==================== mission_level_sequencer
==> config.mk <==
export PLATFORM = sky130hd
export DESIGN_NAME = mission_level_sequencer
export DESIGN_NICKNAME = d
export VERILOG_FILES = /design/src/rtl/mission_pkg.sv /design/src/rtl/mission_delay_counter.sv /design/src/rtl/mission_level_sequencer.sv
export SDC_FILE = /design/constraint.sdc
export NUM_CORES = 1
export LEC_CHECK = 0
export CORE_ASPECT_RATIO = 0.7
export CORE_UTILIZATION = 33
export CTS_BUF_LIST = sky130_fd_sc_hd__clkbuf_2
export CTS_CLUSTER_DIAMETER = 120
export DETAILED_ROUTE_END_ITERATION = 6
export PLACE_DENSITY = 0.68
export SLEW_MARGIN = 25
export SYNTH_ARGS = -nofsm -noshare
export SYNTH_HDL_FRONTEND = slang
export SYNTH_SLANG_ARGS = --single-unit
==> constraint.sdc <==
create_clock -name clk -period 4.5 [get_ports clk]
set_input_delay 0.45 -clock clk [delete_from_list [all_inputs] [get_ports clk]]
set_output_delay 0.45 -clock clk [all_outputs]
set_load 0.005 [all_outputs]
==> src/rtl/mission_pkg.sv <==
// Shared types and constants for the mission-level sequencer: FSM states,
// status codes, per-level enable masks and the user switch-off allowances.
package mission_pkg;

  localparam int unsigned MAX_UNITS = 32;

  typedef enum logic [2:0] {
    S_IDLE,
    S_L1_EVAL,
    S_L2_EVAL,
    S_L2_USER,
    S_L3_EVAL,
    S_L3_USER,
    S_FINISH
  } state_e;

  localparam logic [1:0] STAT_NONE    = 2'b00;
  localparam logic [1:0] STAT_SUCCESS = 2'b01;
  localparam logic [1:0] STAT_ABORT   = 2'b10;
  localparam logic [1:0] STAT_FAIL    = 2'b11;

  // Units the user may switch off after each level (bit 0 = last unit).
  localparam logic [MAX_UNITS-1:0] L2_OFF_ALLOW = 32'h0000_0002;
  localparam logic [MAX_UNITS-1:0] L3_OFF_ALLOW = 32'h0000_0006;

  // Enable mask for a level: all-ones shifted left by the level number.
  function automatic logic [MAX_UNITS-1:0] level_mask(input int unsigned lvl);
    return {MAX_UNITS{1'b1}} << lvl;
  endfunction

endpackage

==> src/rtl/mission_delay_counter.sv <==
// Loadable down-counter with zero flag; saturates at zero.
module mission_delay_counter #(
  parameter int unsigned WIDTH = 4
) (
  input  logic             clk,
  input  logic             rst,
  input  logic             load_i,
  input  logic [WIDTH-1:0] load_val_i,
  input  logic             dec_i,
  output logic             zero_o
);

  logic [WIDTH-1:0] count_q, count_d;

  always_comb begin
    count_d = count_q;
    if (load_i) begin
      count_d = load_val_i;
    end else if (dec_i && (count_q != '0)) begin
      count_d = count_q - 1'b1;
    end
  end

  always_ff @(posedge clk or posedge rst) begin
    if (rst) count_q <= '0;
    else     count_q <= count_d;
  end

  assign zero_o = (count_q == '0);

endmodule

==> src/rtl/mission_level_sequencer.sv <==
// Escalates the fault-tolerance check through Levels 1-3, arming each level
// evaluator, sampling its pass flag and running the user switch-off handshakes.
module mission_level_sequencer
  import mission_pkg::*;
#(
  parameter int unsigned NUNITS        = 5,
  parameter int unsigned SETTLE_CYCLES = 1,
  parameter int unsigned USER_TIMEOUT  = 8
) (
  input  logic              clk,
  input  logic              rst,
  input  logic              start,
  input  logic [NUNITS-1:0] unit_ok,
  input  logic              l1_passed,
  input  logic              l2_passed,
  input  logic              l3_passed,
  input  logic              user_valid,
  input  logic [NUNITS-1:0] user_off_req,
  output logic              user_ready,
  output logic [NUNITS-1:0] enable_mask,
  output logic              switch_l2,
  output logic              switch1_l3,
  output logic              switch2_l3,
  output logic [1:0]        level,
  output logic [NUNITS-1:0] out_vec,
  output logic              busy,
  output logic              done,
  output logic [1:0]        status
);

  localparam int unsigned CMAX = (SETTLE_CYCLES > USER_TIMEOUT) ? SETTLE_CYCLES : USER_TIMEOUT;
  localparam int unsigned CW   = (CMAX == 0) ? 1 : $clog2(CMAX + 1);
  localparam logic [CW-1:0] SETTLE_LOAD  = CW'(SETTLE_CYCLES);
  localparam logic [CW-1:0] TIMEOUT_LOAD = CW'(USER_TIMEOUT);

  state_e            state_q, state_d;
  logic [NUNITS-1:0] snap_q, snap_d;
  logic [NUNITS-1:0] en_q, en_d;
  logic [NUNITS-1:0] off_q, off_d;
  logic [NUNITS-1:0] out_q, out_d;
  logic              sw2_q, sw2_d;
  logic              sw3_q, sw3_d;
  logic [1:0]        status_q, status_d;

  logic              cnt_load;
  logic [CW-1:0]     cnt_val;
  logic              cnt_dec;
  logic              cnt_zero;

  mission_delay_counter #(
    .WIDTH(CW)
  ) u_delay (
    .clk       (clk),
    .rst       (rst),
    .load_i    (cnt_load),
    .load_val_i(cnt_val),
    .dec_i     (cnt_dec),
    .zero_o    (cnt_zero)
  );

  always_comb begin
    state_d  = state_q;
    snap_d   = snap_q;
    en_d     = en_q;
    off_d    = off_q;
    sw2_d    = sw2_q;
    sw3_d    = sw3_q;
    status_d = status_q;
    cnt_load = 1'b0;
    cnt_val  = SETTLE_LOAD;
    cnt_dec  = 1'b0;

    unique case (state_q)
      S_IDLE: begin
        if (start) begin
          snap_d   = unit_ok;
          off_d    = '0;
          status_d = STAT_NONE;
          en_d     = NUNITS'(level_mask(1));
          cnt_load = 1'b1;
          state_d  = S_L1_EVAL;
        end
      end
      S_L1_EVAL: begin
        if (!cnt_zero) begin
          cnt_dec = 1'b1;
        end else if (l1_passed) begin
          en_d     = NUNITS'(level_mask(2));
          sw2_d    = 1'b1;
          cnt_load = 1'b1;
          state_d  = S_L2_EVAL;
        end else begin
          status_d = STAT_ABORT;
          state_d  = S_FINISH;
        end
      end
      S_L2_EVAL: begin
        if (!cnt_zero) begin
          cnt_dec = 1'b1;
        end else if (l2_passed) begin
          cnt_load = 1'b1;
          cnt_val  = TIMEOUT_LOAD;
          state_d  = S_L2_USER;
        end else begin
          status_d = STAT_ABORT;
          state_d  = S_FINISH;
        end
      end
      S_L2_USER: begin
        // A handshake on the expiry edge wins, so it is tested first.
        if (user_valid || cnt_zero) begin
          if (user_valid) off_d = off_q | (user_off_req & NUNITS'(L2_OFF_ALLOW));
          en_d     = NUNITS'(level_mask(3));
          sw3_d    = 1'b1;
          cnt_load = 1'b1;
          state_d  = S_L3_EVAL;
        end else begin
          cnt_dec = 1'b1;
        end
      end
      S_L3_EVAL: begin
        if (!cnt_zero) begin
          cnt_dec = 1'b1;
        end else if (l3_passed) begin
          cnt_load = 1'b1;
          cnt_val  = TIMEOUT_LOAD;
          state_d  = S_L3_USER;
        end else begin
          status_d = STAT_FAIL;
          state_d  = S_FINISH;
        end
      end
      S_L3_USER: begin
        if (user_valid || cnt_zero) begin
          if (user_valid) off_d = off_q | (user_off_req & NUNITS'(L3_OFF_ALLOW));
          status_d = STAT_SUCCESS;
          state_d  = S_FINISH;
        end else begin
          cnt_dec = 1'b1;
        end
      end
      S_FINISH: state_d = S_IDLE;
      default:  state_d = S_IDLE;
    endcase

    // Switches drop on the edge that enters FINISH, so an armed level
    // stays armed exactly as long as the mission is still evaluating it.
    if (state_d == S_FINISH) begin
      sw2_d = 1'b0;
      sw3_d = 1'b0;
    end

    out_d = snap_q & en_q & ~off_q;
  end

  always_ff @(posedge clk or posedge rst) begin
    if (rst) begin
      state_q  <= S_IDLE;
      snap_q   <= '0;
      en_q     <= '0;
      off_q    <= '0;
      out_q    <= '0;
      sw2_q    <= 1'b0;
      sw3_q    <= 1'b0;
      status_q <= STAT_NONE;
    end else begin
      state_q  <= state_d;
      snap_q   <= snap_d;
      en_q     <= en_d;
      off_q    <= off_d;
      out_q    <= out_d;
      sw2_q    <= sw2_d;
      sw3_q    <= sw3_d;
      status_q <= status_d;
    end
  end

  always_comb begin
    level = 2'd0;
    unique case (state_q)
      S_L1_EVAL:            level = 2'd1;
      S_L2_EVAL, S_L2_USER: level = 2'd2;
      S_L3_EVAL, S_L3_USER: level = 2'd3;
      default:              level = 2'd0;
    endcase
  end

  assign user_ready  = (state_q == S_L2_USER) || (state_q == S_L3_USER);
  assign busy        = (state_q != S_IDLE);
  assign done        = (state_q == S_FINISH);
  assign enable_mask = en_q;
  assign out_vec     = out_q;
  assign switch_l2   = sw2_q;
  assign switch1_l3  = sw3_q;
  assign switch2_l3  = sw3_q;
  assign status      = status_q;

endmodule

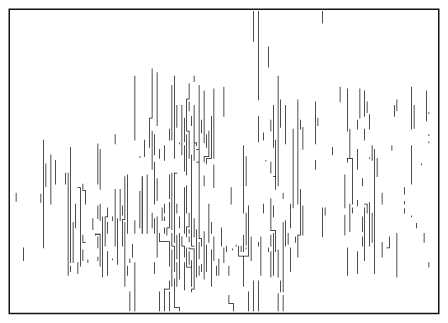
Fig. 1. The metal 2 layer (mission_level_sequencer).
The longest straight run is 28.5 um. The wires run mostly vertical. The layer carries 1300 um of wire.

==> metrics.yaml <==
cts:
  cts-resized-gates: 0
  cts_sinks: 24
  cts_setup_buffers: 0
worst_hold_path:
  hold_path_class: "input pin to asynchronous set/reset pin"
cells_and_area:
  sh_seq_area_pct: 34.8
  final_common_cell: "clkdlybuf4s50_1"
global_routing:
  antenna_found_initial: 0
  use_met3_pct: 4.55
  grt_max_degree: 26
worst_setup_path:
  critPathCaptureType: "output pin"
  crit_fanout: 25
  critPathMaxStageDelay_ns: 0.90
pwr:
  power_density_mw_per_mm2: 672
  power_leader: "combinational logic"
  p_clk_share_pct: 12.2
  p_sw_share_pct: 39.1
  clk-power_mw: 0.142
run_status:
  status: "complete, no violations"
final_timing:
  setup_viol: 0
  finalCritPeriodShare_pct: 57.9
  max_freq_mhz: 384
placement:
  placed_area_sq_mm: 0.00168
  portBuffers: 30
drt:
  antenna_left: 0
  dr_wl_met2_um: 1300
synth:
  postSynthSeqShare_pct: 43.1
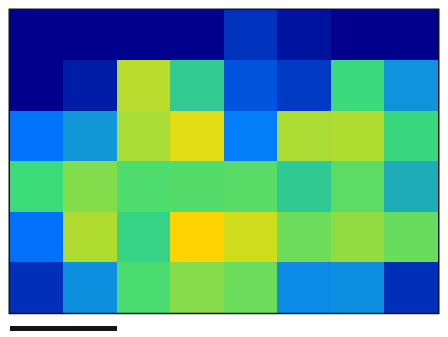
Fig. 2. Cell density map (mission_level_sequencer).
The bar under the picture is 20 um long. 8 x 6 tiles, from dark blue (low) to red (high), 0 to 100% covered.
The mean over all tiles is 37%. The fullest tile reaches 76%. The densest ninth of the die: bottom middle. The emptiest ninth of the die: top left. 2.1% of the tiles are over 75% full.

==> logic make-up (layout without fill, tap and decap cells) <==
| group | Yosys count | after routing |
|---|---|---|
| DFF | 24 | 24 |
| muxes | 2 | 2 |
| other | 1 | 2 |
| and+or+nand+nor | 56 | 56 |
| xor gates and xnor gates | 3 | 3 |
| buffers and inverters | 18 | 40 |
| adders and majority gates | 1 | 1 |
| AOI/OAI and AO/OA | 37 | 37 |
==> state kept, by name (all words and copies together) (netlist names) <==
name,flops
off_q,2
switch1_l3,1
out_vec,4
switch_l2,1
snap_q,4
state_q,3
u_delay.count_q,4
status,2
enable_mask,3

==================== store_narrow_queue
## src/rtl/store_pkg.sv

```systemverilog
// store_pkg: shared store-size encodings and the queued store entry layout.
package store_pkg;
   localparam int SQ_AW = 32;
   localparam logic [1:0] SZ_BYTE = 2'b00;
   localparam logic [1:0] SZ_HALF = 2'b01;
   localparam logic [1:0] SZ_WORD = 2'b10;
   localparam logic [1:0] SZ_BAD  = 2'b11;
   typedef struct packed {
      logic [SQ_AW-1:2] addr;
      logic [31:0]      wdata;
      logic [3:0]       be;
   } store_entry_t;
endpackage

```

## src/rtl/store_fifo.sv

```systemverilog
// store_fifo: synchronous FIFO of store entries; while empty the output shows the last popped head.
module store_fifo
   import store_pkg::*;
#(
   parameter int DEPTH = 4
) (
   input  logic                     clk,
   input  logic                     rst_n,
   input  logic                     i_push,
   input  logic                     i_pop,
   input  store_entry_t             i_din,
   output store_entry_t             o_dout,
   output logic [$clog2(DEPTH):0]   o_count
);
   localparam int PW = $clog2(DEPTH);
   localparam int CW = PW + 1;
   store_entry_t  r_mem [DEPTH];
   logic [PW-1:0] r_wr;
   logic [PW-1:0] r_rd;
   logic [CW-1:0] r_count;
   logic [PW-1:0] w_prev;
   always_ff @(posedge clk or negedge rst_n) begin
      if (!rst_n) begin
         for (int i = 0; i < DEPTH; i++) r_mem[i] <= '0;
         r_wr    <= '0;
         r_rd    <= '0;
         r_count <= '0;
      end else begin
         if (i_push) begin
            r_mem[r_wr] <= i_din;
            r_wr        <= r_wr + PW'(1);
         end
         if (i_pop) r_rd <= r_rd + PW'(1);
         r_count <= r_count + CW'(i_push) - CW'(i_pop);
      end
   end
   // Pointers wrap naturally because DEPTH is a power of two.
   assign w_prev  = r_rd - PW'(1);
   assign o_dout  = (r_count == '0) ? r_mem[w_prev] : r_mem[r_rd];
   assign o_count = r_count;
endmodule

```

## src/rtl/store_narrow_queue.sv

```systemverilog
// store_narrow_queue: narrows/aligns register store data onto byte lanes and queues it to data memory.
// Optional discarded-bits check enabled by STORE_TRUNC_CHECK_EN.
module store_narrow_queue
   import store_pkg::*;
#(
   parameter int DEPTH = 4,
   parameter int AW    = SQ_AW
) (
   input  logic                     clk,
   input  logic                     rst_n,
   input  logic                     in_valid,
   output logic                     in_ready,
   input  logic [AW-1:0]            in_addr,
   input  logic [31:0]              in_data,
   input  logic [1:0]               in_size,
   output logic                     out_valid,
   input  logic                     out_ready,
   output logic [AW-1:0]            out_addr,
   output logic [31:0]              out_wdata,
   output logic [3:0]               out_be,
   output logic                     misalign,
   output logic                     trunc_flag,
   output logic [$clog2(DEPTH):0]   count
);
   localparam int CW = $clog2(DEPTH) + 1;
   logic         w_acc;
   logic         w_bad;
   logic         w_push;
   logic         w_pop;
   store_entry_t w_entry;
   store_entry_t w_head;
   logic         r_misalign;
   assign in_ready = (count != CW'(DEPTH));
   assign w_acc    = in_valid & in_ready;
   assign w_bad    = (in_size == SZ_BAD) |
                     ((in_size == SZ_HALF) & in_addr[0]) |
                     ((in_size == SZ_WORD) & (in_addr[1:0] != 2'b00));
   assign w_push   = w_acc & ~w_bad;
   assign w_pop    = out_valid & out_ready;
   always_comb begin
      w_entry       = '0;
      w_entry.addr  = in_addr[AW-1:2];
      w_entry.wdata = (in_size == SZ_BYTE) ? {4{in_data[7:0]}} :
                      (in_size == SZ_HALF) ? {2{in_data[15:0]}} : in_data;
      w_entry.be    = (in_size == SZ_BYTE) ? (4'b0001 << in_addr[1:0]) :
                      (in_size == SZ_HALF) ? (in_addr[1] ? 4'b1100 : 4'b0011) : 4'b1111;
   end
   store_fifo #(.DEPTH(DEPTH)) u_fifo (
      .clk     (clk),
      .rst_n   (rst_n),
      .i_push  (w_push),
      .i_pop   (w_pop),
      .i_din   (w_entry),
      .o_dout  (w_head),
      .o_count (count)
   );
   assign out_valid = (count != '0);
   assign out_addr  = {w_head.addr, 2'b00};
   assign out_wdata = w_head.wdata;
   assign out_be    = out_valid ? w_head.be : 4'b0000;
   always_ff @(posedge clk or negedge rst_n) begin
      if (!rst_n) r_misalign <= 1'b0;
      else        r_misalign <= w_acc & w_bad;
   end
   assign misalign = r_misalign;
`ifdef STORE_TRUNC_CHECK_EN
   logic w_trunc;
   logic r_trunc;
   // Discarded bits are fine if they are a zero or sign extension of the narrow value.
   assign w_trunc = (in_size == SZ_BYTE) ? !((in_data[31:8] == '0) || (in_data[31:8] == {24{in_data[7]}})) :
                    (in_size == SZ_HALF) ? !((in_data[31:16] == '0) || (in_data[31:16] == {16{in_data[15]}})) :
                    1'b0;
   always_ff @(posedge clk or negedge rst_n) begin
      if (!rst_n) r_trunc <= 1'b0;
      else        r_trunc <= w_push & w_trunc;
   end
   assign trunc_flag = r_trunc;
`else
   assign trunc_flag = 1'b0;
`endif
endmodule

```

## config.mk

```make
export PLATFORM = sky130hd
export DESIGN_NAME = store_narrow_queue
export DESIGN_NICKNAME = d
export VERILOG_FILES = /design/src/rtl/store_pkg.sv /design/src/rtl/store_fifo.sv /design/src/rtl/store_narrow_queue.sv
export SDC_FILE = /design/constraint.sdc
export NUM_CORES = 1
export LEC_CHECK = 0
export CORE_MARGIN = 2
export CORE_UTILIZATION = 50
export DETAILED_ROUTE_END_ITERATION = 8
export PLACE_DENSITY = 0.74
export SYNTH_ARGS = -nofsm -noshare
export SYNTH_HDL_FRONTEND = slang
export SYNTH_SLANG_ARGS = --single-unit
export TNS_END_PERCENT = 50
```

## constraint.sdc

```tcl
create_clock -name clk -period 2.2 [get_ports clk]
set_input_delay 0.44 -clock clk [delete_from_list [all_inputs] [get_ports clk]]
set_output_delay 0.44 -clock clk [all_outputs]
set_load 0.03 [all_outputs]
```

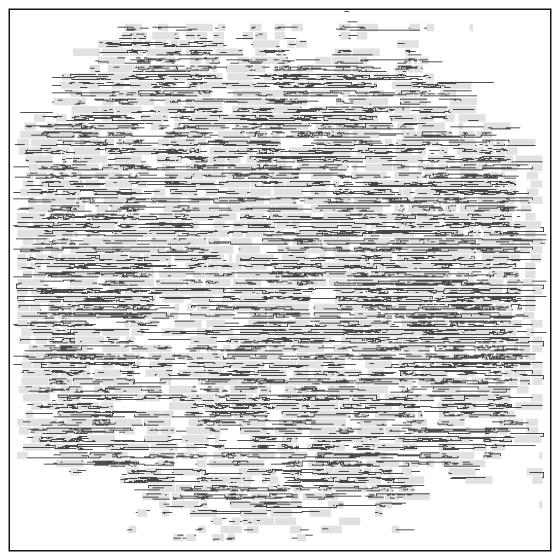
Fig. 3. Signal wires on met1 (store_narrow_queue).
Cells faint in the background.
The layer carries 18700 um of wire. The longest straight run is 68.1 um. The layer holds 43% of the routed length. The wires run mostly horizontal. 1399 nets have wire on it.

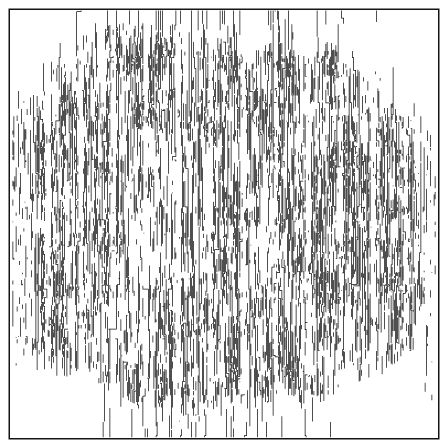
Fig. 4. The metal 2 layer (store_narrow_queue).
The wires run mostly vertical. The layer holds 47% of the routed length. The layer carries 20.1 mm of wire.

==> metrics.yaml <==
cells_and_area:
  largest_class: "multi-input combinational cells"
  fin_util_pct: 66.8
  logic_gates: 907
  fin_cells: 1877
run_status:
  failed_checks: "negative setup slack"
  status: "complete, but fails checks"
synth:
  enable_flop_cells: 0
  async_reset_ff_share_pct: 100
  yosys_warnings: 0
global_routing:
  antenna_found_initial: 0
  globalRoute.totalOverflow: 0
cts:
  cts_root_buf: "clkbuf_16"
final_timing:
  setup_ws_ns: -0.566
  setup_viol: 68
  period_minus_slack_ns: 2.77
  finalClockSkew_ns: 0.00980
pwr:
  power_mw: 36.3
  power_leader: "combinational logic"
  p_sw_share_pct: 41.1
  p_clk_share_pct: 13.9
worst_setup_path:
  crit_fanout: 14
  rr_endpoint: "u_fifo.o_count[2]"
  r2r_slack_ns: -0.01
  cp-start-kind: "flop"
floorplan:
  core_area_sq_mm: 0.0298
  die_h_um: 179
flow_run:
  warnings: 32
  maxCapViolations: 0
placement:
  placed_area_sq_mm: 0.0177
==> kinds of logic after synthesis <==
| group | count (synthesis) |
|---|---|
| other | 1 |
| and+or+nand+nor | 213 |
| xor gates and xnor gates | 5 |
| adders and majority gates | 7 |
| AOI/OAI and AO/OA | 324 |
| muxes | 355 |
| buffers and inverters | 127 |
| DFF | 272 |
==> routing by layer <==
layer	GRT usage (%)	routed length, um
met4	7.28	1110
met2	42.2	20100
met5	0	0
met3	5.03	3190
met1	37.0	18700

==================== sdram_port_arbiter
Fig. 5: sdram_port_arbiter, signal wires on met1
Cells faint in the background.
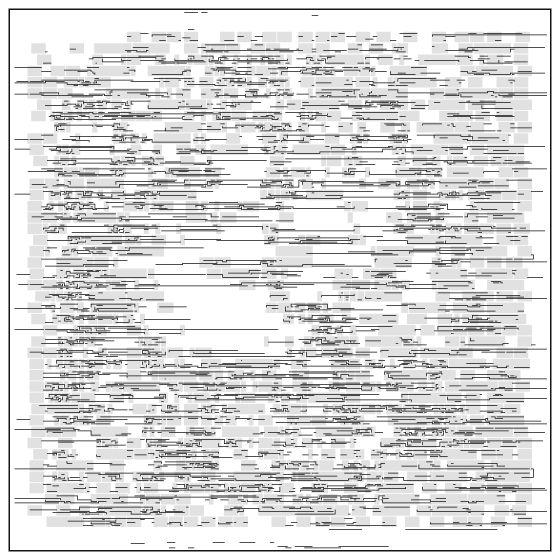
Fig. 6: sdram_port_arbiter, the metal 2 layer
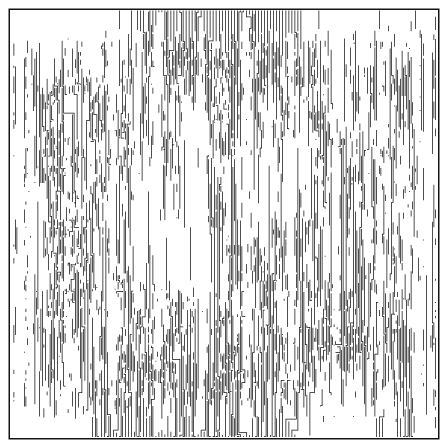
Fig. 7: sdram_port_arbiter, metal 4
Cells faint in the background.
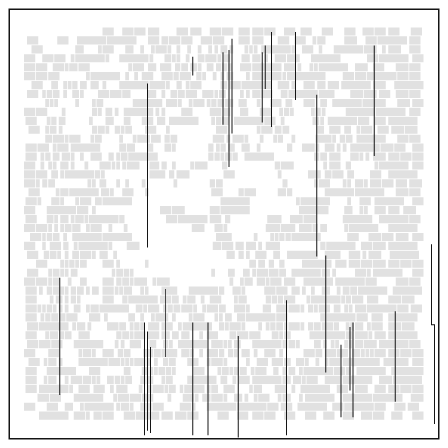
--- src/rtl/sdram_port_arbiter.sv ---
// Round-robin arbiter sharing sdram controller port 0 among NUM_REQ requesters.
// Optional watchdog on stalled accesses: define SDRAM_ARB_TIMEOUT_EN.
module sdram_port_arbiter #(
  parameter int unsigned NUM_REQ    = 3,
  parameter int unsigned ADDR_WIDTH = 21,
  parameter int unsigned DATA_WIDTH = 32,
  parameter int unsigned BE_WIDTH   = DATA_WIDTH / 8
`ifdef SDRAM_ARB_TIMEOUT_EN
  ,
  parameter int unsigned TIMEOUT_CYCLES = 64
`endif
) (
  input  logic                             clk,
  input  logic                             reset_n,
  input  logic [NUM_REQ-1:0]               req_valid,
  input  logic [NUM_REQ-1:0]               req_we,
  input  logic [NUM_REQ*ADDR_WIDTH-1:0]    req_addr,
  input  logic [NUM_REQ*DATA_WIDTH-1:0]    req_data,
  input  logic [NUM_REQ*BE_WIDTH-1:0]      req_byte_en,
  output logic [NUM_REQ-1:0]               req_accept,
  output logic [NUM_REQ-1:0]               req_done,
  output logic [DATA_WIDTH-1:0]            rsp_q,
  output logic                             busy,
  output logic [ADDR_WIDTH-1:0]            p0_addr,
  output logic [DATA_WIDTH-1:0]            p0_data,
  output logic [BE_WIDTH-1:0]              p0_byte_en,
  output logic                             p0_wr_req,
  output logic                             p0_rd_req,
  input  logic                             p0_available,
  input  logic                             p0_ready,
  input  logic [DATA_WIDTH-1:0]            p0_q,
  output logic                             arb_err
);
  localparam int unsigned GW = (NUM_REQ > 1) ? $clog2(NUM_REQ) : 1;

  typedef enum logic {S_IDLE, S_WAIT} state_t;

  state_t                  r_state;
  logic [GW-1:0]           r_grant;
  logic [GW-1:0]           r_last_grant;
  logic                    r_we;
  logic [NUM_REQ-1:0]      r_req_accept;
  logic [NUM_REQ-1:0]      r_req_done;
  logic [DATA_WIDTH-1:0]   r_rsp_q;
  logic                    r_busy;
  logic [ADDR_WIDTH-1:0]   r_p0_addr;
  logic [DATA_WIDTH-1:0]   r_p0_data;
  logic [BE_WIDTH-1:0]     r_p0_byte_en;
  logic                    r_p0_wr_req;
  logic                    r_p0_rd_req;
  logic                    r_arb_err;

  logic [GW-1:0]           w_grant;
  logic [GW-1:0]           w_idx;
  logic                    w_found;

  // First pending requester after the last one served, wrapping around.
  always_comb begin
    w_found = 1'b0;
    w_grant = '0;
    w_idx   = '0;
    for (int unsigned k = 1; k <= NUM_REQ; k++) begin
      w_idx = GW'((32'(r_last_grant) + k) % NUM_REQ);
      if (!w_found && req_valid[w_idx]) begin
        w_found = 1'b1;
        w_grant = w_idx;
      end
    end
  end

`ifdef SDRAM_ARB_TIMEOUT_EN
  localparam int unsigned WD_W = $clog2(TIMEOUT_CYCLES + 1);
  logic [WD_W-1:0] r_wd_cnt;
`endif

  always_ff @(posedge clk or negedge reset_n) begin
    if (!reset_n) begin
      r_state      <= S_IDLE;
      r_grant      <= '0;
      r_last_grant <= GW'(NUM_REQ - 1);
      r_we         <= 1'b0;
      r_req_accept <= '0;
      r_req_done   <= '0;
      r_rsp_q      <= '0;
      r_busy       <= 1'b0;
      r_p0_addr    <= '0;
      r_p0_data    <= '0;
      r_p0_byte_en <= '0;
      r_p0_wr_req  <= 1'b0;
      r_p0_rd_req  <= 1'b0;
      r_arb_err    <= 1'b0;
`ifdef SDRAM_ARB_TIMEOUT_EN
      r_wd_cnt     <= '0;
`endif
    end else begin
      r_p0_wr_req  <= 1'b0;
      r_p0_rd_req  <= 1'b0;
      r_req_accept <= '0;
      r_req_done   <= '0;
      r_arb_err    <= 1'b0;
      case (r_state)
        S_IDLE: begin
          if (p0_available && w_found) begin
            r_grant      <= w_grant;
            r_we         <= req_we[w_grant];
            r_p0_addr    <= req_addr[32'(w_grant) * ADDR_WIDTH +: ADDR_WIDTH];
            r_p0_data    <= req_data[32'(w_grant) * DATA_WIDTH +: DATA_WIDTH];
            r_p0_byte_en <= req_byte_en[32'(w_grant) * BE_WIDTH +: BE_WIDTH];
            r_p0_wr_req  <= req_we[w_grant];
            r_p0_rd_req  <= !req_we[w_grant];
            r_req_accept <= NUM_REQ'(1) << w_grant;
            r_busy       <= 1'b1;
            r_state      <= S_WAIT;
`ifdef SDRAM_ARB_TIMEOUT_EN
            r_wd_cnt     <= '0;
`endif
          end
        end
        S_WAIT: begin
          if (p0_ready) begin
            r_req_done   <= NUM_REQ'(1) << r_grant;
            if (!r_we) begin
              r_rsp_q <= p0_q;
            end
            r_last_grant <= r_grant;
            r_busy       <= 1'b0;
            r_state      <= S_IDLE;
          end
`ifdef SDRAM_ARB_TIMEOUT_EN
          // Abandon a stalled access; read data is left untouched.
          else if (r_wd_cnt == WD_W'(TIMEOUT_CYCLES - 1)) begin
            r_req_done   <= NUM_REQ'(1) << r_grant;
            r_arb_err    <= 1'b1;
            r_last_grant <= r_grant;
            r_busy       <= 1'b0;
            r_state      <= S_IDLE;
          end else begin
            r_wd_cnt <= r_wd_cnt + WD_W'(1);
          end
`endif
        end
        default: r_state <= S_IDLE;
      endcase
    end
  end

  assign req_accept = r_req_accept;
  assign req_done   = r_req_done;
  assign rsp_q      = r_rsp_q;
  assign busy       = r_busy;
  assign p0_addr    = r_p0_addr;
  assign p0_data    = r_p0_data;
  assign p0_byte_en = r_p0_byte_en;
  assign p0_wr_req  = r_p0_wr_req;
  assign p0_rd_req  = r_p0_rd_req;
  assign arb_err    = r_arb_err;

endmodule

--- config.mk ---
export PLATFORM = sky130hd
export DESIGN_NAME = sdram_port_arbiter
export DESIGN_NICKNAME = d
export VERILOG_FILES = /design/src/rtl/sdram_port_arbiter.sv
export SDC_FILE = /design/constraint.sdc
export NUM_CORES = 1
export LEC_CHECK = 0
export CAP_MARGIN = 25
export CORE_MARGIN = 4
export CORE_UTILIZATION = 42
export CTS_BUF_LIST = sky130_fd_sc_hd__clkbuf_8
export DETAILED_ROUTE_END_ITERATION = 10
export GPL_TIMING_DRIVEN = 0
export PLACE_DENSITY = 0.83
export SLEW_MARGIN = 15
export SYNTH_ARGS = -nofsm -noshare
export SYNTH_HDL_FRONTEND = slang
export SYNTH_SLANG_ARGS = --single-unit
--- constraint.sdc ---
create_clock -name clk -period 3.31 [get_ports clk]
set_input_delay 0.331 -clock clk [delete_from_list [all_inputs] [get_ports clk]]
set_output_delay 0.331 -clock clk [all_outputs]
set_load 0.005 [all_outputs]
==> metrics.yaml <==
run_status:
  status: "complete, no violations"
cells_and_area:
  ff_count: 104
  antenna_cells: 0
  final-nonclk-buf-share_pct: 36.0
  clock_buffers: 9
  sh_seq_area_pct: 26.4
  seq_area_sq_mm: 0.00260
  nNonClkInverters: 4
drt:
  wl_um: 24700
  post_drt_wl_per_cell_um: 19.1
pwr:
  peakVddDrop_mv: 0.414
  seq_power_share_pct: 23.5
  comb_power_share_pct: 67.6
  leakagePower_nw: 4.35
  power_density_mw_per_mm2: 975
final_timing:
  whs_ns: 0.424
  worstMarginPinSlew_ns: 0.644
  hold_viol: 0
  period_minus_slack_ns: 2.96
  rsz0062_at_grt: "no"
synth:
  synthesis.nets: 997
  async_reset_ff_share_pct: 100
  top_area_cell: "dfrtp_1"
  yosys-stat-cells: 780
  most_common_cell: "nand2_1"
placement:
  pre_cts_slack_ns: 0.363
worst_hold_path:
  hold_path_class: "input pin to asynchronous set/reset pin"
worst_setup_path:
  rr_endpoint: "p0_data[20]"
  crit_cells: 8
  crit_buf_inv: 2
  path_delay_family: "AND-OR/OR-AND gates"
cts:
  h-tree-depth: 3
  cts_tree: "done"
global_routing:
  antenna_found_initial: 0
  grt_max_degree: 61
floorplan:
  dieWidth_um: 130
Notes on Fig. 5 above:
1160 nets have wire on it. The longest straight run is 35.9 um.

Notes on Fig. 6 above:
The wires run mostly vertical. The layer holds 49% of the routed length. 1117 nets have wire on it. The layer carries 12200 um of wire. The longest straight run is 70.7 um.

Notes on Fig. 7 above:
23 nets have wire on it. The wires run mostly vertical. The longest straight run is 49.6 um. The layer holds 3.2% of the routed length. The layer carries 778 um of wire.

==> worst reg2reg max path, stage by stage (launching register included) <==
cell and delay (ns):
dfstp_2 0.58, ha_1 0.32, nor2b_1 0.21, a211oi_1 0.09, o211ai_1 0.54, buf_4 0.30, clkbuf_1 0.47, nor2_1 0.12
o31ai_1 0.24
==> per-stage QoR <==
step	power [mW]	area (sq um)	instances
floorplan	5.96	6280	780
global placement	8.61	9620	1274
detailed placement	8.78	9640	1275
CTS	9.65	9860	1292
global route	10.4	9860	1292
finish	9.61	9860	1292

==================== sign_frame_sequencer
`src/rtl/sign_frame_sequencer.sv`:
```
// Frames a 1-bit object-image stream, measures palm height, launches the sign classifier
// and holds its result until acknowledged. Optional macro: SIGN_HEIGHT_OVERRIDE_EN.
module sign_frame_sequencer #(
  parameter int IMG_W   = 64,
  parameter int IMG_H   = 64,
  parameter int HW      = 8,
  parameter int TIMEOUT = 255
) (
  input  logic          clk,
  input  logic          rst,
  input  logic          pix_in,
  input  logic          pix_valid,
  input  logic          pix_sof,
  output logic          pix_ready,
  output logic          cls_start,
  output logic [HW-1:0] cls_palm_height,
  input  logic          cls_done,
  input  logic [3:0]    cls_sign,
  output logic [3:0]    sign_value,
  output logic          sign_valid,
  input  logic          sign_ack,
  output logic          busy,
  output logic          err_timeout
`ifdef SIGN_HEIGHT_OVERRIDE_EN
  ,
  input  logic          testing_switch,
  input  logic [HW-1:0] palm_height_test
`endif
);

  localparam int CW = (IMG_W > 1) ? $clog2(IMG_W) : 1;
  localparam int RW = (IMG_H > 1) ? $clog2(IMG_H) : 1;
  localparam int TW = $clog2(TIMEOUT + 1);
  localparam logic [63:0] HMAX64 = (64'd1 << HW) - 64'd1;
  localparam logic [31:0] HMAX   = HMAX64[31:0];

  localparam logic [2:0] S_IDLE     = 3'd0;
  localparam logic [2:0] S_CAPTURE  = 3'd1;
  localparam logic [2:0] S_MEASURE  = 3'd2;
  localparam logic [2:0] S_CLASSIFY = 3'd3;
  localparam logic [2:0] S_HOLD     = 3'd4;

  logic [2:0]    state_q, state_d;
  logic [CW-1:0] col_q, col_d;
  logic [RW-1:0] row_q, row_d, top_q, top_d, bot_q, bot_d;
  logic          row_hit_q, row_hit_d, any_q, any_d;
  logic [TW-1:0] t_q, t_d;
  logic [HW-1:0] hgt_q, hgt_d;
  logic [3:0]    sv_q, sv_d;
  logic          err_q, err_d;

  logic          acc, sof_acc, cap_beat, row_end, last_pix, hit, any_prev;
  logic [CW-1:0] cur_col;
  logic [RW-1:0] cur_row;
  logic [31:0]   meas_h;
  logic [HW-1:0] h_meas, h_sel;

  assign pix_ready       = ((state_q == S_IDLE) || (state_q == S_CAPTURE)) && !rst;
  assign busy            = (state_q != S_IDLE);
  assign sign_valid      = (state_q == S_HOLD);
  assign cls_start       = (state_q == S_CLASSIFY) && (t_q == '0);
  assign cls_palm_height = hgt_q;
  assign sign_value      = sv_q;
  assign err_timeout     = err_q;

  // An accepted sof always lands at (0,0) with fresh stats, in IDLE or mid-frame.
  assign acc      = pix_valid && pix_ready;
  assign sof_acc  = acc && pix_sof;
  assign cap_beat = acc && ((state_q == S_CAPTURE) || pix_sof);
  assign cur_col  = sof_acc ? '0 : col_q;
  assign cur_row  = sof_acc ? '0 : row_q;
  assign hit      = (!sof_acc && row_hit_q) || pix_in;
  assign any_prev = !sof_acc && any_q;
  assign row_end  = (cur_col == CW'(IMG_W - 1));
  assign last_pix = row_end && (cur_row == RW'(IMG_H - 1));

  assign meas_h = any_q ? (32'(bot_q) - 32'(top_q) + 32'd1) : 32'd0;
  assign h_meas = (meas_h > HMAX) ? HMAX[HW-1:0] : meas_h[HW-1:0];
`ifdef SIGN_HEIGHT_OVERRIDE_EN
  assign h_sel  = testing_switch ? palm_height_test : h_meas;
`else
  assign h_sel  = h_meas;
`endif

  always_comb begin
    state_d   = state_q;
    col_d     = col_q;
    row_d     = row_q;
    top_d     = top_q;
    bot_d     = bot_q;
    row_hit_d = row_hit_q;
    any_d     = any_q;
    t_d       = t_q;
    hgt_d     = hgt_q;
    sv_d      = sv_q;
    err_d     = err_q;
    case (state_q)
      S_IDLE, S_CAPTURE: begin
        if (cap_beat) begin
          state_d = S_CAPTURE;
          if (sof_acc) err_d = 1'b0;
          any_d = any_prev;
          if (row_end) begin
            col_d     = '0;
            row_d     = last_pix ? '0 : cur_row + 1'b1;
            row_hit_d = 1'b0;
            if (hit) begin
              if (!any_prev) top_d = cur_row;
              bot_d = cur_row;
              any_d = 1'b1;
            end
            if (last_pix) state_d = S_MEASURE;
          end else begin
            col_d     = cur_col + 1'b1;
            row_d     = cur_row;
            row_hit_d = hit;
          end
        end
      end
      S_MEASURE: begin
        hgt_d = h_sel;
        t_d   = '0;
        if (h_sel == '0) begin
          sv_d    = 4'hE;
          state_d = S_HOLD;
        end else begin
          state_d = S_CLASSIFY;
        end
      end
      S_CLASSIFY: begin
        // A result arriving on the deadline cycle still counts as success.
        if (cls_done) begin
          sv_d    = cls_sign;
          state_d = S_HOLD;
        end else if (t_q == TW'(TIMEOUT)) begin
          sv_d    = 4'hF;
          err_d   = 1'b1;
          state_d = S_HOLD;
        end else begin
          t_d = t_q + 1'b1;
        end
      end
      S_HOLD: begin
        if (sign_ack) state_d = S_IDLE;
      end
      default: state_d = S_IDLE;
    endcase
  end

  always_ff @(posedge clk) begin
    if (rst) begin
      state_q   <= S_IDLE;
      col_q     <= '0;
      row_q     <= '0;
      top_q     <= '0;
      bot_q     <= '0;
      row_hit_q <= 1'b0;
      any_q     <= 1'b0;
      t_q       <= '0;
      hgt_q     <= '0;
      sv_q      <= '0;
      err_q     <= 1'b0;
    end else begin
      state_q   <= state_d;
      col_q     <= col_d;
      row_q     <= row_d;
      top_q     <= top_d;
      bot_q     <= bot_d;
      row_hit_q <= row_hit_d;
      any_q     <= any_d;
      t_q       <= t_d;
      hgt_q     <= hgt_d;
      sv_q      <= sv_d;
      err_q     <= err_d;
    end
  end

endmodule

```
`config.mk`:
```
export PLATFORM = sky130hd
export DESIGN_NAME = sign_frame_sequencer
export DESIGN_NICKNAME = d
export VERILOG_FILES = /design/src/rtl/sign_frame_sequencer.sv
export SDC_FILE = /design/constraint.sdc
export NUM_CORES = 1
export LEC_CHECK = 0
export CAP_MARGIN = 5
export CORE_ASPECT_RATIO = 1.75
export CORE_MARGIN = 1.5
export CORE_UTILIZATION = 45
export CTS_CLUSTER_SIZE = 14
export DETAILED_ROUTE_END_ITERATION = 6
export PLACE_DENSITY_LB_ADDON = 0.2
export SLEW_MARGIN = 20
export SYNTH_ARGS = -nofsm -noshare
export SYNTH_HDL_FRONTEND = slang
export SYNTH_SLANG_ARGS = --single-unit
```
`constraint.sdc`:
```
create_clock -name clk -period 3 [get_ports clk]
set_clock_uncertainty 0.05 [all_clocks]
set_input_delay 0.3 -clock clk [delete_from_list [all_inputs] [get_ports clk]]
set_output_delay 0.3 -clock clk [all_outputs]
set_load 0.01 [all_outputs]
```
==> metrics.yaml <==
cts:
  cts_tree: "done"
  h-tree-depth: 2
  cts_setup_buffers: 0
  cts_root_buf: "clkbuf_8"
synth:
  postSynthSeqShare_pct: 35.8
  ys_types: 55
  synthXorXnorAreaFrac_pct: 4.03
  ys_ff: 50
  top_area_cell: "dfxtp_1"
  async_reset_ff_share_pct: 0
  yosys.area.top_type_share_pct: 35.8
  synth_area_per_cell_sq_um: 8.07
  muxShareOfSynthArea_pct: 0
  ys_sh_adder_pct: 5.65
final_timing:
  setup_tns_ns: 0
  worstMarginPinSlew_ns: 0.728
  setup_ws_ns: 0.172
pwr:
  peakVddDrop_mv: 0.247
  leakagePower_nw: 1.10
  power.internal_mw: 0.939
  comb_power_share_pct: 4.8
global_routing:
  globalRoute.totalOverflow: 0
  grt_pass1_wl_um: 10700
  use_met3_pct: 3.36
placement:
  place_congestion: 0.872
  placed_area_sq_mm: 0.00316
  dp_cells: 445
drt:
  vias: 2529
  wl_um: 6290
  antenna_left: 0
  drc: 0
worst_setup_path:
  critPathCaptureType: "flop"
  cp_cell_sequence: "inv_1 > ha_1 > inv_1 > fa_2 > a211oi_4 > o21ai_1 > a21o_1 > nor4_4 > o221ai_2 > a22o_4 > a211oi_2"
  crit_cells: 11
  rr_worst_depth: 11
  critPathMaxStageDelay_ns: 0.39
run_status:
  status: "complete, no violations"
flow_run:
  maxCapViolations: 0
cells_and_area:
  layout_top_cells: "50 x dfxtp_1, 42 x nor2_1, 36 x nand2_1"
  antenna_cells: 0
  final_area_sq_mm: 0.00329
floorplan:
  core_area_sq_mm: 0.00593
worst_hold_path:
  hold_path_end: "row_hit_q"
## per-layer routing
metal,part of all wire (%),wire (um)
met5,0,0
met4,2.9,180
met3,2.2,139
met2,54,3390
met1,41,2580
## layout make-up
cell class,count,area (sq um),area share [%]
inverters,17,63.8,1.94
flip-flops and latches,50,1000,30.4
repair buffers,34,318,9.67
clock inverters,3,45.0,1.37
clock buffers,5,68.8,2.09
multi-input cells,266,1690,51.5
well taps,78,97.6,2.97
## state kept, by name, indices dropped and copies added (netlist names), 3 cells and up
register / flops
bot_q: 6
sign_value: 4
state_q: 3
cls_palm_height: 8
top_q: 6
row_q: 6
col_q: 6
t_q: 8
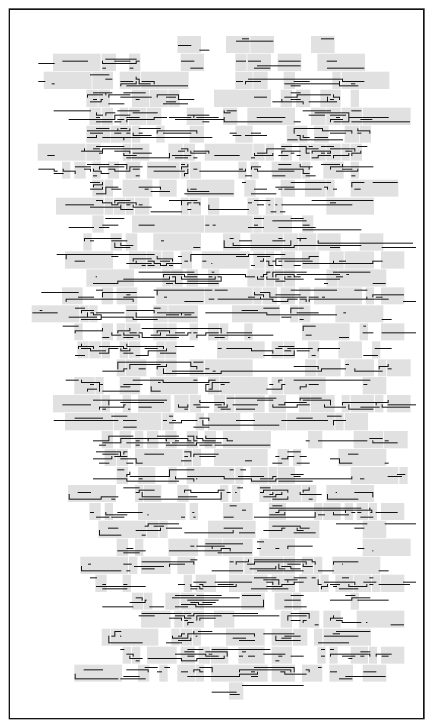
Fig. 8. Signal wires on met1 (sign_frame_sequencer).
Cells faint in the background.
373 nets have wire on it. The layer holds 41% of the routed length.

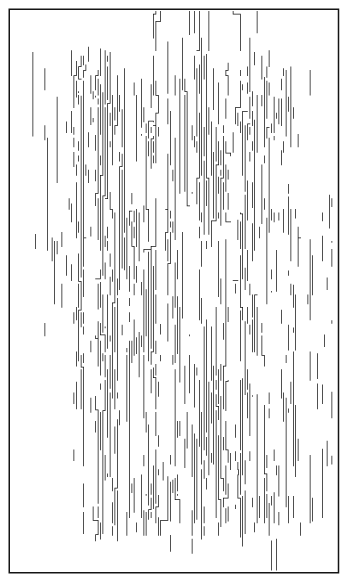
Fig. 9. The metal 2 layer (sign_frame_sequencer).
The longest straight run is 35.4 um. 341 nets have wire on it. The layer carries 3390 um of wire. The layer holds 54% of the routed length. The wires run mostly vertical.

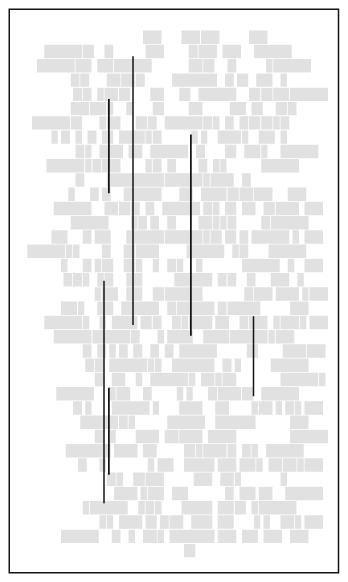
Fig. 10. Metal 4 (sign_frame_sequencer).
Cells faint in the background.
The longest straight run is 51.0 um. The layer carries 180 um of wire.


==================== speed_ctrl_mc
Fig. 11: speed_ctrl_mc, metal 4
Cells faint in the background.
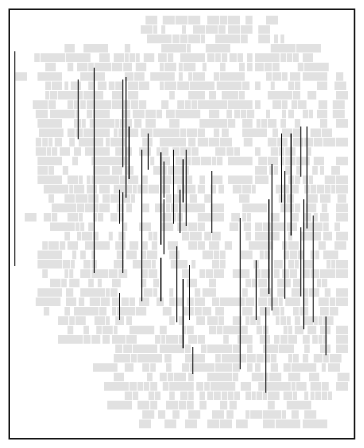
Fig. 12: speed_ctrl_mc, the metal 2 layer
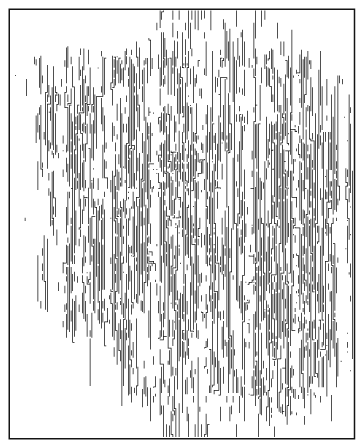
$ cat src/rtl/speed_ctrl_pkg.sv
// Shared encodings for the speed/position counter: end-of-range modes,
// direction constants and the bounce FSM state type.
package speed_ctrl_pkg;

  typedef enum logic [1:0] {
    MODE_WRAP    = 2'b00,
    MODE_BOUNCE  = 2'b01,
    MODE_ONESHOT = 2'b10,
    MODE_RSVD    = 2'b11
  } mode_e;

  localparam logic DIR_UP   = 1'b0;
  localparam logic DIR_DOWN = 1'b1;

  typedef enum logic {
    ST_UP   = 1'b0,
    ST_DOWN = 1'b1
  } bounce_state_e;

endpackage

$ cat src/rtl/speed_ctrl_mc_tick_gen.sv
// Run-time programmable prescaler; period is latched only at terminal count,
// reset or restart so a tick in progress is never truncated or stretched.
module tick_gen #(
  parameter int PRESC_W    = 26,
  parameter int RST_PERIOD = 10_000
) (
  input  logic               clk,
  input  logic               rst,
  input  logic               en,
  input  logic [PRESC_W-1:0] period,
  input  logic               restart,
  output logic               step
);

  logic [PRESC_W-1:0] pcnt;
  logic [PRESC_W-1:0] period_active;
  logic [PRESC_W-1:0] last;

  // Periods 0 and 1 both give a terminal count of 0, i.e. a step every cycle.
  always_comb begin
    last = '0;
    if (period_active > PRESC_W'(1)) last = period_active - PRESC_W'(1);
  end

  // Held at terminal count while en=0, so a pending step fires on re-enable.
  assign step = en && (pcnt == last);

  always_ff @(posedge clk) begin
    if (rst) begin
      pcnt          <= '0;
      period_active <= PRESC_W'(RST_PERIOD);
    end else if (restart) begin
      pcnt          <= '0;
      period_active <= period;
    end else if (step) begin
      pcnt          <= '0;
      period_active <= period;
    end else if (en) begin
      pcnt <= pcnt + PRESC_W'(1);
    end
  end

endmodule

$ cat src/rtl/speed_ctrl_mc.sv
// Position counter with wrap / bounce / one-shot end handling, driven by the
// tick_gen prescaler; all outputs are registered and aligned with cnt.
module speed_ctrl_mc
  import speed_ctrl_pkg::*;
#(
  parameter int WIDTH      = 10,
  parameter int MAX_VAL    = 2**WIDTH - 1,
  parameter int PRESC_W    = 26,
  parameter int RST_PERIOD = 10_000
) (
  input  logic               clk,
  input  logic               rst,
  input  logic               en,
  input  logic [PRESC_W-1:0] period,
  input  logic [1:0]         mode,
  input  logic               dir,
  input  logic               clr,
  input  logic               load,
  input  logic [WIDTH-1:0]   load_val,
  output logic [WIDTH-1:0]   cnt,
  output logic               tick,
  output logic               wrap,
  output logic               done,
  output logic               cur_dir
);

  localparam logic [WIDTH-1:0] MAXW = WIDTH'(MAX_VAL);
  localparam logic [WIDTH-1:0] ONE  = WIDTH'(1);

  mode_e         mode_s;
  logic          step;
  logic [WIDTH-1:0] cnt_q, cnt_d, target;
  logic          tick_q, tick_d, wrap_q, wrap_d, done_q, done_d;
  logic          cur_dir_q, cur_dir_d, armed_q, armed_d, go_up;
  bounce_state_e state_q, state_d;

  assign mode_s = mode_e'(mode);

  tick_gen #(
    .PRESC_W   (PRESC_W),
    .RST_PERIOD(RST_PERIOD)
  ) u_tick_gen (
    .clk    (clk),
    .rst    (rst),
    .en     (en),
    .period (period),
    .restart(clr),
    .step   (step)
  );

  always_ff @(posedge clk) begin
    if (rst) begin
      cnt_q     <= '0;
      tick_q    <= 1'b0;
      wrap_q    <= 1'b0;
      done_q    <= 1'b0;
      cur_dir_q <= DIR_UP;
      state_q   <= ST_UP;
      armed_q   <= 1'b0;
    end else begin
      cnt_q     <= cnt_d;
      tick_q    <= tick_d;
      wrap_q    <= wrap_d;
      done_q    <= done_d;
      cur_dir_q <= cur_dir_d;
      state_q   <= state_d;
      armed_q   <= armed_d;
    end
  end

  // armed_q: bounce was the mode at the last update, so state_q is valid;
  // otherwise the bounce direction is seeded from dir at the next step.
  always_comb begin
    cnt_d     = cnt_q;
    tick_d    = 1'b0;
    wrap_d    = 1'b0;
    done_d    = done_q;
    cur_dir_d = cur_dir_q;
    state_d   = state_q;
    armed_d   = armed_q;
    go_up     = 1'b0;
    target    = '0;
    if (clr) begin
      cnt_d     = (dir == DIR_DOWN) ? MAXW : '0;
      done_d    = 1'b0;
      cur_dir_d = dir;
      state_d   = (dir == DIR_DOWN) ? ST_DOWN : ST_UP;
      armed_d   = (mode_s == MODE_BOUNCE);
    end else if (load) begin
      cnt_d     = (load_val > MAXW) ? MAXW : load_val;
      done_d    = 1'b0;
      cur_dir_d = dir;
      state_d   = (dir == DIR_DOWN) ? ST_DOWN : ST_UP;
      armed_d   = (mode_s == MODE_BOUNCE);
    end else if (step) begin
      armed_d = (mode_s == MODE_BOUNCE);
      case (mode_s)
        MODE_BOUNCE: begin
          go_up  = armed_q ? (state_q == ST_UP) : (dir == DIR_UP);
          tick_d = 1'b1;
          if (go_up) begin
            if (cnt_q >= MAXW) begin
              cnt_d   = MAXW - ONE;
              state_d = ST_DOWN;
              wrap_d  = 1'b1;
            end else begin
              cnt_d   = cnt_q + ONE;
              state_d = ST_UP;
            end
          end else if (cnt_q == '0) begin
            cnt_d   = ONE;
            state_d = ST_UP;
            wrap_d  = 1'b1;
          end else begin
            cnt_d   = cnt_q - ONE;
            state_d = ST_DOWN;
          end
          cur_dir_d = (state_d == ST_DOWN);
        end
        MODE_ONESHOT: begin
          cur_dir_d = dir;
          target    = (dir == DIR_DOWN) ? '0 : MAXW;
          if (!done_q) begin
            if (cnt_q == target) begin
              done_d = 1'b1;
            end else begin
              cnt_d  = (dir == DIR_DOWN) ? cnt_q - ONE : cnt_q + ONE;
              tick_d = 1'b1;
              done_d = (cnt_d == target);
            end
          end
        end
        default: begin
          cur_dir_d = dir;
          tick_d    = 1'b1;
          if (dir == DIR_UP) begin
            if (cnt_q >= MAXW) begin
              cnt_d  = '0;
              wrap_d = 1'b1;
            end else begin
              cnt_d = cnt_q + ONE;
            end
          end else if (cnt_q == '0) begin
            cnt_d  = MAXW;
            wrap_d = 1'b1;
          end else begin
            cnt_d = cnt_q - ONE;
          end
        end
      endcase
    end
  end

  always_comb begin
    cnt     = cnt_q;
    tick    = tick_q;
    wrap    = wrap_q;
    done    = done_q;
    cur_dir = cur_dir_q;
  end

endmodule
$ cat config.mk
export PLATFORM = sky130hd
export DESIGN_NAME = speed_ctrl_mc
export DESIGN_NICKNAME = d
export VERILOG_FILES = /design/src/rtl/speed_ctrl_pkg.sv /design/src/rtl/speed_ctrl_mc_tick_gen.sv /design/src/rtl/speed_ctrl_mc.sv
export SDC_FILE = /design/constraint.sdc
export NUM_CORES = 1
export LEC_CHECK = 0
export CAP_MARGIN = 20
export CORE_ASPECT_RATIO = 1.25
export CORE_UTILIZATION = 50
export CTS_BUF_LIST = sky130_fd_sc_hd__clkbuf_8
export CTS_CLUSTER_DIAMETER = 80
export DETAILED_ROUTE_END_ITERATION = 10
export PLACE_DENSITY = 0.81
export SYNTH_ARGS = -nofsm -noshare
export SYNTH_HDL_FRONTEND = slang
export SYNTH_SLANG_ARGS = --single-unit
export TNS_END_PERCENT = 30
$ cat constraint.sdc
create_clock -name clk -period 4.64 [get_ports clk]
set_input_delay 0.696 -clock clk [delete_from_list [all_inputs] [get_ports clk]]
set_output_delay 0.696 -clock clk [all_outputs]
set_load 0.02 [all_outputs]
==> metrics.yaml <==
pwr:
  power_mw: 1.59
  pg_comb_mw: 0.414
  power_switching_mw: 0.533
worst_hold_path:
  hold_path_class: "flop to flop"
  hold_depth: 2
cts:
  cts_root_buf: "clkbuf_8"
  clock_path_buffers: 2
  h-tree-depth: 3
  cts-resized-gates: 0
  hold_buffers: 0
  cts_setup_buffers: 0
  insertion_delay_ns: 0.37
synth:
  top_area_cell: "dfxtp_1"
  synthesis.nets: 852
  yosys.area.top_type_share_pct: 22.9
  synth_area_per_cell_sq_um: 7.45
worst_setup_path:
  critPathCapture: "u_tick_gen.period_active[0]"
  path_class: "flop to flop"
  reg2reg_from: "u_tick_gen.period_active[9]"
  cp-start-kind: "flop"
  rr_worst_depth: 11
floorplan:
  dieWidth_um: 99.6
  ioPinCount: 58
cells_and_area:
  fin_cells: 984
  fin_util_pct: 58.5
  final_common_cell: "o21ai_0"
final_timing:
  hold_viol: 0
  slew_viol_final: 0
  finalCritPeriodShare_pct: 89.4
global_routing:
  globalRoute.totalOverflow: 0
  use_met3_pct: 5.11
  track_usage_pct: 30.9
  top_usage_layer: "met2"
  antenna_found_initial: 0
drt:
  wl_met1_um: 7550
  vias: 6197
placement:
  placed_area_sq_mm: 0.00660
  portBuffers: 57
  place_congestion: 1.02
run_status:
  status: "complete, no violations"
flow_run:
  warnings: 30
Notes on Fig. 11 above:
The layer holds 4.9% of the routed length. 35 nets have wire on it.

Notes on Fig. 12 above:
The layer holds 49% of the routed length. The wires run mostly vertical. The longest straight run is 54.4 um.

worst max-delay path: stages, from the launching register on:
cell	delay (ns)
dfxtp_1	0.38
nor3_1	0.52
nand3_1	0.41
nor3_2	0.65
buf_4	0.29
nor3_1	0.07
a2111oi_0	0.53
nand4_1	0.30
nor3_2	0.19
or2_2	0.33
buf_12	0.23
o31ai_1	0.09
area by class of cell:
class,count,area [sq um]
Fill cell,1059,4820
Multi-Input combinational cell,644,4260
Timing Repair Buffer,72,691
Clock buffer,10,138
Tap cell,161,201
Sequential cell,68,1360
Clock inverter,6,63.8
Inverter,23,86.3

==================== spi_input_conditioner
Fig. 13: spi_input_conditioner, signal wires on met1
Cells faint in the background.
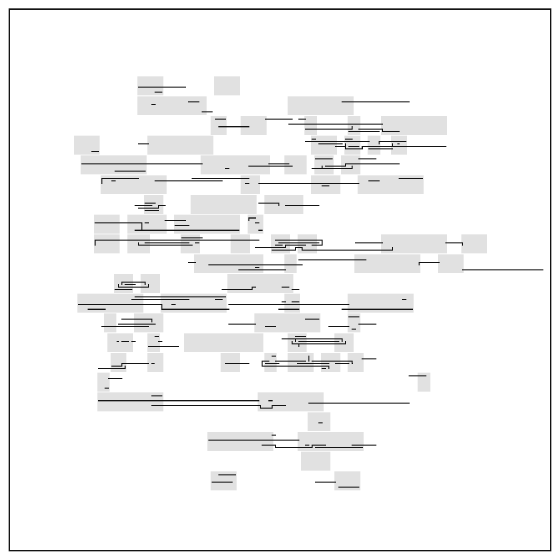
Fig. 14: spi_input_conditioner, routing congestion map
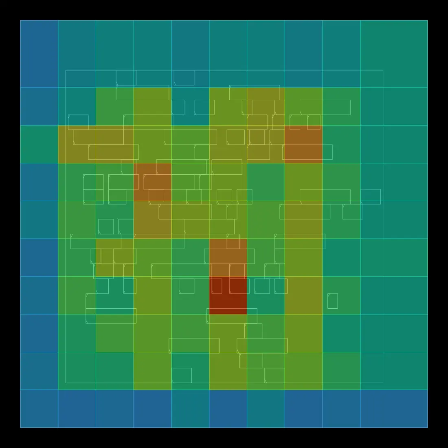
Fig. 15: spi_input_conditioner, the metal 2 layer
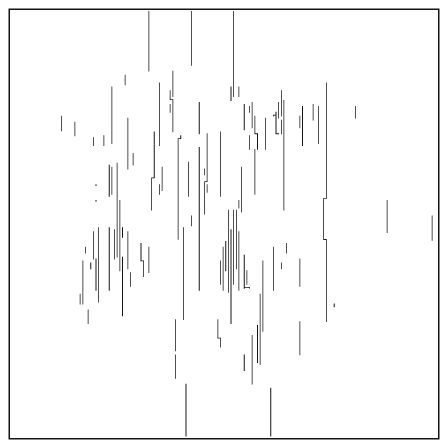
$ cat config.mk
export PLATFORM = sky130hd
export DESIGN_NAME = spi_input_conditioner
export DESIGN_NICKNAME = d
export VERILOG_FILES = /design/src/rtl/spi_pkg.sv /design/src/rtl/spi_input_conditioner_ch.sv /design/src/rtl/spi_input_conditioner.sv
export SDC_FILE = /design/constraint.sdc
export NUM_CORES = 1
export LEC_CHECK = 0
export CELL_PAD_IN_SITES_DETAIL_PLACEMENT = 1
export CELL_PAD_IN_SITES_GLOBAL_PLACEMENT = 2
export CORE_MARGIN = 8
export CORE_UTILIZATION = 25
export DETAILED_ROUTE_END_ITERATION = 16
export GPL_TIMING_DRIVEN = 0
export PLACE_DENSITY = 0.62
export SLEW_MARGIN = 20
export SYNTH_ARGS = -nofsm -noshare
export SYNTH_HDL_FRONTEND = slang
export SYNTH_SLANG_ARGS = --single-unit
$ cat constraint.sdc
create_clock -name clk -period 2.29 [get_ports clk]
set_input_delay 0.5725 -clock clk [delete_from_list [all_inputs] [get_ports clk]]
set_output_delay 0.5725 -clock clk [all_outputs]
set_load 0.005 [all_outputs]
$ cat src/rtl/spi_pkg.sv
// Shared constants for the SPI slave front end.
//   Idle levels of the three pins (also the reset values of their conditioned levels)
//   and the default conditioning parameters.
package spi_pkg;

    localparam logic CS_IDLE   = 1'b1;
    localparam logic SCLK_IDLE = 1'b0;
    localparam logic MOSI_IDLE = 1'b0;

    localparam int WAIT_TIME_DEF     = 3;
    localparam int COUNTER_WIDTH_DEF = 3;
    localparam int SYNC_STAGES_DEF   = 2;

endpackage : spi_pkg

$ cat src/rtl/spi_input_conditioner_ch.sv
// One conditioning channel: synchroniser, stability counter, edge strobes.
//   clk, rst_n  system clock / async active-low reset
//   pin         raw asynchronous input
//   cond        debounced level (resets to RESET_VAL)
//   posedge_o   one-cycle strobe after cond goes 0->1
//   negedge_o   one-cycle strobe after cond goes 1->0
module input_conditioner_ch
    import spi_pkg::*;
#(
    parameter int   WAIT_TIME     = WAIT_TIME_DEF,
    parameter int   COUNTER_WIDTH = COUNTER_WIDTH_DEF,
    parameter int   SYNC_STAGES   = SYNC_STAGES_DEF,
    parameter logic RESET_VAL     = 1'b0
) (
    input  logic clk,
    input  logic rst_n,
    input  logic pin,
    output logic cond,
    output logic posedge_o,
    output logic negedge_o
);

    localparam logic [COUNTER_WIDTH-1:0] CNT_LAST = COUNTER_WIDTH'(WAIT_TIME - 1);

    logic [SYNC_STAGES-1:0]   sync_q, sync_d;
    logic [COUNTER_WIDTH-1:0] cnt_q, cnt_d;
    logic                     cond_q, cond_d;
    logic                     pos_q, pos_d;
    logic                     neg_q, neg_d;
    logic                     sync;

    // Oldest stage of the synchroniser chain is the only one used downstream.
    assign sync = sync_q[SYNC_STAGES-1];

    always_comb begin
        sync_d = {sync_q[SYNC_STAGES-2:0], pin};
        cond_d = cond_q;
        cnt_d  = cnt_q;
        pos_d  = 1'b0;
        neg_d  = 1'b0;
        if (sync == cond_q) begin
            // Any return to the accepted level restarts the stability window.
            cnt_d = '0;
        end else if (cnt_q == CNT_LAST) begin
            // Counter stops here, so it never wraps.
            cond_d = sync;
            cnt_d  = '0;
            pos_d  = sync;
            neg_d  = ~sync;
        end else begin
            cnt_d = cnt_q + COUNTER_WIDTH'(1);
        end
    end

    always_ff @(posedge clk or negedge rst_n) begin
        if (!rst_n) begin
            sync_q <= {SYNC_STAGES{RESET_VAL}};
            cnt_q  <= '0;
            cond_q <= RESET_VAL;
            pos_q  <= 1'b0;
            neg_q  <= 1'b0;
        end else begin
            sync_q <= sync_d;
            cnt_q  <= cnt_d;
            cond_q <= cond_d;
            pos_q  <= pos_d;
            neg_q  <= neg_d;
        end
    end

    assign cond      = cond_q;
    assign posedge_o = pos_q;
    assign negedge_o = neg_q;

endmodule : input_conditioner_ch

$ cat src/rtl/spi_input_conditioner.sv
// SPI slave input front end: conditions sclk, cs and mosi into the clk domain.
//   clk, rst_n                  system clock / async active-low reset
//   sclk_pin, cs_pin, mosi_pin  raw pins (cs active low)
//   sclk_cond, cs_cond, mosi_cond  debounced levels
//   sclk_posedge/negedge        sclk strobes, only while in a frame
//   cs_posedge/negedge          frame end / frame start strobes
module spi_input_conditioner
    import spi_pkg::*;
#(
    parameter int WAIT_TIME     = WAIT_TIME_DEF,
    parameter int COUNTER_WIDTH = COUNTER_WIDTH_DEF,
    parameter int SYNC_STAGES   = SYNC_STAGES_DEF
) (
    input  logic clk,
    input  logic rst_n,
    input  logic sclk_pin,
    input  logic cs_pin,
    input  logic mosi_pin,
    output logic sclk_cond,
    output logic sclk_posedge,
    output logic sclk_negedge,
    output logic cs_cond,
    output logic cs_posedge,
    output logic cs_negedge,
    output logic mosi_cond
);

    logic sclk_pos_raw, sclk_neg_raw;
    logic mosi_pos_unused, mosi_neg_unused;

    input_conditioner_ch #(
        .WAIT_TIME(WAIT_TIME), .COUNTER_WIDTH(COUNTER_WIDTH),
        .SYNC_STAGES(SYNC_STAGES), .RESET_VAL(SCLK_IDLE)
    ) u_sclk (
        .clk(clk), .rst_n(rst_n), .pin(sclk_pin), .cond(sclk_cond),
        .posedge_o(sclk_pos_raw), .negedge_o(sclk_neg_raw)
    );

    input_conditioner_ch #(
        .WAIT_TIME(WAIT_TIME), .COUNTER_WIDTH(COUNTER_WIDTH),
        .SYNC_STAGES(SYNC_STAGES), .RESET_VAL(CS_IDLE)
    ) u_cs (
        .clk(clk), .rst_n(rst_n), .pin(cs_pin), .cond(cs_cond),
        .posedge_o(cs_posedge), .negedge_o(cs_negedge)
    );

    input_conditioner_ch #(
        .WAIT_TIME(WAIT_TIME), .COUNTER_WIDTH(COUNTER_WIDTH),
        .SYNC_STAGES(SYNC_STAGES), .RESET_VAL(MOSI_IDLE)
    ) u_mosi (
        .clk(clk), .rst_n(rst_n), .pin(mosi_pin), .cond(mosi_cond),
        .posedge_o(mosi_pos_unused), .negedge_o(mosi_neg_unused)
    );

    // Raw sclk strobes and cs_cond are registered on the same edge, so cs_cond here
    // is the cs level that edge produced: a frame opening on that edge lets the
    // strobe through, a frame closing on it suppresses it.
    assign sclk_posedge = sclk_pos_raw & ~cs_cond;
    assign sclk_negedge = sclk_neg_raw & ~cs_cond;

endmodule : spi_input_conditioner
==> metrics.yaml <==
run_status:
  status: "complete, no violations"
cells_and_area:
  fin_cells: 122
  layout.nets: 82
  ff_count: 22
global_routing:
  antenna_found_initial: 0
  grt_max_degree: 23
worst_setup_path:
  arrival_ns: 1.44
  rr_endpoint: "u_sclk.cond"
  crit_cells: 1
  rr_worst_depth: 2
  path_delay_family: "flip-flops"
final_timing:
  setup_ws_ns: 0.277
  slew_headroom_pct: 67.5
drt:
  route.met3.wl_um: 99
flow_run:
  maxCapViolations: 0
placement:
  portBuffers: 11
synth:
  yosys.area.top_type_share_pct: 55.8
  yosys-stat-cells: 61
pwr:
  pg_comb_mw: 0.335
cts:
  h-tree-depth: 1
About Fig. 13:
The wires run mostly horizontal. The layer holds 47% of the routed length. The longest straight run is 22.5 um. The layer carries 677 um of wire.

About Fig. 14:
M3 GR Usage: 2.43%
M2 GR Usage: 8.62%
utilization after layout: 32.2%

About Fig. 15:
The layer carries 669 um of wire. The longest straight run is 24.8 um. The layer holds 46% of the routed length. 75 nets have wire on it. The wires run mostly vertical.

sequential cells by signal, indices dropped and copies added (netlist names), 2 cells and up:
name,cells
u_cs.sync_q,2
u_mosi.sync_q,2
u_mosi.cnt_q,3
u_cs.cnt_q,3
u_sclk.cnt_q,3
u_sclk.sync_q,2
kinds of logic (layout without fill, tap and decap cells):
group | after synthesis | count (layout)
AND-OR/OR-AND | 9 | 9
XOR/XNOR | 3 | 3
buffers and inverters | 0 | 15
flip-flops | 22 | 22
multiplexers | 3 | 3
AND/OR/NAND/NOR | 24 | 24

==================== ifetch_queue
Fig. 16: ifetch_queue, signal wires on met1
Cells faint in the background.
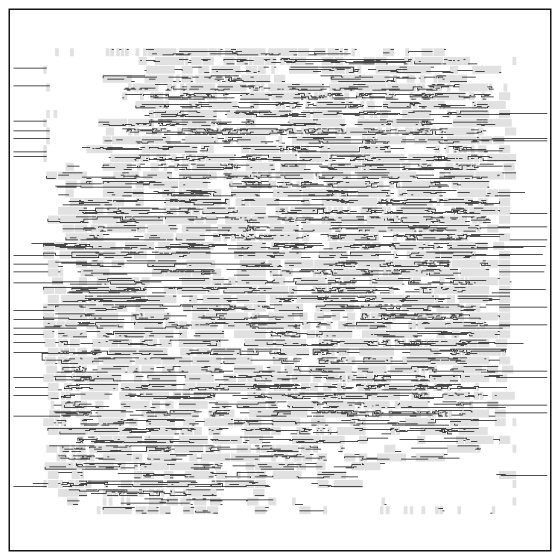
File: config.mk
export PLATFORM = sky130hd
export DESIGN_NAME = ifetch_queue
export DESIGN_NICKNAME = d
export VERILOG_FILES = /design/src/rtl/fcpu_pkg.sv /design/src/rtl/ifq_ring_ctrl.sv /design/src/rtl/ifetch_queue.sv
export SDC_FILE = /design/constraint.sdc
export NUM_CORES = 1
export LEC_CHECK = 0
export CORE_MARGIN = 10
export CORE_UTILIZATION = 57
export CTS_BUF_LIST = sky130_fd_sc_hd__clkbuf_4
export CTS_CLUSTER_SIZE = 40
export DETAILED_ROUTE_END_ITERATION = 8
export PLACE_DENSITY_LB_ADDON = 0.3
export SETUP_SLACK_MARGIN = 0.2
export SYNTH_ARGS = -nofsm -noshare
export SYNTH_HDL_FRONTEND = slang
export SYNTH_HIERARCHICAL = 1
export SYNTH_SLANG_ARGS = --single-unit
File: constraint.sdc
create_clock -name clk -period 4.7 [get_ports clk]
set_input_delay 0.94 -clock clk [delete_from_list [all_inputs] [get_ports clk]]
set_output_delay 0.94 -clock clk [all_outputs]
set_load 0.05 [all_outputs]
File: src/rtl/fcpu_pkg.sv
// fcpu_pkg: shared widths, opcodes and the instruction-fetch queue entry type.
//   CRAM_ADDR_W - code RAM byte address width
//   DATA_W      - fetched word width
//   INSTR_W     - instruction width
//   I_JMP       - opcode of the unconditional jump (top OPC_W bits of the word)
package fcpu_pkg;

    localparam int unsigned CRAM_ADDR_W = 16;
    localparam int unsigned DATA_W      = 32;
    localparam int unsigned INSTR_W     = 32;
    localparam int unsigned OPC_W       = 8;

    localparam logic [OPC_W-1:0] I_JMP = 8'h1F;

    // One fetch-queue slot.
    typedef struct packed {
        logic [CRAM_ADDR_W-1:0] pc;
        logic [DATA_W-1:0]      data;
        logic                   filled;
        logic                   err;
        logic                   epoch;
    } ifq_entry_t;

    // Opcode field of an instruction word.
    function automatic logic [OPC_W-1:0] opcode_of(input logic [INSTR_W-1:0] inst);
        return inst[INSTR_W-1 -: OPC_W];
    endfunction

endpackage

File: src/rtl/ifq_ring_ctrl.sv
// ifq_ring_ctrl: head/tail/fill pointers and occupancy counters of the fetch ring.
//   clk, nrst     - clock, async active-low reset
//   alloc_i       - allocate the tail slot (AR handshake)
//   fill_i        - fill the oldest unfilled slot (R beat)
//   pop_i         - release the head slot (must be filled)
//   head_o/tail_o/fill_ptr_o/count_o - current state
//   head_d_o/count_d_o              - next-state values for registered consumers
//   can_fill_o    - at least one allocated slot is still waiting for data
module ifq_ring_ctrl #(
    parameter int unsigned DEPTH = 4
) (
    input  logic                     clk,
    input  logic                     nrst,
    input  logic                     alloc_i,
    input  logic                     fill_i,
    input  logic                     pop_i,
    output logic [$clog2(DEPTH)-1:0] head_o,
    output logic [$clog2(DEPTH)-1:0] head_d_o,
    output logic [$clog2(DEPTH)-1:0] tail_o,
    output logic [$clog2(DEPTH)-1:0] fill_ptr_o,
    output logic [$clog2(DEPTH):0]   count_o,
    output logic [$clog2(DEPTH):0]   count_d_o,
    output logic                     can_fill_o
);

    localparam int unsigned PTR_W = $clog2(DEPTH);
    localparam int unsigned CNT_W = PTR_W + 1;

    logic [PTR_W-1:0] head_q, head_d;
    logic [PTR_W-1:0] tail_q, tail_d;
    logic [PTR_W-1:0] fptr_q, fptr_d;
    logic [CNT_W-1:0] count_q, count_d;
    logic [CNT_W-1:0] nfill_q, nfill_d;

    // Pointers wrap naturally since DEPTH is a power of two; count tells full from empty.
    always_comb begin
        head_d  = head_q;
        tail_d  = tail_q;
        fptr_d  = fptr_q;
        if (alloc_i) tail_d = tail_q + PTR_W'(1);
        if (pop_i)   head_d = head_q + PTR_W'(1);
        if (fill_i)  fptr_d = fptr_q + PTR_W'(1);
        count_d = count_q + CNT_W'(alloc_i) - CNT_W'(pop_i);
        nfill_d = nfill_q + CNT_W'(fill_i) - CNT_W'(pop_i);
    end

    always_ff @(posedge clk or negedge nrst) begin
        if (!nrst) begin
            head_q  <= '0;
            tail_q  <= '0;
            fptr_q  <= '0;
            count_q <= '0;
            nfill_q <= '0;
        end else begin
            head_q  <= head_d;
            tail_q  <= tail_d;
            fptr_q  <= fptr_d;
            count_q <= count_d;
            nfill_q <= nfill_d;
        end
    end

    assign head_o     = head_q;
    assign head_d_o   = head_d;
    assign tail_o     = tail_q;
    assign fill_ptr_o = fptr_q;
    assign count_o    = count_q;
    assign count_d_o  = count_d;
    assign can_fill_o = (count_q != nfill_q);

endmodule

File: src/rtl/ifetch_queue.sv
// ifetch_queue: AXI4 read-only instruction prefetcher with an in-order epoch-tagged queue.
//   clk, nrst                  - clock, async active-low reset
//   redirect_valid/redirect_pc - flush queued fetches and restart at redirect_pc
//   s_cram_ar*                 - AXI read-address channel (single-beat 32-bit reads)
//   s_cram_r*                  - AXI read-data channel (rready tied high)
//   o_valid/o_pc/o_inst/o_err  - head instruction; i_ready pops it
// Build option: define IFETCH_JMP_FOLD_EN to redirect internally on fetched I_JMP words.
module ifetch_queue
    import fcpu_pkg::*;
#(
    parameter int unsigned            DEPTH    = 4,
    parameter logic [CRAM_ADDR_W-1:0] RESET_PC = '0,
    parameter int unsigned            PC_STEP  = 4
) (
    input  logic                   clk,
    input  logic                   nrst,
    input  logic                   redirect_valid,
    input  logic [CRAM_ADDR_W-1:0] redirect_pc,
    output logic [31:0]            s_cram_araddr,
    output logic                   s_cram_arvalid,
    input  logic                   s_cram_arready,
    output logic [3:0]             s_cram_arid,
    output logic [7:0]             s_cram_arlen,
    output logic [2:0]             s_cram_arsize,
    output logic [1:0]             s_cram_arburst,
    output logic                   s_cram_arlock,
    output logic [3:0]             s_cram_arcache,
    output logic [2:0]             s_cram_arprot,
    output logic [3:0]             s_cram_arqos,
    output logic [3:0]             s_cram_arregion,
    input  logic [31:0]            s_cram_rdata,
    input  logic [1:0]             s_cram_rresp,
    input  logic                   s_cram_rvalid,
    output logic                   s_cram_rready,
    output logic                   o_valid,
    output logic [CRAM_ADDR_W-1:0] o_pc,
    output logic [DATA_W-1:0]      o_inst,
    output logic                   o_err,
    input  logic                   i_ready
);

    localparam int unsigned PTR_W = $clog2(DEPTH);
    localparam int unsigned CNT_W = PTR_W + 1;

    ifq_entry_t mem_q [DEPTH];
    ifq_entry_t mem_d [DEPTH];

    logic [CRAM_ADDR_W-1:0] araddr_q, araddr_d;
    logic                   arvalid_q, arvalid_d;
    logic                   epoch_q, epoch_d;
    logic                   o_valid_q, o_valid_d;
    logic [CRAM_ADDR_W-1:0] o_pc_q, o_pc_d;
    logic [DATA_W-1:0]      o_inst_q, o_inst_d;
    logic                   o_err_q, o_err_d;

    logic [PTR_W-1:0] head, head_d, tail, fill_ptr;
    logic [CNT_W-1:0] count, count_d;
    logic             can_fill;

    logic                   ar_hs, fill, pop, discard;
    logic                   fold, redir;
    logic [CRAM_ADDR_W-1:0] fold_pc, redir_pc;
    ifq_entry_t             head_e, nxt_e;
    logic [PTR_W-1:0]       off_i, off_fill;
`ifdef IFETCH_JMP_FOLD_EN
    ifq_entry_t             fill_e;
`endif

    ifq_ring_ctrl #(
        .DEPTH (DEPTH)
    ) u_ring (
        .clk        (clk),
        .nrst       (nrst),
        .alloc_i    (ar_hs),
        .fill_i     (fill),
        .pop_i      (pop),
        .head_o     (head),
        .head_d_o   (head_d),
        .tail_o     (tail),
        .fill_ptr_o (fill_ptr),
        .count_o    (count),
        .count_d_o  (count_d),
        .can_fill_o (can_fill)
    );

    // Handshake, fill, pop/discard and redirect decisions for this cycle.
    always_comb begin
        ar_hs   = arvalid_q && s_cram_arready;
        fill    = s_cram_rvalid && can_fill;
        head_e  = mem_q[head];
        discard = (count != '0) && head_e.filled && (head_e.epoch != epoch_q);
        pop     = (o_valid_q && i_ready) || discard;
        fold    = 1'b0;
        fold_pc = '0;
`ifdef IFETCH_JMP_FOLD_EN
        fill_e  = mem_q[fill_ptr];
        fold    = fill && !redirect_valid && (fill_e.epoch == epoch_q)
                  && (opcode_of(INSTR_W'(s_cram_rdata)) == I_JMP);
        fold_pc = s_cram_rdata[CRAM_ADDR_W-1:0];
`endif
        redir    = redirect_valid || fold;
        redir_pc = redirect_valid ? redirect_pc : fold_pc;
    end

    // Next queue contents, fetch address and registered head outputs.
    always_comb begin
        mem_d     = mem_q;
        epoch_d   = epoch_q;
        araddr_d  = araddr_q;
        off_i     = '0;
        off_fill  = fill_ptr - head;

        // On a redirect every live entry is re-tagged relative to the new epoch, so
        // back-to-back redirects cannot revive older stale entries. A folded jump keeps
        // itself and older current entries; an external redirect keeps nothing.
        if (redir) begin
            epoch_d = ~epoch_q;
            for (int unsigned i = 0; i < DEPTH; i++) begin
                off_i = PTR_W'(i) - head;
                if (fold && (off_i <= off_fill) && (mem_q[i].epoch == epoch_q)) begin
                    mem_d[i].epoch = ~epoch_q;
                end else begin
                    mem_d[i].epoch = epoch_q;
                end
            end
        end

        if (fill) begin
            mem_d[fill_ptr].data   = s_cram_rdata;
            mem_d[fill_ptr].err    = (s_cram_rresp != 2'b00);
            mem_d[fill_ptr].filled = 1'b1;
        end

        if (pop) begin
            mem_d[head].filled = 1'b0;
        end

        // Old epoch on allocation: a request issued alongside a redirect is stale.
        if (ar_hs) begin
            mem_d[tail].pc     = araddr_q;
            mem_d[tail].data   = '0;
            mem_d[tail].filled = 1'b0;
            mem_d[tail].err    = 1'b0;
            mem_d[tail].epoch  = epoch_q;
        end

        if (redir) begin
            araddr_d = redir_pc;
        end else if (ar_hs) begin
            araddr_d = araddr_q + CRAM_ADDR_W'(PC_STEP);
        end

        // One-cycle bubble after a redirect; never request beyond the free slots.
        arvalid_d = !redir && (count_d < CNT_W'(DEPTH));

        nxt_e     = mem_d[head_d];
        o_valid_d = (count_d != '0) && nxt_e.filled && (nxt_e.epoch == epoch_d);
        o_pc_d    = nxt_e.pc;
        o_inst_d  = nxt_e.data;
        o_err_d   = nxt_e.filled && nxt_e.err;
    end

    always_ff @(posedge clk or negedge nrst) begin
        if (!nrst) begin
            for (int unsigned i = 0; i < DEPTH; i++) begin
                mem_q[i] <= '0;
            end
            araddr_q  <= RESET_PC;
            arvalid_q <= 1'b0;
            epoch_q   <= 1'b0;
            o_valid_q <= 1'b0;
            o_pc_q    <= '0;
            o_inst_q  <= '0;
            o_err_q   <= 1'b0;
        end else begin
            mem_q     <= mem_d;
            araddr_q  <= araddr_d;
            arvalid_q <= arvalid_d;
            epoch_q   <= epoch_d;
            o_valid_q <= o_valid_d;
            o_pc_q    <= o_pc_d;
            o_inst_q  <= o_inst_d;
            o_err_q   <= o_err_d;
        end
    end

    assign s_cram_araddr   = 32'(araddr_q);
    assign s_cram_arvalid  = arvalid_q;
    assign s_cram_arid     = 4'd0;
    assign s_cram_arlen    = 8'd0;
    assign s_cram_arsize   = 3'd2;
    assign s_cram_arburst  = 2'd1;
    assign s_cram_arlock   = 1'b0;
    assign s_cram_arcache  = 4'd0;
    assign s_cram_arprot   = 3'd0;
    assign s_cram_arqos    = 4'd0;
    assign s_cram_arregion = 4'd0;
    assign s_cram_rready   = 1'b1;

    assign o_valid = o_valid_q;
    assign o_pc    = o_pc_q;
    assign o_inst  = o_inst_q;
    assign o_err   = o_err_q;

endmodule

==> metrics.yaml <==
cells_and_area:
  final_common_cell: "dfrtp_1"
  nFillCells: 1571
  fin_cells: 1524
  regMostFlops: "mem_q"
placement:
  pre_cts_slack_ns: 1.07
  dp_cells: 1409
synth:
  synthXorXnorAreaFrac_pct: 2.07
  yosys-stat-cells: 1059
  ys_sh_adder_pct: 0.836
  muxShareOfSynthArea_pct: 16.3
pwr:
  leakagePower_nw: 6.53
run_status:
  status: "complete, no violations"
floorplan:
  dieArea_sq_mm: 0.0278
  ioPinCount: 173
worst_setup_path:
  worst_ep_required_time_ns: 5.28
  cp-start-kind: "flop"
  r2r_slack_ns: 1.45
  arrival_ns: 3.83
drt:
  vias: 8436
final_timing:
  slew_headroom_pct: 49.1
  max_freq_mhz: 307
  whs_ns: 0.344
  finalClockSkew_ns: 0.0453
cts:
  hold_buffers: 0
global_routing:
  globalRoute.totalOverflow: 0
  grt_pass1_vias: 9114
  use_met3_pct: 5.34
  use_met1_pct: 27.0
flow_run:
  warnings: 26
About Fig. 16:
The longest straight run is 46.2 um. The wires run mostly horizontal. The layer holds 41% of the routed length. The layer carries 12200 um of wire. 1168 nets have wire on it.

worst max-delay path, cell delays in order (launching register included):
cell     delay (ns)
dfrtp_1        0.60
mux4_2         0.56
xor2_1         0.16
a32o_2         0.37
nand2_1        0.14
xnor2_2        0.17
buf_4          0.49
mux4_2         0.40
xor2_1         0.16
nor3_2         0.11
report_power, final:
part	internal [mW]	leakage, nW	switching, mW
combinational	2.68	2.43	3.26
sequential	3.55	3.58	0.441
clock	1.06	0.515	0.947
total	7.29	6.53	4.65

==================== shader_zresolve
Fig. 17: shader_zresolve, signal wires on met1
Cells faint in the background.
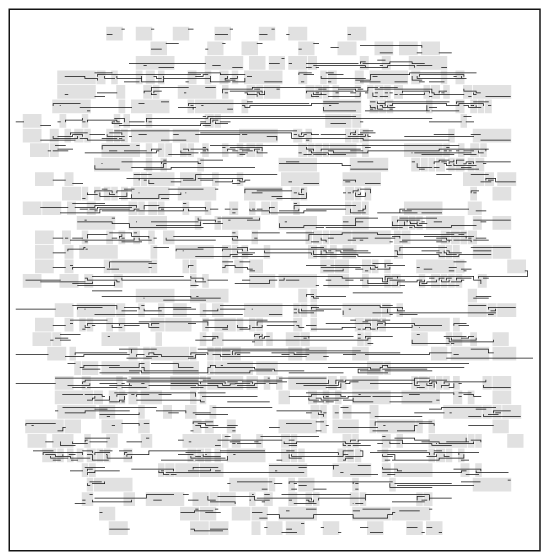
### config.mk
export PLATFORM = sky130hd
export DESIGN_NAME = shader_zresolve
export DESIGN_NICKNAME = d
export VERILOG_FILES = /design/src/rtl/leopard_pkg.sv /design/src/rtl/shader_zresolve.sv
export SDC_FILE = /design/constraint.sdc
export NUM_CORES = 1
export LEC_CHECK = 0
export ABC_AREA = 1
export CELL_PAD_IN_SITES_DETAIL_PLACEMENT = 0
export CELL_PAD_IN_SITES_GLOBAL_PLACEMENT = 1
export CORE_AREA = 2 2 97 99
export CTS_BUF_LIST = sky130_fd_sc_hd__clkbuf_8
export CTS_CLUSTER_SIZE = 24
export DETAILED_ROUTE_END_ITERATION = 7
export DIE_AREA = 0 0 99 101
export GPL_TIMING_DRIVEN = 0
export PLACE_DENSITY_LB_ADDON = 0.1
export SYNTH_ARGS = -nofsm -noshare
export SYNTH_HDL_FRONTEND = slang
export SYNTH_SLANG_ARGS = --single-unit
### constraint.sdc
create_clock -name aclk -period 1.65 [get_ports aclk]
set_input_delay 0.165 -clock aclk [delete_from_list [all_inputs] [get_ports aclk]]
set_output_delay 0.165 -clock aclk [all_outputs]
set_load 0.05 [all_outputs]
### src/rtl/leopard_pkg.sv
// Shared types for the Z-resolve stage: layer grouping, FSM states and the
// beat/pixel record layouts at the default widths.
package leopard_pkg;

    localparam int ZLAYERS_PER_GROUP = 5;

    localparam int DEF_ZGROUPS      = 1;
    localparam int DEF_ZLAYERS      = DEF_ZGROUPS * ZLAYERS_PER_GROUP;
    localparam int DEF_LAYER_W      = $clog2(DEF_ZLAYERS);
    localparam int DEF_SHADERS_POW2 = 3;
    localparam int DEF_COLOR_W      = 16;

    typedef enum logic [1:0] {
        ST_IDLE    = 2'd0,
        ST_COLLECT = 2'd1,
        ST_OUTPUT  = 2'd2
    } resolve_state_t;

    typedef struct packed {
        logic [DEF_LAYER_W-1:0]      layer;
        logic                        opaque;
        logic [DEF_SHADERS_POW2-1:0] shader;
        logic [DEF_COLOR_W-1:0]      color;
    } layer_beat_t;

    typedef struct packed {
        logic [DEF_COLOR_W-1:0]      color;
        logic                        hit;
        logic [DEF_LAYER_W-1:0]      layer;
        logic [DEF_SHADERS_POW2-1:0] shader;
    } pixel_out_t;

endpackage

### src/rtl/shader_zresolve.sv
// Per-pixel Z-layer visibility resolve. Collects one beat per layer in
// front-to-back order, keeps the first opaque beat as the winner and
// presents the resolved pixel (or the background) on a valid/ready port.
//
// state      | meaning
// -----------+-------------------------------------------------------------
// ST_IDLE    | ready=1, waiting for strobe; latches bg_color on strobe
// ST_COLLECT | in_ready=1, consuming exactly ZLAYERS beats
// ST_OUTPUT  | pix_valid=1, resolved pixel held until pix_ready
module shader_zresolve
    import leopard_pkg::*;
#(
    parameter int ZGROUPS      = 1,
    parameter int SHADERS_POW2 = 3,
    parameter int COLOR_W      = 16
) (
    input  logic                             aclk,
    input  logic                             areset,
    input  logic                             strobe,
    output logic                             ready,
    input  logic [COLOR_W-1:0]               bg_color,
    input  logic                             in_valid,
    output logic                             in_ready,
    input  logic [$clog2(ZGROUPS*5)-1:0]     in_layer,
    input  logic                             in_opaque,
    input  logic [SHADERS_POW2-1:0]          in_shader,
    input  logic [COLOR_W-1:0]               in_color,
    output logic                             pix_valid,
    input  logic                             pix_ready,
    output logic [COLOR_W-1:0]               pix_color,
    output logic                             pix_hit,
    output logic [$clog2(ZGROUPS*5)-1:0]     pix_layer,
    output logic [SHADERS_POW2-1:0]          pix_shader,
    output logic                             seq_err
);

    localparam int ZLAYERS = ZGROUPS * ZLAYERS_PER_GROUP;
    localparam int LAYER_W = $clog2(ZLAYERS);
    localparam int K_W     = $clog2(ZLAYERS + 1);

    resolve_state_t          state;
    logic [K_W-1:0]          k;
    logic [COLOR_W-1:0]      bg_q;
    logic                    hit;
    logic [COLOR_W-1:0]      win_color;
    logic [SHADERS_POW2-1:0] win_shader;
    logic [LAYER_W-1:0]      win_layer;

    logic                    beat_take;
    logic                    beat_wins;
    logic                    last_beat;
    logic                    hit_nxt;
    logic [COLOR_W-1:0]      win_color_nxt;
    logic [SHADERS_POW2-1:0] win_shader_nxt;
    logic [LAYER_W-1:0]      win_layer_nxt;

    // Winner view including the beat being accepted this cycle, so the last
    // beat can still win when the pixel is handed to the output registers.
    always_comb begin
        beat_take      = in_valid && in_ready;
        beat_wins      = beat_take && !hit && in_opaque;
        last_beat      = beat_take && (k == K_W'(ZLAYERS - 1));
        hit_nxt        = hit;
        win_color_nxt  = win_color;
        win_shader_nxt = win_shader;
        win_layer_nxt  = win_layer;
        if (beat_wins) begin
            hit_nxt        = 1'b1;
            win_color_nxt  = in_color;
            win_shader_nxt = in_shader;
            win_layer_nxt  = LAYER_W'(k);
        end
    end

    // Resolve FSM with registered handshake and pixel outputs.
    always_ff @(posedge aclk) begin
        if (areset) begin
            state      <= ST_IDLE;
            ready      <= 1'b1;
            in_ready   <= 1'b0;
            pix_valid  <= 1'b0;
            pix_color  <= '0;
            pix_hit    <= 1'b0;
            pix_layer  <= '0;
            pix_shader <= '0;
            seq_err    <= 1'b0;
            k          <= '0;
            bg_q       <= '0;
            hit        <= 1'b0;
            win_color  <= '0;
            win_shader <= '0;
            win_layer  <= '0;
        end else begin
            case (state)
                ST_IDLE: begin
                    if (strobe) begin
                        bg_q       <= bg_color;
                        k          <= '0;
                        hit        <= 1'b0;
                        win_color  <= '0;
                        win_shader <= '0;
                        win_layer  <= '0;
                        ready      <= 1'b0;
                        in_ready   <= 1'b1;
                        state      <= ST_COLLECT;
                    end
                end
                ST_COLLECT: begin
                    if (beat_take) begin
                        // Order errors are flagged only; resolution follows beat order.
                        if (K_W'(in_layer) != k) begin
                            seq_err <= 1'b1;
                        end
                        hit        <= hit_nxt;
                        win_color  <= win_color_nxt;
                        win_shader <= win_shader_nxt;
                        win_layer  <= win_layer_nxt;
                        k          <= k + 1'b1;
                        if (last_beat) begin
                            in_ready   <= 1'b0;
                            pix_valid  <= 1'b1;
                            pix_hit    <= hit_nxt;
                            pix_color  <= hit_nxt ? win_color_nxt : bg_q;
                            pix_layer  <= hit_nxt ? win_layer_nxt : '0;
                            pix_shader <= hit_nxt ? win_shader_nxt : '0;
                            state      <= ST_OUTPUT;
                        end
                    end
                end
                ST_OUTPUT: begin
                    if (pix_ready) begin
                        pix_valid  <= 1'b0;
                        pix_color  <= '0;
                        pix_hit    <= 1'b0;
                        pix_layer  <= '0;
                        pix_shader <= '0;
                        ready      <= 1'b1;
                        state      <= ST_IDLE;
                    end
                end
                default: begin
                    state    <= ST_IDLE;
                    ready    <= 1'b1;
                    in_ready <= 1'b0;
                    pix_valid <= 1'b0;
                end
            endcase
        end
    end

endmodule

==> metrics.yaml <==
run_status:
  status: "complete, no violations"
floorplan:
  dieArea_sq_mm: 0.0100
  core_area_sq_mm: 0.00898
  die_h_um: 101
cells_and_area:
  nFillCells: 972
  clock_buffers: 10
  ff_count: 71
  sh_seq_area_pct: 33.8
  antenna_cells: 0
synth:
  ys_ff: 71
  most_common_cell: "nand2_1"
  top_cells_by_count: "139 x nand2_1, 71 x dfxtp_1, 71 x nor2_1"
  yosys-stat-cells: 454
  top_area_cell: "dfxtp_1"
  top_cells_by_area: "dfxtp_1 44%, nand2_1 16%, nor2_1 8.3%, a21oi_1 8.1%, nand3_1 5.8%"
worst_setup_path:
  worst_ep_required_time_ns: 1.93
cts:
  cts_setup_buffers: 0
drt:
  drc: 0
  vias: 3109
global_routing:
  met2_usage_pct: 29.0
final_timing:
  rsz0062_at_grt: "no"
  worstMarginPinSlew_ns: 0.749
pwr:
  power.internal_mw: 2.52
  clk-power_mw: 1.27
About Fig. 17:
The longest straight run is 46.5 um. 521 nets have wire on it. The layer holds 50% of the routed length.

## worst paths after layout
| kind | from | endpoint | slack, ns |
|---|---|---|---|
| worst max-delay path | k[1] | pix_color[1] | 0.12 |
| worst min-delay path | areset | hit | 0.22 |
| worst max register to register | k[1] | pix_color[1] | 0.12 |
| worst min register to register | pix_layer[1] | pix_layer[1] | 0.46 |
## sequential cells by signal (all words and copies together), names as in the netlist
register / flops
in_ready: 1
ready: 1
win_color: 16
bg_q: 16
pix_valid: 1
pix_hit: 1
seq_err: 1
hit: 1
pix_color: 16
k: 3
win_layer: 3
state: 2
win_shader: 3
pix_layer: 3
pix_shader: 3

==================== encoder_scan_sequencer
Fig. 18: encoder_scan_sequencer, signal wires on met1
Cells faint in the background.
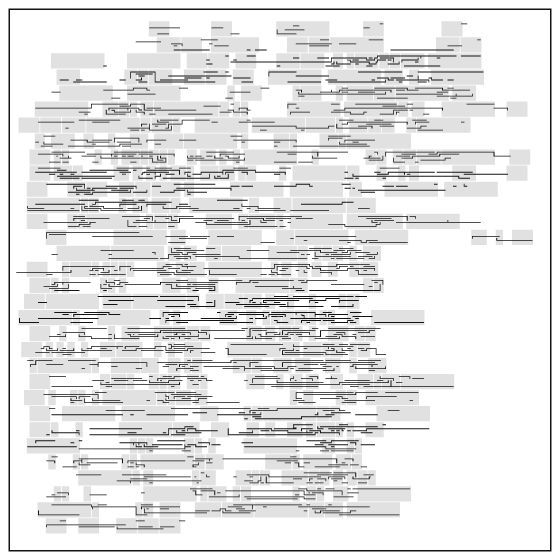
Fig. 19: encoder_scan_sequencer, cell sizes after repair
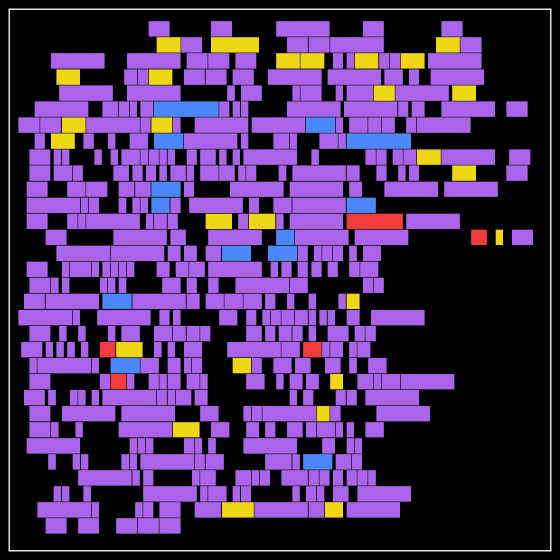
`config.mk`:
```
export PLATFORM = sky130hd
export DESIGN_NAME = encoder_scan_sequencer
export DESIGN_NICKNAME = d
export VERILOG_FILES = /design/src/rtl/encoder_scan_sequencer.sv
export SDC_FILE = /design/constraint.sdc
export NUM_CORES = 1
export LEC_CHECK = 0
export CAP_MARGIN = 20
export CORE_UTILIZATION = 44
export CTS_CLUSTER_DIAMETER = 40
export CTS_CLUSTER_SIZE = 40
export DETAILED_ROUTE_END_ITERATION = 10
export PLACE_DENSITY = 0.73
export SYNTH_ARGS = -nofsm -noshare
export SYNTH_HDL_FRONTEND = slang
export SYNTH_SLANG_ARGS = --single-unit
```
`constraint.sdc`:
```
create_clock -name OUT_CLK -period 6.3 [get_ports OUT_CLK]
set_clock_uncertainty 0.1 [all_clocks]
set_input_delay 1.26 -clock OUT_CLK [delete_from_list [all_inputs] [get_ports OUT_CLK]]
set_output_delay 1.26 -clock OUT_CLK [all_outputs]
set_load 0.01 [all_outputs]
```
`src/rtl/encoder_scan_sequencer.sv`:
```
// Time-multiplexed gated pulse counter: scans enabled encoder channels in ascending order
// and reports one count per channel on a valid/ack handshake. Optional ENC_SEQ_OVF_FLAG_EN adds count_ovf.
module encoder_scan_sequencer #(
    parameter int unsigned N_CH       = 4,
    parameter int unsigned CW         = 8,
    parameter int unsigned GW         = 16,
    parameter int unsigned SETTLE_CYC = 2,
    localparam int unsigned SELW      = (N_CH > 1) ? $clog2(N_CH) : 1
) (
    input  logic            OUT_CLK,
    input  logic            RST,
    input  logic [N_CH-1:0] A,
    input  logic            start,
    input  logic            cont,
    input  logic [N_CH-1:0] ch_mask,
    input  logic [GW-1:0]   gate_len,
    output logic            busy,
    output logic [SELW-1:0] sel,
    output logic [CW-1:0]   count_data,
    output logic [SELW-1:0] count_ch,
    output logic            count_valid,
    input  logic            count_ack
`ifdef ENC_SEQ_OVF_FLAG_EN
    ,
    output logic            count_ovf
`endif
);

    localparam int unsigned STW = $clog2(SETTLE_CYC);

    typedef enum logic [2:0] {IDLE, SETTLE, GATE, REPORT, NEXT} state_t;

    state_t            state;
    logic [N_CH-1:0]   mask_q;
    logic [GW-1:0]     gl_q;
    logic [STW-1:0]    settle_cnt;
    logic [GW-1:0]     gate_cnt;
    logic [CW-1:0]     counter;
    logic              sync1, sync2, sync_d;
    logic              rise;
`ifdef ENC_SEQ_OVF_FLAG_EN
    logic              sat;
`endif

    logic [SELW-1:0]   next_ch, low_ch, start_ch;
    logic              next_found;

    // Selected input: 2-flop synchronizer plus one delay stage for rising-edge detection
    always_ff @(posedge OUT_CLK or posedge RST) begin
        if (RST) begin
            sync1  <= 1'b0;
            sync2  <= 1'b0;
            sync_d <= 1'b0;
        end else begin
            sync1  <= A[sel];
            sync2  <= sync1;
            sync_d <= sync2;
        end
    end

    assign rise = sync2 & ~sync_d;

    // Channel search: next enabled above sel, lowest latched, lowest requested at start
    always_comb begin
        next_ch    = '0;
        next_found = 1'b0;
        low_ch     = '0;
        start_ch   = '0;
        for (int i = int'(N_CH) - 1; i >= 0; i--) begin
            if (mask_q[i]) low_ch = SELW'(i);
            if (ch_mask[i]) start_ch = SELW'(i);
            if (mask_q[i] && (SELW'(i) > sel)) begin
                next_ch    = SELW'(i);
                next_found = 1'b1;
            end
        end
    end

    // Scan sequencer
    always_ff @(posedge OUT_CLK or posedge RST) begin
        if (RST) begin
            state       <= IDLE;
            mask_q      <= '0;
            gl_q        <= '0;
            settle_cnt  <= '0;
            gate_cnt    <= '0;
            counter     <= '0;
            busy        <= 1'b0;
            sel         <= '0;
            count_data  <= '0;
            count_ch    <= '0;
            count_valid <= 1'b0;
`ifdef ENC_SEQ_OVF_FLAG_EN
            sat         <= 1'b0;
            count_ovf   <= 1'b0;
`endif
        end else begin
            case (state)
                IDLE: begin
                    if (start && (ch_mask != '0)) begin
                        mask_q     <= ch_mask;
                        gl_q       <= gate_len;
                        sel        <= start_ch;
                        busy       <= 1'b1;
                        settle_cnt <= '0;
                        state      <= SETTLE;
                    end
                end
                SETTLE: begin
                    counter <= '0;
`ifdef ENC_SEQ_OVF_FLAG_EN
                    sat     <= 1'b0;
`endif
                    if (settle_cnt == STW'(SETTLE_CYC - 1)) begin
                        // gate_len of 0 is treated as a single-cycle window
                        gate_cnt <= (gl_q == '0) ? '0 : gl_q - GW'(1);
                        state    <= GATE;
                    end else begin
                        settle_cnt <= settle_cnt + STW'(1);
                    end
                end
                GATE: begin
                    if (rise) begin
                        if (counter != {CW{1'b1}}) begin
                            counter <= counter + CW'(1);
                        end
`ifdef ENC_SEQ_OVF_FLAG_EN
                        else begin
                            sat <= 1'b1;
                        end
`endif
                    end
                    if (gate_cnt == '0) begin
                        state <= REPORT;
                    end else begin
                        gate_cnt <= gate_cnt - GW'(1);
                    end
                end
                REPORT: begin
                    if (!count_valid) begin
                        count_data  <= counter;
                        count_ch    <= sel;
                        count_valid <= 1'b1;
`ifdef ENC_SEQ_OVF_FLAG_EN
                        count_ovf   <= sat;
`endif
                    end else if (count_ack) begin
                        count_valid <= 1'b0;
                        state       <= NEXT;
                    end
                end
                NEXT: begin
                    settle_cnt <= '0;
                    if (next_found) begin
                        sel   <= next_ch;
                        state <= SETTLE;
                    end else if (cont) begin
                        sel   <= low_ch;
                        state <= SETTLE;
                    end else begin
                        busy  <= 1'b0;
                        state <= IDLE;
                    end
                end
                default: state <= IDLE;
            endcase
        end
    end

endmodule
```
==> metrics.yaml <==
pwr:
  p_sw_share_pct: 42.0
  peakVddDrop_mv: 0.211
  seq_power_share_pct: 38.3
  clk-power_mw: 0.402
placement:
  portBuffers: 42
  hpwl_um: 5360
cts:
  cts_setup_buffers: 0
  hold_buffers: 0
  h-tree-depth: 3
cells_and_area:
  ff_count: 65
  layout_top_cells: "79 x nand2_1, 65 x dfrtp_1, 42 x clkdlybuf4s50_1"
  final-nonclk-buf-share_pct: 10.1
run_status:
  status: "complete, no violations"
worst_hold_path:
  hold_path_class: "flop to flop"
  hp-start: "sync1"
  hold_path_end: "sync2"
drt:
  vias: 3022
  drt_iter0_drc: 180
synth:
  synth.cellmix.compoundShare_pct: 17.7
  ys_top_logic_family: "simple AND/OR/NAND/NOR gates"
  synth_area_per_cell_sq_um: 9.01
worst_setup_path:
  critical-path-slowest-cell: "or4_1"
  crit_fanout: 22
  cpMostUsedCell: "o211ai_1"
global_routing:
  grt_max_degree: 66
  antenna_found_initial: 0
## Picture notes: Fig. 18
The layer holds 47% of the routed length. The longest straight run is 19.3 um.

## Picture notes: Fig. 19
drive 6 and up: shown in blue, cells 13, most used clkbuf_8. drive 2: shown in yellow, cells 27, most used mux2_2. drive 3 to 4: shown in red, cells 5, most used clkinvlp_4. drive 1 or less: shown in purple, cells 390, most used nand2_1.

==> kinds of logic after synthesis <==
group / Yosys count
xor gates and xnor gates: 9
muxes: 16
AOI/OAI and AO/OA: 95
adders and majority gates: 4
and+or+nand+nor: 175
DFF: 65
buffers and inverters: 28
==> metal layers <==
metal	up-vias	global-route usage, %	wire length (um)
met5	-	0	0
met4	0	9.39	117
met3	10	2.90	295
met2	73	31.2	3620
met1	1449	27.7	3640
li1	1490	-	-
==> registers in the layout (all words and copies together), names as in the netlist, 2 cells and up <==
register    flops
count_ch        2
counter         8
mask_q          4
gate_cnt       16
sel             2
state           3
gl_q           16
count_data      8

==================== comparator_seq_nbit
Fig. 20: comparator_seq_nbit, the metal 2 layer
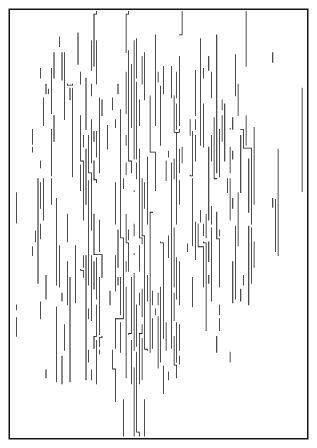
--- src/rtl/comparator_seq_nbit.sv ---
// Multi-cycle MSB-first magnitude comparator, CHUNK bits per cycle.
// Signed compares use offset-binary so every chunk compare is unsigned.
module comparator_seq_nbit #(
    parameter int WIDTH      = 8,
    parameter int CHUNK      = 2,
    parameter int EARLY_EXIT = 1
) (
    input  logic             clk,
    input  logic             rst,
    input  logic             start,
    input  logic [WIDTH-1:0] a,
    input  logic [WIDTH-1:0] b,
    input  logic             signed_mode,
    output logic             busy,
    output logic             done,
    output logic             gt,
    output logic             eq,
    output logic             lt
);

    localparam int N  = WIDTH / CHUNK;
    localparam int IW = (N > 1) ? $clog2(N) : 1;

    typedef enum logic [1:0] {
        IDLE,
        RUN,
        DONE
    } state_t;

    state_t           state;
    state_t           state_nx;
    logic [WIDTH-1:0] a_sh;
    logic [WIDTH-1:0] b_sh;
    logic [WIDTH-1:0] msb_mask;
    logic [IW-1:0]    idx;
    logic             found;
    logic             rec_gt;
    logic [CHUNK-1:0] ca;
    logic [CHUNK-1:0] cb;
    logic             accept;
    logic             diff;
    logic             last;
    logic             finish;
    logic             res_gt;
    logic             res_lt;

    // Flipping both MSBs maps two's complement order onto unsigned order.
    assign msb_mask = {signed_mode, {(WIDTH-1){1'b0}}};

    // Current chunk always sits at the top of the shift registers.
    assign ca     = a_sh[WIDTH-1 -: CHUNK];
    assign cb     = b_sh[WIDTH-1 -: CHUNK];
    assign diff   = (ca != cb);
    assign last   = (idx == IW'(N - 1));
    assign accept = start && (state == IDLE || state == DONE);
    assign finish = (state == RUN) &&
                    (last || ((EARLY_EXIT != 0) && diff && !found));

    // An already recorded direction wins over the current chunk.
    assign res_gt = found ? rec_gt  : (diff && (ca > cb));
    assign res_lt = found ? !rec_gt : (diff && (ca < cb));

    assign busy = (state == RUN);
    assign done = (state == DONE);

    // State register.
    always_ff @(posedge clk or posedge rst) begin
        if (rst) begin
            state <= IDLE;
        end else begin
            state <= state_nx;
        end
    end

    // Next-state logic; DONE always leaves after one cycle.
    always_comb begin
        state_nx = state;
        unique case (state)
            IDLE:    if (start) state_nx = RUN;
            RUN:     if (finish) state_nx = DONE;
            DONE:    state_nx = start ? RUN : IDLE;
            default: state_nx = IDLE;
        endcase
    end

    // Operand capture, chunk walk and result registers.
    always_ff @(posedge clk or posedge rst) begin
        if (rst) begin
            a_sh   <= '0;
            b_sh   <= '0;
            idx    <= '0;
            found  <= 1'b0;
            rec_gt <= 1'b0;
            gt     <= 1'b0;
            eq     <= 1'b0;
            lt     <= 1'b0;
        end else if (accept) begin
            a_sh   <= a ^ msb_mask;
            b_sh   <= b ^ msb_mask;
            idx    <= '0;
            found  <= 1'b0;
            rec_gt <= 1'b0;
            gt     <= 1'b0;
            eq     <= 1'b0;
            lt     <= 1'b0;
        end else if (state == RUN) begin
            a_sh <= a_sh << CHUNK;
            b_sh <= b_sh << CHUNK;
            idx  <= idx + IW'(1);
            if (!found && diff) begin
                found  <= 1'b1;
                rec_gt <= (ca > cb);
            end
            if (finish) begin
                gt <= res_gt;
                lt <= res_lt;
                eq <= !res_gt && !res_lt;
            end
        end
    end

endmodule
--- config.mk ---
export PLATFORM = sky130hd
export DESIGN_NAME = comparator_seq_nbit
export DESIGN_NICKNAME = d
export VERILOG_FILES = /design/src/rtl/comparator_seq_nbit.sv
export SDC_FILE = /design/constraint.sdc
export NUM_CORES = 1
export LEC_CHECK = 0
export ABC_AREA = 1
export CELL_PAD_IN_SITES_DETAIL_PLACEMENT = 1
export CELL_PAD_IN_SITES_GLOBAL_PLACEMENT = 1
export CORE_ASPECT_RATIO = 1.5
export CORE_MARGIN = 3
export CORE_UTILIZATION = 40
export DETAILED_ROUTE_END_ITERATION = 10
export PLACE_DENSITY = 0.8
export SYNTH_ARGS = -nofsm -noshare
export SYNTH_HDL_FRONTEND = slang
export SYNTH_SLANG_ARGS = --single-unit
--- constraint.sdc ---
create_clock -name clk -period 3.95 [get_ports clk]
set_input_delay 0.79 -clock clk [delete_from_list [all_inputs] [get_ports clk]]
set_output_delay 0.79 -clock clk [all_outputs]
set_load 0.01 [all_outputs]
==> metrics.yaml <==
placement:
  pre_cts_slack_ns: 1.87
  hpwl_um: 2240
pwr:
  power_density_mw_per_mm2: 756
  peakVddDrop_mv: 0.387
  comb_power_share_pct: 48.6
  p_sw_share_pct: 43.3
final_timing:
  finalCritPeriodShare_pct: 60.3
  rsz0062_at_grt: "no"
  setup_tns_ns: 0
  whs_ns: 0.482
synth:
  yosys_warnings: 0
  ys_top_logic_family: "simple AND/OR/NAND/NOR gates"
  ys_sh_adder_pct: 3.06
worst_setup_path:
  critPathMaxStageDelay_ns: 0.56
  rr_worst_depth: 8
  rr_endpoint: "gt"
run_status:
  status: "complete, no violations"
drt:
  vias: 1018
  first_pass_iters: 2
  route.met3.wl_um: 96
floorplan:
  fp-utilization_pct: 42.1
  ioPinCount: 25
cells_and_area:
  seq_area_sq_um: 626
  signal_buffers: 24
flow_run:
  warnings: 26
  maxCapViolations: 0
global_routing:
  top_usage_layer: "met2"
## Picture notes: Fig. 20
The layer carries 1610 um of wire. The longest straight run is 32.0 um. The wires run mostly vertical.

==> cells in the mapped netlist <==
master    instances  area share, %
nand3_2           1           0.82
nand4_1           1           0.51
nand2_1          51             16
a21oi_1           3            1.2
nor2_1            4            1.2
ha_1              3            3.1
nand2_4           4            3.7
inv_2             3           0.92
xor2_1            2            1.4
o21ai_1           1           0.41
buf_8             1            1.2
inv_1            15            4.6
o21ai_2           2            1.4
inv_4             2            1.0
nand3_1           5            2.0
o211ai_1          8            4.9
dfrtp_1          25             51
o21bai_1          1           0.61
buf_6             2            1.8
o21ai_0           6            2.4

==================== ram_access_arbiter_flat
Fig. 21: ram_access_arbiter_flat, signal wires on met1
Cells faint in the background.
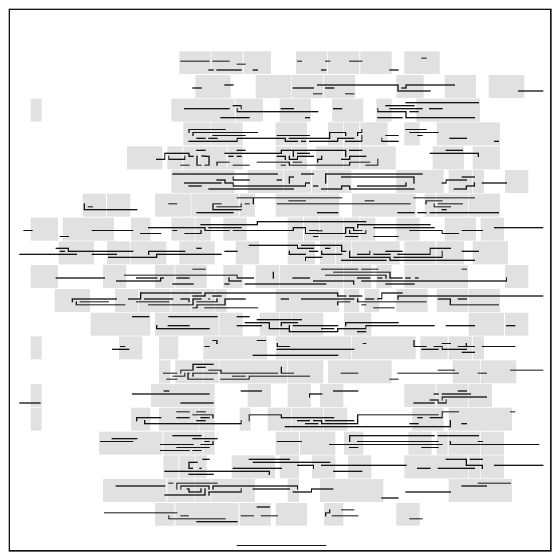
Fig. 22: ram_access_arbiter_flat, cell density map
The bar under the picture is 20 um long. 6 x 6 tiles, from dark blue (low) to red (high), 0 to 100% covered.
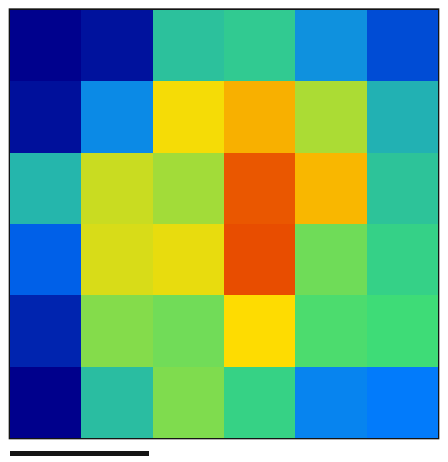
--- config.mk ---
export PLATFORM = sky130hd
export DESIGN_NAME = ram_access_arbiter_flat
export DESIGN_NICKNAME = d
export VERILOG_FILES = /design/src/rtl/ram_access_arbiter_pkg.sv /design/src/rtl/ram_access_arbiter_if.sv /design/src/rtl/ram_access_arbiter_arb.sv /design/src/rtl/ram_access_arbiter.sv /design/src/flat_wrapper.sv
export SDC_FILE = /design/constraint.sdc
export NUM_CORES = 1
export LEC_CHECK = 0
export CAP_MARGIN = 0
export CORE_MARGIN = 2
export CORE_UTILIZATION = 35
export CTS_BUF_LIST = sky130_fd_sc_hd__clkbuf_4
export CTS_CLUSTER_DIAMETER = 200
export DETAILED_ROUTE_END_ITERATION = 10
export HOLD_SLACK_MARGIN = 0.06
export MAX_ROUTING_LAYER = met4
export PLACE_DENSITY = 0.7
export SETUP_SLACK_MARGIN = 0.02
export SYNTH_ARGS = -nofsm -noshare
export SYNTH_HDL_FRONTEND = slang
export SYNTH_SLANG_ARGS = --single-unit
export TNS_END_PERCENT = 5
--- constraint.sdc ---
create_clock -name clk -period 1.55 [get_ports clk]
set_clock_uncertainty 0.15 [all_clocks]
set_input_delay 0.465 -clock clk [delete_from_list [all_inputs] [get_ports clk]]
set_output_delay 0.465 -clock clk [all_outputs]
set_load 0.03 [all_outputs]
--- src/rtl/ram_access_arbiter_pkg.sv ---
// Shared definitions for the RAM access arbiter: default widths, FSM encoding
// and the CRC-4 (x^4+x+1) serial step used when MEM_CRC_EN is defined.
package mem_ctrl_pkg;

  localparam int MEM_ADDR_W = 3;
  localparam int MEM_DATA_W = 4;

  localparam logic [3:0] CRC4_POLY = 4'b0011;

  typedef enum logic [1:0] {
    IDLE   = 2'd0,
    ACCESS = 2'd1,
    RESP   = 2'd2
  } state_e;

  // One bit of an MSB-first CRC-4 shift.
  function automatic logic [3:0] crc4_step(input logic [3:0] crc, input logic din);
    logic fb;
    fb = crc[3] ^ din;
    return {crc[2:0], 1'b0} ^ (fb ? CRC4_POLY : 4'b0000);
  endfunction

endpackage

--- src/rtl/ram_access_arbiter_if.sv ---
// Request/response bundle between the two host requesters and the arbiter.
interface ram_access_arbiter_if #(
  parameter int ADDR_W = 3,
  parameter int DATA_W = 4
);

  logic [1:0]          req_valid;
  logic [1:0]          req_write;
  logic [2*ADDR_W-1:0] req_addr;
  logic [2*DATA_W-1:0] req_wdata;
  logic [1:0]          req_ready;

  logic                rsp_valid;
  logic                rsp_ready;
  logic                rsp_id;
  logic                rsp_write;
  logic [DATA_W-1:0]   rsp_data;
  logic [3:0]          rsp_crc;
  logic                rsp_timeout;

  modport master (
    output req_valid, req_write, req_addr, req_wdata, rsp_ready,
    input  req_ready, rsp_valid, rsp_id, rsp_write, rsp_data, rsp_crc, rsp_timeout
  );

  modport slave (
    input  req_valid, req_write, req_addr, req_wdata, rsp_ready,
    output req_ready, rsp_valid, rsp_id, rsp_write, rsp_data, rsp_crc, rsp_timeout
  );

endinterface

--- src/rtl/ram_access_arbiter_arb.sv ---
// Two-input round-robin arbiter: the pointer names the favoured requester and
// moves to the losing side whenever a grant is accepted.
module rr_arbiter_2 (
  input  logic       clk,
  input  logic       reset,
  input  logic       en_i,
  input  logic [1:0] req_i,
  input  logic       accept_i,
  output logic [1:0] gnt_o
);

  logic ptr_q, ptr_d;

  always_comb begin
    gnt_o = 2'b00;
    if (en_i) begin
      unique case (req_i)
        2'b01:   gnt_o = 2'b01;
        2'b10:   gnt_o = 2'b10;
        2'b11:   gnt_o = ptr_q ? 2'b10 : 2'b01;
        default: gnt_o = 2'b00;
      endcase
    end
  end

  always_comb begin
    ptr_d = ptr_q;
    if (accept_i) ptr_d = gnt_o[0];
  end

  always_ff @(posedge clk) begin
    if (reset) ptr_q <= 1'b0;
    else       ptr_q <= ptr_d;
  end

endmodule

--- src/rtl/ram_access_arbiter.sv ---
// Shares one register-file RAM between two requesters: IDLE -> ACCESS -> RESP.
// Define MEM_CRC_EN to register a CRC-4 of {addr, data} with each response.
module ram_access_arbiter
  import mem_ctrl_pkg::*;
#(
  parameter int ADDR_W      = MEM_ADDR_W,
  parameter int DATA_W      = MEM_DATA_W,
  parameter int RSP_TIMEOUT = 15
) (
  input  logic               clk,
  input  logic               reset,
  ram_access_arbiter_if.slave bus,
  output logic [ADDR_W-1:0]  ram_address,
  output logic [DATA_W-1:0]  ram_data_in,
  output logic               ram_write_enable,
  output logic               ram_read_enable,
  input  logic [DATA_W-1:0]  ram_data_out
);

  localparam int CNT_W = (RSP_TIMEOUT > 1) ? $clog2(RSP_TIMEOUT) : 1;
  localparam logic [CNT_W-1:0] TMO_LAST = CNT_W'((RSP_TIMEOUT > 0) ? RSP_TIMEOUT - 1 : 0);

  state_e              state_q, state_d;
  logic [1:0]          gnt;
  logic                accept;
  logic                id_q, write_q;
  logic [ADDR_W-1:0]   addr_q;
  logic [DATA_W-1:0]   wdata_q;
  logic                rsp_id_q, rsp_write_q, rsp_timeout_q;
  logic [DATA_W-1:0]   rsp_data_q, rsp_data_d;
  logic [CNT_W-1:0]    cnt_q, cnt_d;
  logic                tmo_fire;

  assign accept = |(bus.req_valid & gnt);

  rr_arbiter_2 u_arb (
    .clk     (clk),
    .reset   (reset),
    .en_i    (state_q == IDLE),
    .req_i   (bus.req_valid),
    .accept_i(accept),
    .gnt_o   (gnt)
  );

  assign tmo_fire = (RSP_TIMEOUT != 0) && (state_q == RESP) && !bus.rsp_ready
                    && (cnt_q == TMO_LAST);

  always_ff @(posedge clk) begin
    if (reset) state_q <= IDLE;
    else       state_q <= state_d;
  end

  always_comb begin
    state_d = state_q;
    unique case (state_q)
      IDLE:    if (accept) state_d = ACCESS;
      ACCESS:  state_d = RESP;
      RESP:    if (bus.rsp_ready || tmo_fire) state_d = IDLE;
      default: state_d = IDLE;
    endcase
  end

  // Enables are masked by reset so a reset landing in ACCESS never commits the write.
  always_comb begin
    bus.req_ready    = gnt;
    bus.rsp_valid    = (state_q == RESP);
    ram_address      = '0;
    ram_data_in      = '0;
    ram_write_enable = 1'b0;
    ram_read_enable  = 1'b0;
    if (state_q == ACCESS && !reset) begin
      ram_address      = addr_q;
      ram_data_in      = wdata_q;
      ram_write_enable = write_q;
      ram_read_enable  = !write_q;
    end
  end

  assign bus.rsp_id      = rsp_id_q;
  assign bus.rsp_write   = rsp_write_q;
  assign bus.rsp_data    = rsp_data_q;
  assign bus.rsp_timeout = rsp_timeout_q;

  assign rsp_data_d = write_q ? wdata_q : ram_data_out;

  always_comb begin
    cnt_d = '0;
    if (state_q == RESP && !bus.rsp_ready && !tmo_fire) cnt_d = cnt_q + 1'b1;
  end

  always_ff @(posedge clk) begin
    if (reset) begin
      id_q          <= 1'b0;
      write_q       <= 1'b0;
      addr_q        <= '0;
      wdata_q       <= '0;
      rsp_id_q      <= 1'b0;
      rsp_write_q   <= 1'b0;
      rsp_data_q    <= '0;
      rsp_timeout_q <= 1'b0;
      cnt_q         <= '0;
    end else begin
      if (accept) begin
        id_q    <= gnt[1];
        write_q <= gnt[1] ? bus.req_write[1] : bus.req_write[0];
        addr_q  <= gnt[1] ? bus.req_addr[2*ADDR_W-1:ADDR_W] : bus.req_addr[ADDR_W-1:0];
        wdata_q <= gnt[1] ? bus.req_wdata[2*DATA_W-1:DATA_W] : bus.req_wdata[DATA_W-1:0];
      end
      if (state_q == ACCESS) begin
        rsp_id_q    <= id_q;
        rsp_write_q <= write_q;
        rsp_data_q  <= rsp_data_d;
      end
      rsp_timeout_q <= tmo_fire;
      cnt_q         <= cnt_d;
    end
  end

`ifdef MEM_CRC_EN
  logic [3:0] crc_d, rsp_crc_q;

  always_comb begin
    crc_d = 4'b0000;
    for (int i = ADDR_W - 1; i >= 0; i--) crc_d = crc4_step(crc_d, addr_q[i]);
    for (int i = DATA_W - 1; i >= 0; i--) crc_d = crc4_step(crc_d, rsp_data_d[i]);
  end

  always_ff @(posedge clk) begin
    if (reset)                  rsp_crc_q <= 4'b0000;
    else if (state_q == ACCESS) rsp_crc_q <= crc_d;
  end

  assign bus.rsp_crc = rsp_crc_q;
`else
  assign bus.rsp_crc = 4'b0000;
`endif

endmodule

--- src/flat_wrapper.sv ---
// flat-port wrapper written by rule: the top's interface ports become plain ports
module ram_access_arbiter_flat import mem_ctrl_pkg::*;
#(
  parameter int ADDR_W      = MEM_ADDR_W,
  parameter int DATA_W      = MEM_DATA_W,
  parameter int RSP_TIMEOUT = 15
)
  (clk, reset, ram_address, ram_data_in, ram_write_enable, ram_read_enable, ram_data_out, bus_req_valid, bus_req_write, bus_req_addr, bus_req_wdata, bus_rsp_ready, bus_req_ready, bus_rsp_valid, bus_rsp_id, bus_rsp_write, bus_rsp_data, bus_rsp_crc, bus_rsp_timeout);
  ram_access_arbiter_if #(.ADDR_W(ADDR_W), .DATA_W(DATA_W)) bus_i ();
  input  logic clk;
  input  logic reset;
  output logic [ADDR_W-1:0] ram_address;
  output logic [DATA_W-1:0] ram_data_in;
  output logic ram_write_enable;
  output logic ram_read_enable;
  input  logic [DATA_W-1:0] ram_data_out;
  input wire logic [$bits(bus_i.req_valid)-1:0] bus_req_valid;
  input wire logic [$bits(bus_i.req_write)-1:0] bus_req_write;
  input wire logic [$bits(bus_i.req_addr)-1:0] bus_req_addr;
  input wire logic [$bits(bus_i.req_wdata)-1:0] bus_req_wdata;
  input wire logic [$bits(bus_i.rsp_ready)-1:0] bus_rsp_ready;
  output wire logic [$bits(bus_i.req_ready)-1:0] bus_req_ready;
  output wire logic [$bits(bus_i.rsp_valid)-1:0] bus_rsp_valid;
  output wire logic [$bits(bus_i.rsp_id)-1:0] bus_rsp_id;
  output wire logic [$bits(bus_i.rsp_write)-1:0] bus_rsp_write;
  output wire logic [$bits(bus_i.rsp_data)-1:0] bus_rsp_data;
  output wire logic [$bits(bus_i.rsp_crc)-1:0] bus_rsp_crc;
  output wire logic [$bits(bus_i.rsp_timeout)-1:0] bus_rsp_timeout;
  assign bus_i.req_valid = bus_req_valid;
  assign bus_i.req_write = bus_req_write;
  assign bus_i.req_addr = bus_req_addr;
  assign bus_i.req_wdata = bus_req_wdata;
  assign bus_i.rsp_ready = bus_rsp_ready;
  assign bus_req_ready = bus_i.req_ready;
  assign bus_rsp_valid = bus_i.rsp_valid;
  assign bus_rsp_id = bus_i.rsp_id;
  assign bus_rsp_write = bus_i.rsp_write;
  assign bus_rsp_data = bus_i.rsp_data;
  assign bus_rsp_crc = bus_i.rsp_crc;
  assign bus_rsp_timeout = bus_i.rsp_timeout;
  ram_access_arbiter #(.ADDR_W(ADDR_W), .DATA_W(DATA_W), .RSP_TIMEOUT(RSP_TIMEOUT)) u_core (.clk(clk), .reset(reset), .bus(bus_i), .ram_address(ram_address), .ram_data_in(ram_data_in), .ram_write_enable(ram_write_enable), .ram_read_enable(ram_read_enable), .ram_data_out(ram_data_out));
endmodule
==> metrics.yaml <==
final_timing:
  finalCritPeriodShare_pct: 132
  setup_viol: 14
  setup_ws_ns: -0.497
  setup_tns_ns: -5.25
  hold_viol: 0
worst_setup_path:
  cp-start-kind: "flop"
  path_class: "flop to output pin"
  critPathCaptureType: "output pin"
  rr_worst_depth: 5
placement:
  placed_area_sq_mm: 0.00169
cts:
  hold_buffers: 0
  insertion_delay_ns: 0.32
pwr:
  leakagePower_nw: 0.736
  seq_power_share_pct: 46.0
drt:
  wl_met1_um: 1360
  wl_um: 3260
worst_hold_path:
  hp-start: "u_core.bus.rsp_data[3]"
floorplan:
  core_area_sq_mm: 0.00310
run_status:
  failed_checks: "negative setup slack"
  status: "complete, but fails checks"
synth:
  ys_sh_adder_pct: 2.14
  ff_type: "dfxtp_1"
  ys_sh_simple_pct: 25.4
  ys_top_logic_family: "simple AND/OR/NAND/NOR gates"
global_routing:
  met2_usage_pct: 29.9
Notes on Fig. 21 above:
The wires run mostly horizontal. The longest straight run is 18.9 um. The layer carries 1360 um of wire. 183 nets have wire on it. The layer holds 42% of the routed length.

Notes on Fig. 22 above:
The fullest tile reaches 91%. 11% of the tiles are over 75% full. 5.6% of the tiles are nearly empty.

[flip-flops by register name (all words and copies together) (netlist names), 2 cells and up]
register	cells
u_core.bus.rsp_data	4
u_core.cnt_q	4
u_core.state_q	2
u_core.addr_q	3
u_core.wdata_q	4
[critical path: stages, from the launching register on]
cell and delay [ns]:
dfxtp_2 0.35, buf_6 0.12, or3b_4 0.38, a21oi_4 0.12, buf_6 0.14

==================== sample_ingest
### config.mk
export PLATFORM = sky130hd
export DESIGN_NAME = sample_ingest
export DESIGN_NICKNAME = d
export VERILOG_FILES = /design/src/rtl/sample_ingest.sv
export SDC_FILE = /design/constraint.sdc
export NUM_CORES = 1
export LEC_CHECK = 0
export CORE_MARGIN = 4
export CORE_UTILIZATION = 55
export CTS_BUF_LIST = sky130_fd_sc_hd__clkbuf_8 sky130_fd_sc_hd__clkbuf_16
export DETAILED_ROUTE_END_ITERATION = 8
export HOLD_SLACK_MARGIN = 0.15
export PLACE_DENSITY_LB_ADDON = 0.1
export SETUP_SLACK_MARGIN = 0.15
export SLEW_MARGIN = 20
export SYNTH_ARGS = -nofsm -noshare
export SYNTH_HDL_FRONTEND = slang
export SYNTH_SLANG_ARGS = --single-unit
### constraint.sdc
create_clock -name clk -period 2.19 [get_ports clk]
set_input_delay 0.3285 -clock clk [delete_from_list [all_inputs] [get_ports clk]]
set_output_delay 0.3285 -clock clk [all_outputs]
set_load 0.02 [all_outputs]
### src/rtl/sample_ingest.sv
// sample_ingest
//   Input acquisition stage ahead of the wavelet filter core. The external
//   strobe i_data_clk is asynchronous to clk. This block:
//   - synchronises i_data_clk into the clk domain;
//   - captures i_value on each rising edge of the synchronised strobe;
//   - buffers captured samples in a small FIFO;
//   - re-issues them as single-cycle o_data_strobe pulses spaced exactly
//     MIN_GAP cycles apart while data is waiting.
//   Samples that arrive when the FIFO is full are dropped, and the drop is
//   latched in o_overflow until it is cleared.
//
// Ports
//   clk              system clock
//   rst              asynchronous reset, active low
//   i_value          signed external sample
//   i_data_clk       asynchronous sample strobe; sample taken on its rise
//   i_clear_overflow synchronous clear of o_overflow (a drop in the same
//                    cycle takes priority)
//   o_value          sample presented to the shift line (held between pops)
//   o_data_strobe    one-cycle pulse; o_value is valid in the same cycle
//   o_fifo_level     current FIFO occupancy
//   o_overflow       sticky dropped-sample flag
module sample_ingest #(
  parameter int BITS_PER_ELEM = 8,
  parameter int SYNC_STAGES   = 2,
  parameter int FIFO_DEPTH    = 4,
  parameter int MIN_GAP       = 16,
  parameter int LEVEL_BITS    = 3
) (
  input  logic                            clk,
  input  logic                            rst,
  input  logic signed [BITS_PER_ELEM-1:0] i_value,
  input  logic                            i_data_clk,
  input  logic                            i_clear_overflow,
  output logic signed [BITS_PER_ELEM-1:0] o_value,
  output logic                            o_data_strobe,
  output logic [LEVEL_BITS-1:0]           o_fifo_level,
  output logic                            o_overflow
);

  localparam int PTR_W = $clog2(FIFO_DEPTH);
  localparam int GAP_W = $clog2(MIN_GAP);
  localparam int ARM_W = $clog2(SYNC_STAGES + 1);
  localparam logic [LEVEL_BITS-1:0] FULL = LEVEL_BITS'(FIFO_DEPTH);

  typedef enum logic {IDLE, GAP} state_t;

  // ---------------------------------------------------------------------
  // Strobe synchroniser and rising-edge detect
  // ---------------------------------------------------------------------
  logic [SYNC_STAGES-1:0] sync_pipe;
  logic                   sync_last;
  logic                   prev;
  logic [ARM_W-1:0]       arm_cnt;
  logic                   armed;
  logic                   rise;

  assign sync_last = sync_pipe[SYNC_STAGES-1];

  // While the chain refills after reset, prev keeps following it, but
  // rise stays masked. A strobe that is already high when reset is
  // released therefore never looks like a new edge.
  always_ff @(posedge clk or negedge rst) begin
    if (!rst) begin
      sync_pipe <= '0;
      prev      <= 1'b0;
      arm_cnt   <= '0;
      armed     <= 1'b0;
    end else begin
      sync_pipe <= {sync_pipe[SYNC_STAGES-2:0], i_data_clk};
      prev      <= sync_last;
      if (!armed) begin
        if (arm_cnt == ARM_W'(SYNC_STAGES)) armed <= 1'b1;
        else                                arm_cnt <= arm_cnt + 1'b1;
      end
    end
  end

  assign rise = sync_last & ~prev & armed;

  // ---------------------------------------------------------------------
  // Sample FIFO
  // ---------------------------------------------------------------------
  logic [BITS_PER_ELEM-1:0] mem [FIFO_DEPTH];
  logic [PTR_W-1:0]         wr_ptr;
  logic [PTR_W-1:0]         rd_ptr;
  logic                     pop;
  logic                     push;
  logic                     drop;
  state_t                   state;
  logic [GAP_W-1:0]         gap_cnt;

  assign pop = (state == IDLE) && (o_fifo_level != '0);
  // A pop in the same cycle frees a slot, so a push into a full FIFO is
  // still accepted in that case.
  assign push = rise && ((o_fifo_level != FULL) || pop);
  assign drop = rise && (o_fifo_level == FULL) && !pop;

  // The sample storage needs no reset; only the pointers and the level
  // decide which entries are valid.
  always_ff @(posedge clk) begin
    if (push) mem[wr_ptr] <= i_value;
  end

  always_ff @(posedge clk or negedge rst) begin
    if (!rst) begin
      wr_ptr       <= '0;
      rd_ptr       <= '0;
      o_fifo_level <= '0;
      o_overflow   <= 1'b0;
    end else begin
      if (push) wr_ptr <= wr_ptr + 1'b1;
      if (pop)  rd_ptr <= rd_ptr + 1'b1;
      case ({push, pop})
        2'b10:   o_fifo_level <= o_fifo_level + 1'b1;
        2'b01:   o_fifo_level <= o_fifo_level - 1'b1;
        default: o_fifo_level <= o_fifo_level;
      endcase
      if (drop)                  o_overflow <= 1'b1;
      else if (i_clear_overflow) o_overflow <= 1'b0;
    end
  end

  // ---------------------------------------------------------------------
  // Issue FSM: pop in IDLE, then hold off in GAP for MIN_GAP-1 cycles.
  // Leaving GAP as the counter reaches zero lets IDLE pop again on the
  // next edge. Back-to-back strobes are then exactly MIN_GAP cycles apart.
  // ---------------------------------------------------------------------
  always_ff @(posedge clk or negedge rst) begin
    if (!rst) begin
      state         <= IDLE;
      gap_cnt       <= '0;
      o_value       <= '0;
      o_data_strobe <= 1'b0;
    end else begin
      case (state)
        IDLE: begin
          o_data_strobe <= 1'b0;
          if (pop) begin
            o_value       <= mem[rd_ptr];
            o_data_strobe <= 1'b1;
            gap_cnt       <= GAP_W'(MIN_GAP - 1);
            state         <= GAP;
          end
        end
        GAP: begin
          o_data_strobe <= 1'b0;
          gap_cnt       <= gap_cnt - 1'b1;
          if (gap_cnt == GAP_W'(1)) state <= IDLE;
        end
        default: begin
          o_data_strobe <= 1'b0;
          state         <= IDLE;
        end
      endcase
    end
  end

endmodule

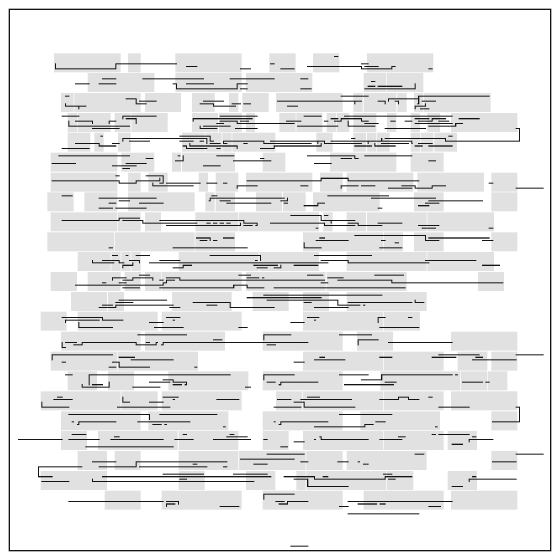
Fig. 23. Signal wires on met1 (sample_ingest).
Cells faint in the background.
The layer holds 43% of the routed length. The longest straight run is 24.4 um. 171 nets have wire on it. The layer carries 1690 um of wire. The wires run mostly horizontal.

==> metrics.yaml <==
cells_and_area:
  logic_gates: 66
  signal_buffers: 28
  comb_area_sq_um: 671
  ff_count: 60
  largest_class: "sequential cells"
  layout.nets: 194
  sh_seq_area_pct: 57.0
drt:
  route.met3.wl_um: 129
  drt-vias-per-instance: 5.27
floorplan:
  rows: 23
worst_setup_path:
  arrival_ns: 2.10
  worst_ep_required_time_ns: 2.45
  critPathCaptureType: "flop"
run_status:
  status: "complete, no violations"
global_routing:
  use_met3_pct: 5.34
  antenna_found_initial: 0
synth:
  ys_ff: 60
  ys_area_sq_mm: 0.00238
  muxShareOfSynthArea_pct: 12.4
  synth_area_per_cell_sq_um: 17.0
  ys_sh_simple_pct: 5.09
final_timing:
  period_minus_slack_ns: 1.85
  slew_headroom_pct: 72.0
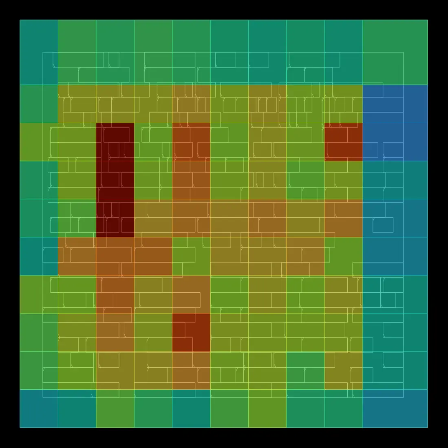
Fig. 24. Routing congestion map (sample_ingest).
Most Crowded Layer GR: met2
M2 GR Usage: 28.1%
utilization after layout: 71.3%
global-route total usage across every layer: 17.3%
met1 Usage GRT: 20.4%

==> worst max-delay path: stages (launching register included) <==
cell	delay (ns)
dfrtp_1	0.50
or2_4	0.33
inv_1	0.07
nand2_1	0.06
fa_1	0.35
inv_1	0.08
nor4b_1	0.05
a31oi_1	0.19
xnor2_1	0.13
==> power by group <==
part	switching [mW]	leakage [nW]	internal [mW]	total, mW
sequential	0.209	0.619	1.46	1.67
combinational	0.541	0.396	0.634	1.18
clock	0.408	0.111	0.659	1.07
total	1.16	1.13	2.75	3.91

==================== dmem_arbiter_flat
File: config.mk
export PLATFORM = sky130hd
export DESIGN_NAME = dmem_arbiter_flat
export DESIGN_NICKNAME = d
export VERILOG_FILES = /design/src/rtl/dmem_arbiter_pkg.sv /design/src/rtl/dmem_arbiter_if.sv /design/src/rtl/dmem_arbiter_rr_arb2.sv /design/src/rtl/dmem_arbiter.sv /design/src/flat_wrapper.sv
export SDC_FILE = /design/constraint.sdc
export NUM_CORES = 1
export LEC_CHECK = 0
export CAP_MARGIN = 20
export CORE_MARGIN = 5
export CORE_UTILIZATION = 30
export CTS_BUF_LIST = sky130_fd_sc_hd__clkbuf_8
export DETAILED_ROUTE_END_ITERATION = 12
export HOLD_SLACK_MARGIN = 0.12
export PLACE_DENSITY = 0.6
export SYNTH_ARGS = -nofsm -noshare
export SYNTH_HDL_FRONTEND = slang
export SYNTH_SLANG_ARGS = --single-unit
File: constraint.sdc
create_clock -name clk -period 6.4 [get_ports clk]
set_input_delay 1.28 -clock clk [delete_from_list [all_inputs] [get_ports clk]]
set_output_delay 1.28 -clock clk [all_outputs]
set_load 0.02 [all_outputs]
File: src/rtl/dmem_arbiter_pkg.sv
// dmem_arbiter_pkg: memory-op encodings, arbiter state encodings and alignment rule
package dmem_arbiter_pkg;

    localparam logic [1:0] MEM_WORD = 2'b00;
    localparam logic [1:0] MEM_HALF = 2'b01;
    localparam logic [1:0] MEM_BYTE = 2'b10;

    localparam logic GNT_CPU = 1'b0;
    localparam logic GNT_DBG = 1'b1;

    typedef enum logic [1:0] {
        ARB_IDLE   = 2'd0,
        ARB_ACCESS = 2'd1,
        ARB_RESP   = 2'd2
    } arb_state_t;

    // Bytes are always aligned; halves need addr[0]=0, words need addr[1:0]=0.
    function automatic logic is_misaligned(input logic [1:0] op, input logic [1:0] a);
        return (op == MEM_HALF && a[0]) || (op == MEM_WORD && a != 2'b00);
    endfunction

endpackage

File: src/rtl/dmem_arbiter_if.sv
// dmem_arbiter_if: CPU, debug and data-memory signals shared by the arbiter and its environment
interface dmem_arbiter_if;

    logic        cpu_req, cpu_we, cpu_ext, cpu_ready, cpu_err;
    logic [1:0]  cpu_op;
    logic [31:0] cpu_addr, cpu_wdata, cpu_rdata;

    logic        dbg_req, dbg_we, dbg_ext, dbg_ready, dbg_err;
    logic [1:0]  dbg_op;
    logic [31:0] dbg_addr, dbg_wdata, dbg_rdata;

    logic        mem_wr, mem_rd, mem_ext;
    logic [1:0]  mem_op;
    logic [31:0] mem_addr, mem_wdata, mem_rdata;

    modport slave (
        input  cpu_req, cpu_we, cpu_op, cpu_ext, cpu_addr, cpu_wdata,
        output cpu_rdata, cpu_ready, cpu_err,
        input  dbg_req, dbg_we, dbg_op, dbg_ext, dbg_addr, dbg_wdata,
        output dbg_rdata, dbg_ready, dbg_err,
        output mem_wr, mem_rd, mem_op, mem_ext, mem_addr, mem_wdata,
        input  mem_rdata
    );

    modport master (
        output cpu_req, cpu_we, cpu_op, cpu_ext, cpu_addr, cpu_wdata,
        input  cpu_rdata, cpu_ready, cpu_err,
        output dbg_req, dbg_we, dbg_op, dbg_ext, dbg_addr, dbg_wdata,
        input  dbg_rdata, dbg_ready, dbg_err,
        input  mem_wr, mem_rd, mem_op, mem_ext, mem_addr, mem_wdata,
        output mem_rdata
    );

endinterface

File: src/rtl/dmem_arbiter_rr_arb2.sv
// rr_arb2: two-way round-robin grant; bit 0 is the CPU, bit 1 the debug port
module rr_arb2
    import dmem_arbiter_pkg::*;
(
    input  logic       clk,
    input  logic       rst,
    input  logic [1:0] i_req,
    input  logic       i_upd,
    output logic [1:0] o_grant
);

    logic r_last;

    assign o_grant[0] = i_req[0] & (~i_req[1] | r_last);
    assign o_grant[1] = i_req[1] & (~i_req[0] | ~r_last);

    // Remember the winner so a tie next time goes to the other port; CPU wins the first tie.
    always_ff @(posedge clk or posedge rst)
        if (rst) r_last <= GNT_DBG;
        else if (i_upd && |i_req) r_last <= o_grant[1];

endmodule

File: src/rtl/dmem_arbiter.sv
// dmem_arbiter: shares one data-memory port between the CPU and the debug/loader port
module dmem_arbiter
    import dmem_arbiter_pkg::*;
#(
    parameter int WAIT_CYCLES = 1,
    parameter int CNT_W       = 4
) (
    input  logic           clk,
    input  logic           rst,
    dmem_arbiter_if.slave  bus
);

    arb_state_t       r_state, w_state;
    logic [1:0]       w_req, w_grant, w_op, r_op;
    logic             w_gid, w_we, w_ext, w_mis, w_start, w_last, w_resp;
    logic             r_gid, r_we, r_ext, r_err;
    logic [31:0]      w_addr, w_wdata, r_addr, r_wdata, r_cpu_rdata, r_dbg_rdata;
    logic [CNT_W-1:0] r_cnt;

    assign w_req   = {bus.dbg_req, bus.cpu_req};
    assign w_gid   = w_grant[1];
    assign w_we    = w_gid ? bus.dbg_we    : bus.cpu_we;
    assign w_op    = w_gid ? bus.dbg_op    : bus.cpu_op;
    assign w_ext   = w_gid ? bus.dbg_ext   : bus.cpu_ext;
    assign w_addr  = w_gid ? bus.dbg_addr  : bus.cpu_addr;
    assign w_wdata = w_gid ? bus.dbg_wdata : bus.cpu_wdata;
    assign w_mis   = is_misaligned(w_op, w_addr[1:0]);
    assign w_start = r_state == ARB_IDLE && |w_grant;
    assign w_last  = r_cnt == '0;
    assign w_resp  = r_state == ARB_RESP;

    rr_arb2 u_rr (
        .clk     (clk),
        .rst     (rst),
        .i_req   (w_req),
        .i_upd   (r_state == ARB_IDLE),
        .o_grant (w_grant)
    );

    // State register.
    always_ff @(posedge clk or posedge rst)
        if (rst) r_state <= ARB_IDLE;
        else r_state <= w_state;

    // Next state: misaligned requests skip the memory cycle and answer at once.
    always_comb begin
        w_state = r_state;
        case (r_state)
            ARB_IDLE:   if (|w_grant) w_state = w_mis ? ARB_RESP : ARB_ACCESS;
            ARB_ACCESS: if (w_last) w_state = ARB_RESP;
            default:    w_state = ARB_IDLE;
        endcase
    end

    // Latch the granted request so memory signals stay stable for the whole access.
    always_ff @(posedge clk or posedge rst)
        if (rst) begin
            r_gid   <= GNT_CPU;
            r_we    <= 1'b0;
            r_op    <= MEM_WORD;
            r_ext   <= 1'b0;
            r_addr  <= '0;
            r_wdata <= '0;
            r_err   <= 1'b0;
            r_cnt   <= '0;
        end else if (w_start) begin
            r_gid   <= w_gid;
            r_we    <= w_we;
            r_op    <= w_op;
            r_ext   <= w_ext;
            r_addr  <= w_addr;
            r_wdata <= w_wdata;
            r_err   <= w_mis;
            r_cnt   <= CNT_W'(WAIT_CYCLES);
        end else if (r_state == ARB_ACCESS && !w_last) r_cnt <= r_cnt - CNT_W'(1);

    // Capture load data for the granted port on the final access cycle; stores return zero.
    always_ff @(posedge clk or posedge rst)
        if (rst) begin
            r_cpu_rdata <= '0;
            r_dbg_rdata <= '0;
        end else if (r_state == ARB_ACCESS && w_last) begin
            if (r_gid == GNT_DBG) r_dbg_rdata <= r_we ? '0 : bus.mem_rdata;
            else r_cpu_rdata <= r_we ? '0 : bus.mem_rdata;
        end

    assign bus.mem_wr    = r_state == ARB_ACCESS && r_we && w_last;
    assign bus.mem_rd    = r_state == ARB_ACCESS && !r_we;
    assign bus.mem_op    = r_op;
    assign bus.mem_ext   = r_ext;
    assign bus.mem_addr  = r_addr;
    assign bus.mem_wdata = r_wdata;

    assign bus.cpu_ready = w_resp && r_gid == GNT_CPU;
    assign bus.cpu_err   = bus.cpu_ready && r_err;
    assign bus.cpu_rdata = r_cpu_rdata;
    assign bus.dbg_ready = w_resp && r_gid == GNT_DBG;
    assign bus.dbg_err   = bus.dbg_ready && r_err;
    assign bus.dbg_rdata = r_dbg_rdata;

endmodule

File: src/flat_wrapper.sv
// flat-port wrapper written by rule: the top's interface ports become plain ports
module dmem_arbiter_flat import dmem_arbiter_pkg::*;
#(
    parameter int WAIT_CYCLES = 1,
    parameter int CNT_W       = 4
)
  (clk, rst, bus_cpu_req, bus_cpu_we, bus_cpu_op, bus_cpu_ext, bus_cpu_addr, bus_cpu_wdata, bus_cpu_rdata, bus_cpu_ready, bus_cpu_err, bus_dbg_req, bus_dbg_we, bus_dbg_op, bus_dbg_ext, bus_dbg_addr, bus_dbg_wdata, bus_dbg_rdata, bus_dbg_ready, bus_dbg_err, bus_mem_wr, bus_mem_rd, bus_mem_op, bus_mem_ext, bus_mem_addr, bus_mem_wdata, bus_mem_rdata);
  dmem_arbiter_if bus_i ();
  input  logic clk;
  input  logic rst;
  input wire logic [$bits(bus_i.cpu_req)-1:0] bus_cpu_req;
  input wire logic [$bits(bus_i.cpu_we)-1:0] bus_cpu_we;
  input wire logic [$bits(bus_i.cpu_op)-1:0] bus_cpu_op;
  input wire logic [$bits(bus_i.cpu_ext)-1:0] bus_cpu_ext;
  input wire logic [$bits(bus_i.cpu_addr)-1:0] bus_cpu_addr;
  input wire logic [$bits(bus_i.cpu_wdata)-1:0] bus_cpu_wdata;
  output wire logic [$bits(bus_i.cpu_rdata)-1:0] bus_cpu_rdata;
  output wire logic [$bits(bus_i.cpu_ready)-1:0] bus_cpu_ready;
  output wire logic [$bits(bus_i.cpu_err)-1:0] bus_cpu_err;
  input wire logic [$bits(bus_i.dbg_req)-1:0] bus_dbg_req;
  input wire logic [$bits(bus_i.dbg_we)-1:0] bus_dbg_we;
  input wire logic [$bits(bus_i.dbg_op)-1:0] bus_dbg_op;
  input wire logic [$bits(bus_i.dbg_ext)-1:0] bus_dbg_ext;
  input wire logic [$bits(bus_i.dbg_addr)-1:0] bus_dbg_addr;
  input wire logic [$bits(bus_i.dbg_wdata)-1:0] bus_dbg_wdata;
  output wire logic [$bits(bus_i.dbg_rdata)-1:0] bus_dbg_rdata;
  output wire logic [$bits(bus_i.dbg_ready)-1:0] bus_dbg_ready;
  output wire logic [$bits(bus_i.dbg_err)-1:0] bus_dbg_err;
  output wire logic [$bits(bus_i.mem_wr)-1:0] bus_mem_wr;
  output wire logic [$bits(bus_i.mem_rd)-1:0] bus_mem_rd;
  output wire logic [$bits(bus_i.mem_op)-1:0] bus_mem_op;
  output wire logic [$bits(bus_i.mem_ext)-1:0] bus_mem_ext;
  output wire logic [$bits(bus_i.mem_addr)-1:0] bus_mem_addr;
  output wire logic [$bits(bus_i.mem_wdata)-1:0] bus_mem_wdata;
  input wire logic [$bits(bus_i.mem_rdata)-1:0] bus_mem_rdata;
  assign bus_i.cpu_req = bus_cpu_req;
  assign bus_i.cpu_we = bus_cpu_we;
  assign bus_i.cpu_op = bus_cpu_op;
  assign bus_i.cpu_ext = bus_cpu_ext;
  assign bus_i.cpu_addr = bus_cpu_addr;
  assign bus_i.cpu_wdata = bus_cpu_wdata;
  assign bus_cpu_rdata = bus_i.cpu_rdata;
  assign bus_cpu_ready = bus_i.cpu_ready;
  assign bus_cpu_err = bus_i.cpu_err;
  assign bus_i.dbg_req = bus_dbg_req;
  assign bus_i.dbg_we = bus_dbg_we;
  assign bus_i.dbg_op = bus_dbg_op;
  assign bus_i.dbg_ext = bus_dbg_ext;
  assign bus_i.dbg_addr = bus_dbg_addr;
  assign bus_i.dbg_wdata = bus_dbg_wdata;
  assign bus_dbg_rdata = bus_i.dbg_rdata;
  assign bus_dbg_ready = bus_i.dbg_ready;
  assign bus_dbg_err = bus_i.dbg_err;
  assign bus_mem_wr = bus_i.mem_wr;
  assign bus_mem_rd = bus_i.mem_rd;
  assign bus_mem_op = bus_i.mem_op;
  assign bus_mem_ext = bus_i.mem_ext;
  assign bus_mem_addr = bus_i.mem_addr;
  assign bus_mem_wdata = bus_i.mem_wdata;
  assign bus_i.mem_rdata = bus_mem_rdata;
  dmem_arbiter #(.WAIT_CYCLES(WAIT_CYCLES), .CNT_W(CNT_W)) u_core (.clk(clk), .rst(rst), .bus(bus_i));
endmodule
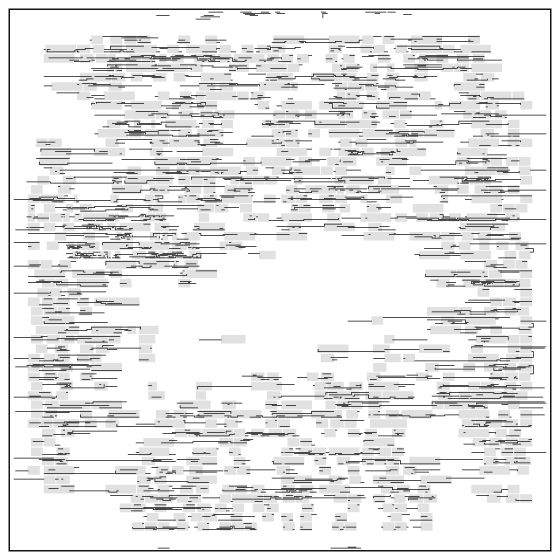
Fig. 25. Signal wires on met1 (dmem_arbiter_flat).
Cells faint in the background.
The layer carries 7220 um of wire. The longest straight run is 48.8 um. The wires run mostly horizontal. 813 nets have wire on it.

==> metrics.yaml <==
synth:
  synth.cellmix.compoundShare_pct: 2.13
  yosys.area.top_type_share_pct: 54.1
  yosys-stat-cells: 449
cells_and_area:
  sh_seq_area_pct: 34.6
  nFillCells: 1901
  nNonClkInverters: 5
drt:
  wl_um: 19300
  first_pass_iters: 5
worst_setup_path:
  arrival_ns: 2.30
  worst_ep_required_time_ns: 5.12
  rr_endpoint: "u_core.bus.dbg_rdata[21]"
pwr:
  power_switching_mw: 1.84
cts:
  cts_buffers: 17
  cts_tree: "done"
floorplan:
  dieWidth_um: 157
  die_h_um: 157
  rows: 53
run_status:
  status: "complete, no violations"
global_routing:
  grt_max_degree: 98
  use_met1_pct: 17.3
  globalRoute.totalOverflow: 0
worst_hold_path:
  hold_path_class: "flop to flop"
placement:
  portBuffers: 308
  placed_area_sq_mm: 0.00982
[synthesized netlist by cell type (all sizes together)]
master  count
nor2        5
and2        2
o221ai      1
o211a       1
dfrtp     140
nand2b      2
nand3       2
a211oi      1
nor3b       2
a21oi       3
or3         1
o31ai       1
mux2      197
o21bai      1
nor2b      33
mux2i       3
or4         1
and3b       1
o31a        1
and2b       1
or3b        1
o32a        1
dfstp       1
o21ai       9
nor3        2
or2         1
a31oi       1
and3        1
clkbuf      3
a21boi      1
buf        21
inv         5
nand2       1
ha          2

==================== lc2k_multicycle_ctrl
===== config.mk =====
export PLATFORM = sky130hd
export DESIGN_NAME = lc2k_multicycle_ctrl
export DESIGN_NICKNAME = d
export VERILOG_FILES = /design/src/rtl/lc2k_multicycle_ctrl.sv
export SDC_FILE = /design/constraint.sdc
export NUM_CORES = 1
export LEC_CHECK = 0
export ABC_AREA = 0
export CAP_MARGIN = 10
export CORE_UTILIZATION = 40
export CTS_BUF_LIST = sky130_fd_sc_hd__clkbuf_16
export CTS_CLUSTER_DIAMETER = 50
export CTS_CLUSTER_SIZE = 8
export DETAILED_ROUTE_END_ITERATION = 8
export PLACE_DENSITY = 0.83
export RECOVER_POWER = 25
export SYNTH_ARGS = -nofsm -noshare
export SYNTH_HDL_FRONTEND = slang
export SYNTH_SLANG_ARGS = --single-unit

===== constraint.sdc =====
create_clock -name clk -period 2.4 [get_ports clk]
set_input_delay 0.48 -clock clk [delete_from_list [all_inputs] [get_ports clk]]
set_output_delay 0.48 -clock clk [all_outputs]
set_load 0.05 [all_outputs]

===== src/rtl/lc2k_multicycle_ctrl.sv =====
// Multi-cycle control FSM for the LC2K CPU.
// Sequences FETCH/DECODE/EXEC/MEM/WB for each instruction and waits on the
// mem_req/mem_ack handshake. Drives every datapath select and write enable,
// counts retired instructions with saturation, and holds a sticky halt.
module lc2k_multicycle_ctrl #(
    parameter int DATA_W     = 32,
    parameter int OPCODE_LSB = 22,
    parameter int CNT_W      = 32
) (
    input  logic              clk,
    input  logic              rst_n,
    input  logic              start,
    input  logic [DATA_W-1:0] instr,
    input  logic              mem_ack,
    input  logic              alu_eq,
    output logic              mem_req,
    output logic              mem_we,
    output logic              mem_addr_sel,
    output logic              ir_we,
    output logic              alu_b_sel,
    output logic [1:0]        alu_op,
    output logic              reg_we,
    output logic              reg_dst_sel,
    output logic [1:0]        wb_sel,
    output logic              pc_we,
    output logic [1:0]        pc_sel,
    output logic              busy,
    output logic              halted,
    output logic [CNT_W-1:0]  instr_count
);

    typedef enum logic [2:0] {
        S_IDLE,
        S_FETCH,
        S_DECODE,
        S_EXEC,
        S_MEM,
        S_WB,
        S_HALT
    } state_t;

    typedef enum logic [2:0] {
        OP_ADD  = 3'd0,
        OP_NOR  = 3'd1,
        OP_LW   = 3'd2,
        OP_SW   = 3'd3,
        OP_BEQ  = 3'd4,
        OP_JALR = 3'd5,
        OP_HALT = 3'd6,
        OP_NOOP = 3'd7
    } opcode_t;

    state_t  state_q, state_d;
    opcode_t opcode_q;
    logic    retire;

    // Only the opcode field is consumed; the rest of the word belongs to the datapath.
    logic unused_instr_bits;
    assign unused_instr_bits = ^instr;

    // State register, latched opcode and saturating retire counter.
    always_ff @(posedge clk or negedge rst_n) begin
        if (!rst_n) begin
            state_q     <= S_IDLE;
            opcode_q    <= OP_ADD;
            instr_count <= '0;
        end else begin
            state_q <= state_d;
            if (ir_we) begin
                opcode_q <= opcode_t'(instr[OPCODE_LSB+2:OPCODE_LSB]);
            end
            if (retire && (instr_count != '1)) begin
                instr_count <= instr_count + CNT_W'(1);
            end
        end
    end

    // Next-state and output decode from state, latched opcode and mem_ack/alu_eq.
    always_comb begin
        state_d      = state_q;
        retire       = 1'b0;
        mem_req      = 1'b0;
        mem_we       = 1'b0;
        mem_addr_sel = 1'b0;
        ir_we        = 1'b0;
        alu_b_sel    = 1'b0;
        alu_op       = 2'd0;
        reg_we       = 1'b0;
        reg_dst_sel  = 1'b0;
        wb_sel       = 2'd0;
        pc_we        = 1'b0;
        pc_sel       = 2'd0;
        busy         = 1'b1;
        halted       = 1'b0;

        case (state_q)
            S_IDLE: begin
                busy = 1'b0;
                if (start) begin
                    state_d = S_FETCH;
                end
            end

            S_FETCH: begin
                mem_req = 1'b1;
                if (mem_ack) begin
                    ir_we   = 1'b1;
                    state_d = S_DECODE;
                end
            end

            S_DECODE: begin
                case (opcode_q)
                    OP_JALR: state_d = S_WB;
                    OP_NOOP: begin
                        pc_we   = 1'b1;
                        retire  = 1'b1;
                        state_d = S_FETCH;
                    end
                    OP_HALT: begin
                        pc_we   = 1'b1;
                        retire  = 1'b1;
                        state_d = S_HALT;
                    end
                    default: state_d = S_EXEC;
                endcase
            end

            S_EXEC: begin
                case (opcode_q)
                    OP_ADD: begin
                        alu_b_sel = 1'b1;
                        state_d   = S_WB;
                    end
                    OP_NOR: begin
                        alu_b_sel = 1'b1;
                        alu_op    = 2'd1;
                        state_d   = S_WB;
                    end
                    OP_BEQ: begin
                        alu_b_sel = 1'b1;
                        alu_op    = 2'd2;
                        pc_we     = 1'b1;
                        pc_sel    = alu_eq ? 2'd1 : 2'd0;
                        retire    = 1'b1;
                        state_d   = S_FETCH;
                    end
                    default: state_d = S_MEM;
                endcase
            end

            S_MEM: begin
                mem_req      = 1'b1;
                mem_addr_sel = 1'b1;
                mem_we       = (opcode_q == OP_SW);
                if (mem_ack) begin
                    if (opcode_q == OP_SW) begin
                        pc_we   = 1'b1;
                        retire  = 1'b1;
                        state_d = S_FETCH;
                    end else begin
                        state_d = S_WB;
                    end
                end
            end

            S_WB: begin
                reg_we  = 1'b1;
                pc_we   = 1'b1;
                retire  = 1'b1;
                state_d = S_FETCH;
                case (opcode_q)
                    OP_ADD, OP_NOR: begin
                        reg_dst_sel = 1'b1;
                        wb_sel      = 2'd1;
                        alu_b_sel   = 1'b1;
                        alu_op      = (opcode_q == OP_NOR) ? 2'd1 : 2'd0;
                    end
                    OP_JALR: begin
                        wb_sel = 2'd2;
                        pc_sel = 2'd2;
                    end
                    default: ;
                endcase
            end

            S_HALT: begin
                busy   = 1'b0;
                halted = 1'b1;
            end

            default: begin
                busy    = 1'b0;
                state_d = S_IDLE;
            end
        endcase
    end

endmodule


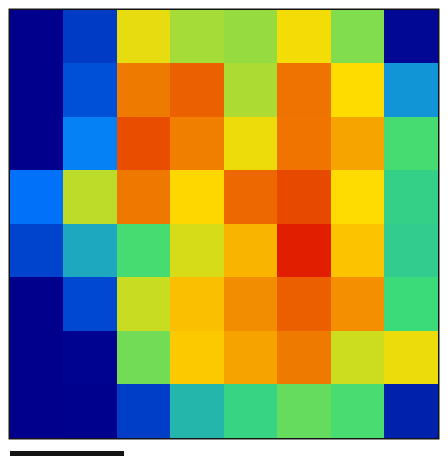
Fig. 26. Cell density map (lc2k_multicycle_ctrl).
The bar under the picture is 20 um long. 8 x 8 tiles, from dark blue (low) to red (high), 0 to 100% covered.
34% of the tiles are over 75% full. The mean over all tiles is 54%. The emptiest ninth of the die: bottom left. The fullest tile reaches 97%.

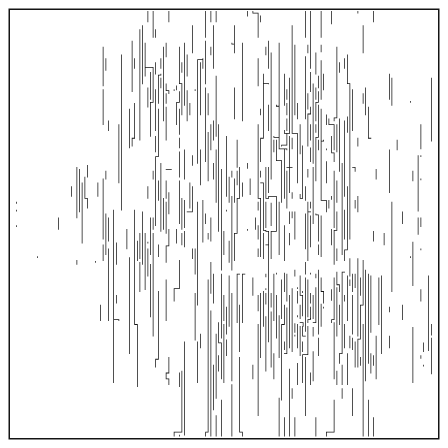
Fig. 27. The metal 2 layer (lc2k_multicycle_ctrl).
The layer holds 49% of the routed length. 262 nets have wire on it. The layer carries 2580 um of wire.

==> metrics.yaml <==
run_status:
  status: "complete, no violations"
cts:
  insertion_delay_ns: 0.28
  cts_buffers: 5
  h-tree-depth: 2
floorplan:
  fp-utilization_pct: 41.7
  rows: 26
  die_h_um: 75.0
  core_area_sq_mm: 0.00511
  dieArea_sq_mm: 0.00563
  ioPinCount: 85
synth:
  synth_area_sq_mm: 0.00213
  ys_ff: 38
  synthesis.nets: 260
  ys_top_logic_family: "simple AND/OR/NAND/NOR gates"
  synth.cellmix.compoundShare_pct: 10.2
cells_and_area:
  layout.nets: 326
  layout_top_cells: "38 x clkdlybuf4s50_1, 38 x dfrtp_1, 29 x xnor2_1"
  antenna_cells: 0
  fin_cells: 358
  fin_util_pct: 61.0
  final_area_sq_mm: 0.00311
  nFillCells: 428
  comb_area_sq_mm: 0.00113
placement:
  placed_area_sq_mm: 0.00296
  dp_cells: 351
  place_congestion: 0.824
worst_setup_path:
  path_delay_family: "simple AND/OR/NAND/NOR gates"
  cp-start-kind: "flop"
  critPathCaptureType: "output pin"
  critPathCapture: "pc_we"
  worst_ep_required_time_ns: 1.92
pwr:
  power_mw: 2.80
  power_switching_mw: 1.10
  leakagePower_nw: 1.26
worst_hold_path:
  hp-start: "instr_count[7]"
  hold_path_class: "flop to flop"
  hold_path_end: "instr_count[7]"
flow_run:
  maxCapViolations: 0
final_timing:
  setup_ws_ns: 0.0922
  rsz0062_at_grt: "no"
global_routing:
  globalRoute.totalOverflow: 0
drt:
  drt-vias-per-instance: 5.51
## routing by layer
metal  GRT usage, %  part of all wire, %  vias to the layer above
met3           3.21                  4.9                       11
li1               -                    -                      952
met4           9.01                  1.7                        0
met5              0                    0                        -
met2           32.0                   49                       70
met1           26.2                   44                      941
## layout make-up
type	instances	area share (%)
clock buffers	5	4.02
clock inverters	2	1.08
inverters	4	0.482
multi-input cells	169	36.3
flip-flops and latches	38	30.5
well taps	70	2.81
repair buffers	70	24.7

==================== fwd_hazard_ctrl
<file path="src/rtl/fwd_hazard_ctrl_pkg.sv">
// Shared types for the forwarding / hazard controller: operand mux select
// codes, controller state encoding and the shadow pipeline-stage record.
package fwd_hazard_ctrl_pkg;

    // ALU operand source select; 2'b11 is never produced.
    typedef enum logic [1:0] {
        FWD_REG = 2'b00,
        FWD_WB  = 2'b01,
        FWD_MEM = 2'b10
    } fwd_sel_t;

    // Controller state: normal flow, or EX held by a multi-cycle mult/div.
    typedef enum logic [0:0] {
        ST_RUN      = 1'b0,
        ST_MDU_BUSY = 1'b1
    } state_t;

    // Register 0 is hard-wired to zero and must never be a forwarding source.
    localparam logic [4:0] REG_ZERO = 5'd0;

    // Shadow copy of the hazard-relevant fields of one pipeline register.
    typedef struct packed {
        logic       valid;
        logic [4:0] rs;
        logic [4:0] rt;
        logic [4:0] dst;
        logic       regwrite;
        logic       memread;
        logic       mdu;
    } stage_t;

    localparam stage_t STAGE_EMPTY = '0;

    // True when a stage will write a real (non-zero) register equal to src.
    function automatic logic dst_hits(input logic       valid,
                                      input logic       regwrite,
                                      input logic [4:0] dst,
                                      input logic [4:0] src);
        return valid && regwrite && (dst != REG_ZERO) && (dst == src);
    endfunction

endpackage

</file>
<file path="src/rtl/fwd_hazard_ctrl_fwd_cmp.sv">
// Combinational forwarding select for one ALU operand: compares the EX
// source register against the MEM and WB destinations, MEM winning.
module fwd_cmp
    import fwd_hazard_ctrl_pkg::*;
(
    input  logic       ex_valid,
    input  logic [4:0] src,
    input  logic       mem_valid,
    input  logic       mem_regwrite,
    input  logic [4:0] mem_dst,
    input  logic       wb_valid,
    input  logic       wb_regwrite,
    input  logic [4:0] wb_dst,
    output fwd_sel_t   sel
);

    // Youngest producer (EX/MEM) has priority over the older MEM/WB value.
    always_comb begin
        sel = FWD_REG;
        if (ex_valid) begin
            if (dst_hits(mem_valid, mem_regwrite, mem_dst, src)) begin
                sel = FWD_MEM;
            end else if (dst_hits(wb_valid, wb_regwrite, wb_dst, src)) begin
                sel = FWD_WB;
            end
        end
    end

endmodule

</file>
<file path="src/rtl/fwd_hazard_ctrl.sv">
// Forwarding and hazard controller. Keeps shadow copies of the EX, MEM and
// WB pipeline registers, derives ALU operand forwarding selects, detects
// load-use hazards and sequences multi-cycle mult/div occupancy of EX.
module fwd_hazard_ctrl
    import fwd_hazard_ctrl_pkg::*;
#(
    parameter int unsigned MDU_LAT = 4
)(
    input  logic       clk,
    input  logic       rst,
    input  logic       id_valid,
    input  logic [4:0] id_rs,
    input  logic [4:0] id_rt,
    input  logic [4:0] id_dst,
    input  logic       id_regwrite,
    input  logic       id_memread,
    input  logic       id_mdu,
    output logic [1:0] forward_a,
    output logic [1:0] forward_b,
    output logic       stall,
    output logic       bubble_ex,
    output logic       hold_ex
);

    localparam logic [3:0] CNT_LOAD = 4'(MDU_LAT - 1);

    state_t     state_reg, state_next;
    logic [3:0] cnt_reg, cnt_next;
    stage_t     ex_reg, ex_next;
    stage_t     mem_reg, mem_next;
    stage_t     wb_reg, wb_next;
    stage_t     id_stage;

    logic       busy_hold;
    logic       load_use;
    logic       mdu_enter;

    logic [4:0] src_sel [2];
    fwd_sel_t   sel     [2];

    // Hazard detection: the MDU hold owns EX; load-use only matters in RUN.
    always_comb begin
        busy_hold = (state_reg == ST_MDU_BUSY) && (cnt_reg != 4'd0);
        load_use  = (state_reg == ST_RUN) && ex_reg.valid && ex_reg.memread &&
                    (ex_reg.dst != REG_ZERO) && id_valid &&
                    ((ex_reg.dst == id_rs) || (ex_reg.dst == id_rt));
        // The counter is armed as the mult/div enters EX, so its first EX
        // cycle is already counted and total occupancy is MDU_LAT cycles.
        mdu_enter = !busy_hold && !load_use && id_valid && id_mdu &&
                    (MDU_LAT > 1);
    end

    // Next shadow-stage contents: hold, bubble or normal advance.
    always_comb begin
        id_stage.valid    = id_valid;
        id_stage.rs       = id_rs;
        id_stage.rt       = id_rt;
        id_stage.dst      = id_dst;
        id_stage.regwrite = id_regwrite;
        id_stage.memread  = id_memread;
        id_stage.mdu      = id_mdu;

        ex_next  = ex_reg;
        mem_next = ex_reg;
        wb_next  = mem_reg;

        if (busy_hold) begin
            // EX frozen under the mult/div; MEM sees an empty slot.
            ex_next  = ex_reg;
            mem_next = STAGE_EMPTY;
        end else if (load_use) begin
            // Consumer stays in ID; EX gets a one-cycle bubble.
            ex_next.valid = 1'b0;
        end else if (id_valid) begin
            ex_next = id_stage;
        end else begin
            ex_next.valid = 1'b0;
        end
    end

    // FSM next state and occupancy counter.
    always_comb begin
        state_next = ST_RUN;
        cnt_next   = 4'd0;
        if (mdu_enter) begin
            state_next = ST_MDU_BUSY;
            cnt_next   = CNT_LOAD;
        end else if (busy_hold) begin
            state_next = ST_MDU_BUSY;
            cnt_next   = cnt_reg - 4'd1;
        end
    end

    // State registers with synchronous reset back to an empty pipeline in RUN.
    always_ff @(posedge clk) begin
        if (rst) begin
            state_reg <= ST_RUN;
            cnt_reg   <= 4'd0;
            ex_reg    <= STAGE_EMPTY;
            mem_reg   <= STAGE_EMPTY;
            wb_reg    <= STAGE_EMPTY;
        end else begin
            state_reg <= state_next;
            cnt_reg   <= cnt_next;
            ex_reg    <= ex_next;
            mem_reg   <= mem_next;
            wb_reg    <= wb_next;
        end
    end

    assign src_sel[0] = ex_reg.rs;
    assign src_sel[1] = ex_reg.rt;

    // One comparator per ALU operand (0 = A/rs, 1 = B/rt).
    genvar gi;
    generate
        for (gi = 0; gi < 2; gi++) begin : g_fwd
            fwd_cmp u_cmp (
                .ex_valid     (ex_reg.valid),
                .src          (src_sel[gi]),
                .mem_valid    (mem_reg.valid),
                .mem_regwrite (mem_reg.regwrite),
                .mem_dst      (mem_reg.dst),
                .wb_valid     (wb_reg.valid),
                .wb_regwrite  (wb_reg.regwrite),
                .wb_dst       (wb_reg.dst),
                .sel          (sel[gi])
            );
        end
    endgenerate

    // Outputs are quiet while reset is held, whatever the state registers show.
    always_comb begin
        forward_a = rst ? FWD_REG : sel[0];
        forward_b = rst ? FWD_REG : sel[1];
        stall     = !rst && (load_use || busy_hold);
        bubble_ex = !rst && load_use;
        hold_ex   = !rst && busy_hold;
    end

    // WB only matters for its destination; the remaining fields ride along.
    logic wb_fields_unused;
    assign wb_fields_unused = ^{wb_reg.rs, wb_reg.rt, wb_reg.memread, wb_reg.mdu};

endmodule

</file>
<file path="config.mk">
export PLATFORM = sky130hd
export DESIGN_NAME = fwd_hazard_ctrl
export DESIGN_NICKNAME = d
export VERILOG_FILES = /design/src/rtl/fwd_hazard_ctrl_pkg.sv /design/src/rtl/fwd_hazard_ctrl_fwd_cmp.sv /design/src/rtl/fwd_hazard_ctrl.sv
export SDC_FILE = /design/constraint.sdc
export NUM_CORES = 1
export LEC_CHECK = 0
export ABC_AREA = 1
export CELL_PAD_IN_SITES_DETAIL_PLACEMENT = 1
export CELL_PAD_IN_SITES_GLOBAL_PLACEMENT = 2
export CORE_MARGIN = 10
export CORE_UTILIZATION = 30
export DETAILED_ROUTE_END_ITERATION = 10
export GPL_TIMING_DRIVEN = 0
export HOLD_SLACK_MARGIN = 0.05
export MAX_ROUTING_LAYER = met4
export PLACE_DENSITY_LB_ADDON = 0.1
export SETUP_SLACK_MARGIN = 0.2
export SYNTH_ARGS = -nofsm -noshare
export SYNTH_HDL_FRONTEND = slang
export SYNTH_SLANG_ARGS = --single-unit
export TNS_END_PERCENT = 30
</file>
<file path="constraint.sdc">
create_clock -name clk -period 2 [get_ports clk]
set_clock_uncertainty 0.05 [all_clocks]
set_input_delay 0.5 -clock clk [delete_from_list [all_inputs] [get_ports clk]]
set_output_delay 0.5 -clock clk [all_outputs]
set_load 0.005 [all_outputs]
</file>
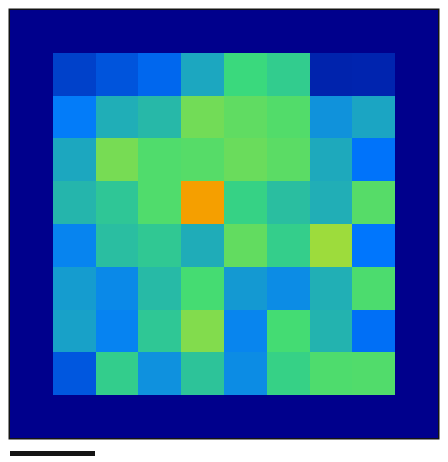
Fig. 28. Cell density map (fwd_hazard_ctrl).
The bar under the picture is 20 um long. 10 x 10 tiles, from dark blue (low) to red (high), 0 to 100% covered.
The densest ninth of the die: middle. The fullest tile reaches 82%. The mean over all tiles is 26%. 36% of the tiles are nearly empty. 1.0% of the tiles are over 75% full.

==> metrics.yaml <==
run_status:
  status: "complete, but fails checks"
  failed_checks: "negative setup slack"
placement:
  dp_cells: 387
  hpwl_um: 4380
cells_and_area:
  largest_register_ffs: 18
  drive_gt1_share_pct: 41.3
  final-nonclk-buf-share_pct: 16.6
  clock_buffers: 6
global_routing:
  top_usage_layer: "met2"
  use_met1_pct: 14.6
  grt_pass1_wl_um: 9970
  grt_max_degree: 12
flow_run:
  maxCapViolations: 0
synth:
  ys_sh_adder_pct: 0.644
cts:
  cts-resized-gates: 117
  cts_setup_buffers: 21
  cts_tree: "done"
worst_setup_path:
  critPathMaxStageDelay_ns: 0.21
pwr:
  comb_power_share_pct: 21.0
final_timing:
  setup_viol: 4
  setup_ws_ns: -0.0414
  slew_headroom_pct: 59.8
floorplan:
  nWellTaps: 77
  ioPinCount: 28
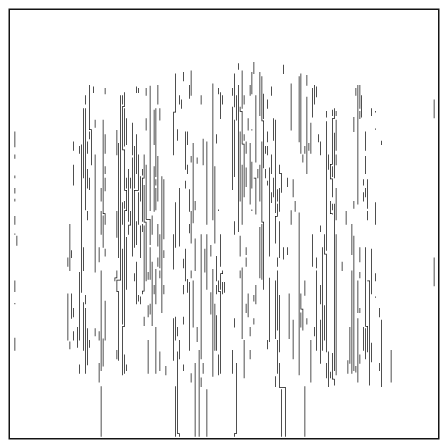
Fig. 29. The metal 2 layer (fwd_hazard_ctrl).
The wires run mostly vertical. The layer holds 51% of the routed length. 301 nets have wire on it. The layer carries 3020 um of wire.

[tightest hold or removal path: stages (launching register included)]
cell and delay [ns]:
dfxtp_1 0.32, inv_1 0.05, nor2_1 0.03
[power groups by stage]
stage	clock network (mW)	logic, mW	registers (mW)
finish	0.511	0.358	0.838
global route	0.562	0.406	0.846
CTS	0.530	0.334	0.835
detailed placement	0	0.283	0.849
global placement	0	0.280	0.848
floorplan	0	0.191	0.832
[worst paths after layout]
path | endpoint
worst max-delay path | stall
worst max register to register | mem_reg[5]
worst min-delay path | wb_reg[2]
worst min register to register | wb_reg[2]

==================== rca_seq_ctrl
Fig. 30: rca_seq_ctrl, cell density map
The bar under the picture is 20 um long. 11 x 11 tiles, from dark blue (low) to red (high), 0 to 100% covered.
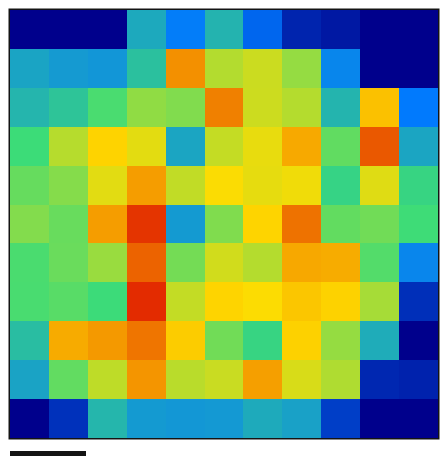
Fig. 31: rca_seq_ctrl, routing congestion map
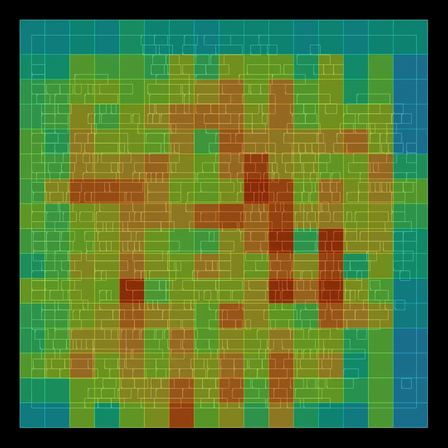
$ cat src/rtl/rca_seq_ctrl.sv
// Multi-word add sequencer and arbiter sharing one carry-in-less ripple-carry adder slice.
// Define RCA_SEQ_RR_EN for round-robin arbitration; otherwise requester 0 has fixed highest priority.
module rca_seq_ctrl #(
    parameter int WORD_W = 6,
    parameter int NWORDS = 4,
    parameter int NREQ   = 2
) (
    input  logic                              i_clk,
    input  logic                              i_rst_n,
    input  logic [NREQ-1:0]                   i_req_valid,
    output logic [NREQ-1:0]                   o_req_ready,
    input  logic [NREQ*WORD_W*NWORDS-1:0]     i_op_a,
    input  logic [NREQ*WORD_W*NWORDS-1:0]     i_op_b,
    output logic [WORD_W-1:0]                 o_add_term1,
    output logic [WORD_W-1:0]                 o_add_term2,
    input  logic [WORD_W:0]                   i_add_result,
    output logic                              o_rsp_valid,
    input  logic                              i_rsp_ready,
    output logic [$clog2(NREQ)-1:0]           o_rsp_id,
    output logic [WORD_W*NWORDS:0]            o_rsp_sum
);

    localparam int OPW = WORD_W * NWORDS;
    localparam int IDW = $clog2(NREQ);
    localparam int IXW = (NWORDS > 1) ? $clog2(NWORDS) : 1;

    typedef enum logic [1:0] {IDLE, ADD, INC, RESP} state_t;

    state_t             state;
    state_t             state_next;
    logic [OPW-1:0]     a_q;
    logic [OPW-1:0]     b_q;
    logic [OPW-1:0]     sum_q;
    logic [IDW-1:0]     id_q;
    logic [IXW-1:0]     idx_q;
    logic               carry_q;
    logic               c1_q;
    logic [WORD_W-1:0]  partial_q;
    logic               grant_any;
    logic [IDW-1:0]     grant_id;
    logic [IDW-1:0]     cand;
    logic               last_word;
    logic               accept;

    assign last_word = (idx_q == IXW'(NWORDS - 1));
    assign accept    = (state == IDLE) && grant_any;

`ifdef RCA_SEQ_RR_EN
    logic [IDW-1:0] rr_ptr;

    always_ff @(posedge i_clk or negedge i_rst_n) begin
        if (!i_rst_n) begin
            rr_ptr <= '0;
        end else if (accept) begin
            rr_ptr <= (grant_id == IDW'(NREQ - 1)) ? '0 : grant_id + 1'b1;
        end
    end
`endif

    // First valid requester in priority order, starting from the pointer in round-robin mode.
    always_comb begin
        grant_any = 1'b0;
        grant_id  = '0;
        cand      = '0;
        for (int i = 0; i < NREQ; i++) begin
`ifdef RCA_SEQ_RR_EN
            cand = IDW'((int'(rr_ptr) + i) % NREQ);
`else
            cand = IDW'(i);
`endif
            if (!grant_any && i_req_valid[cand]) begin
                grant_any = 1'b1;
                grant_id  = cand;
            end
        end
    end

    // Ready is gated by reset so the grant also drops while reset is asserted.
    always_comb begin
        o_req_ready = '0;
        if (state == IDLE && grant_any && i_rst_n) begin
            o_req_ready = NREQ'(1) << grant_id;
        end
    end

    always_ff @(posedge i_clk or negedge i_rst_n) begin
        if (!i_rst_n) begin
            state <= IDLE;
        end else begin
            state <= state_next;
        end
    end

    always_comb begin
        state_next  = state;
        o_add_term1 = '0;
        o_add_term2 = '0;
        case (state)
            IDLE: begin
                if (grant_any) begin
                    state_next = ADD;
                end
            end
            ADD: begin
                o_add_term1 = a_q[idx_q*WORD_W +: WORD_W];
                o_add_term2 = b_q[idx_q*WORD_W +: WORD_W];
                if (carry_q) begin
                    state_next = INC;
                end else if (last_word) begin
                    state_next = RESP;
                end
            end
            INC: begin
                o_add_term1 = partial_q;
                o_add_term2 = WORD_W'(1);
                state_next  = last_word ? RESP : ADD;
            end
            RESP: begin
                if (i_rsp_ready) begin
                    state_next = IDLE;
                end
            end
            default: state_next = IDLE;
        endcase
    end

    // Word datapath: an ADD pass either commits directly or, with a pending carry, defers to INC.
    always_ff @(posedge i_clk or negedge i_rst_n) begin
        if (!i_rst_n) begin
            a_q       <= '0;
            b_q       <= '0;
            sum_q     <= '0;
            id_q      <= '0;
            idx_q     <= '0;
            carry_q   <= 1'b0;
            c1_q      <= 1'b0;
            partial_q <= '0;
        end else begin
            case (state)
                IDLE: begin
                    if (grant_any) begin
                        a_q     <= i_op_a[grant_id*OPW +: OPW];
                        b_q     <= i_op_b[grant_id*OPW +: OPW];
                        id_q    <= grant_id;
                        idx_q   <= '0;
                        carry_q <= 1'b0;
                        sum_q   <= '0;
                    end
                end
                ADD: begin
                    partial_q <= i_add_result[WORD_W-1:0];
                    c1_q      <= i_add_result[WORD_W];
                    if (!carry_q) begin
                        sum_q[idx_q*WORD_W +: WORD_W] <= i_add_result[WORD_W-1:0];
                        carry_q                       <= i_add_result[WORD_W];
                        if (!last_word) begin
                            idx_q <= idx_q + 1'b1;
                        end
                    end
                end
                INC: begin
                    sum_q[idx_q*WORD_W +: WORD_W] <= i_add_result[WORD_W-1:0];
                    carry_q                       <= c1_q | i_add_result[WORD_W];
                    if (!last_word) begin
                        idx_q <= idx_q + 1'b1;
                    end
                end
                default: begin
                end
            endcase
        end
    end

    assign o_rsp_valid = (state == RESP);
    assign o_rsp_id    = id_q;
    assign o_rsp_sum   = {carry_q, sum_q};

endmodule

$ cat config.mk
export PLATFORM = sky130hd
export DESIGN_NAME = rca_seq_ctrl
export DESIGN_NICKNAME = d
export VERILOG_FILES = /design/src/rtl/rca_seq_ctrl.sv
export SDC_FILE = /design/constraint.sdc
export NUM_CORES = 1
export LEC_CHECK = 0
export CORE_MARGIN = 3
export CORE_UTILIZATION = 40
export CTS_CLUSTER_DIAMETER = 50
export CTS_CLUSTER_SIZE = 14
export DETAILED_ROUTE_END_ITERATION = 16
export PLACE_DENSITY = 0.71
export SETUP_SLACK_MARGIN = 0.15
export SLEW_MARGIN = 20
export SYNTH_ARGS = -nofsm -noshare
export SYNTH_HDL_FRONTEND = slang
export SYNTH_SLANG_ARGS = --single-unit
$ cat constraint.sdc
create_clock -name i_clk -period 2.5 [get_ports i_clk]
set_input_delay 0.5 -clock i_clk [delete_from_list [all_inputs] [get_ports i_clk]]
set_output_delay 0.5 -clock i_clk [all_outputs]
set_load 0.1 [all_outputs]
==> metrics.yaml <==
cells_and_area:
  logic_gates: 297
  final_common_cell: "clkdlybuf4s50_1"
  final_area_sq_mm: 0.00674
  clock_buffers: 13
  layout_top_cells: "106 x clkdlybuf4s50_1, 85 x dfrtp_1, 54 x nand2_1"
synth:
  ys_ff: 85
  synth_area_per_cell_sq_um: 11.0
  ff_type: "dfrtp_1"
  async_reset_ff_share_pct: 100
  yosys.area.top_type_share_pct: 46.4
worst_setup_path:
  critPathMaxStageDelay_ns: 0.55
  crit_fanout: 8
  rr_worst_depth: 6
  path_class: "flop to output pin"
  cp_cell_sequence: "buf_6 > mux4_2 > a22o_2 > buf_12"
  critPathCapture: "o_add_term1[1]"
  worst_ep_required_time_ns: 2.00
  crit_cells: 4
  critical_path.startpoint: "idx_q[0]"
cts:
  hold_buffers: 0
  path_clk_slew_ns: 0.06
final_timing:
  setup_viol: 0
  slew_headroom_pct: 49.4
  slew_viol_final: 0
floorplan:
  ioPinCount: 149
flow_run:
  warnings: 37
  maxCapViolations: 0
run_status:
  status: "complete, no violations"
pwr:
  leakagePower_nw: 2.91
  p_clk_share_pct: 17.6
  peakVddDrop_mv: 0.980
global_routing:
  antenna_found_initial: 0
drt:
  wl_um: 12300
About Fig. 30:
The fullest tile reaches 95%. 21% of the tiles are over 75% full. The mean over all tiles is 51%. 9.1% of the tiles are nearly empty.

About Fig. 31:
global-route total usage across every layer: 19.3%
Most Crowded Layer GR: met2
M3 GR Usage: 3.05%
M2 GR Usage: 33.1%
Avg WL per Cell: 17.2 um

## logic make-up (layout without fill, tap and decap cells)
logic type | count (synthesis) | count (layout) | synth area share, %
buf+inv | 36 | 191 | 3.88
simple gates | 109 | 110 | 12.2
fa+ha+maj | 10 | 10 | 2.73
compound gates | 103 | 103 | 15.0
flops | 85 | 85 | 46.4
mux | 74 | 74 | 19.7
## routing by layer
metal / wire, um / up-vias / track usage [%]
li1: - / 1844 / -
met1: 5190 / 1815 / 25.1
met2: 6300 / 115 / 33.1
met3: 658 / 9 / 3.05
met4: 137 / 0 / 6.25
met5: 0 / - / 0

==================== dram_sched
`config.mk`:
```
export PLATFORM = sky130hd
export DESIGN_NAME = dram_sched
export DESIGN_NICKNAME = d
export VERILOG_FILES = /design/src/rtl/dram_sched.sv
export SDC_FILE = /design/constraint.sdc
export NUM_CORES = 1
export LEC_CHECK = 0
export CORE_MARGIN = 5
export CORE_UTILIZATION = 40
export CTS_BUF_LIST = sky130_fd_sc_hd__clkbuf_8
export CTS_CLUSTER_DIAMETER = 30
export DETAILED_ROUTE_END_ITERATION = 8
export PLACE_DENSITY = 0.69
export SKIP_LAST_GASP = 1
export SLEW_MARGIN = 20
export SYNTH_ARGS = -nofsm -noshare
export SYNTH_HDL_FRONTEND = slang
export SYNTH_SLANG_ARGS = --single-unit
```
`constraint.sdc`:
```
create_clock -name i_clk -period 2.5 [get_ports i_clk]
set_clock_uncertainty 0.05 [all_clocks]
set_input_delay 0.25 -clock i_clk [delete_from_list [all_inputs] [get_ports i_clk]]
set_output_delay 0.25 -clock i_clk [all_outputs]
set_load 0.01 [all_outputs]
```
`src/rtl/dram_sched.sv`:
```
// dram_sched: round-robin DRAM bus arbiter with quantum preemption,
// atomic-lock hold of ownership and drain of the shared controller between owners.
module dram_sched #(
    parameter int NCORES  = 2,
    parameter int QUANTUM = 10,
    parameter int IDW     = 3
) (
    input  logic              i_clk,
    input  logic              i_rst,
    input  logic [NCORES-1:0] i_req,
    input  logic [NCORES-1:0] i_lock,
    input  logic              i_dram_busy,
    output logic [IDW-1:0]    o_grant_id,
    output logic              o_grant_valid,
    output logic [NCORES-1:0] o_core_busy,
    output logic [15:0]       o_switch_cnt
);
    localparam int LW = $clog2(NCORES);
    localparam int CW = $clog2(QUANTUM);

    typedef enum logic [1:0] {IDLE, SWITCH, RUN, DRAIN} state_t;

    state_t         r_state, w_nxt;
    logic [IDW-1:0] r_gid, w_pick;
    logic [CW-1:0]  r_cnt;
    logic [15:0]    r_sw;
    logic [LW-1:0]  w_own, w_idx;
    logic           w_req_own, w_lock_own, w_other, w_qdone;

    assign w_own      = r_gid[LW-1:0];
    assign w_req_own  = i_req[w_own];
    assign w_lock_own = i_lock[w_own];
    assign w_other    = |(i_req & ~(NCORES'(1) << w_own));
    assign w_qdone    = r_cnt == CW'(QUANTUM - 1);

    // Scan from farthest to nearest so the nearest requester after the owner wins;
    // the index wraps naturally because NCORES is a power of two.
    always_comb begin
        w_pick = r_gid;
        w_idx  = '0;
        for (int k = NCORES; k >= 1; k--) begin
            w_idx = w_own + LW'(k);
            if (i_req[w_idx]) w_pick = IDW'(w_idx);
        end
    end

    always_comb begin
        w_nxt = r_state;
        case (r_state)
            IDLE:    w_nxt = |i_req ? SWITCH : IDLE;
            SWITCH:  w_nxt = RUN;
            RUN:     w_nxt = (!w_lock_own && (w_qdone || !w_req_own)) ? DRAIN : RUN;
            DRAIN:   w_nxt = i_dram_busy ? DRAIN : w_other ? SWITCH : w_req_own ? RUN : IDLE;
            default: w_nxt = IDLE;
        endcase
    end

    assign o_grant_valid = r_state == RUN;
    assign o_grant_id    = r_gid;
    assign o_switch_cnt  = r_sw;

    always_comb begin
        o_core_busy        = '1;
        o_core_busy[w_own] = !o_grant_valid || i_dram_busy;
    end

    always_ff @(posedge i_clk or posedge i_rst) begin
        if (i_rst) begin
            r_state <= IDLE;
            r_gid   <= IDW'(NCORES - 1);
            r_cnt   <= '0;
            r_sw    <= '0;
        end else begin
            r_state <= w_nxt;
            r_cnt   <= (r_state == RUN && w_nxt == RUN) ? (w_qdone ? r_cnt : r_cnt + 1'b1) : '0;
            if (w_nxt == SWITCH) begin
                r_gid <= w_pick;
                r_sw  <= r_sw + {15'd0, r_sw != 16'hFFFF};
            end
        end
    end
endmodule

```
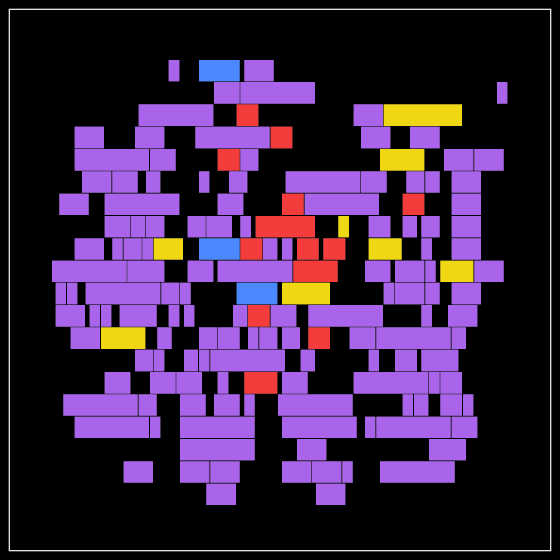
Fig. 32. Cell sizes after repair (dram_sched).
drive 1 or less: shown in purple, cells 134, most used clkdlybuf4s50_1. drive 3 to 4: shown in red, cells 13, most used buf_4. drive 2: shown in yellow, cells 8, most used mux2_2. drive 6 and up: shown in blue, cells 3, most used clkbuf_8.

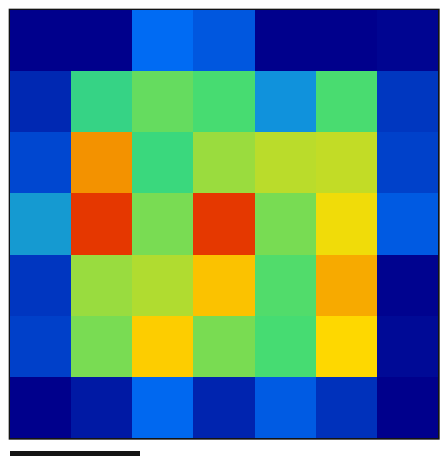
Fig. 33. Cell density map (dram_sched).
The bar under the picture is 20 um long. 7 x 7 tiles, from dark blue (low) to red (high), 0 to 100% covered.
14% of the tiles are over 75% full. 16% of the tiles are nearly empty. The fullest tile reaches 94%. The mean over all tiles is 37%. The densest ninth of the die: middle.

==> metrics.yaml <==
run_status:
  status: "complete, no violations"
flow_run:
  maxCapViolations: 0
cells_and_area:
  nNonClkInverters: 8
  drive_gt1_share_pct: 15.2
  largest_class: "multi-input combinational cells"
synth:
  muxShareOfSynthArea_pct: 2.61
  synth_area_per_cell_sq_um: 10.4
  top_area_cell: "dfrtp_1"
  ys_sh_adder_pct: 5.01
  ys_types: 37
  ff_type: "dfrtp_1"
  top_cells_by_count: "22 x dfrtp_1, 11 x nand2_1, 9 x nor2_1"
global_routing:
  globalRoute.totalOverflow: 0
  grt_pass1_wl_um: 4800
worst_setup_path:
  crit_buf_inv: 0
  critical_path.startpoint: "o_grant_id[0]"
  critPathMaxStageDelay_ns: 0.63
pwr:
  power.internal_mw: 0.921
final_timing:
  max_freq_mhz: 417
drt:
  drt-vias-per-instance: 5.01
  first_pass_iters: 4
cts:
  cts_setup_buffers: 0
  hold_buffers: 0
  cts-resized-gates: 0
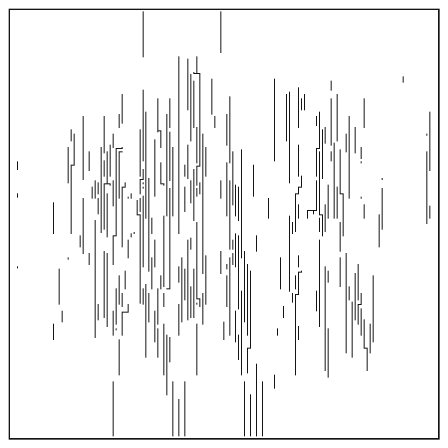
Fig. 34. The metal 2 layer (dram_sched).
The layer carries 1350 um of wire. The longest straight run is 27.2 um. The layer holds 50% of the routed length. The wires run mostly vertical.

## placed cells by master, fill, tap and decap left out, types with 3 or more instances in the layout
cell,instances
xnor2_1,8
nand3_1,6
xor2_1,8
nor3_1,3
clkbuf_8,3
dfrtp_1,22
nand4_1,7
nor2_1,9
ha_1,4
inv_1,8
clkdlybuf4s50_1,26
buf_4,10
nand2_1,11
a21oi_1,3
## per-stage QoR
step,worst slack [ns],utilization [%],instances
floorplan,0.0831,-,121
global placement,0.0691,53.4,198
detailed placement,-0.00459,53.4,198
CTS,0.0852,54.9,202
global route,-0.0112,55.4,202
finish,0.102,55.4,202

==================== mux_word_serializer
===== src/rtl/mux_word_serializer.sv =====
// ============================================================================
// Module  : mux_word_serializer
// Brief   : Loads a 16-bit word onto an external 16:1 mux, walks its select
//           and emits the selected bits serially with an optional parity beat.
// Rev     : 1.0  initial release
// ============================================================================
`default_nettype none

module mux_word_serializer #(
  parameter int unsigned HOLD      = 1,
  parameter bit          PARITY_EN = 1'b1
) (
  input  logic        clk,
  input  logic        rst_n,
  input  logic        load_valid,
  output logic        load_ready,
  input  logic [0:15] load_data,
  output logic [0:15] mux_in,
  output logic [0:3]  mux_sel,
  input  logic        mux_out,
  output logic        ser_valid,
  output logic        ser_data,
  output logic        ser_last,
  output logic        busy
);

  localparam int unsigned     CW        = (HOLD > 1) ? $clog2(HOLD) : 1;
  localparam logic [CW-1:0]   C_CNT_MAX = CW'(HOLD - 1);
  localparam logic [0:3]      C_SEL_MAX = 4'd15;

  typedef enum logic [1:0] {
    ST_IDLE   = 2'd0,
    ST_SHIFT  = 2'd1,
    ST_PARITY = 2'd2
  } state_t;

  state_t        r_state;
  logic [CW-1:0] r_cnt;
  logic          r_acc;
  logic [0:15]   r_mux_in;
  logic [0:3]    r_mux_sel;
  logic          r_ser_valid;
  logic          r_ser_data;
  logic          r_ser_last;
  logic          w_capture;

  assign w_capture = (r_cnt == C_CNT_MAX);

  always_ff @(posedge clk or negedge rst_n) begin
    if (!rst_n) begin
      r_state     <= ST_IDLE;
      r_cnt       <= '0;
      r_acc       <= 1'b0;
      r_mux_in    <= '0;
      r_mux_sel   <= '0;
      r_ser_valid <= 1'b0;
      r_ser_data  <= 1'b0;
      r_ser_last  <= 1'b0;
    end else begin
      r_ser_valid <= 1'b0;
      r_ser_last  <= 1'b0;
      case (r_state)
        ST_IDLE: begin
          r_mux_sel <= '0;
          if (load_valid) begin
            r_mux_in <= load_data;
            r_cnt    <= '0;
            r_acc    <= 1'b0;
            r_state  <= ST_SHIFT;
          end
        end
        ST_SHIFT: begin
          if (w_capture) begin
            // mux_out reflects the select presented this cycle; no extra stage
            r_ser_data  <= mux_out;
            r_ser_valid <= 1'b1;
            r_acc       <= r_acc ^ mux_out;
            r_cnt       <= '0;
            if (r_mux_sel != C_SEL_MAX) begin
              r_mux_sel <= r_mux_sel + 4'd1;
            end else if (PARITY_EN) begin
              r_state <= ST_PARITY;
            end else begin
              r_state    <= ST_IDLE;
              r_mux_sel  <= '0;
              r_ser_last <= 1'b1;
            end
          end else begin
            r_cnt <= r_cnt + CW'(1);
          end
        end
        ST_PARITY: begin
          if (w_capture) begin
            r_ser_data  <= r_acc;
            r_ser_valid <= 1'b1;
            r_ser_last  <= 1'b1;
            r_cnt       <= '0;
            r_mux_sel   <= '0;
            r_state     <= ST_IDLE;
          end else begin
            r_cnt <= r_cnt + CW'(1);
          end
        end
        default: r_state <= ST_IDLE;
      endcase
    end
  end

  // Handshake status decodes straight from the state so reset shows at once
  assign load_ready = (r_state == ST_IDLE);
  assign busy       = (r_state != ST_IDLE);
  assign mux_in     = r_mux_in;
  assign mux_sel    = r_mux_sel;
  assign ser_valid  = r_ser_valid;
  assign ser_data   = r_ser_data;
  assign ser_last   = r_ser_last;

endmodule

`default_nettype wire


===== config.mk =====
export PLATFORM = sky130hd
export DESIGN_NAME = mux_word_serializer
export DESIGN_NICKNAME = d
export VERILOG_FILES = /design/src/rtl/mux_word_serializer.sv
export SDC_FILE = /design/constraint.sdc
export NUM_CORES = 1
export LEC_CHECK = 0
export CAP_MARGIN = 20
export CORE_ASPECT_RATIO = 0.5
export CORE_MARGIN = 1.5
export CORE_UTILIZATION = 30
export CTS_BUF_LIST = sky130_fd_sc_hd__clkbuf_8
export DETAILED_ROUTE_END_ITERATION = 6
export PLACE_DENSITY = 0.66
export SETUP_SLACK_MARGIN = 0.5
export SLEW_MARGIN = 0
export SYNTH_ARGS = -nofsm -noshare
export SYNTH_HDL_FRONTEND = slang
export SYNTH_SLANG_ARGS = --single-unit

===== constraint.sdc =====
create_clock -name clk -period 2.54 [get_ports clk]
set_clock_uncertainty 0.1 [all_clocks]
set_input_delay 0.254 -clock clk [delete_from_list [all_inputs] [get_ports clk]]
set_output_delay 0.254 -clock clk [all_outputs]
set_load 0.02 [all_outputs]

==> metrics.yaml <==
run_status:
  status: "complete, no violations"
floorplan:
  die_h_um: 47.1
  dieWidth_um: 91.3
  core_area_sq_mm: 0.00358
  fp-utilization_pct: 32.6
final_timing:
  slew_headroom_pct: 73.7
  period_minus_slack_ns: 1.73
  whs_ns: 0.240
  finalCritPeriodShare_pct: 68.2
synth:
  enable_flop_cells: 0
  synthesis.nets: 102
placement:
  placed_area_sq_mm: 0.00164
  portBuffers: 44
cells_and_area:
  final_common_cell: "clkdlybuf4s50_1"
  comb_area_sq_um: 483
drt:
  route.met3.wl_um: 85
  first_pass_iters: 2
  drt_iter0_drc: 15
pwr:
  peakVddDrop_mv: 0.395
  power.internal_mw: 1.34
  power_switching_mw: 0.763
  power_density_mw_per_mm2: 1240
global_routing:
  grt_pass1_vias: 773
worst_setup_path:
  rr_worst_depth: 4
cts:
  hold_buffers: 0
  cts_tree: "done"
-- kinds of logic after synthesis --
logic type,count (synthesis)
DFF,26
muxes,19
adders and majority gates,4
xor gates and xnor gates,1
and+or+nand+nor,12
AOI/OAI and AO/OA,10
buffers and inverters,6
-- final cells by class --
cell class | count | share of cell area (%)
Inverter | 3 | 0.663
Timing Repair Buffer | 45 | 26.4
Tap cell | 51 | 3.76
Multi-Input combinational cell | 46 | 28.4
Clock buffer | 3 | 2.43
Sequential cell | 26 | 38.3
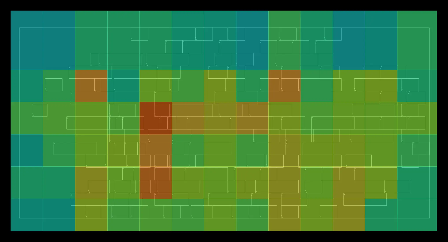
Fig. 35. Routing congestion map (mux_word_serializer).
global-route total usage across every layer: 11.5%
M3 GR Usage: 3.88%
utilization after layout: 47.4%
Avg WL per Cell: 12.9 um
met1 Usage GRT: 14.0%


==================== mips_cpu_muldiv
Fig. 36: mips_cpu_muldiv, signal wires on met1
Cells faint in the background.
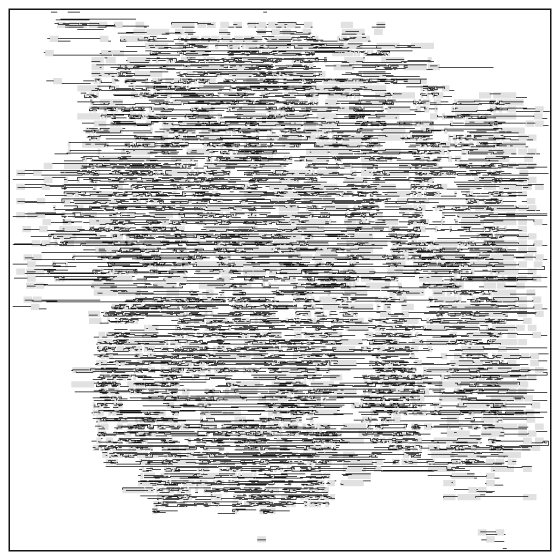
Fig. 37: mips_cpu_muldiv, the metal 2 layer
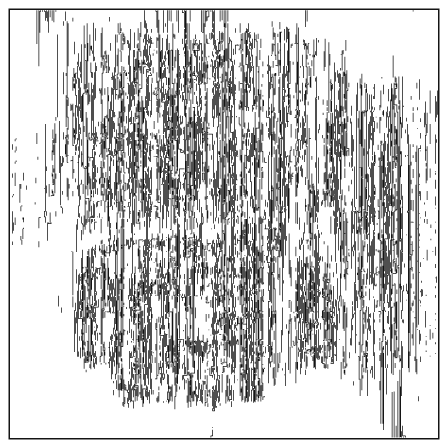
$ cat config.mk
export PLATFORM = sky130hd
export DESIGN_NAME = mips_cpu_muldiv
export DESIGN_NICKNAME = d
export VERILOG_FILES = /design/src/rtl/mips_cpu_pkg.sv /design/src/rtl/mips_cpu_muldiv_step.sv /design/src/rtl/mips_cpu_muldiv.sv
export SDC_FILE = /design/constraint.sdc
export NUM_CORES = 1
export LEC_CHECK = 0
export CAP_MARGIN = 5
export CORE_MARGIN = 2
export CORE_UTILIZATION = 40
export CTS_BUF_LIST = sky130_fd_sc_hd__clkbuf_4 sky130_fd_sc_hd__clkbuf_8
export DETAILED_ROUTE_END_ITERATION = 12
export GPL_ROUTABILITY_DRIVEN = 0
export GPL_TIMING_DRIVEN = 0
export PLACE_DENSITY = 0.65
export SYNTH_ARGS = -nofsm -noshare
export SYNTH_HDL_FRONTEND = slang
export SYNTH_SLANG_ARGS = --single-unit
$ cat constraint.sdc
create_clock -name clk -period 5.06 [get_ports clk]
set_input_delay 1.012 -clock clk [delete_from_list [all_inputs] [get_ports clk]]
set_output_delay 1.012 -clock clk [all_outputs]
set_load 0.02 [all_outputs]
$ cat src/rtl/mips_cpu_pkg.sv
// Shared types for the MIPS core: multiply/divide opcodes and sequencer states.
package mips_cpu_pkg;

    typedef enum logic [1:0] {
        OP_MULT  = 2'd0,
        OP_MULTU = 2'd1,
        OP_DIV   = 2'd2,
        OP_DIVU  = 2'd3
    } muldiv_op_t;

    typedef enum logic [1:0] {
        ST_IDLE = 2'd0,
        ST_PREP = 2'd1,
        ST_RUN  = 2'd2,
        ST_FIX  = 2'd3
    } muldiv_state_t;

    function automatic logic is_div_op(input muldiv_op_t o);
        return (o == OP_DIV) || (o == OP_DIVU);
    endfunction

    function automatic logic is_signed_op(input muldiv_op_t o);
        return (o == OP_MULT) || (o == OP_DIV);
    endfunction

endpackage

$ cat src/rtl/mips_cpu_muldiv_step.sv
// One iteration of shift-add multiply or restoring divide on {upper, lower}.
module mips_cpu_muldiv_step #(
    parameter int WIDTH = 32
) (
    input  logic                 is_div,
    input  logic [2*WIDTH-1:0]   acc,
    input  logic [WIDTH-1:0]     operand,
    output logic [2*WIDTH-1:0]   acc_next
);

    logic [WIDTH:0]   sum;
    logic [WIDTH:0]   rem_sh;
    logic [WIDTH-1:0] diff;

    always_comb begin
        sum      = {1'b0, acc[2*WIDTH-1:WIDTH]} + (acc[0] ? {1'b0, operand} : '0);
        // remainder after the left shift needs one extra bit before the compare
        rem_sh   = acc[2*WIDTH-1:WIDTH-1];
        diff     = rem_sh[WIDTH-1:0] - operand;
        acc_next = {sum, acc[WIDTH-1:1]};
        if (is_div) begin
            if (rem_sh >= {1'b0, operand}) begin
                acc_next = {diff, acc[WIDTH-2:0], 1'b1};
            end else begin
                acc_next = {rem_sh[WIDTH-1:0], acc[WIDTH-2:0], 1'b0};
            end
        end
    end

endmodule

$ cat src/rtl/mips_cpu_muldiv.sv
// HI/LO owner: iterative multiply/divide sequencer with MTHI/MTLO abort path.
// state | meaning
// IDLE  | waiting for start or MT write
// PREP  | take operand magnitudes, record result signs, clear accumulator
// RUN   | WIDTH iterations of the step unit
// FIX   | apply signs, write HI/LO, pulse done
module mips_cpu_muldiv
    import mips_cpu_pkg::*;
#(
    parameter int WIDTH = 32
) (
    input  logic             clk,
    input  logic             reset_n,
    input  logic             start,
    input  logic [1:0]       op,
    input  logic [WIDTH-1:0] a,
    input  logic [WIDTH-1:0] b,
    input  logic             mthi_en,
    input  logic             mtlo_en,
    input  logic [WIDTH-1:0] wdata,
    output logic [WIDTH-1:0] hi,
    output logic [WIDTH-1:0] lo,
    output logic             busy,
    output logic             done
);

    localparam int CW = $clog2(WIDTH) + 1;

    muldiv_state_t    state, state_nx;
    muldiv_op_t       op_q;
    logic [WIDTH-1:0] a_q, b_q, mag_a, mag_b;
    logic [2*WIDTH-1:0] acc, acc_next, prod;
    logic [WIDTH-1:0] quot, rem;
    logic [CW-1:0]    cnt;
    logic             neg_q, neg_r, sgn, div_op, mt_any;
    logic             latch_en, prep_en, iter_en, commit_en;

    assign mt_any = mthi_en | mtlo_en;
    assign sgn    = is_signed_op(op_q);
    assign div_op = is_div_op(op_q);

    always_ff @(posedge clk or negedge reset_n) begin
        if (!reset_n) state <= ST_IDLE;
        else          state <= state_nx;
    end

    always_comb begin
        state_nx = state;
        case (state)
            ST_IDLE: if (start) state_nx = ST_PREP;
            ST_PREP: state_nx = ST_RUN;
            ST_RUN:  if (cnt == CW'(WIDTH - 1)) state_nx = ST_FIX;
            ST_FIX:  state_nx = ST_IDLE;
            default: state_nx = ST_IDLE;
        endcase
        // an MT write always wins: drops a new start or aborts the running op
        if (mt_any) state_nx = ST_IDLE;
    end

    always_comb begin
        busy      = (state != ST_IDLE);
        latch_en  = 1'b0;
        prep_en   = 1'b0;
        iter_en   = 1'b0;
        commit_en = 1'b0;
        case (state)
            ST_IDLE: latch_en  = start & ~mt_any;
            ST_PREP: prep_en   = 1'b1;
            ST_RUN:  iter_en   = 1'b1;
            ST_FIX:  commit_en = ~mt_any;
            default: ;
        endcase
    end

    assign mag_a = (sgn && a_q[WIDTH-1]) ? -a_q : a_q;
    assign mag_b = (sgn && b_q[WIDTH-1]) ? -b_q : b_q;

    mips_cpu_muldiv_step #(.WIDTH(WIDTH)) u_step (
        .is_div   (div_op),
        .acc      (acc),
        .operand  (div_op ? b_q : a_q),
        .acc_next (acc_next)
    );

    assign prod = neg_q ? -acc : acc;
    assign quot = neg_q ? -acc[WIDTH-1:0] : acc[WIDTH-1:0];
    assign rem  = neg_r ? -acc[2*WIDTH-1:WIDTH] : acc[2*WIDTH-1:WIDTH];

    always_ff @(posedge clk or negedge reset_n) begin
        if (!reset_n) begin
            op_q  <= OP_MULT;
            a_q   <= '0;
            b_q   <= '0;
            acc   <= '0;
            cnt   <= '0;
            neg_q <= 1'b0;
            neg_r <= 1'b0;
            hi    <= '0;
            lo    <= '0;
            done  <= 1'b0;
        end else begin
            done <= commit_en;
            if (latch_en) begin
                op_q <= muldiv_op_t'(op);
                a_q  <= a;
                b_q  <= b;
            end
            if (prep_en) begin
                a_q   <= mag_a;
                b_q   <= mag_b;
                neg_q <= sgn & (a_q[WIDTH-1] ^ b_q[WIDTH-1]);
                neg_r <= sgn & a_q[WIDTH-1];
                // lower half starts as multiplier or dividend; upper half clear
                acc   <= {{WIDTH{1'b0}}, (div_op ? mag_a : mag_b)};
                cnt   <= '0;
            end
            if (iter_en) begin
                acc <= acc_next;
                cnt <= cnt + CW'(1);
            end
            if (mt_any) begin
                if (mthi_en) hi <= wdata;
                if (mtlo_en) lo <= wdata;
            end else if (commit_en) begin
                if (div_op) begin
                    hi <= rem;
                    lo <= quot;
                end else begin
                    {hi, lo} <= prod;
                end
            end
        end
    end

endmodule

==> metrics.yaml <==
run_status:
  status: "complete, no violations"
pwr:
  powerSeq_mw: 2.67
  power_mw: 8.72
  peakVddDrop_mv: 0.177
  power_leader: "combinational logic"
  pg_comb_mw: 4.26
  power_switching_mw: 3.99
  power.internal_mw: 4.73
  leakagePower_nw: 8.31
cells_and_area:
  clkCellAreaFrac_pct: 4.19
  nNonClkInverters: 39
  drive_gt1_share_pct: 6.99
  final-nonclk-buf-share_pct: 11.2
cts:
  cts_buffers: 39
  path_clk_slew_ns: 0.05
  insertion_delay_ns: 0.58
synth:
  most_common_cell: "nor2_1"
  synth_area_sq_mm: 0.0167
  ys_sh_adder_pct: 5.78
  ff_type: "dfrtp_1"
final_timing:
  finalClockSkew_ns: 0.0363
  period_minus_slack_ns: 4.98
  worstMarginPinSlew_ns: 1.12
  finalCritPeriodShare_pct: 98.4
  slew_viol_final: 0
  setup_ws_ns: 0.0804
  hold_viol: 0
placement:
  portBuffers: 168
  dp_cells: 2768
worst_setup_path:
  cp-start-kind: "flop"
  rr_endpoint: "acc[46]"
  rr_worst_depth: 16
  critical-path-slowest-cell: "dfrtp_2"
  arrival_ns: 5.37
## Picture notes: Fig. 36
The layer carries 27.7 mm of wire. The wires run mostly horizontal. The layer holds 43% of the routed length.

## Picture notes: Fig. 37
The layer carries 27.3 mm of wire. The longest straight run is 91.1 um. The wires run mostly vertical. The layer holds 42% of the routed length.

==> how the worst min path moves through the flow <==
stage          slack [ns]    start  endpoint  cells after the start
2_1_floorplan        0.48   cnt[0]    cnt[0]                      1
3_3_place_gp         0.46    hi[4]     hi[4]                      1
3_5_place_dp         0.47    hi[4]     hi[4]                      1
4_1_cts              0.48  reset_n    hi[13]                      1
5_1_grt              0.49    hi[4]     hi[4]                      1
6_report             0.47  reset_n    hi[24]                      1

==================== dmem_access_ctrl_flat
--- config.mk ---
export PLATFORM = sky130hd
export DESIGN_NAME = dmem_access_ctrl_flat
export DESIGN_NICKNAME = d
export VERILOG_FILES = /design/src/rtl/dmem_access_ctrl_if.sv /design/src/rtl/dmem_access_ctrl.sv /design/src/flat_wrapper.sv
export SDC_FILE = /design/constraint.sdc
export NUM_CORES = 1
export LEC_CHECK = 0
export CAP_MARGIN = 20
export CORE_AREA = 3 3 94 141
export DETAILED_ROUTE_END_ITERATION = 16
export DIE_AREA = 0 0 97 144
export HOLD_SLACK_MARGIN = 0.12
export PLACE_DENSITY = 0.8
export SYNTH_ARGS = -nofsm -noshare
export SYNTH_HDL_FRONTEND = slang
export SYNTH_SLANG_ARGS = --single-unit
--- constraint.sdc ---
create_clock -name clk -period 3.6 [get_ports clk]
set_clock_uncertainty 0.05 [all_clocks]
set_input_delay 1.08 -clock clk [delete_from_list [all_inputs] [get_ports clk]]
set_output_delay 1.08 -clock clk [all_outputs]
set_load 0.05 [all_outputs]
--- src/rtl/dmem_access_ctrl_if.sv ---
// -----------------------------------------------------------------------------
// dmem_access_ctrl_if
//   Data-memory bus between the MEM-stage access sequencer and the memory.
//   Request channel is held stable while mem_req=1 and mem_gnt=0.
//   A single response (read data or write ack) follows each accepted request.
//
//   mem_req     master->slave  bus request, held until mem_gnt
//   mem_we      master->slave  1 = write
//   mem_addr    master->slave  word-aligned byte address
//   mem_wdata   master->slave  lane-replicated store data
//   mem_wstrb   master->slave  byte enables
//   mem_gnt     slave->master  request accepted this cycle
//   mem_rvalid  slave->master  response valid (read data or write ack)
//   mem_rdata   slave->master  read data
// -----------------------------------------------------------------------------
interface dmem_access_ctrl_if;
    logic        mem_req;
    logic        mem_we;
    logic [31:0] mem_addr;
    logic [31:0] mem_wdata;
    logic [3:0]  mem_wstrb;
    logic        mem_gnt;
    logic        mem_rvalid;
    logic [31:0] mem_rdata;

    modport master (
        output mem_req,
        output mem_we,
        output mem_addr,
        output mem_wdata,
        output mem_wstrb,
        input  mem_gnt,
        input  mem_rvalid,
        input  mem_rdata
    );

    modport slave (
        input  mem_req,
        input  mem_we,
        input  mem_addr,
        input  mem_wdata,
        input  mem_wstrb,
        output mem_gnt,
        output mem_rvalid,
        output mem_rdata
    );
endinterface

--- src/rtl/dmem_access_ctrl.sv ---
// -----------------------------------------------------------------------------
// dmem_access_ctrl
//   MEM-stage data-memory access sequencer. Converts the EX/MEM load/store
//   request into a req/gnt + rvalid bus transaction, stalls the pipeline and
//   flushes MEM/WB while the access is outstanding, steers store lanes,
//   extends load data, flags misaligned accesses and aborts stuck accesses.
//
//   Parameters
//     TIMEOUT_CYCLES  max cycles spent in REQ+RESP before abort (1..65535)
//
//   Ports
//     clk             clock
//     rst_n           synchronous active-low reset
//     MemReadM        load in MEM stage (wins over MemWriteM)
//     MemWriteM       store in MEM stage
//     Funct3M         RV32I load/store funct3 (size/sign)
//     ALUResultM      byte address
//     WriteDataM      store data (rs2)
//     bus             data-memory bus (master side)
//     ReadDataM       registered, extended load data to MEM/WB
//     StallMem        hold F/D/E/M pipeline registers
//     FlushW          flush input of MEM/WB
//     misaligned_err  pulse while a misaligned access sits in IDLE
//     timeout_err     pulse during the DONE cycle that follows an abort
// -----------------------------------------------------------------------------
module dmem_access_ctrl #(
    parameter int unsigned TIMEOUT_CYCLES = 255
) (
    input  logic                 clk,
    input  logic                 rst_n,
    input  logic                 MemReadM,
    input  logic                 MemWriteM,
    input  logic [2:0]           Funct3M,
    input  logic [31:0]          ALUResultM,
    input  logic [31:0]          WriteDataM,
    dmem_access_ctrl_if.master   bus,
    output logic [31:0]          ReadDataM,
    output logic                 StallMem,
    output logic                 FlushW,
    output logic                 misaligned_err,
    output logic                 timeout_err
);

    typedef enum logic [1:0] {
        IDLE,
        REQ,
        RESP,
        DONE
    } state_t;

    // Counter value seen during the last permitted REQ/RESP cycle.
    localparam logic [15:0] LP_CNT_LAST = 16'(TIMEOUT_CYCLES - 1);

    // Registers
    state_t      r_state;
    logic [15:0] r_cnt;
    logic [31:0] r_addr;
    logic [31:0] r_wdata;
    logic [3:0]  r_wstrb;
    logic        r_we;
    logic [2:0]  r_f3;
    logic [1:0]  r_off;
    logic        r_abort;
    logic [31:0] r_rdata;

    // Combinational nets
    state_t      w_next;
    logic        w_access;
    logic        w_sz_byte;
    logic        w_sz_half;
    logic        w_misaligned;
    logic        w_start;
    logic        w_mis_access;
    logic        w_mis_load;
    logic        w_cnt_last;
    logic        w_abort;
    logic        w_capture;
    logic        w_busy;
    logic [31:0] w_wdata;
    logic [3:0]  w_wstrb;
    logic [7:0]  w_byte;
    logic [15:0] w_half;
    logic [31:0] w_ext;

    // ------------------------------------------------------------------
    // Request decode
    // ------------------------------------------------------------------
    assign w_access  = MemReadM | MemWriteM;
    assign w_sz_byte = (Funct3M[1:0] == 2'b00);
    assign w_sz_half = (Funct3M[1:0] == 2'b01);

    // Anything that is neither byte nor half is handled as a word access.
    assign w_misaligned = (w_sz_half & ALUResultM[0]) |
                          (~w_sz_byte & ~w_sz_half & (ALUResultM[1:0] != 2'b00));

    assign w_start      = (r_state == IDLE) & w_access & ~w_misaligned;
    assign w_mis_access = (r_state == IDLE) & w_access & w_misaligned;
    assign w_mis_load   = w_mis_access & MemReadM;
    assign w_cnt_last   = (r_cnt == LP_CNT_LAST);
    assign w_busy       = (r_state == REQ) | (r_state == RESP);

    // ------------------------------------------------------------------
    // Store lane steering (byte enables are left clear for loads)
    // ------------------------------------------------------------------
    always_comb begin
        w_wdata = WriteDataM;
        w_wstrb = 4'b1111;
        if (w_sz_byte) begin
            w_wdata = {4{WriteDataM[7:0]}};
            w_wstrb = 4'b0001 << ALUResultM[1:0];
        end else if (w_sz_half) begin
            w_wdata = {2{WriteDataM[15:0]}};
            w_wstrb = ALUResultM[1] ? 4'b1100 : 4'b0011;
        end
        if (MemReadM) begin
            w_wstrb = '0;
        end
    end

    // ------------------------------------------------------------------
    // Load lane select and extension, using the latched funct3/offset
    // ------------------------------------------------------------------
    always_comb begin
        w_byte = bus.mem_rdata[7:0];
        case (r_off)
            2'd1:    w_byte = bus.mem_rdata[15:8];
            2'd2:    w_byte = bus.mem_rdata[23:16];
            2'd3:    w_byte = bus.mem_rdata[31:24];
            default: w_byte = bus.mem_rdata[7:0];
        endcase
        w_half = r_off[1] ? bus.mem_rdata[31:16] : bus.mem_rdata[15:0];
        case (r_f3[1:0])
            2'b00:   w_ext = {{24{w_byte[7] & ~r_f3[2]}}, w_byte};
            2'b01:   w_ext = {{16{w_half[15] & ~r_f3[2]}}, w_half};
            default: w_ext = bus.mem_rdata;
        endcase
    end

    // ------------------------------------------------------------------
    // FSM next state
    //   REQ : a timeout in the same cycle as gnt still aborts.
    //   RESP: a response arriving in the last permitted cycle completes.
    // ------------------------------------------------------------------
    always_comb begin
        w_next    = r_state;
        w_abort   = 1'b0;
        w_capture = 1'b0;
        case (r_state)
            IDLE: begin
                if (w_start) begin
                    w_next = REQ;
                end
            end
            REQ: begin
                if (w_cnt_last) begin
                    w_next  = DONE;
                    w_abort = 1'b1;
                end else if (bus.mem_gnt) begin
                    w_next = RESP;
                end
            end
            RESP: begin
                if (bus.mem_rvalid) begin
                    w_next    = DONE;
                    w_capture = ~r_we;
                end else if (w_cnt_last) begin
                    w_next  = DONE;
                    w_abort = 1'b1;
                end
            end
            DONE: begin
                w_next = IDLE;
            end
            default: begin
                w_next = IDLE;
            end
        endcase
    end

    // ------------------------------------------------------------------
    // State and datapath registers
    // ------------------------------------------------------------------
    always_ff @(posedge clk) begin
        if (!rst_n) begin
            r_state <= IDLE;
            r_cnt   <= '0;
            r_addr  <= '0;
            r_wdata <= '0;
            r_wstrb <= '0;
            r_we    <= 1'b0;
            r_f3    <= '0;
            r_off   <= '0;
            r_abort <= 1'b0;
            r_rdata <= '0;
        end else begin
            r_state <= w_next;
            r_abort <= w_abort;

            if (w_start) begin
                r_addr  <= {ALUResultM[31:2], 2'b00};
                r_wdata <= w_wdata;
                r_wstrb <= w_wstrb;
                r_we    <= MemWriteM & ~MemReadM;
                r_f3    <= Funct3M;
                r_off   <= ALUResultM[1:0];
                r_cnt   <= '0;
            end else if (w_busy) begin
                r_cnt <= r_cnt + 16'd1;
            end

            if (w_capture) begin
                r_rdata <= w_ext;
            end else if (w_abort | w_mis_load) begin
                r_rdata <= '0;
            end
        end
    end

    // ------------------------------------------------------------------
    // Outputs
    // ------------------------------------------------------------------
    assign bus.mem_req   = (r_state == REQ);
    assign bus.mem_we    = r_we;
    assign bus.mem_addr  = r_addr;
    assign bus.mem_wdata = r_wdata;
    assign bus.mem_wstrb = r_wstrb;

    assign ReadDataM = r_rdata;

    // Pipeline controls and error pulses are suppressed while reset is held,
    // even though the state register only clears on the next edge.
    assign StallMem       = rst_n & (w_start | w_busy);
    assign FlushW         = rst_n & (w_start | w_busy | w_mis_access |
                                     ((r_state == DONE) & r_abort));
    assign misaligned_err = rst_n & w_mis_access;
    assign timeout_err    = rst_n & (r_state == DONE) & r_abort;

endmodule

--- src/flat_wrapper.sv ---
// flat-port wrapper written by rule: the top's interface ports become plain ports
module dmem_access_ctrl_flat 
#(
    parameter int unsigned TIMEOUT_CYCLES = 255
)
  (clk, rst_n, MemReadM, MemWriteM, Funct3M, ALUResultM, WriteDataM, ReadDataM, StallMem, FlushW, misaligned_err, timeout_err, bus_mem_req, bus_mem_we, bus_mem_addr, bus_mem_wdata, bus_mem_wstrb, bus_mem_gnt, bus_mem_rvalid, bus_mem_rdata);
  dmem_access_ctrl_if bus_i ();
  input  logic clk;
  input  logic rst_n;
  input  logic MemReadM;
  input  logic MemWriteM;
  input  logic [2:0] Funct3M;
  input  logic [31:0] ALUResultM;
  input  logic [31:0] WriteDataM;
  output logic [31:0] ReadDataM;
  output logic StallMem;
  output logic FlushW;
  output logic misaligned_err;
  output logic timeout_err;
  output wire logic [$bits(bus_i.mem_req)-1:0] bus_mem_req;
  output wire logic [$bits(bus_i.mem_we)-1:0] bus_mem_we;
  output wire logic [$bits(bus_i.mem_addr)-1:0] bus_mem_addr;
  output wire logic [$bits(bus_i.mem_wdata)-1:0] bus_mem_wdata;
  output wire logic [$bits(bus_i.mem_wstrb)-1:0] bus_mem_wstrb;
  input wire logic [$bits(bus_i.mem_gnt)-1:0] bus_mem_gnt;
  input wire logic [$bits(bus_i.mem_rvalid)-1:0] bus_mem_rvalid;
  input wire logic [$bits(bus_i.mem_rdata)-1:0] bus_mem_rdata;
  assign bus_mem_req = bus_i.mem_req;
  assign bus_mem_we = bus_i.mem_we;
  assign bus_mem_addr = bus_i.mem_addr;
  assign bus_mem_wdata = bus_i.mem_wdata;
  assign bus_mem_wstrb = bus_i.mem_wstrb;
  assign bus_i.mem_gnt = bus_mem_gnt;
  assign bus_i.mem_rvalid = bus_mem_rvalid;
  assign bus_i.mem_rdata = bus_mem_rdata;
  dmem_access_ctrl #(.TIMEOUT_CYCLES(TIMEOUT_CYCLES)) u_core (.clk(clk), .rst_n(rst_n), .MemReadM(MemReadM), .MemWriteM(MemWriteM), .Funct3M(Funct3M), .ALUResultM(ALUResultM), .WriteDataM(WriteDataM), .bus(bus_i), .ReadDataM(ReadDataM), .StallMem(StallMem), .FlushW(FlushW), .misaligned_err(misaligned_err), .timeout_err(timeout_err));
endmodule
==> metrics.yaml <==
flow_run:
  maxCapViolations: 0
worst_setup_path:
  critical-path-slowest-cell: "clkdlybuf4s50_1"
  critical_path.startpoint: "MemReadM"
  cp-start-kind: "input pin"
cells_and_area:
  clkCellAreaFrac_pct: 6.97
  ff_count: 123
synth:
  syn_inst: 505
  ys_types: 56
  ys_top_logic_family: "AND-OR/OR-AND gates"
  ys_area_sq_mm: 0.00533
  ff_type: "dfxtp_1"
  synthXorXnorAreaFrac_pct: 2.80
  top_area_cell: "dfxtp_1"
  yosys.area.top_type_share_pct: 46.2
worst_hold_path:
  hold_path_class: "flop to flop"
  hold_path_end: "u_core.bus.mem_wstrb[1]"
  hold_depth: 1
placement:
  hpwl_um: 13400
  place_congestion: 0.980
final_timing:
  setup_tns_ns: 0
  slew_viol_final: 0
drt:
  wl_um: 18000
  drt-vias-per-instance: 5.82
  drt_iter0_drc: 226
cts:
  path_clk_slew_ns: 0.05
  h-tree-depth: 4
pwr:
  power_density_mw_per_mm2: 637
  seq_power_share_pct: 32.6
  comb_power_share_pct: 36.3
  leakagePower_nw: 3.12
run_status:
  status: "complete, no violations"
floorplan:
  nWellTaps: 153
  dieWidth_um: 97
  die_h_um: 144
global_routing:
  grt_max_degree: 32
==> per-layer routing <==
metal	vias up	track usage, %	wire length [um]
li1	2342	-	-
met1	2487	26.6	6520
met5	-	0	0
met4	0	12.8	748
met2	235	46.1	9550
met3	48	6.27	1150
==> metrics by stage <==
stage | std cells | setup WS, ns | area, sq um
final | 878 | 0.0504 | 8160
after global routing | 878 | 0.0348 | 8160
after CTS | 878 | 0.000425 | 8160
after detailed placement | 846 | -0.0129 | 7590
after global placement | 846 | 0.0284 | 7590
after floorplan | 506 | 0.0229 | 5330
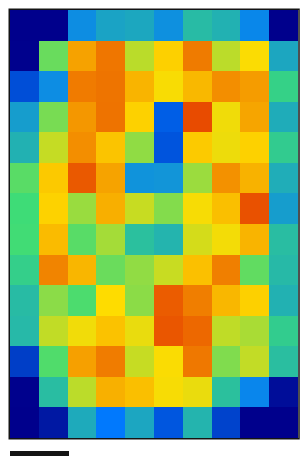
Fig. 38. Cell density map (dmem_access_ctrl_flat).
The bar under the picture is 20 um long. 10 x 14 tiles, from dark blue (low) to red (high), 0 to 100% covered.
5.7% of the tiles are nearly empty. 33% of the tiles are over 75% full. The mean over all tiles is 57%.

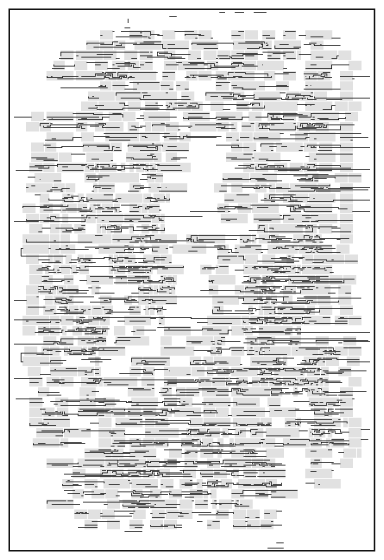
Fig. 39. Signal wires on met1 (dmem_access_ctrl_flat).
Cells faint in the background.
The longest straight run is 42.8 um. The layer holds 36% of the routed length. The layer carries 6520 um of wire. The wires run mostly horizontal. 723 nets have wire on it.


==================== uart_tx_fifo
Fig. 40: uart_tx_fifo, routing congestion map
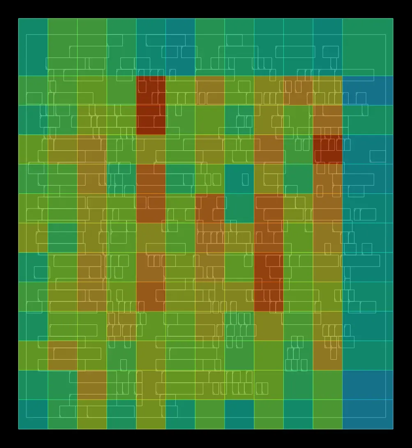
--- src/rtl/uart_tx_fifo.sv ---
// uart_tx_fifo: UART transmitter with a write FIFO, configurable data width,
// runtime-selectable parity (none/even/odd) and one or two stop bits.
// Bit timing comes from an external baud tick, one clk-wide pulse per bit.
module uart_tx_fifo #(
    parameter int DATA_BITS  = 8,
    parameter int FIFO_DEPTH = 4,
    parameter int CW         = $clog2(FIFO_DEPTH + 1)
) (
    input  logic                 clk,
    input  logic                 rst_n,
    input  logic                 tick,
    input  logic                 tx_start,
    input  logic [DATA_BITS-1:0] tx_data,
    input  logic [1:0]           parity_mode,
    input  logic                 stop2,
    output logic                 tx_ready,
    output logic                 tx,
    output logic                 tx_done,
    output logic                 tx_busy,
    output logic [CW-1:0]        fifo_count,
    output logic                 overflow
);

    localparam int AW = $clog2(FIFO_DEPTH);
    localparam int BW = $clog2(DATA_BITS);
    localparam logic [CW-1:0] FULL_COUNT = CW'(FIFO_DEPTH);
    localparam logic [BW-1:0] LAST_BIT   = BW'(DATA_BITS - 1);

    typedef enum logic [2:0] {
        IDLE,
        START,
        DATA,
        PARITY,
        STOP
    } state_t;

    // ------------------------------------------------------------------
    // Write FIFO
    // ------------------------------------------------------------------
    logic [DATA_BITS-1:0] mem [FIFO_DEPTH];
    logic [AW-1:0]        wr_ptr_reg;
    logic [AW-1:0]        rd_ptr_reg;
    logic [CW-1:0]        count_reg;
    logic                 overflow_reg;
    logic                 push;
    logic                 pop;
    logic                 fifo_empty;
    logic [DATA_BITS-1:0] head;

    // A push is only accepted while not full; a pop in the same cycle does
    // not free a slot early, so a push against a full FIFO is always dropped.
    assign tx_ready   = (count_reg != FULL_COUNT);
    assign push       = tx_start && tx_ready;
    assign fifo_empty = (count_reg == '0);
    assign head       = mem[rd_ptr_reg];
    assign fifo_count = count_reg;
    assign overflow   = overflow_reg;

    // FIFO storage: written on accepted pushes only (no reset needed)
    always_ff @(posedge clk) begin
        if (push) begin
            mem[wr_ptr_reg] <= tx_data;
        end
    end

    // FIFO pointers, occupancy and the overflow pulse
    always_ff @(posedge clk or negedge rst_n) begin
        if (!rst_n) begin
            wr_ptr_reg   <= '0;
            rd_ptr_reg   <= '0;
            count_reg    <= '0;
            overflow_reg <= 1'b0;
        end else begin
            if (push) begin
                wr_ptr_reg <= wr_ptr_reg + AW'(1);
            end
            if (pop) begin
                rd_ptr_reg <= rd_ptr_reg + AW'(1);
            end
            case ({push, pop})
                2'b10:   count_reg <= count_reg + CW'(1);
                2'b01:   count_reg <= count_reg - CW'(1);
                default: count_reg <= count_reg;
            endcase
            overflow_reg <= tx_start && !tx_ready;
        end
    end

    // ------------------------------------------------------------------
    // Frame FSM
    // ------------------------------------------------------------------
    state_t               state_reg,    state_next;
    logic [DATA_BITS-1:0] shift_reg,    shift_next;
    logic [BW-1:0]        bit_cnt_reg,  bit_cnt_next;
    logic                 stop_cnt_reg, stop_cnt_next;
    logic                 par_en_reg,   par_en_next;
    logic                 par_bit_reg,  par_bit_next;
    logic                 stop2_reg,    stop2_next;
    logic                 tx_reg,       tx_next;
    logic                 done_reg,     done_next;

    assign tx      = tx_reg;
    assign tx_done = done_reg;
    assign tx_busy = (state_reg != IDLE);

    // FSM and datapath registers; reset forces the line idle immediately
    always_ff @(posedge clk or negedge rst_n) begin
        if (!rst_n) begin
            state_reg    <= IDLE;
            shift_reg    <= '0;
            bit_cnt_reg  <= '0;
            stop_cnt_reg <= 1'b0;
            par_en_reg   <= 1'b0;
            par_bit_reg  <= 1'b0;
            stop2_reg    <= 1'b0;
            tx_reg       <= 1'b1;
            done_reg     <= 1'b0;
        end else begin
            state_reg    <= state_next;
            shift_reg    <= shift_next;
            bit_cnt_reg  <= bit_cnt_next;
            stop_cnt_reg <= stop_cnt_next;
            par_en_reg   <= par_en_next;
            par_bit_reg  <= par_bit_next;
            stop2_reg    <= stop2_next;
            tx_reg       <= tx_next;
            done_reg     <= done_next;
        end
    end

    // Next-state logic: every transition is qualified by the baud tick
    always_comb begin
        state_next    = state_reg;
        shift_next    = shift_reg;
        bit_cnt_next  = bit_cnt_reg;
        stop_cnt_next = stop_cnt_reg;
        par_en_next   = par_en_reg;
        par_bit_next  = par_bit_reg;
        stop2_next    = stop2_reg;
        done_next     = 1'b0;
        pop           = 1'b0;

        if (tick) begin
            case (state_reg)
                IDLE: begin
                    if (!fifo_empty) begin
                        pop        = 1'b1;
                        state_next = START;
                    end
                end
                START: begin
                    state_next   = DATA;
                    bit_cnt_next = '0;
                end
                DATA: begin
                    if (bit_cnt_reg == LAST_BIT) begin
                        stop_cnt_next = 1'b0;
                        state_next    = par_en_reg ? PARITY : STOP;
                    end else begin
                        shift_next   = shift_reg >> 1;
                        bit_cnt_next = bit_cnt_reg + BW'(1);
                    end
                end
                PARITY: begin
                    stop_cnt_next = 1'b0;
                    state_next    = STOP;
                end
                STOP: begin
                    if (stop2_reg && !stop_cnt_reg) begin
                        stop_cnt_next = 1'b1;
                    end else begin
                        // Frame end: chain straight into the next frame if queued
                        done_next = 1'b1;
                        if (!fifo_empty) begin
                            pop        = 1'b1;
                            state_next = START;
                        end else begin
                            state_next = IDLE;
                        end
                    end
                end
                default: state_next = IDLE;
            endcase
        end

        // Popping loads the frame and samples the config for this frame only
        if (pop) begin
            shift_next   = head;
            par_en_next  = (parity_mode == 2'b01) || (parity_mode == 2'b10);
            par_bit_next = (^head) ^ (parity_mode == 2'b10);
            stop2_next   = stop2;
        end

        // Line level registered from the state being entered
        case (state_next)
            START:   tx_next = 1'b0;
            DATA:    tx_next = shift_next[0];
            PARITY:  tx_next = par_bit_next;
            default: tx_next = 1'b1;
        endcase
    end

endmodule

--- config.mk ---
export PLATFORM = sky130hd
export DESIGN_NAME = uart_tx_fifo
export DESIGN_NICKNAME = d
export VERILOG_FILES = /design/src/rtl/uart_tx_fifo.sv
export SDC_FILE = /design/constraint.sdc
export NUM_CORES = 1
export LEC_CHECK = 0
export ABC_AREA = 1
export ABC_CLOCK_PERIOD_IN_PS = 2900
export CAP_MARGIN = 20
export CELL_PAD_IN_SITES_DETAIL_PLACEMENT = 0
export CELL_PAD_IN_SITES_GLOBAL_PLACEMENT = 2
export CORE_ASPECT_RATIO = 1.1
export CORE_MARGIN = 1.5
export CORE_UTILIZATION = 37
export CTS_CLUSTER_DIAMETER = 30
export DETAILED_ROUTE_END_ITERATION = 8
export GPL_ROUTABILITY_DRIVEN = 0
export PLACE_DENSITY_LB_ADDON = 0.15
export SLEW_MARGIN = 30
export SYNTH_ARGS = -nofsm -noshare
export SYNTH_HDL_FRONTEND = slang
export SYNTH_SLANG_ARGS = --single-unit
export TNS_END_PERCENT = 30
--- constraint.sdc ---
create_clock -name clk -period 2.9 [get_ports clk]
set_input_delay 0.29 -clock clk [delete_from_list [all_inputs] [get_ports clk]]
set_output_delay 0.29 -clock clk [all_outputs]
set_load 0.005 [all_outputs]
==> metrics.yaml <==
cts:
  insertion_delay_ns: 0.34
  cts_tree: "done"
drt:
  drt-vias-per-instance: 4.50
synth:
  syn_inst: 301
  top_cells_by_area: "edfxtp_1 33%, dfrtp_1 23%, nand2_1 10%, inv_1 4.6%, nand3_1 3.6%"
  ys_top_logic_family: "simple AND/OR/NAND/NOR gates"
  enable_flop_cells: 32
  yosys-stat-cells: 301
worst_setup_path:
  cp_cell_sequence: "nor2_1 > inv_1 > nor2_2 > nand2_1 > nand2_1 > nand3_2 > inv_1 > ha_1 > inv_1 > fa_1 > a21oi_1 > o21ai_0 > xor2_1"
  rr_worst_depth: 13
  rr_endpoint: "fifo_count[2]"
  path_class: "flop to flop"
  cp-start-kind: "flop"
  crit_buf_inv: 3
  r2r_slack_ns: 0.68
cells_and_area:
  largest_class: "sequential cells"
  seq_area_sq_mm: 0.00166
run_status:
  status: "complete, no violations"
global_routing:
  grt_max_degree: 29
pwr:
  seq_power_share_pct: 35.0
final_timing:
  finalClockSkew_ns: 0.0121
About Fig. 40:
M2 GR Usage: 22.5%
global-route total usage across every layer: 15.1%

stage by stage:
step           cell area, sq um  cells  worst slack [ns]  hold WS (ns)  total power, mW
6_report                   3500    446             0.684         0.338             3.77
5_1_grt                    3500    446             0.425         0.369             4.13
4_1_cts                    3500    446             0.694         0.351             3.83
3_5_place_dp               3280    430             0.676         0.487             2.98
3_3_place_gp               3280    430             0.698         0.478             2.98
2_1_floorplan              2920    301             0.714      -0.00559             2.54
layer usage:
metal	wire, um	GRT usage, %
met5	0	0
met4	78	7.54
met3	206	4.12
met2	2500	22.5
met1	2770	20.2

==================== ras_ckpt
Fig. 41: ras_ckpt, signal wires on met1
Cells faint in the background.
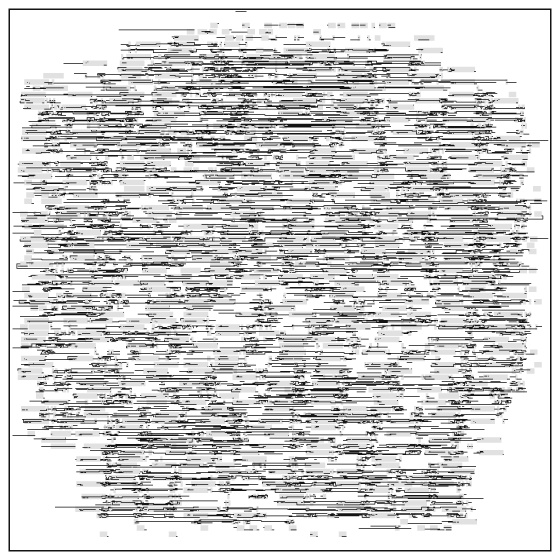
Fig. 42: ras_ckpt, the metal 2 layer
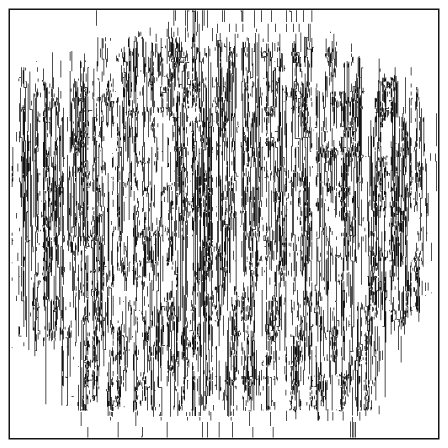
==> src/rtl/ras_ckpt.sv <==
// ras_ckpt: return address stack with checkpoint save/restore for recovery
// after a branch misprediction.
// Circular buffer indexed by a top-of-stack pointer. The depth counter
// saturates at DEPTH, and a push onto a full stack overwrites the oldest
// entry.
// Optional feature: define RAS_LAST_POP_EN to keep a last-popped register.
// A pop on an empty stack then returns that register instead of zero.
module ras_ckpt #(
    parameter int unsigned WIDTH = 32,
    parameter int unsigned DEPTH = 8,
    parameter int unsigned NCKPT = 4
) (
    input  logic                       clk,
    input  logic                       reset,
    input  logic                       push,
    input  logic [WIDTH-1:0]           push_din,
    input  logic                       pop,
    output logic [WIDTH-1:0]           pop_dout,
    output logic                       pop_hit,
    input  logic                       ckpt_save,
    input  logic [$clog2(NCKPT)-1:0]   ckpt_save_tag,
    input  logic                       ckpt_restore,
    input  logic [$clog2(NCKPT)-1:0]   ckpt_restore_tag,
    output logic [$clog2(DEPTH):0]     depth,
    output logic                       full,
    output logic                       empty
);

    localparam int unsigned AW = $clog2(DEPTH);
    localparam int unsigned DW = AW + 1;

    localparam logic [AW-1:0] TOS_RST = AW'(DEPTH - 1);
    localparam logic [DW-1:0] DEPTH_MAX = DW'(DEPTH);

    // Architectural stack state
    logic [AW-1:0]    tos_q, tos_n;
    logic [DW-1:0]    depth_q, depth_n;
    logic [WIDTH-1:0] mem [DEPTH];

    // Checkpoint slots
    logic [AW-1:0]    ck_tos   [NCKPT];
    logic [DW-1:0]    ck_depth [NCKPT];
    logic [WIDTH-1:0] ck_val   [NCKPT];

    // Memory write port (one write per cycle: push or restore)
    logic             mem_we;
    logic [AW-1:0]    mem_waddr;
    logic [WIDTH-1:0] mem_wdata;

    // Checkpoint write request
    logic             ck_we;
    logic [WIDTH-1:0] ck_top;

    // Value returned by a pop on an empty stack
    logic [WIDTH-1:0] empty_pop_val;

    logic is_empty, is_full;

    assign is_empty = (depth_q == '0);
    assign is_full  = (depth_q == DEPTH_MAX);

    assign depth = depth_q;
    assign full  = is_full;
    assign empty = is_empty;

`ifdef RAS_LAST_POP_EN
    logic [WIDTH-1:0] last_pop_q;

    // Remember the most recent successful pop (not checkpointed)
    always_ff @(posedge clk) begin
        if (reset) begin
            last_pop_q <= '0;
        end else if (pop_hit) begin
            last_pop_q <= pop_dout;
        end
    end

    assign empty_pop_val = last_pop_q;
`else
    assign empty_pop_val = '0;
`endif

    // Next-state, memory write, checkpoint capture and pop outputs
    always_comb begin
        tos_n     = tos_q;
        depth_n   = depth_q;
        mem_we    = 1'b0;
        mem_waddr = tos_q;
        mem_wdata = push_din;
        ck_we     = 1'b0;
        ck_top    = '0;
        pop_hit   = 1'b0;
        pop_dout  = '0;

        if (reset) begin
            // Reset wins; the state registers are cleared in the sequential block
            mem_we = 1'b0;
        end else if (ckpt_restore) begin
            // Restore overrides push, pop and save in the same cycle
            tos_n     = ck_tos[ckpt_restore_tag];
            depth_n   = ck_depth[ckpt_restore_tag];
            mem_we    = 1'b1;
            mem_waddr = ck_tos[ckpt_restore_tag];
            mem_wdata = ck_val[ckpt_restore_tag];
        end else begin
            if (pop) begin
                if (!is_empty) begin
                    pop_hit  = 1'b1;
                    pop_dout = mem[tos_q];
                end else begin
                    pop_dout = empty_pop_val;
                end
            end

            if (push && pop && !is_empty) begin
                // Replace the top in place; tos and depth are unchanged
                mem_we    = 1'b1;
                mem_waddr = tos_q;
            end else if (push) begin
                tos_n     = tos_q + AW'(1);
                mem_we    = 1'b1;
                mem_waddr = tos_q + AW'(1);
                if (!is_full) begin
                    depth_n = depth_q + DW'(1);
                end
            end else if (pop && !is_empty) begin
                tos_n   = tos_q - AW'(1);
                depth_n = depth_q - DW'(1);
            end

            // The snapshot reflects the post-update state of this cycle
            ck_we  = ckpt_save;
            ck_top = push ? push_din : mem[tos_n];
        end
    end

    // Pointer and depth registers
    always_ff @(posedge clk) begin
        if (reset) begin
            tos_q   <= TOS_RST;
            depth_q <= '0;
        end else begin
            tos_q   <= tos_n;
            depth_q <= depth_n;
        end
    end

    // Stack storage; contents are left unreset since they are unobservable at depth 0
    always_ff @(posedge clk) begin
        if (mem_we) begin
            mem[mem_waddr] <= mem_wdata;
        end
    end

    // Checkpoint slot storage
    always_ff @(posedge clk) begin
        if (reset) begin
            for (int i = 0; i < int'(NCKPT); i++) begin
                ck_tos[i]   <= TOS_RST;
                ck_depth[i] <= '0;
                ck_val[i]   <= '0;
            end
        end else if (ck_we) begin
            ck_tos[ckpt_save_tag]   <= tos_n;
            ck_depth[ckpt_save_tag] <= depth_n;
            ck_val[ckpt_save_tag]   <= ck_top;
        end
    end

endmodule

==> config.mk <==
export PLATFORM = sky130hd
export DESIGN_NAME = ras_ckpt
export DESIGN_NICKNAME = d
export VERILOG_FILES = /design/src/rtl/ras_ckpt.sv
export SDC_FILE = /design/constraint.sdc
export NUM_CORES = 1
export LEC_CHECK = 0
export ABC_AREA = 1
export CORE_MARGIN = 3
export CORE_UTILIZATION = 42
export DETAILED_ROUTE_END_ITERATION = 8
export PLACE_DENSITY_LB_ADDON = 0.1
export SLEW_MARGIN = 0
export SYNTH_ARGS = -nofsm -noshare
export SYNTH_HDL_FRONTEND = slang
export SYNTH_SLANG_ARGS = --single-unit
export TNS_END_PERCENT = 20
==> constraint.sdc <==
create_clock -name clk -period 13.2 [get_ports clk]
set_clock_uncertainty 0.2 [all_clocks]
set_input_delay 2.64 -clock clk [delete_from_list [all_inputs] [get_ports clk]]
set_output_delay 2.64 -clock clk [all_outputs]
set_load 0.05 [all_outputs]
==> metrics.yaml <==
run_status:
  status: "complete, no violations"
worst_setup_path:
  crit_cells: 7
  critical-path-slowest-cell: "clkdlybuf4s50_1"
  critical_path.startpoint: "pop"
  cpMostUsedCell: "clkdlybuf4s50_1"
cells_and_area:
  area_growth_pct: 12.2
  sh_comb_area_pct: 29.3
  regMostFlops: "mem"
synth:
  ys_sh_adder_pct: 0.230
  synth_area_per_cell_sq_um: 8.78
flow_run:
  maxCapViolations: 0
  warnings: 28
floorplan:
  rows: 82
  dieWidth_um: 234
  ioPinCount: 81
final_timing:
  worstMarginPinSlew_ns: 1.08
  period_minus_slack_ns: 8.17
  setup_viol: 0
cts:
  h-tree-depth: 2
worst_hold_path:
  hold_path_class: "flop to flop"
pwr:
  power.internal_mw: 2.46
About Fig. 41:
The wires run mostly horizontal. The layer carries 28.4 mm of wire. 2367 nets have wire on it. The longest straight run is 61.6 um.

About Fig. 42:
1907 nets have wire on it. The layer holds 49% of the routed length.

==> metrics by stage <==
step / power (mW) / util, % / cells / cell area (sq um)
finish: 3.49 / 48.3 / 3185 / 24500
global route: 3.63 / 48.3 / 3185 / 24500
CTS: 3.51 / 48.3 / 3185 / 24500
detailed placement: 2.20 / 45.2 / 3096 / 22900
global placement: 2.19 / 45.2 / 3096 / 22900
floorplan: 1.99 / - / 2483 / 21800
==> layer usage <==
layer  global-route usage, %  vias to the layer above  share of wire, %
met3                    4.05                      152               6.7
met2                    44.8                      665                49
li1                        -                     8232                 -
met4                    9.09                        2               3.3
met1                    32.0                     8591                41
met5                       0                        -             0.029

==================== pcileech_ft601_tx_arb
--- config.mk ---
export PLATFORM = sky130hd
export DESIGN_NAME = pcileech_ft601_tx_arb
export DESIGN_NICKNAME = d
export VERILOG_FILES = /design/src/rtl/pcileech_ft601_tx_arb.sv
export SDC_FILE = /design/constraint.sdc
export NUM_CORES = 1
export LEC_CHECK = 0
export ABC_CLOCK_PERIOD_IN_PS = 4900
export CORE_MARGIN = 4
export CORE_UTILIZATION = 39
export DETAILED_ROUTE_END_ITERATION = 7
export GPL_TIMING_DRIVEN = 0
export PLACE_DENSITY = 0.9
export SLEW_MARGIN = 5
export SYNTH_ARGS = -nofsm -noshare
export SYNTH_HDL_FRONTEND = slang
export SYNTH_SLANG_ARGS = --single-unit
export TNS_END_PERCENT = 1
--- constraint.sdc ---
create_clock -name clk -period 4.9 [get_ports clk]
set_clock_uncertainty 0.05 [all_clocks]
set_input_delay 1.225 -clock clk [delete_from_list [all_inputs] [get_ports clk]]
set_output_delay 1.225 -clock clk [all_outputs]
set_load 0.05 [all_outputs]
--- src/rtl/pcileech_ft601_tx_arb.sv ---
// rtl/pcileech_ft601_tx_arb.sv - three-source round-robin packet arbiter feeding the FT601 TX queue
// Optional mid-packet stall watchdog with filler-word abort: define FT601_TXARB_WATCHDOG_EN.
module pcileech_ft601_tx_arb #(
  parameter int WDOG_CYCLES = 255
) (
  input  logic        clk,
  input  logic        rst,
  input  logic [31:0] src0_data,
  input  logic [31:0] src1_data,
  input  logic [31:0] src2_data,
  input  logic [2:0]  src_valid,
  input  logic [2:0]  src_last,
  output logic [2:0]  src_ready,
  output logic [31:0] ft_din,
  output logic        ft_din_wr_en,
  input  logic        ft_din_req_data,
  output logic        stat_busy,
  output logic [1:0]  stat_grant,
  output logic        stat_abort
);

  typedef enum logic [1:0] {S_IDLE, S_XFER, S_ABORT} state_t;

  state_t      state_q;
  logic [1:0]  ptr_q;
  logic [1:0]  grant_q;
  logic [31:0] din_q;
  logic        wr_en_q;
  logic [1:0]  win_d;
  logic [1:0]  c0, c1, c2;
  logic [31:0] sel_data;
  logic        sel_valid;
  logic        sel_last;
  logic        xfer;

  function automatic logic [1:0] next_idx(input logic [1:0] i);
    return (i == 2'd2) ? 2'd0 : i + 2'd1;
  endfunction

  // Priority order starts at the pointer and wraps modulo 3.
  always_comb begin
    c0 = ptr_q;
    c1 = next_idx(c0);
    c2 = next_idx(c1);
    if (src_valid[c0])      win_d = c0;
    else if (src_valid[c1]) win_d = c1;
    else                    win_d = c2;
  end

  always_comb begin
    sel_data = src0_data;
    case (grant_q)
      2'd1:    sel_data = src1_data;
      2'd2:    sel_data = src2_data;
      default: sel_data = src0_data;
    endcase
  end

  assign sel_valid = src_valid[grant_q];
  assign sel_last  = src_last[grant_q];

  // Ready is combinational so reset can withdraw it in the very cycle it asserts.
  always_comb begin
    src_ready = 3'b000;
    if (!rst && (state_q == S_XFER) && ft_din_req_data) src_ready[grant_q] = 1'b1;
  end

  assign xfer = src_ready[grant_q] && sel_valid;

`ifdef FT601_TXARB_WATCHDOG_EN
  localparam logic [7:0]  WdogLimit  = 8'(WDOG_CYCLES);
  localparam logic [31:0] FillerWord = 32'h6666_5555;
  logic [7:0] wdog_q;
  logic       abort_q;
  assign stat_abort = abort_q;
`else
  logic unused_wdog;
  assign unused_wdog = ^WDOG_CYCLES;
  assign stat_abort  = 1'b0;
`endif

  always_ff @(posedge clk) begin
    if (rst) begin
      state_q <= S_IDLE;
      ptr_q   <= 2'd0;
      grant_q <= 2'd0;
      din_q   <= 32'd0;
      wr_en_q <= 1'b0;
`ifdef FT601_TXARB_WATCHDOG_EN
      wdog_q  <= 8'd0;
      abort_q <= 1'b0;
`endif
    end else begin
      wr_en_q <= 1'b0;
`ifdef FT601_TXARB_WATCHDOG_EN
      abort_q <= 1'b0;
`endif
      case (state_q)
        S_IDLE: begin
          if (|src_valid) begin
            grant_q <= win_d;
            state_q <= S_XFER;
          end
        end
        S_XFER: begin
          if (xfer) begin
            din_q   <= sel_data;
            wr_en_q <= 1'b1;
`ifdef FT601_TXARB_WATCHDOG_EN
            wdog_q  <= 8'd0;
`endif
            if (sel_last) begin
              state_q <= S_IDLE;
              ptr_q   <= next_idx(grant_q);
            end
          end
`ifdef FT601_TXARB_WATCHDOG_EN
          // Only source starvation counts; a sink stall is not the source's fault.
          else if (!sel_valid && ft_din_req_data) begin
            if (wdog_q + 8'd1 == WdogLimit) begin
              wdog_q  <= 8'd0;
              state_q <= S_ABORT;
            end else begin
              wdog_q  <= wdog_q + 8'd1;
            end
          end
`endif
        end
        S_ABORT: begin
`ifdef FT601_TXARB_WATCHDOG_EN
          if (ft_din_req_data) begin
            din_q   <= FillerWord;
            wr_en_q <= 1'b1;
            abort_q <= 1'b1;
            ptr_q   <= next_idx(grant_q);
            state_q <= S_IDLE;
          end
`else
          state_q <= S_IDLE;
`endif
        end
        default: state_q <= S_IDLE;
      endcase
    end
  end

  assign ft_din       = din_q;
  assign ft_din_wr_en = wr_en_q;
  assign stat_busy    = (state_q != S_IDLE);
  assign stat_grant   = grant_q;

endmodule

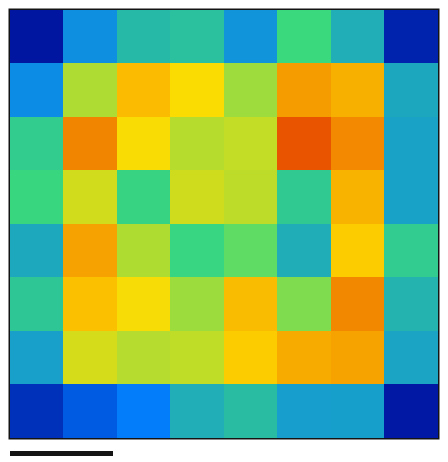
Fig. 43. Cell density map (pcileech_ft601_tx_arb).
The bar under the picture is 20 um long. 8 x 8 tiles, from dark blue (low) to red (high), 0 to 100% covered.
The mean over all tiles is 54%. The fullest tile reaches 91%. 23% of the tiles are over 75% full.

==> metrics.yaml <==
run_status:
  status: "complete, no violations"
cts:
  cts_tree: "done"
  path_clk_slew_ns: 0.07
  cts_root_buf: "clkbuf_8"
  cts_setup_buffers: 0
synth:
  synthesis.nets: 373
  synth.cellmix.compoundShare_pct: 21.2
  ys_area_sq_mm: 0.00222
  muxShareOfSynthArea_pct: 15.9
  ys_ff: 38
cells_and_area:
  logic_gates: 199
  fin_util_pct: 70.0
  final_area_sq_mm: 0.00385
  antenna_cells: 0
  drive_gt1_share_pct: 5.80
  ff_count: 38
worst_setup_path:
  crit_buf_inv: 2
  r2r_slack_ns: 2.46
  cpMostUsedCell: "clkdlybuf4s50_1"
  cp_cell_sequence: "clkdlybuf4s50_1 > and3b_4 > and2_2 > clkdlybuf4s50_1"
final_timing:
  worstMarginPinSlew_ns: 0.589
  finalCritPeriodShare_pct: 88.8
  slew_headroom_pct: 60.7
  max_freq_mhz: 230
worst_hold_path:
  hold_depth: 2
  hp-start: "ft_din[14]"
  hold_path_end: "ft_din[14]"
drt:
  vias: 2503
  wl_um: 7470
  route.met3.wl_um: 567
  drt_iter0_drc: 75
  route.top_layer_used: "met4"
  antenna_left: 0
placement:
  portBuffers: 143
  pre_cts_slack_ns: 0.539
global_routing:
  grt_pass1_wl_um: 12100
  met2_usage_pct: 37.9
  use_met3_pct: 6.32
  use_met1_pct: 23.9
  grt_pass1_vias: 2570
floorplan:
  dieWidth_um: 83.5
  fp-utilization_pct: 40.4
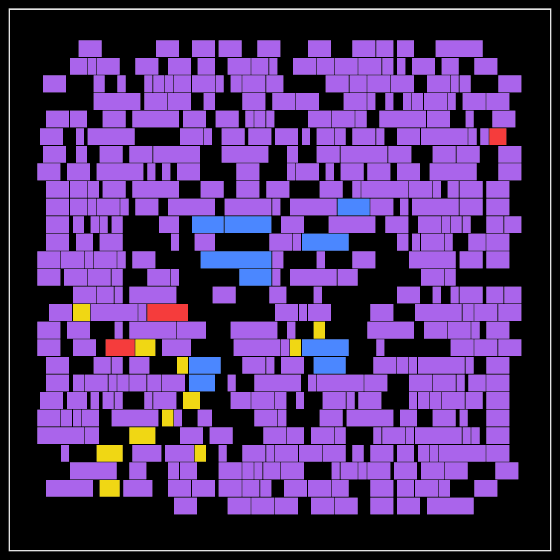
Fig. 44. Cell sizes after repair (pcileech_ft601_tx_arb).
drive 3 to 4: shown in red, cells 3. drive 6 and up: shown in blue, cells 10, most used clkbuf_8. drive 2: shown in yellow, cells 11, most used buf_2. drive 1 or less: shown in purple, cells 390, most used clkdlybuf4s50_1.

cells in the final DEF, fill, tap and decap left out, drive strengths merged, types with 2 or more instances in the layout:
master         instances
mux2                   2
and2b                  2
ha                     5
mux2i                 33
nand3b                 2
dlygate4sd1            4
clkinv                 2
o21ai                 33
nor3                   3
and2                   3
nand2                 65
inv                    4
dfxtp                 38
buf                   10
a22oi                 32
clkdlybuf4s50        143
a21oi                  2
nor2                   4
clkbuf                12
power breakdown:
part / switching (mW) / leakage [nW] / internal [mW]
Combinational: 0.451 / 1.27 / 0.312
Sequential: 0.0377 / 0.311 / 0.371
Clock: 0.110 / 0.0579 / 0.150

==================== blob_tracking_select
File: src/rtl/blob_tracking_select.sv
// blob_tracking_select: scans the sorted blob table for the largest blob of target_color (BLOB_TRACKING_ANY_COLOR_EN: target_color 8'hFF matches any color)
module blob_tracking_select #(
  parameter int BLOB_BASE_ADDR = 200000,
  parameter int MAX_BLOBS = 1000
) (
  input  logic        clk,
  input  logic        reset_n,
  input  logic        enable_blob_tracking,
  input  logic [7:0]  target_color,
  input  logic [7:0]  minimum_blob_size,
  input  logic [31:0] data_read,
  output logic [17:0] address,
  output logic        blob_tracking_done,
  output logic        target_found,
  output logic [8:0]  target_x,
  output logic [8:0]  target_y,
  output logic [23:0] target_size
);
  localparam logic [17:0] BASE = 18'(BLOB_BASE_ADDR);
  localparam int IW = $clog2(MAX_BLOBS + 1);
  localparam logic [IW-1:0] LAST = IW'(MAX_BLOBS - 1);
  typedef enum logic [2:0] {IDLE, CAP0, CAP1, CAP2, EVAL, DONE} state_t;
  state_t state, state_n;
  logic en_q, start, color_ok, qualify;
  logic [IW-1:0] idx;
  logic [17:0] rec_addr, addr_n;
  logic [8:0] x_min, y_min, x_max, y_max;
  logic [7:0] color;
  logic [23:0] count;
  assign start = enable_blob_tracking & ~en_q;
`ifdef BLOB_TRACKING_ANY_COLOR_EN
  assign color_ok = target_color == 8'hFF || color == target_color;
`else
  assign color_ok = color == target_color;
`endif
  assign qualify = color_ok && count >= {16'd0, minimum_blob_size} && x_max >= x_min &&
                   y_max >= y_min && count > target_size;
  always_comb begin
    state_n = state;
    addr_n = address;
    case (state)
      IDLE: state_n = start ? CAP0 : IDLE;
      CAP0: begin
        state_n = data_read == 32'hFFFF_FFFF ? DONE : CAP1;
        addr_n = rec_addr + 18'd1;
      end
      CAP1: begin
        state_n = CAP2;
        addr_n = rec_addr + 18'd2;
      end
      CAP2: state_n = EVAL;
      EVAL: begin
        state_n = idx == LAST ? DONE : CAP0;
        addr_n = rec_addr + 18'd3;
      end
      DONE: state_n = enable_blob_tracking ? DONE : IDLE;
      default: state_n = IDLE;
    endcase
    if (!enable_blob_tracking && state inside {CAP0, CAP1, CAP2, EVAL}) state_n = IDLE;
    if (state_n == IDLE) addr_n = BASE;
  end
  always_ff @(posedge clk) begin
    if (!reset_n) begin
      state <= IDLE;
      en_q <= 1'b0;
      address <= BASE;
      rec_addr <= BASE;
      idx <= '0;
      {x_min, y_min, x_max, y_max, color, count} <= '0;
      blob_tracking_done <= 1'b0;
      target_found <= 1'b0;
      target_x <= '0;
      target_y <= '0;
      target_size <= '0;
    end else begin
      state <= state_n;
      en_q <= enable_blob_tracking;
      address <= addr_n;
      blob_tracking_done <= state == DONE && enable_blob_tracking;
      if (state == IDLE && start) begin
        target_found <= 1'b0;
        target_size <= '0;
        idx <= '0;
        rec_addr <= BASE;
      end
      if (state == CAP0) {x_min, y_min} <= {data_read[24:16], data_read[8:0]};
      if (state == CAP1) {x_max, y_max} <= {data_read[24:16], data_read[8:0]};
      if (state == CAP2) {color, count} <= data_read;
      if (state == EVAL) begin
        idx <= idx + IW'(1);
        rec_addr <= rec_addr + 18'd3;
        if (qualify) begin
          target_found <= 1'b1;
          target_size <= count;
          target_x <= 9'(({1'b0, x_min} + {1'b0, x_max}) >> 1);
          target_y <= 9'(({1'b0, y_min} + {1'b0, y_max}) >> 1);
        end
      end
    end
  end
endmodule

File: config.mk
export PLATFORM = sky130hd
export DESIGN_NAME = blob_tracking_select
export DESIGN_NICKNAME = d
export VERILOG_FILES = /design/src/rtl/blob_tracking_select.sv
export SDC_FILE = /design/constraint.sdc
export NUM_CORES = 1
export LEC_CHECK = 0
export ABC_AREA = 0
export CORE_UTILIZATION = 50
export DETAILED_ROUTE_END_ITERATION = 10
export PLACE_DENSITY_LB_ADDON = 0.3
export SYNTH_ARGS = -nofsm -noshare
export SYNTH_HDL_FRONTEND = slang
export SYNTH_SLANG_ARGS = --single-unit
export TNS_END_PERCENT = 10
File: constraint.sdc
create_clock -name clk -period 4.6 [get_ports clk]
set_clock_uncertainty 0.2 [all_clocks]
set_input_delay 0.46 -clock clk [delete_from_list [all_inputs] [get_ports clk]]
set_output_delay 0.46 -clock clk [all_outputs]
set_load 0.02 [all_outputs]
==> metrics.yaml <==
drt:
  drc: 0
  first_pass_iters: 5
  post_drt_wl_per_cell_um: 16.7
  wl_um: 25000
  drt_iter0_drc: 666
synth:
  postSynthSeqShare_pct: 35.7
  ys_top_logic_family: "simple AND/OR/NAND/NOR gates"
  synth_area_sq_mm: 0.00909
final_timing:
  whs_ns: 0.254
  rsz0062_at_grt: "no"
  max_freq_mhz: 307
  finalCritPeriodShare_pct: 70.8
cells_and_area:
  comb_area_sq_mm: 0.00531
  final-nonclk-buf-share_pct: 11.1
  ff_count: 162
placement:
  placed_area_sq_mm: 0.0103
  portBuffers: 112
worst_hold_path:
  hold_path_class: "flop to flop"
run_status:
  status: "complete, no violations"
cts:
  cts-resized-gates: 0
floorplan:
  nWellTaps: 225
global_routing:
  grt_max_degree: 68
worst_setup_path:
  critical-path-slowest-cell: "nor4_1"
  critPathMaxStageDelay_ns: 0.55
## where the power goes
part | switching (mW) | internal (mW) | total [mW]
sequential | 0.0438 | 1.45 | 1.49
clock | 0.599 | 0.867 | 1.47
combinational | 0.343 | 0.207 | 0.551
## path summary, 6_finish.rpt
kind / startpoint / endpoint / cells past startpoint
max: target_size[21] / target_x[7] / 8
min: target_y[5] / target_y[5] / 2
max reg2reg: target_size[21] / target_x[7] / 8
min reg2reg: target_y[5] / target_y[5] / 2
## per-layer routing
layer  global-route usage, %  part of all wire, %
met4                    13.5                  3.0
met2                    45.6                   47
met3                    5.67                  6.0
met1                    33.9                   44
met5                       0                    0
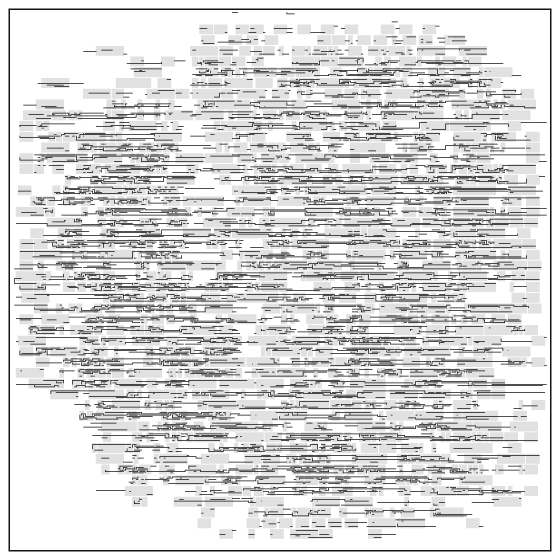
Fig. 45. Signal wires on met1 (blob_tracking_select).
Cells faint in the background.
The longest straight run is 34.0 um. The wires run mostly horizontal. 1254 nets have wire on it. The layer holds 44% of the routed length. The layer carries 11000 um of wire.

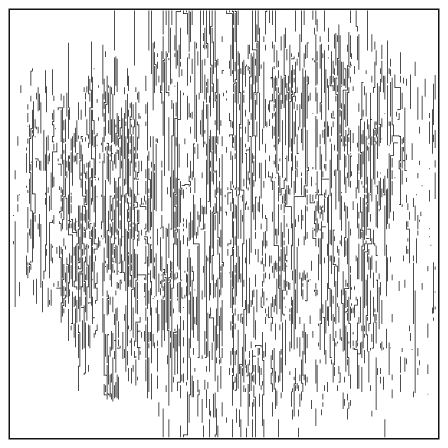
Fig. 46. The metal 2 layer (blob_tracking_select).
The longest straight run is 48.8 um. The layer holds 47% of the routed length. 1099 nets have wire on it. The layer carries 11700 um of wire.


==================== demux4_router_flat
Fig. 47: demux4_router_flat, signal wires on met1
Cells faint in the background.
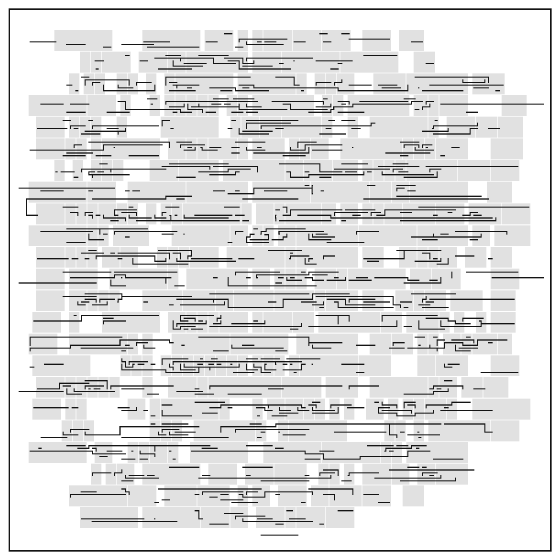
Fig. 48: demux4_router_flat, the metal 2 layer
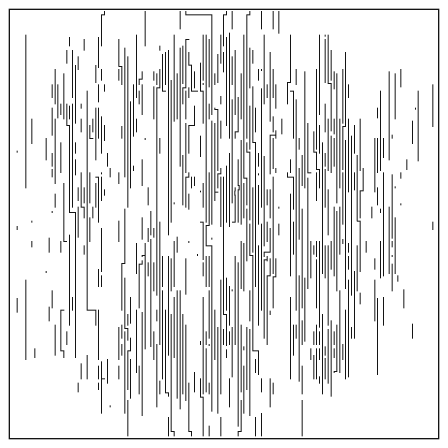
==> src/rtl/demux4_router_if.sv <==
// Handshake bundle between the 1:4 router and its surroundings.
// The slave modport is the router's view; the master modport is the upstream/consumer side.
interface demux4_router_if #(
  parameter int WIDTH = 8
) ();
  logic [WIDTH-1:0]   in_data;
  logic               in_valid;
  logic [1:0]         in_sel;
  logic               auto_mode;
  logic               in_ready;
  logic [4*WIDTH-1:0] out_data;
  logic [3:0]         out_valid;
  logic [3:0]         out_ready;
  logic [1:0]         rr_ptr;
  logic               busy;

  modport slave (
    input  in_data, in_valid, in_sel, auto_mode, out_ready,
    output in_ready, out_data, out_valid, rr_ptr, busy
  );

  modport master (
    output in_data, in_valid, in_sel, auto_mode, out_ready,
    input  in_ready, out_data, out_valid, rr_ptr, busy
  );
endinterface

==> src/rtl/demux4_router.sv <==
// 1:4 word router: each input word goes to one of four single-entry channel registers,
// chosen by in_sel or by an internal round-robin pointer.
module demux4_router #(
  parameter int WIDTH = 8
) (
  input  logic            clk,
  input  logic            reset,
  demux4_router_if.slave  bus
);

  logic [3:0][WIDTH-1:0] r_data;
  logic [3:0]            r_valid;
  logic [1:0]            r_rr_ptr;

  logic [1:0]            w_eff_sel;
  logic                  w_in_ready;
  logic                  w_accept;
  logic [3:0]            w_load;

  // NOTE: every signal assigned in always_comb gets a default first so no latch is inferred.
  always_comb begin
    w_eff_sel  = bus.auto_mode ? r_rr_ptr : bus.in_sel;
    // A full channel can still take a word when its consumer drains it in the same cycle.
    w_in_ready = !reset && (!r_valid[w_eff_sel] || bus.out_ready[w_eff_sel]);
    w_accept   = bus.in_valid && w_in_ready;
    w_load     = 4'b0000;
    if (w_accept) begin
      w_load = 4'b0001 << w_eff_sel;
    end
  end

  // NOTE: sequential state uses non-blocking assignments so all registers update together.
  always_ff @(posedge clk) begin
    if (reset) begin
      r_data   <= '0;
      r_valid  <= 4'b0000;
      r_rr_ptr <= 2'd0;
    end else begin
      for (int i = 0; i < 4; i++) begin
        if (w_load[i]) begin
          r_data[i]  <= bus.in_data;
          r_valid[i] <= 1'b1;
        end else if (bus.out_ready[i]) begin
          // Drained data is left in place; only the valid flag drops.
          r_valid[i] <= 1'b0;
        end
      end
      if (w_accept && bus.auto_mode) begin
        r_rr_ptr <= r_rr_ptr + 2'd1;
      end
    end
  end

  assign bus.in_ready  = w_in_ready;
  assign bus.out_data  = r_data;
  assign bus.out_valid = r_valid;
  assign bus.rr_ptr    = r_rr_ptr;
  assign bus.busy      = |r_valid;

endmodule

==> src/flat_wrapper.sv <==
// flat-port wrapper written by rule: the top's interface ports become plain ports
module demux4_router_flat 
#(
  parameter int WIDTH = 8
)
  (clk, reset, bus_in_data, bus_in_valid, bus_in_sel, bus_auto_mode, bus_out_ready, bus_in_ready, bus_out_data, bus_out_valid, bus_rr_ptr, bus_busy);
  demux4_router_if #(.WIDTH(WIDTH)) bus_i ();
  input  logic clk;
  input  logic reset;
  input wire logic [$bits(bus_i.in_data)-1:0] bus_in_data;
  input wire logic [$bits(bus_i.in_valid)-1:0] bus_in_valid;
  input wire logic [$bits(bus_i.in_sel)-1:0] bus_in_sel;
  input wire logic [$bits(bus_i.auto_mode)-1:0] bus_auto_mode;
  input wire logic [$bits(bus_i.out_ready)-1:0] bus_out_ready;
  output wire logic [$bits(bus_i.in_ready)-1:0] bus_in_ready;
  output wire logic [$bits(bus_i.out_data)-1:0] bus_out_data;
  output wire logic [$bits(bus_i.out_valid)-1:0] bus_out_valid;
  output wire logic [$bits(bus_i.rr_ptr)-1:0] bus_rr_ptr;
  output wire logic [$bits(bus_i.busy)-1:0] bus_busy;
  assign bus_i.in_data = bus_in_data;
  assign bus_i.in_valid = bus_in_valid;
  assign bus_i.in_sel = bus_in_sel;
  assign bus_i.auto_mode = bus_auto_mode;
  assign bus_i.out_ready = bus_out_ready;
  assign bus_in_ready = bus_i.in_ready;
  assign bus_out_data = bus_i.out_data;
  assign bus_out_valid = bus_i.out_valid;
  assign bus_rr_ptr = bus_i.rr_ptr;
  assign bus_busy = bus_i.busy;
  demux4_router #(.WIDTH(WIDTH)) u_core (.clk(clk), .reset(reset), .bus(bus_i));
endmodule
==> config.mk <==
export PLATFORM = sky130hd
export DESIGN_NAME = demux4_router_flat
export DESIGN_NICKNAME = d
export VERILOG_FILES = /design/src/rtl/demux4_router_if.sv /design/src/rtl/demux4_router.sv /design/src/flat_wrapper.sv
export SDC_FILE = /design/constraint.sdc
export NUM_CORES = 1
export LEC_CHECK = 0
export ABC_AREA = 1
export CAP_MARGIN = 20
export CORE_MARGIN = 2
export CORE_UTILIZATION = 46
export CTS_CLUSTER_DIAMETER = 60
export CTS_CLUSTER_SIZE = 40
export DETAILED_ROUTE_END_ITERATION = 8
export PLACE_DENSITY = 0.79
export SYNTH_ARGS = -nofsm -noshare
export SYNTH_HDL_FRONTEND = slang
export SYNTH_SLANG_ARGS = --single-unit
==> constraint.sdc <==
create_clock -name clk -period 1.6 [get_ports clk]
set_input_delay 0.32 -clock clk [delete_from_list [all_inputs] [get_ports clk]]
set_output_delay 0.32 -clock clk [all_outputs]
set_load 0.02 [all_outputs]
==> metrics.yaml <==
global_routing:
  top_usage_layer: "met2"
  use_met3_pct: 5.83
  grt_pass1_wl_um: 7550
  met2_usage_pct: 38.8
run_status:
  failed_checks: "negative setup slack"
  status: "complete, but fails checks"
synth:
  top_cells_by_area: "dfxtp_1 41%, nand2_1 16%, nor2_1 14%, inv_1 8.6%, nand4_4 4.6%"
  ff_type: "dfxtp_1"
  ys_types: 18
  enable_flop_cells: 0
  syn_inst: 275
  synth_area_sq_mm: 0.00187
  ys_top_logic_family: "simple AND/OR/NAND/NOR gates"
  ys_ff: 38
  muxShareOfSynthArea_pct: 0
final_timing:
  setup_ws_ns: -0.108
  setup_viol: 21
  rsz0062_at_grt: "yes"
cells_and_area:
  clkCellAreaFrac_pct: 2.64
  layout.nets: 382
  final_area_sq_mm: 0.00313
  seq_area_sq_um: 767
  clock_buffers: 6
cts:
  cts_sinks: 38
  cts_tree: "done"
pwr:
  power_mw: 2.27
worst_setup_path:
  crit_buf_inv: 2
drt:
  dr_wl_met2_um: 3020
floorplan:
  nWellTaps: 50
  dieArea_sq_mm: 0.00459
Notes on Fig. 47 above:
334 nets have wire on it. The layer carries 2250 um of wire. The layer holds 38% of the routed length. The wires run mostly horizontal.

Notes on Fig. 48 above:
The wires run mostly vertical. The layer carries 3020 um of wire. The longest straight run is 34.7 um. The layer holds 52% of the routed length. 309 nets have wire on it.

## final timing paths
| check | slack (ns) | to | cells after the start |
|---|---|---|---|
| setup / recovery | -0.11 | bus_in_ready | 9 |
| hold / removal | 0.38 | u_core.bus.out_valid[3] | 4 |
| setup reg to reg | -0.10 | u_core.bus.out_data[1] | 14 |
| hold reg to reg | 0.49 | u_core.bus.out_valid[1] | 2 |
## what timing repair did
action,CTS,global route
pin swaps,6,24
setup endpoints to repair,45,43
gates resized,30,69
gates cloned,2,6
setup buffers,4,6


==> layout pictures side by side <==
Routing congestion map.
panel A
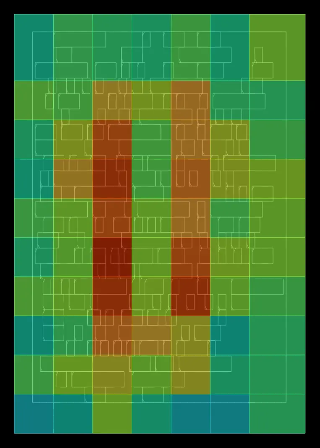
panel B
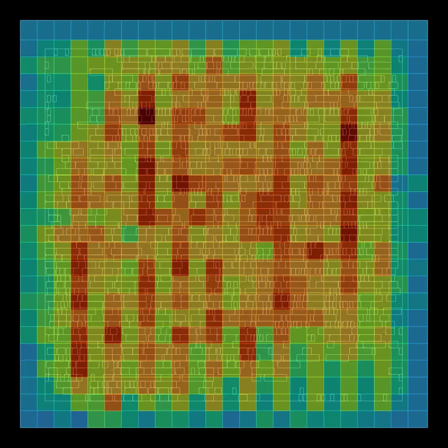
panel C
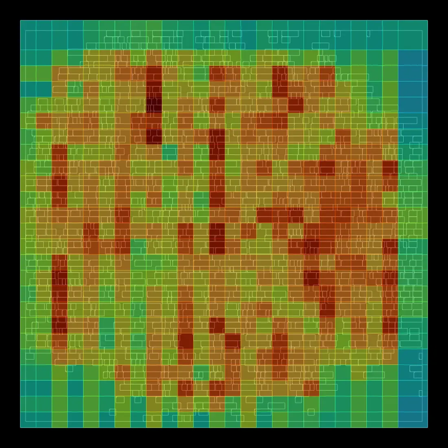
panel D
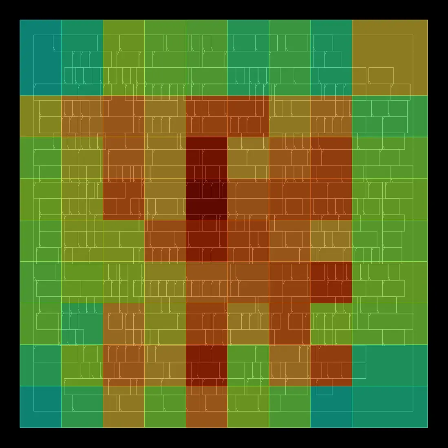
panel E
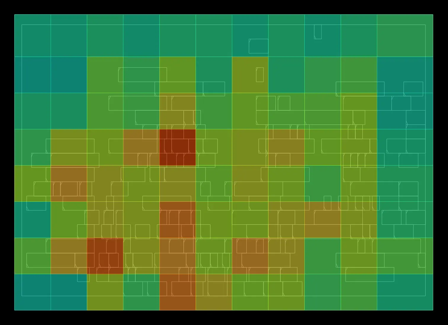
panel F
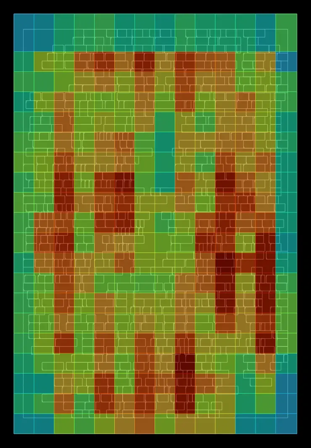
- panel D = demux4_router_flat
- panel E = mission_level_sequencer
- panel F = dmem_access_ctrl_flat
- panel B = ifetch_queue
- panel A = comparator_seq_nbit
- panel C = store_narrow_queue


==> screenshots <==
Cell sizes after repair.
shot_01.png
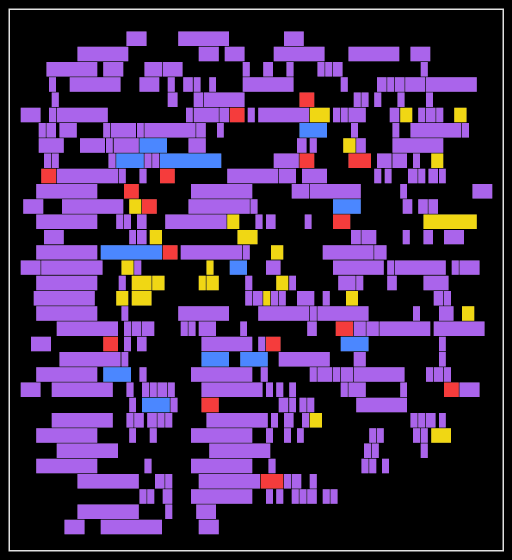
shot_02.png
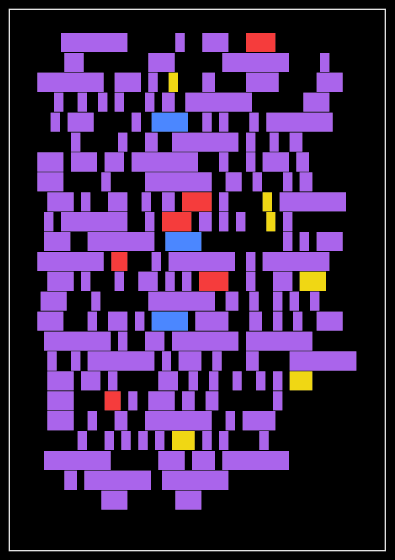
shot_03.png
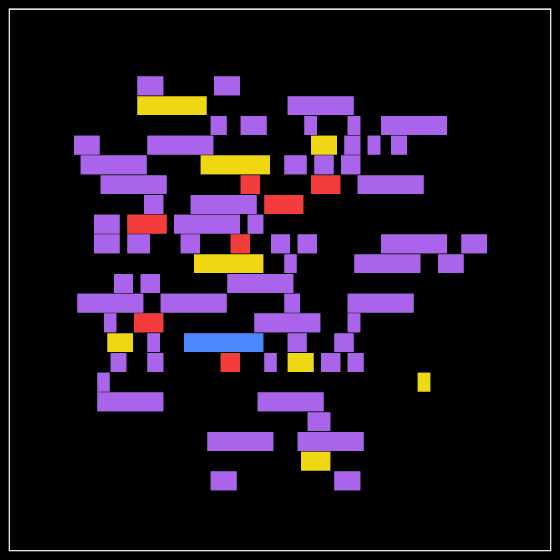
shot_04.png
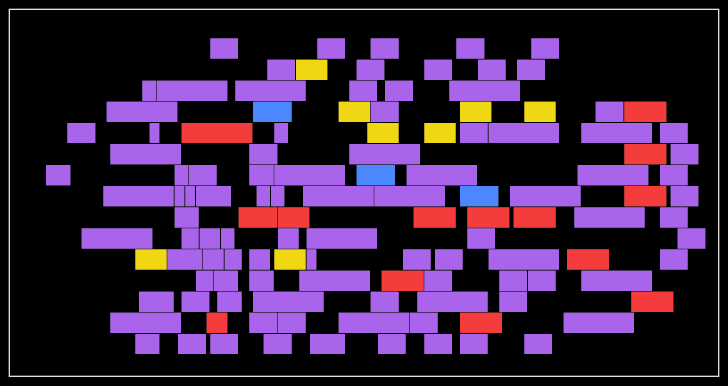
shot_05.png
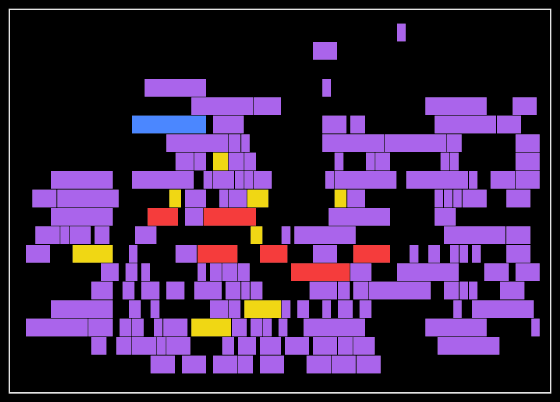
shot_06.png
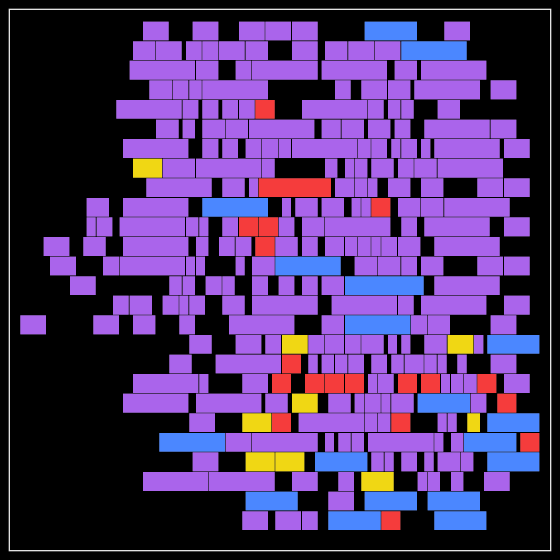
Of these, most cells: shot_01.png
lc2k_multicycle_ctrl: shot_06.png
mux_word_serializer: shot_04.png
comparator_seq_nbit: shot_02.png
spi_input_conditioner: shot_03.png
uart_tx_fifo: shot_01.png
mission_level_sequencer: shot_05.png

Key to shot_06.png:
drive 6 and up: shown in blue, cells 18, most used buf_12. drive 2: shown in yellow, cells 9, most used mux2_2. drive 1 or less: shown in purple, cells 242. drive 3 to 4: shown in red, cells 19, most used buf_4.

Power is estimated from default activity; no workload was simulated.
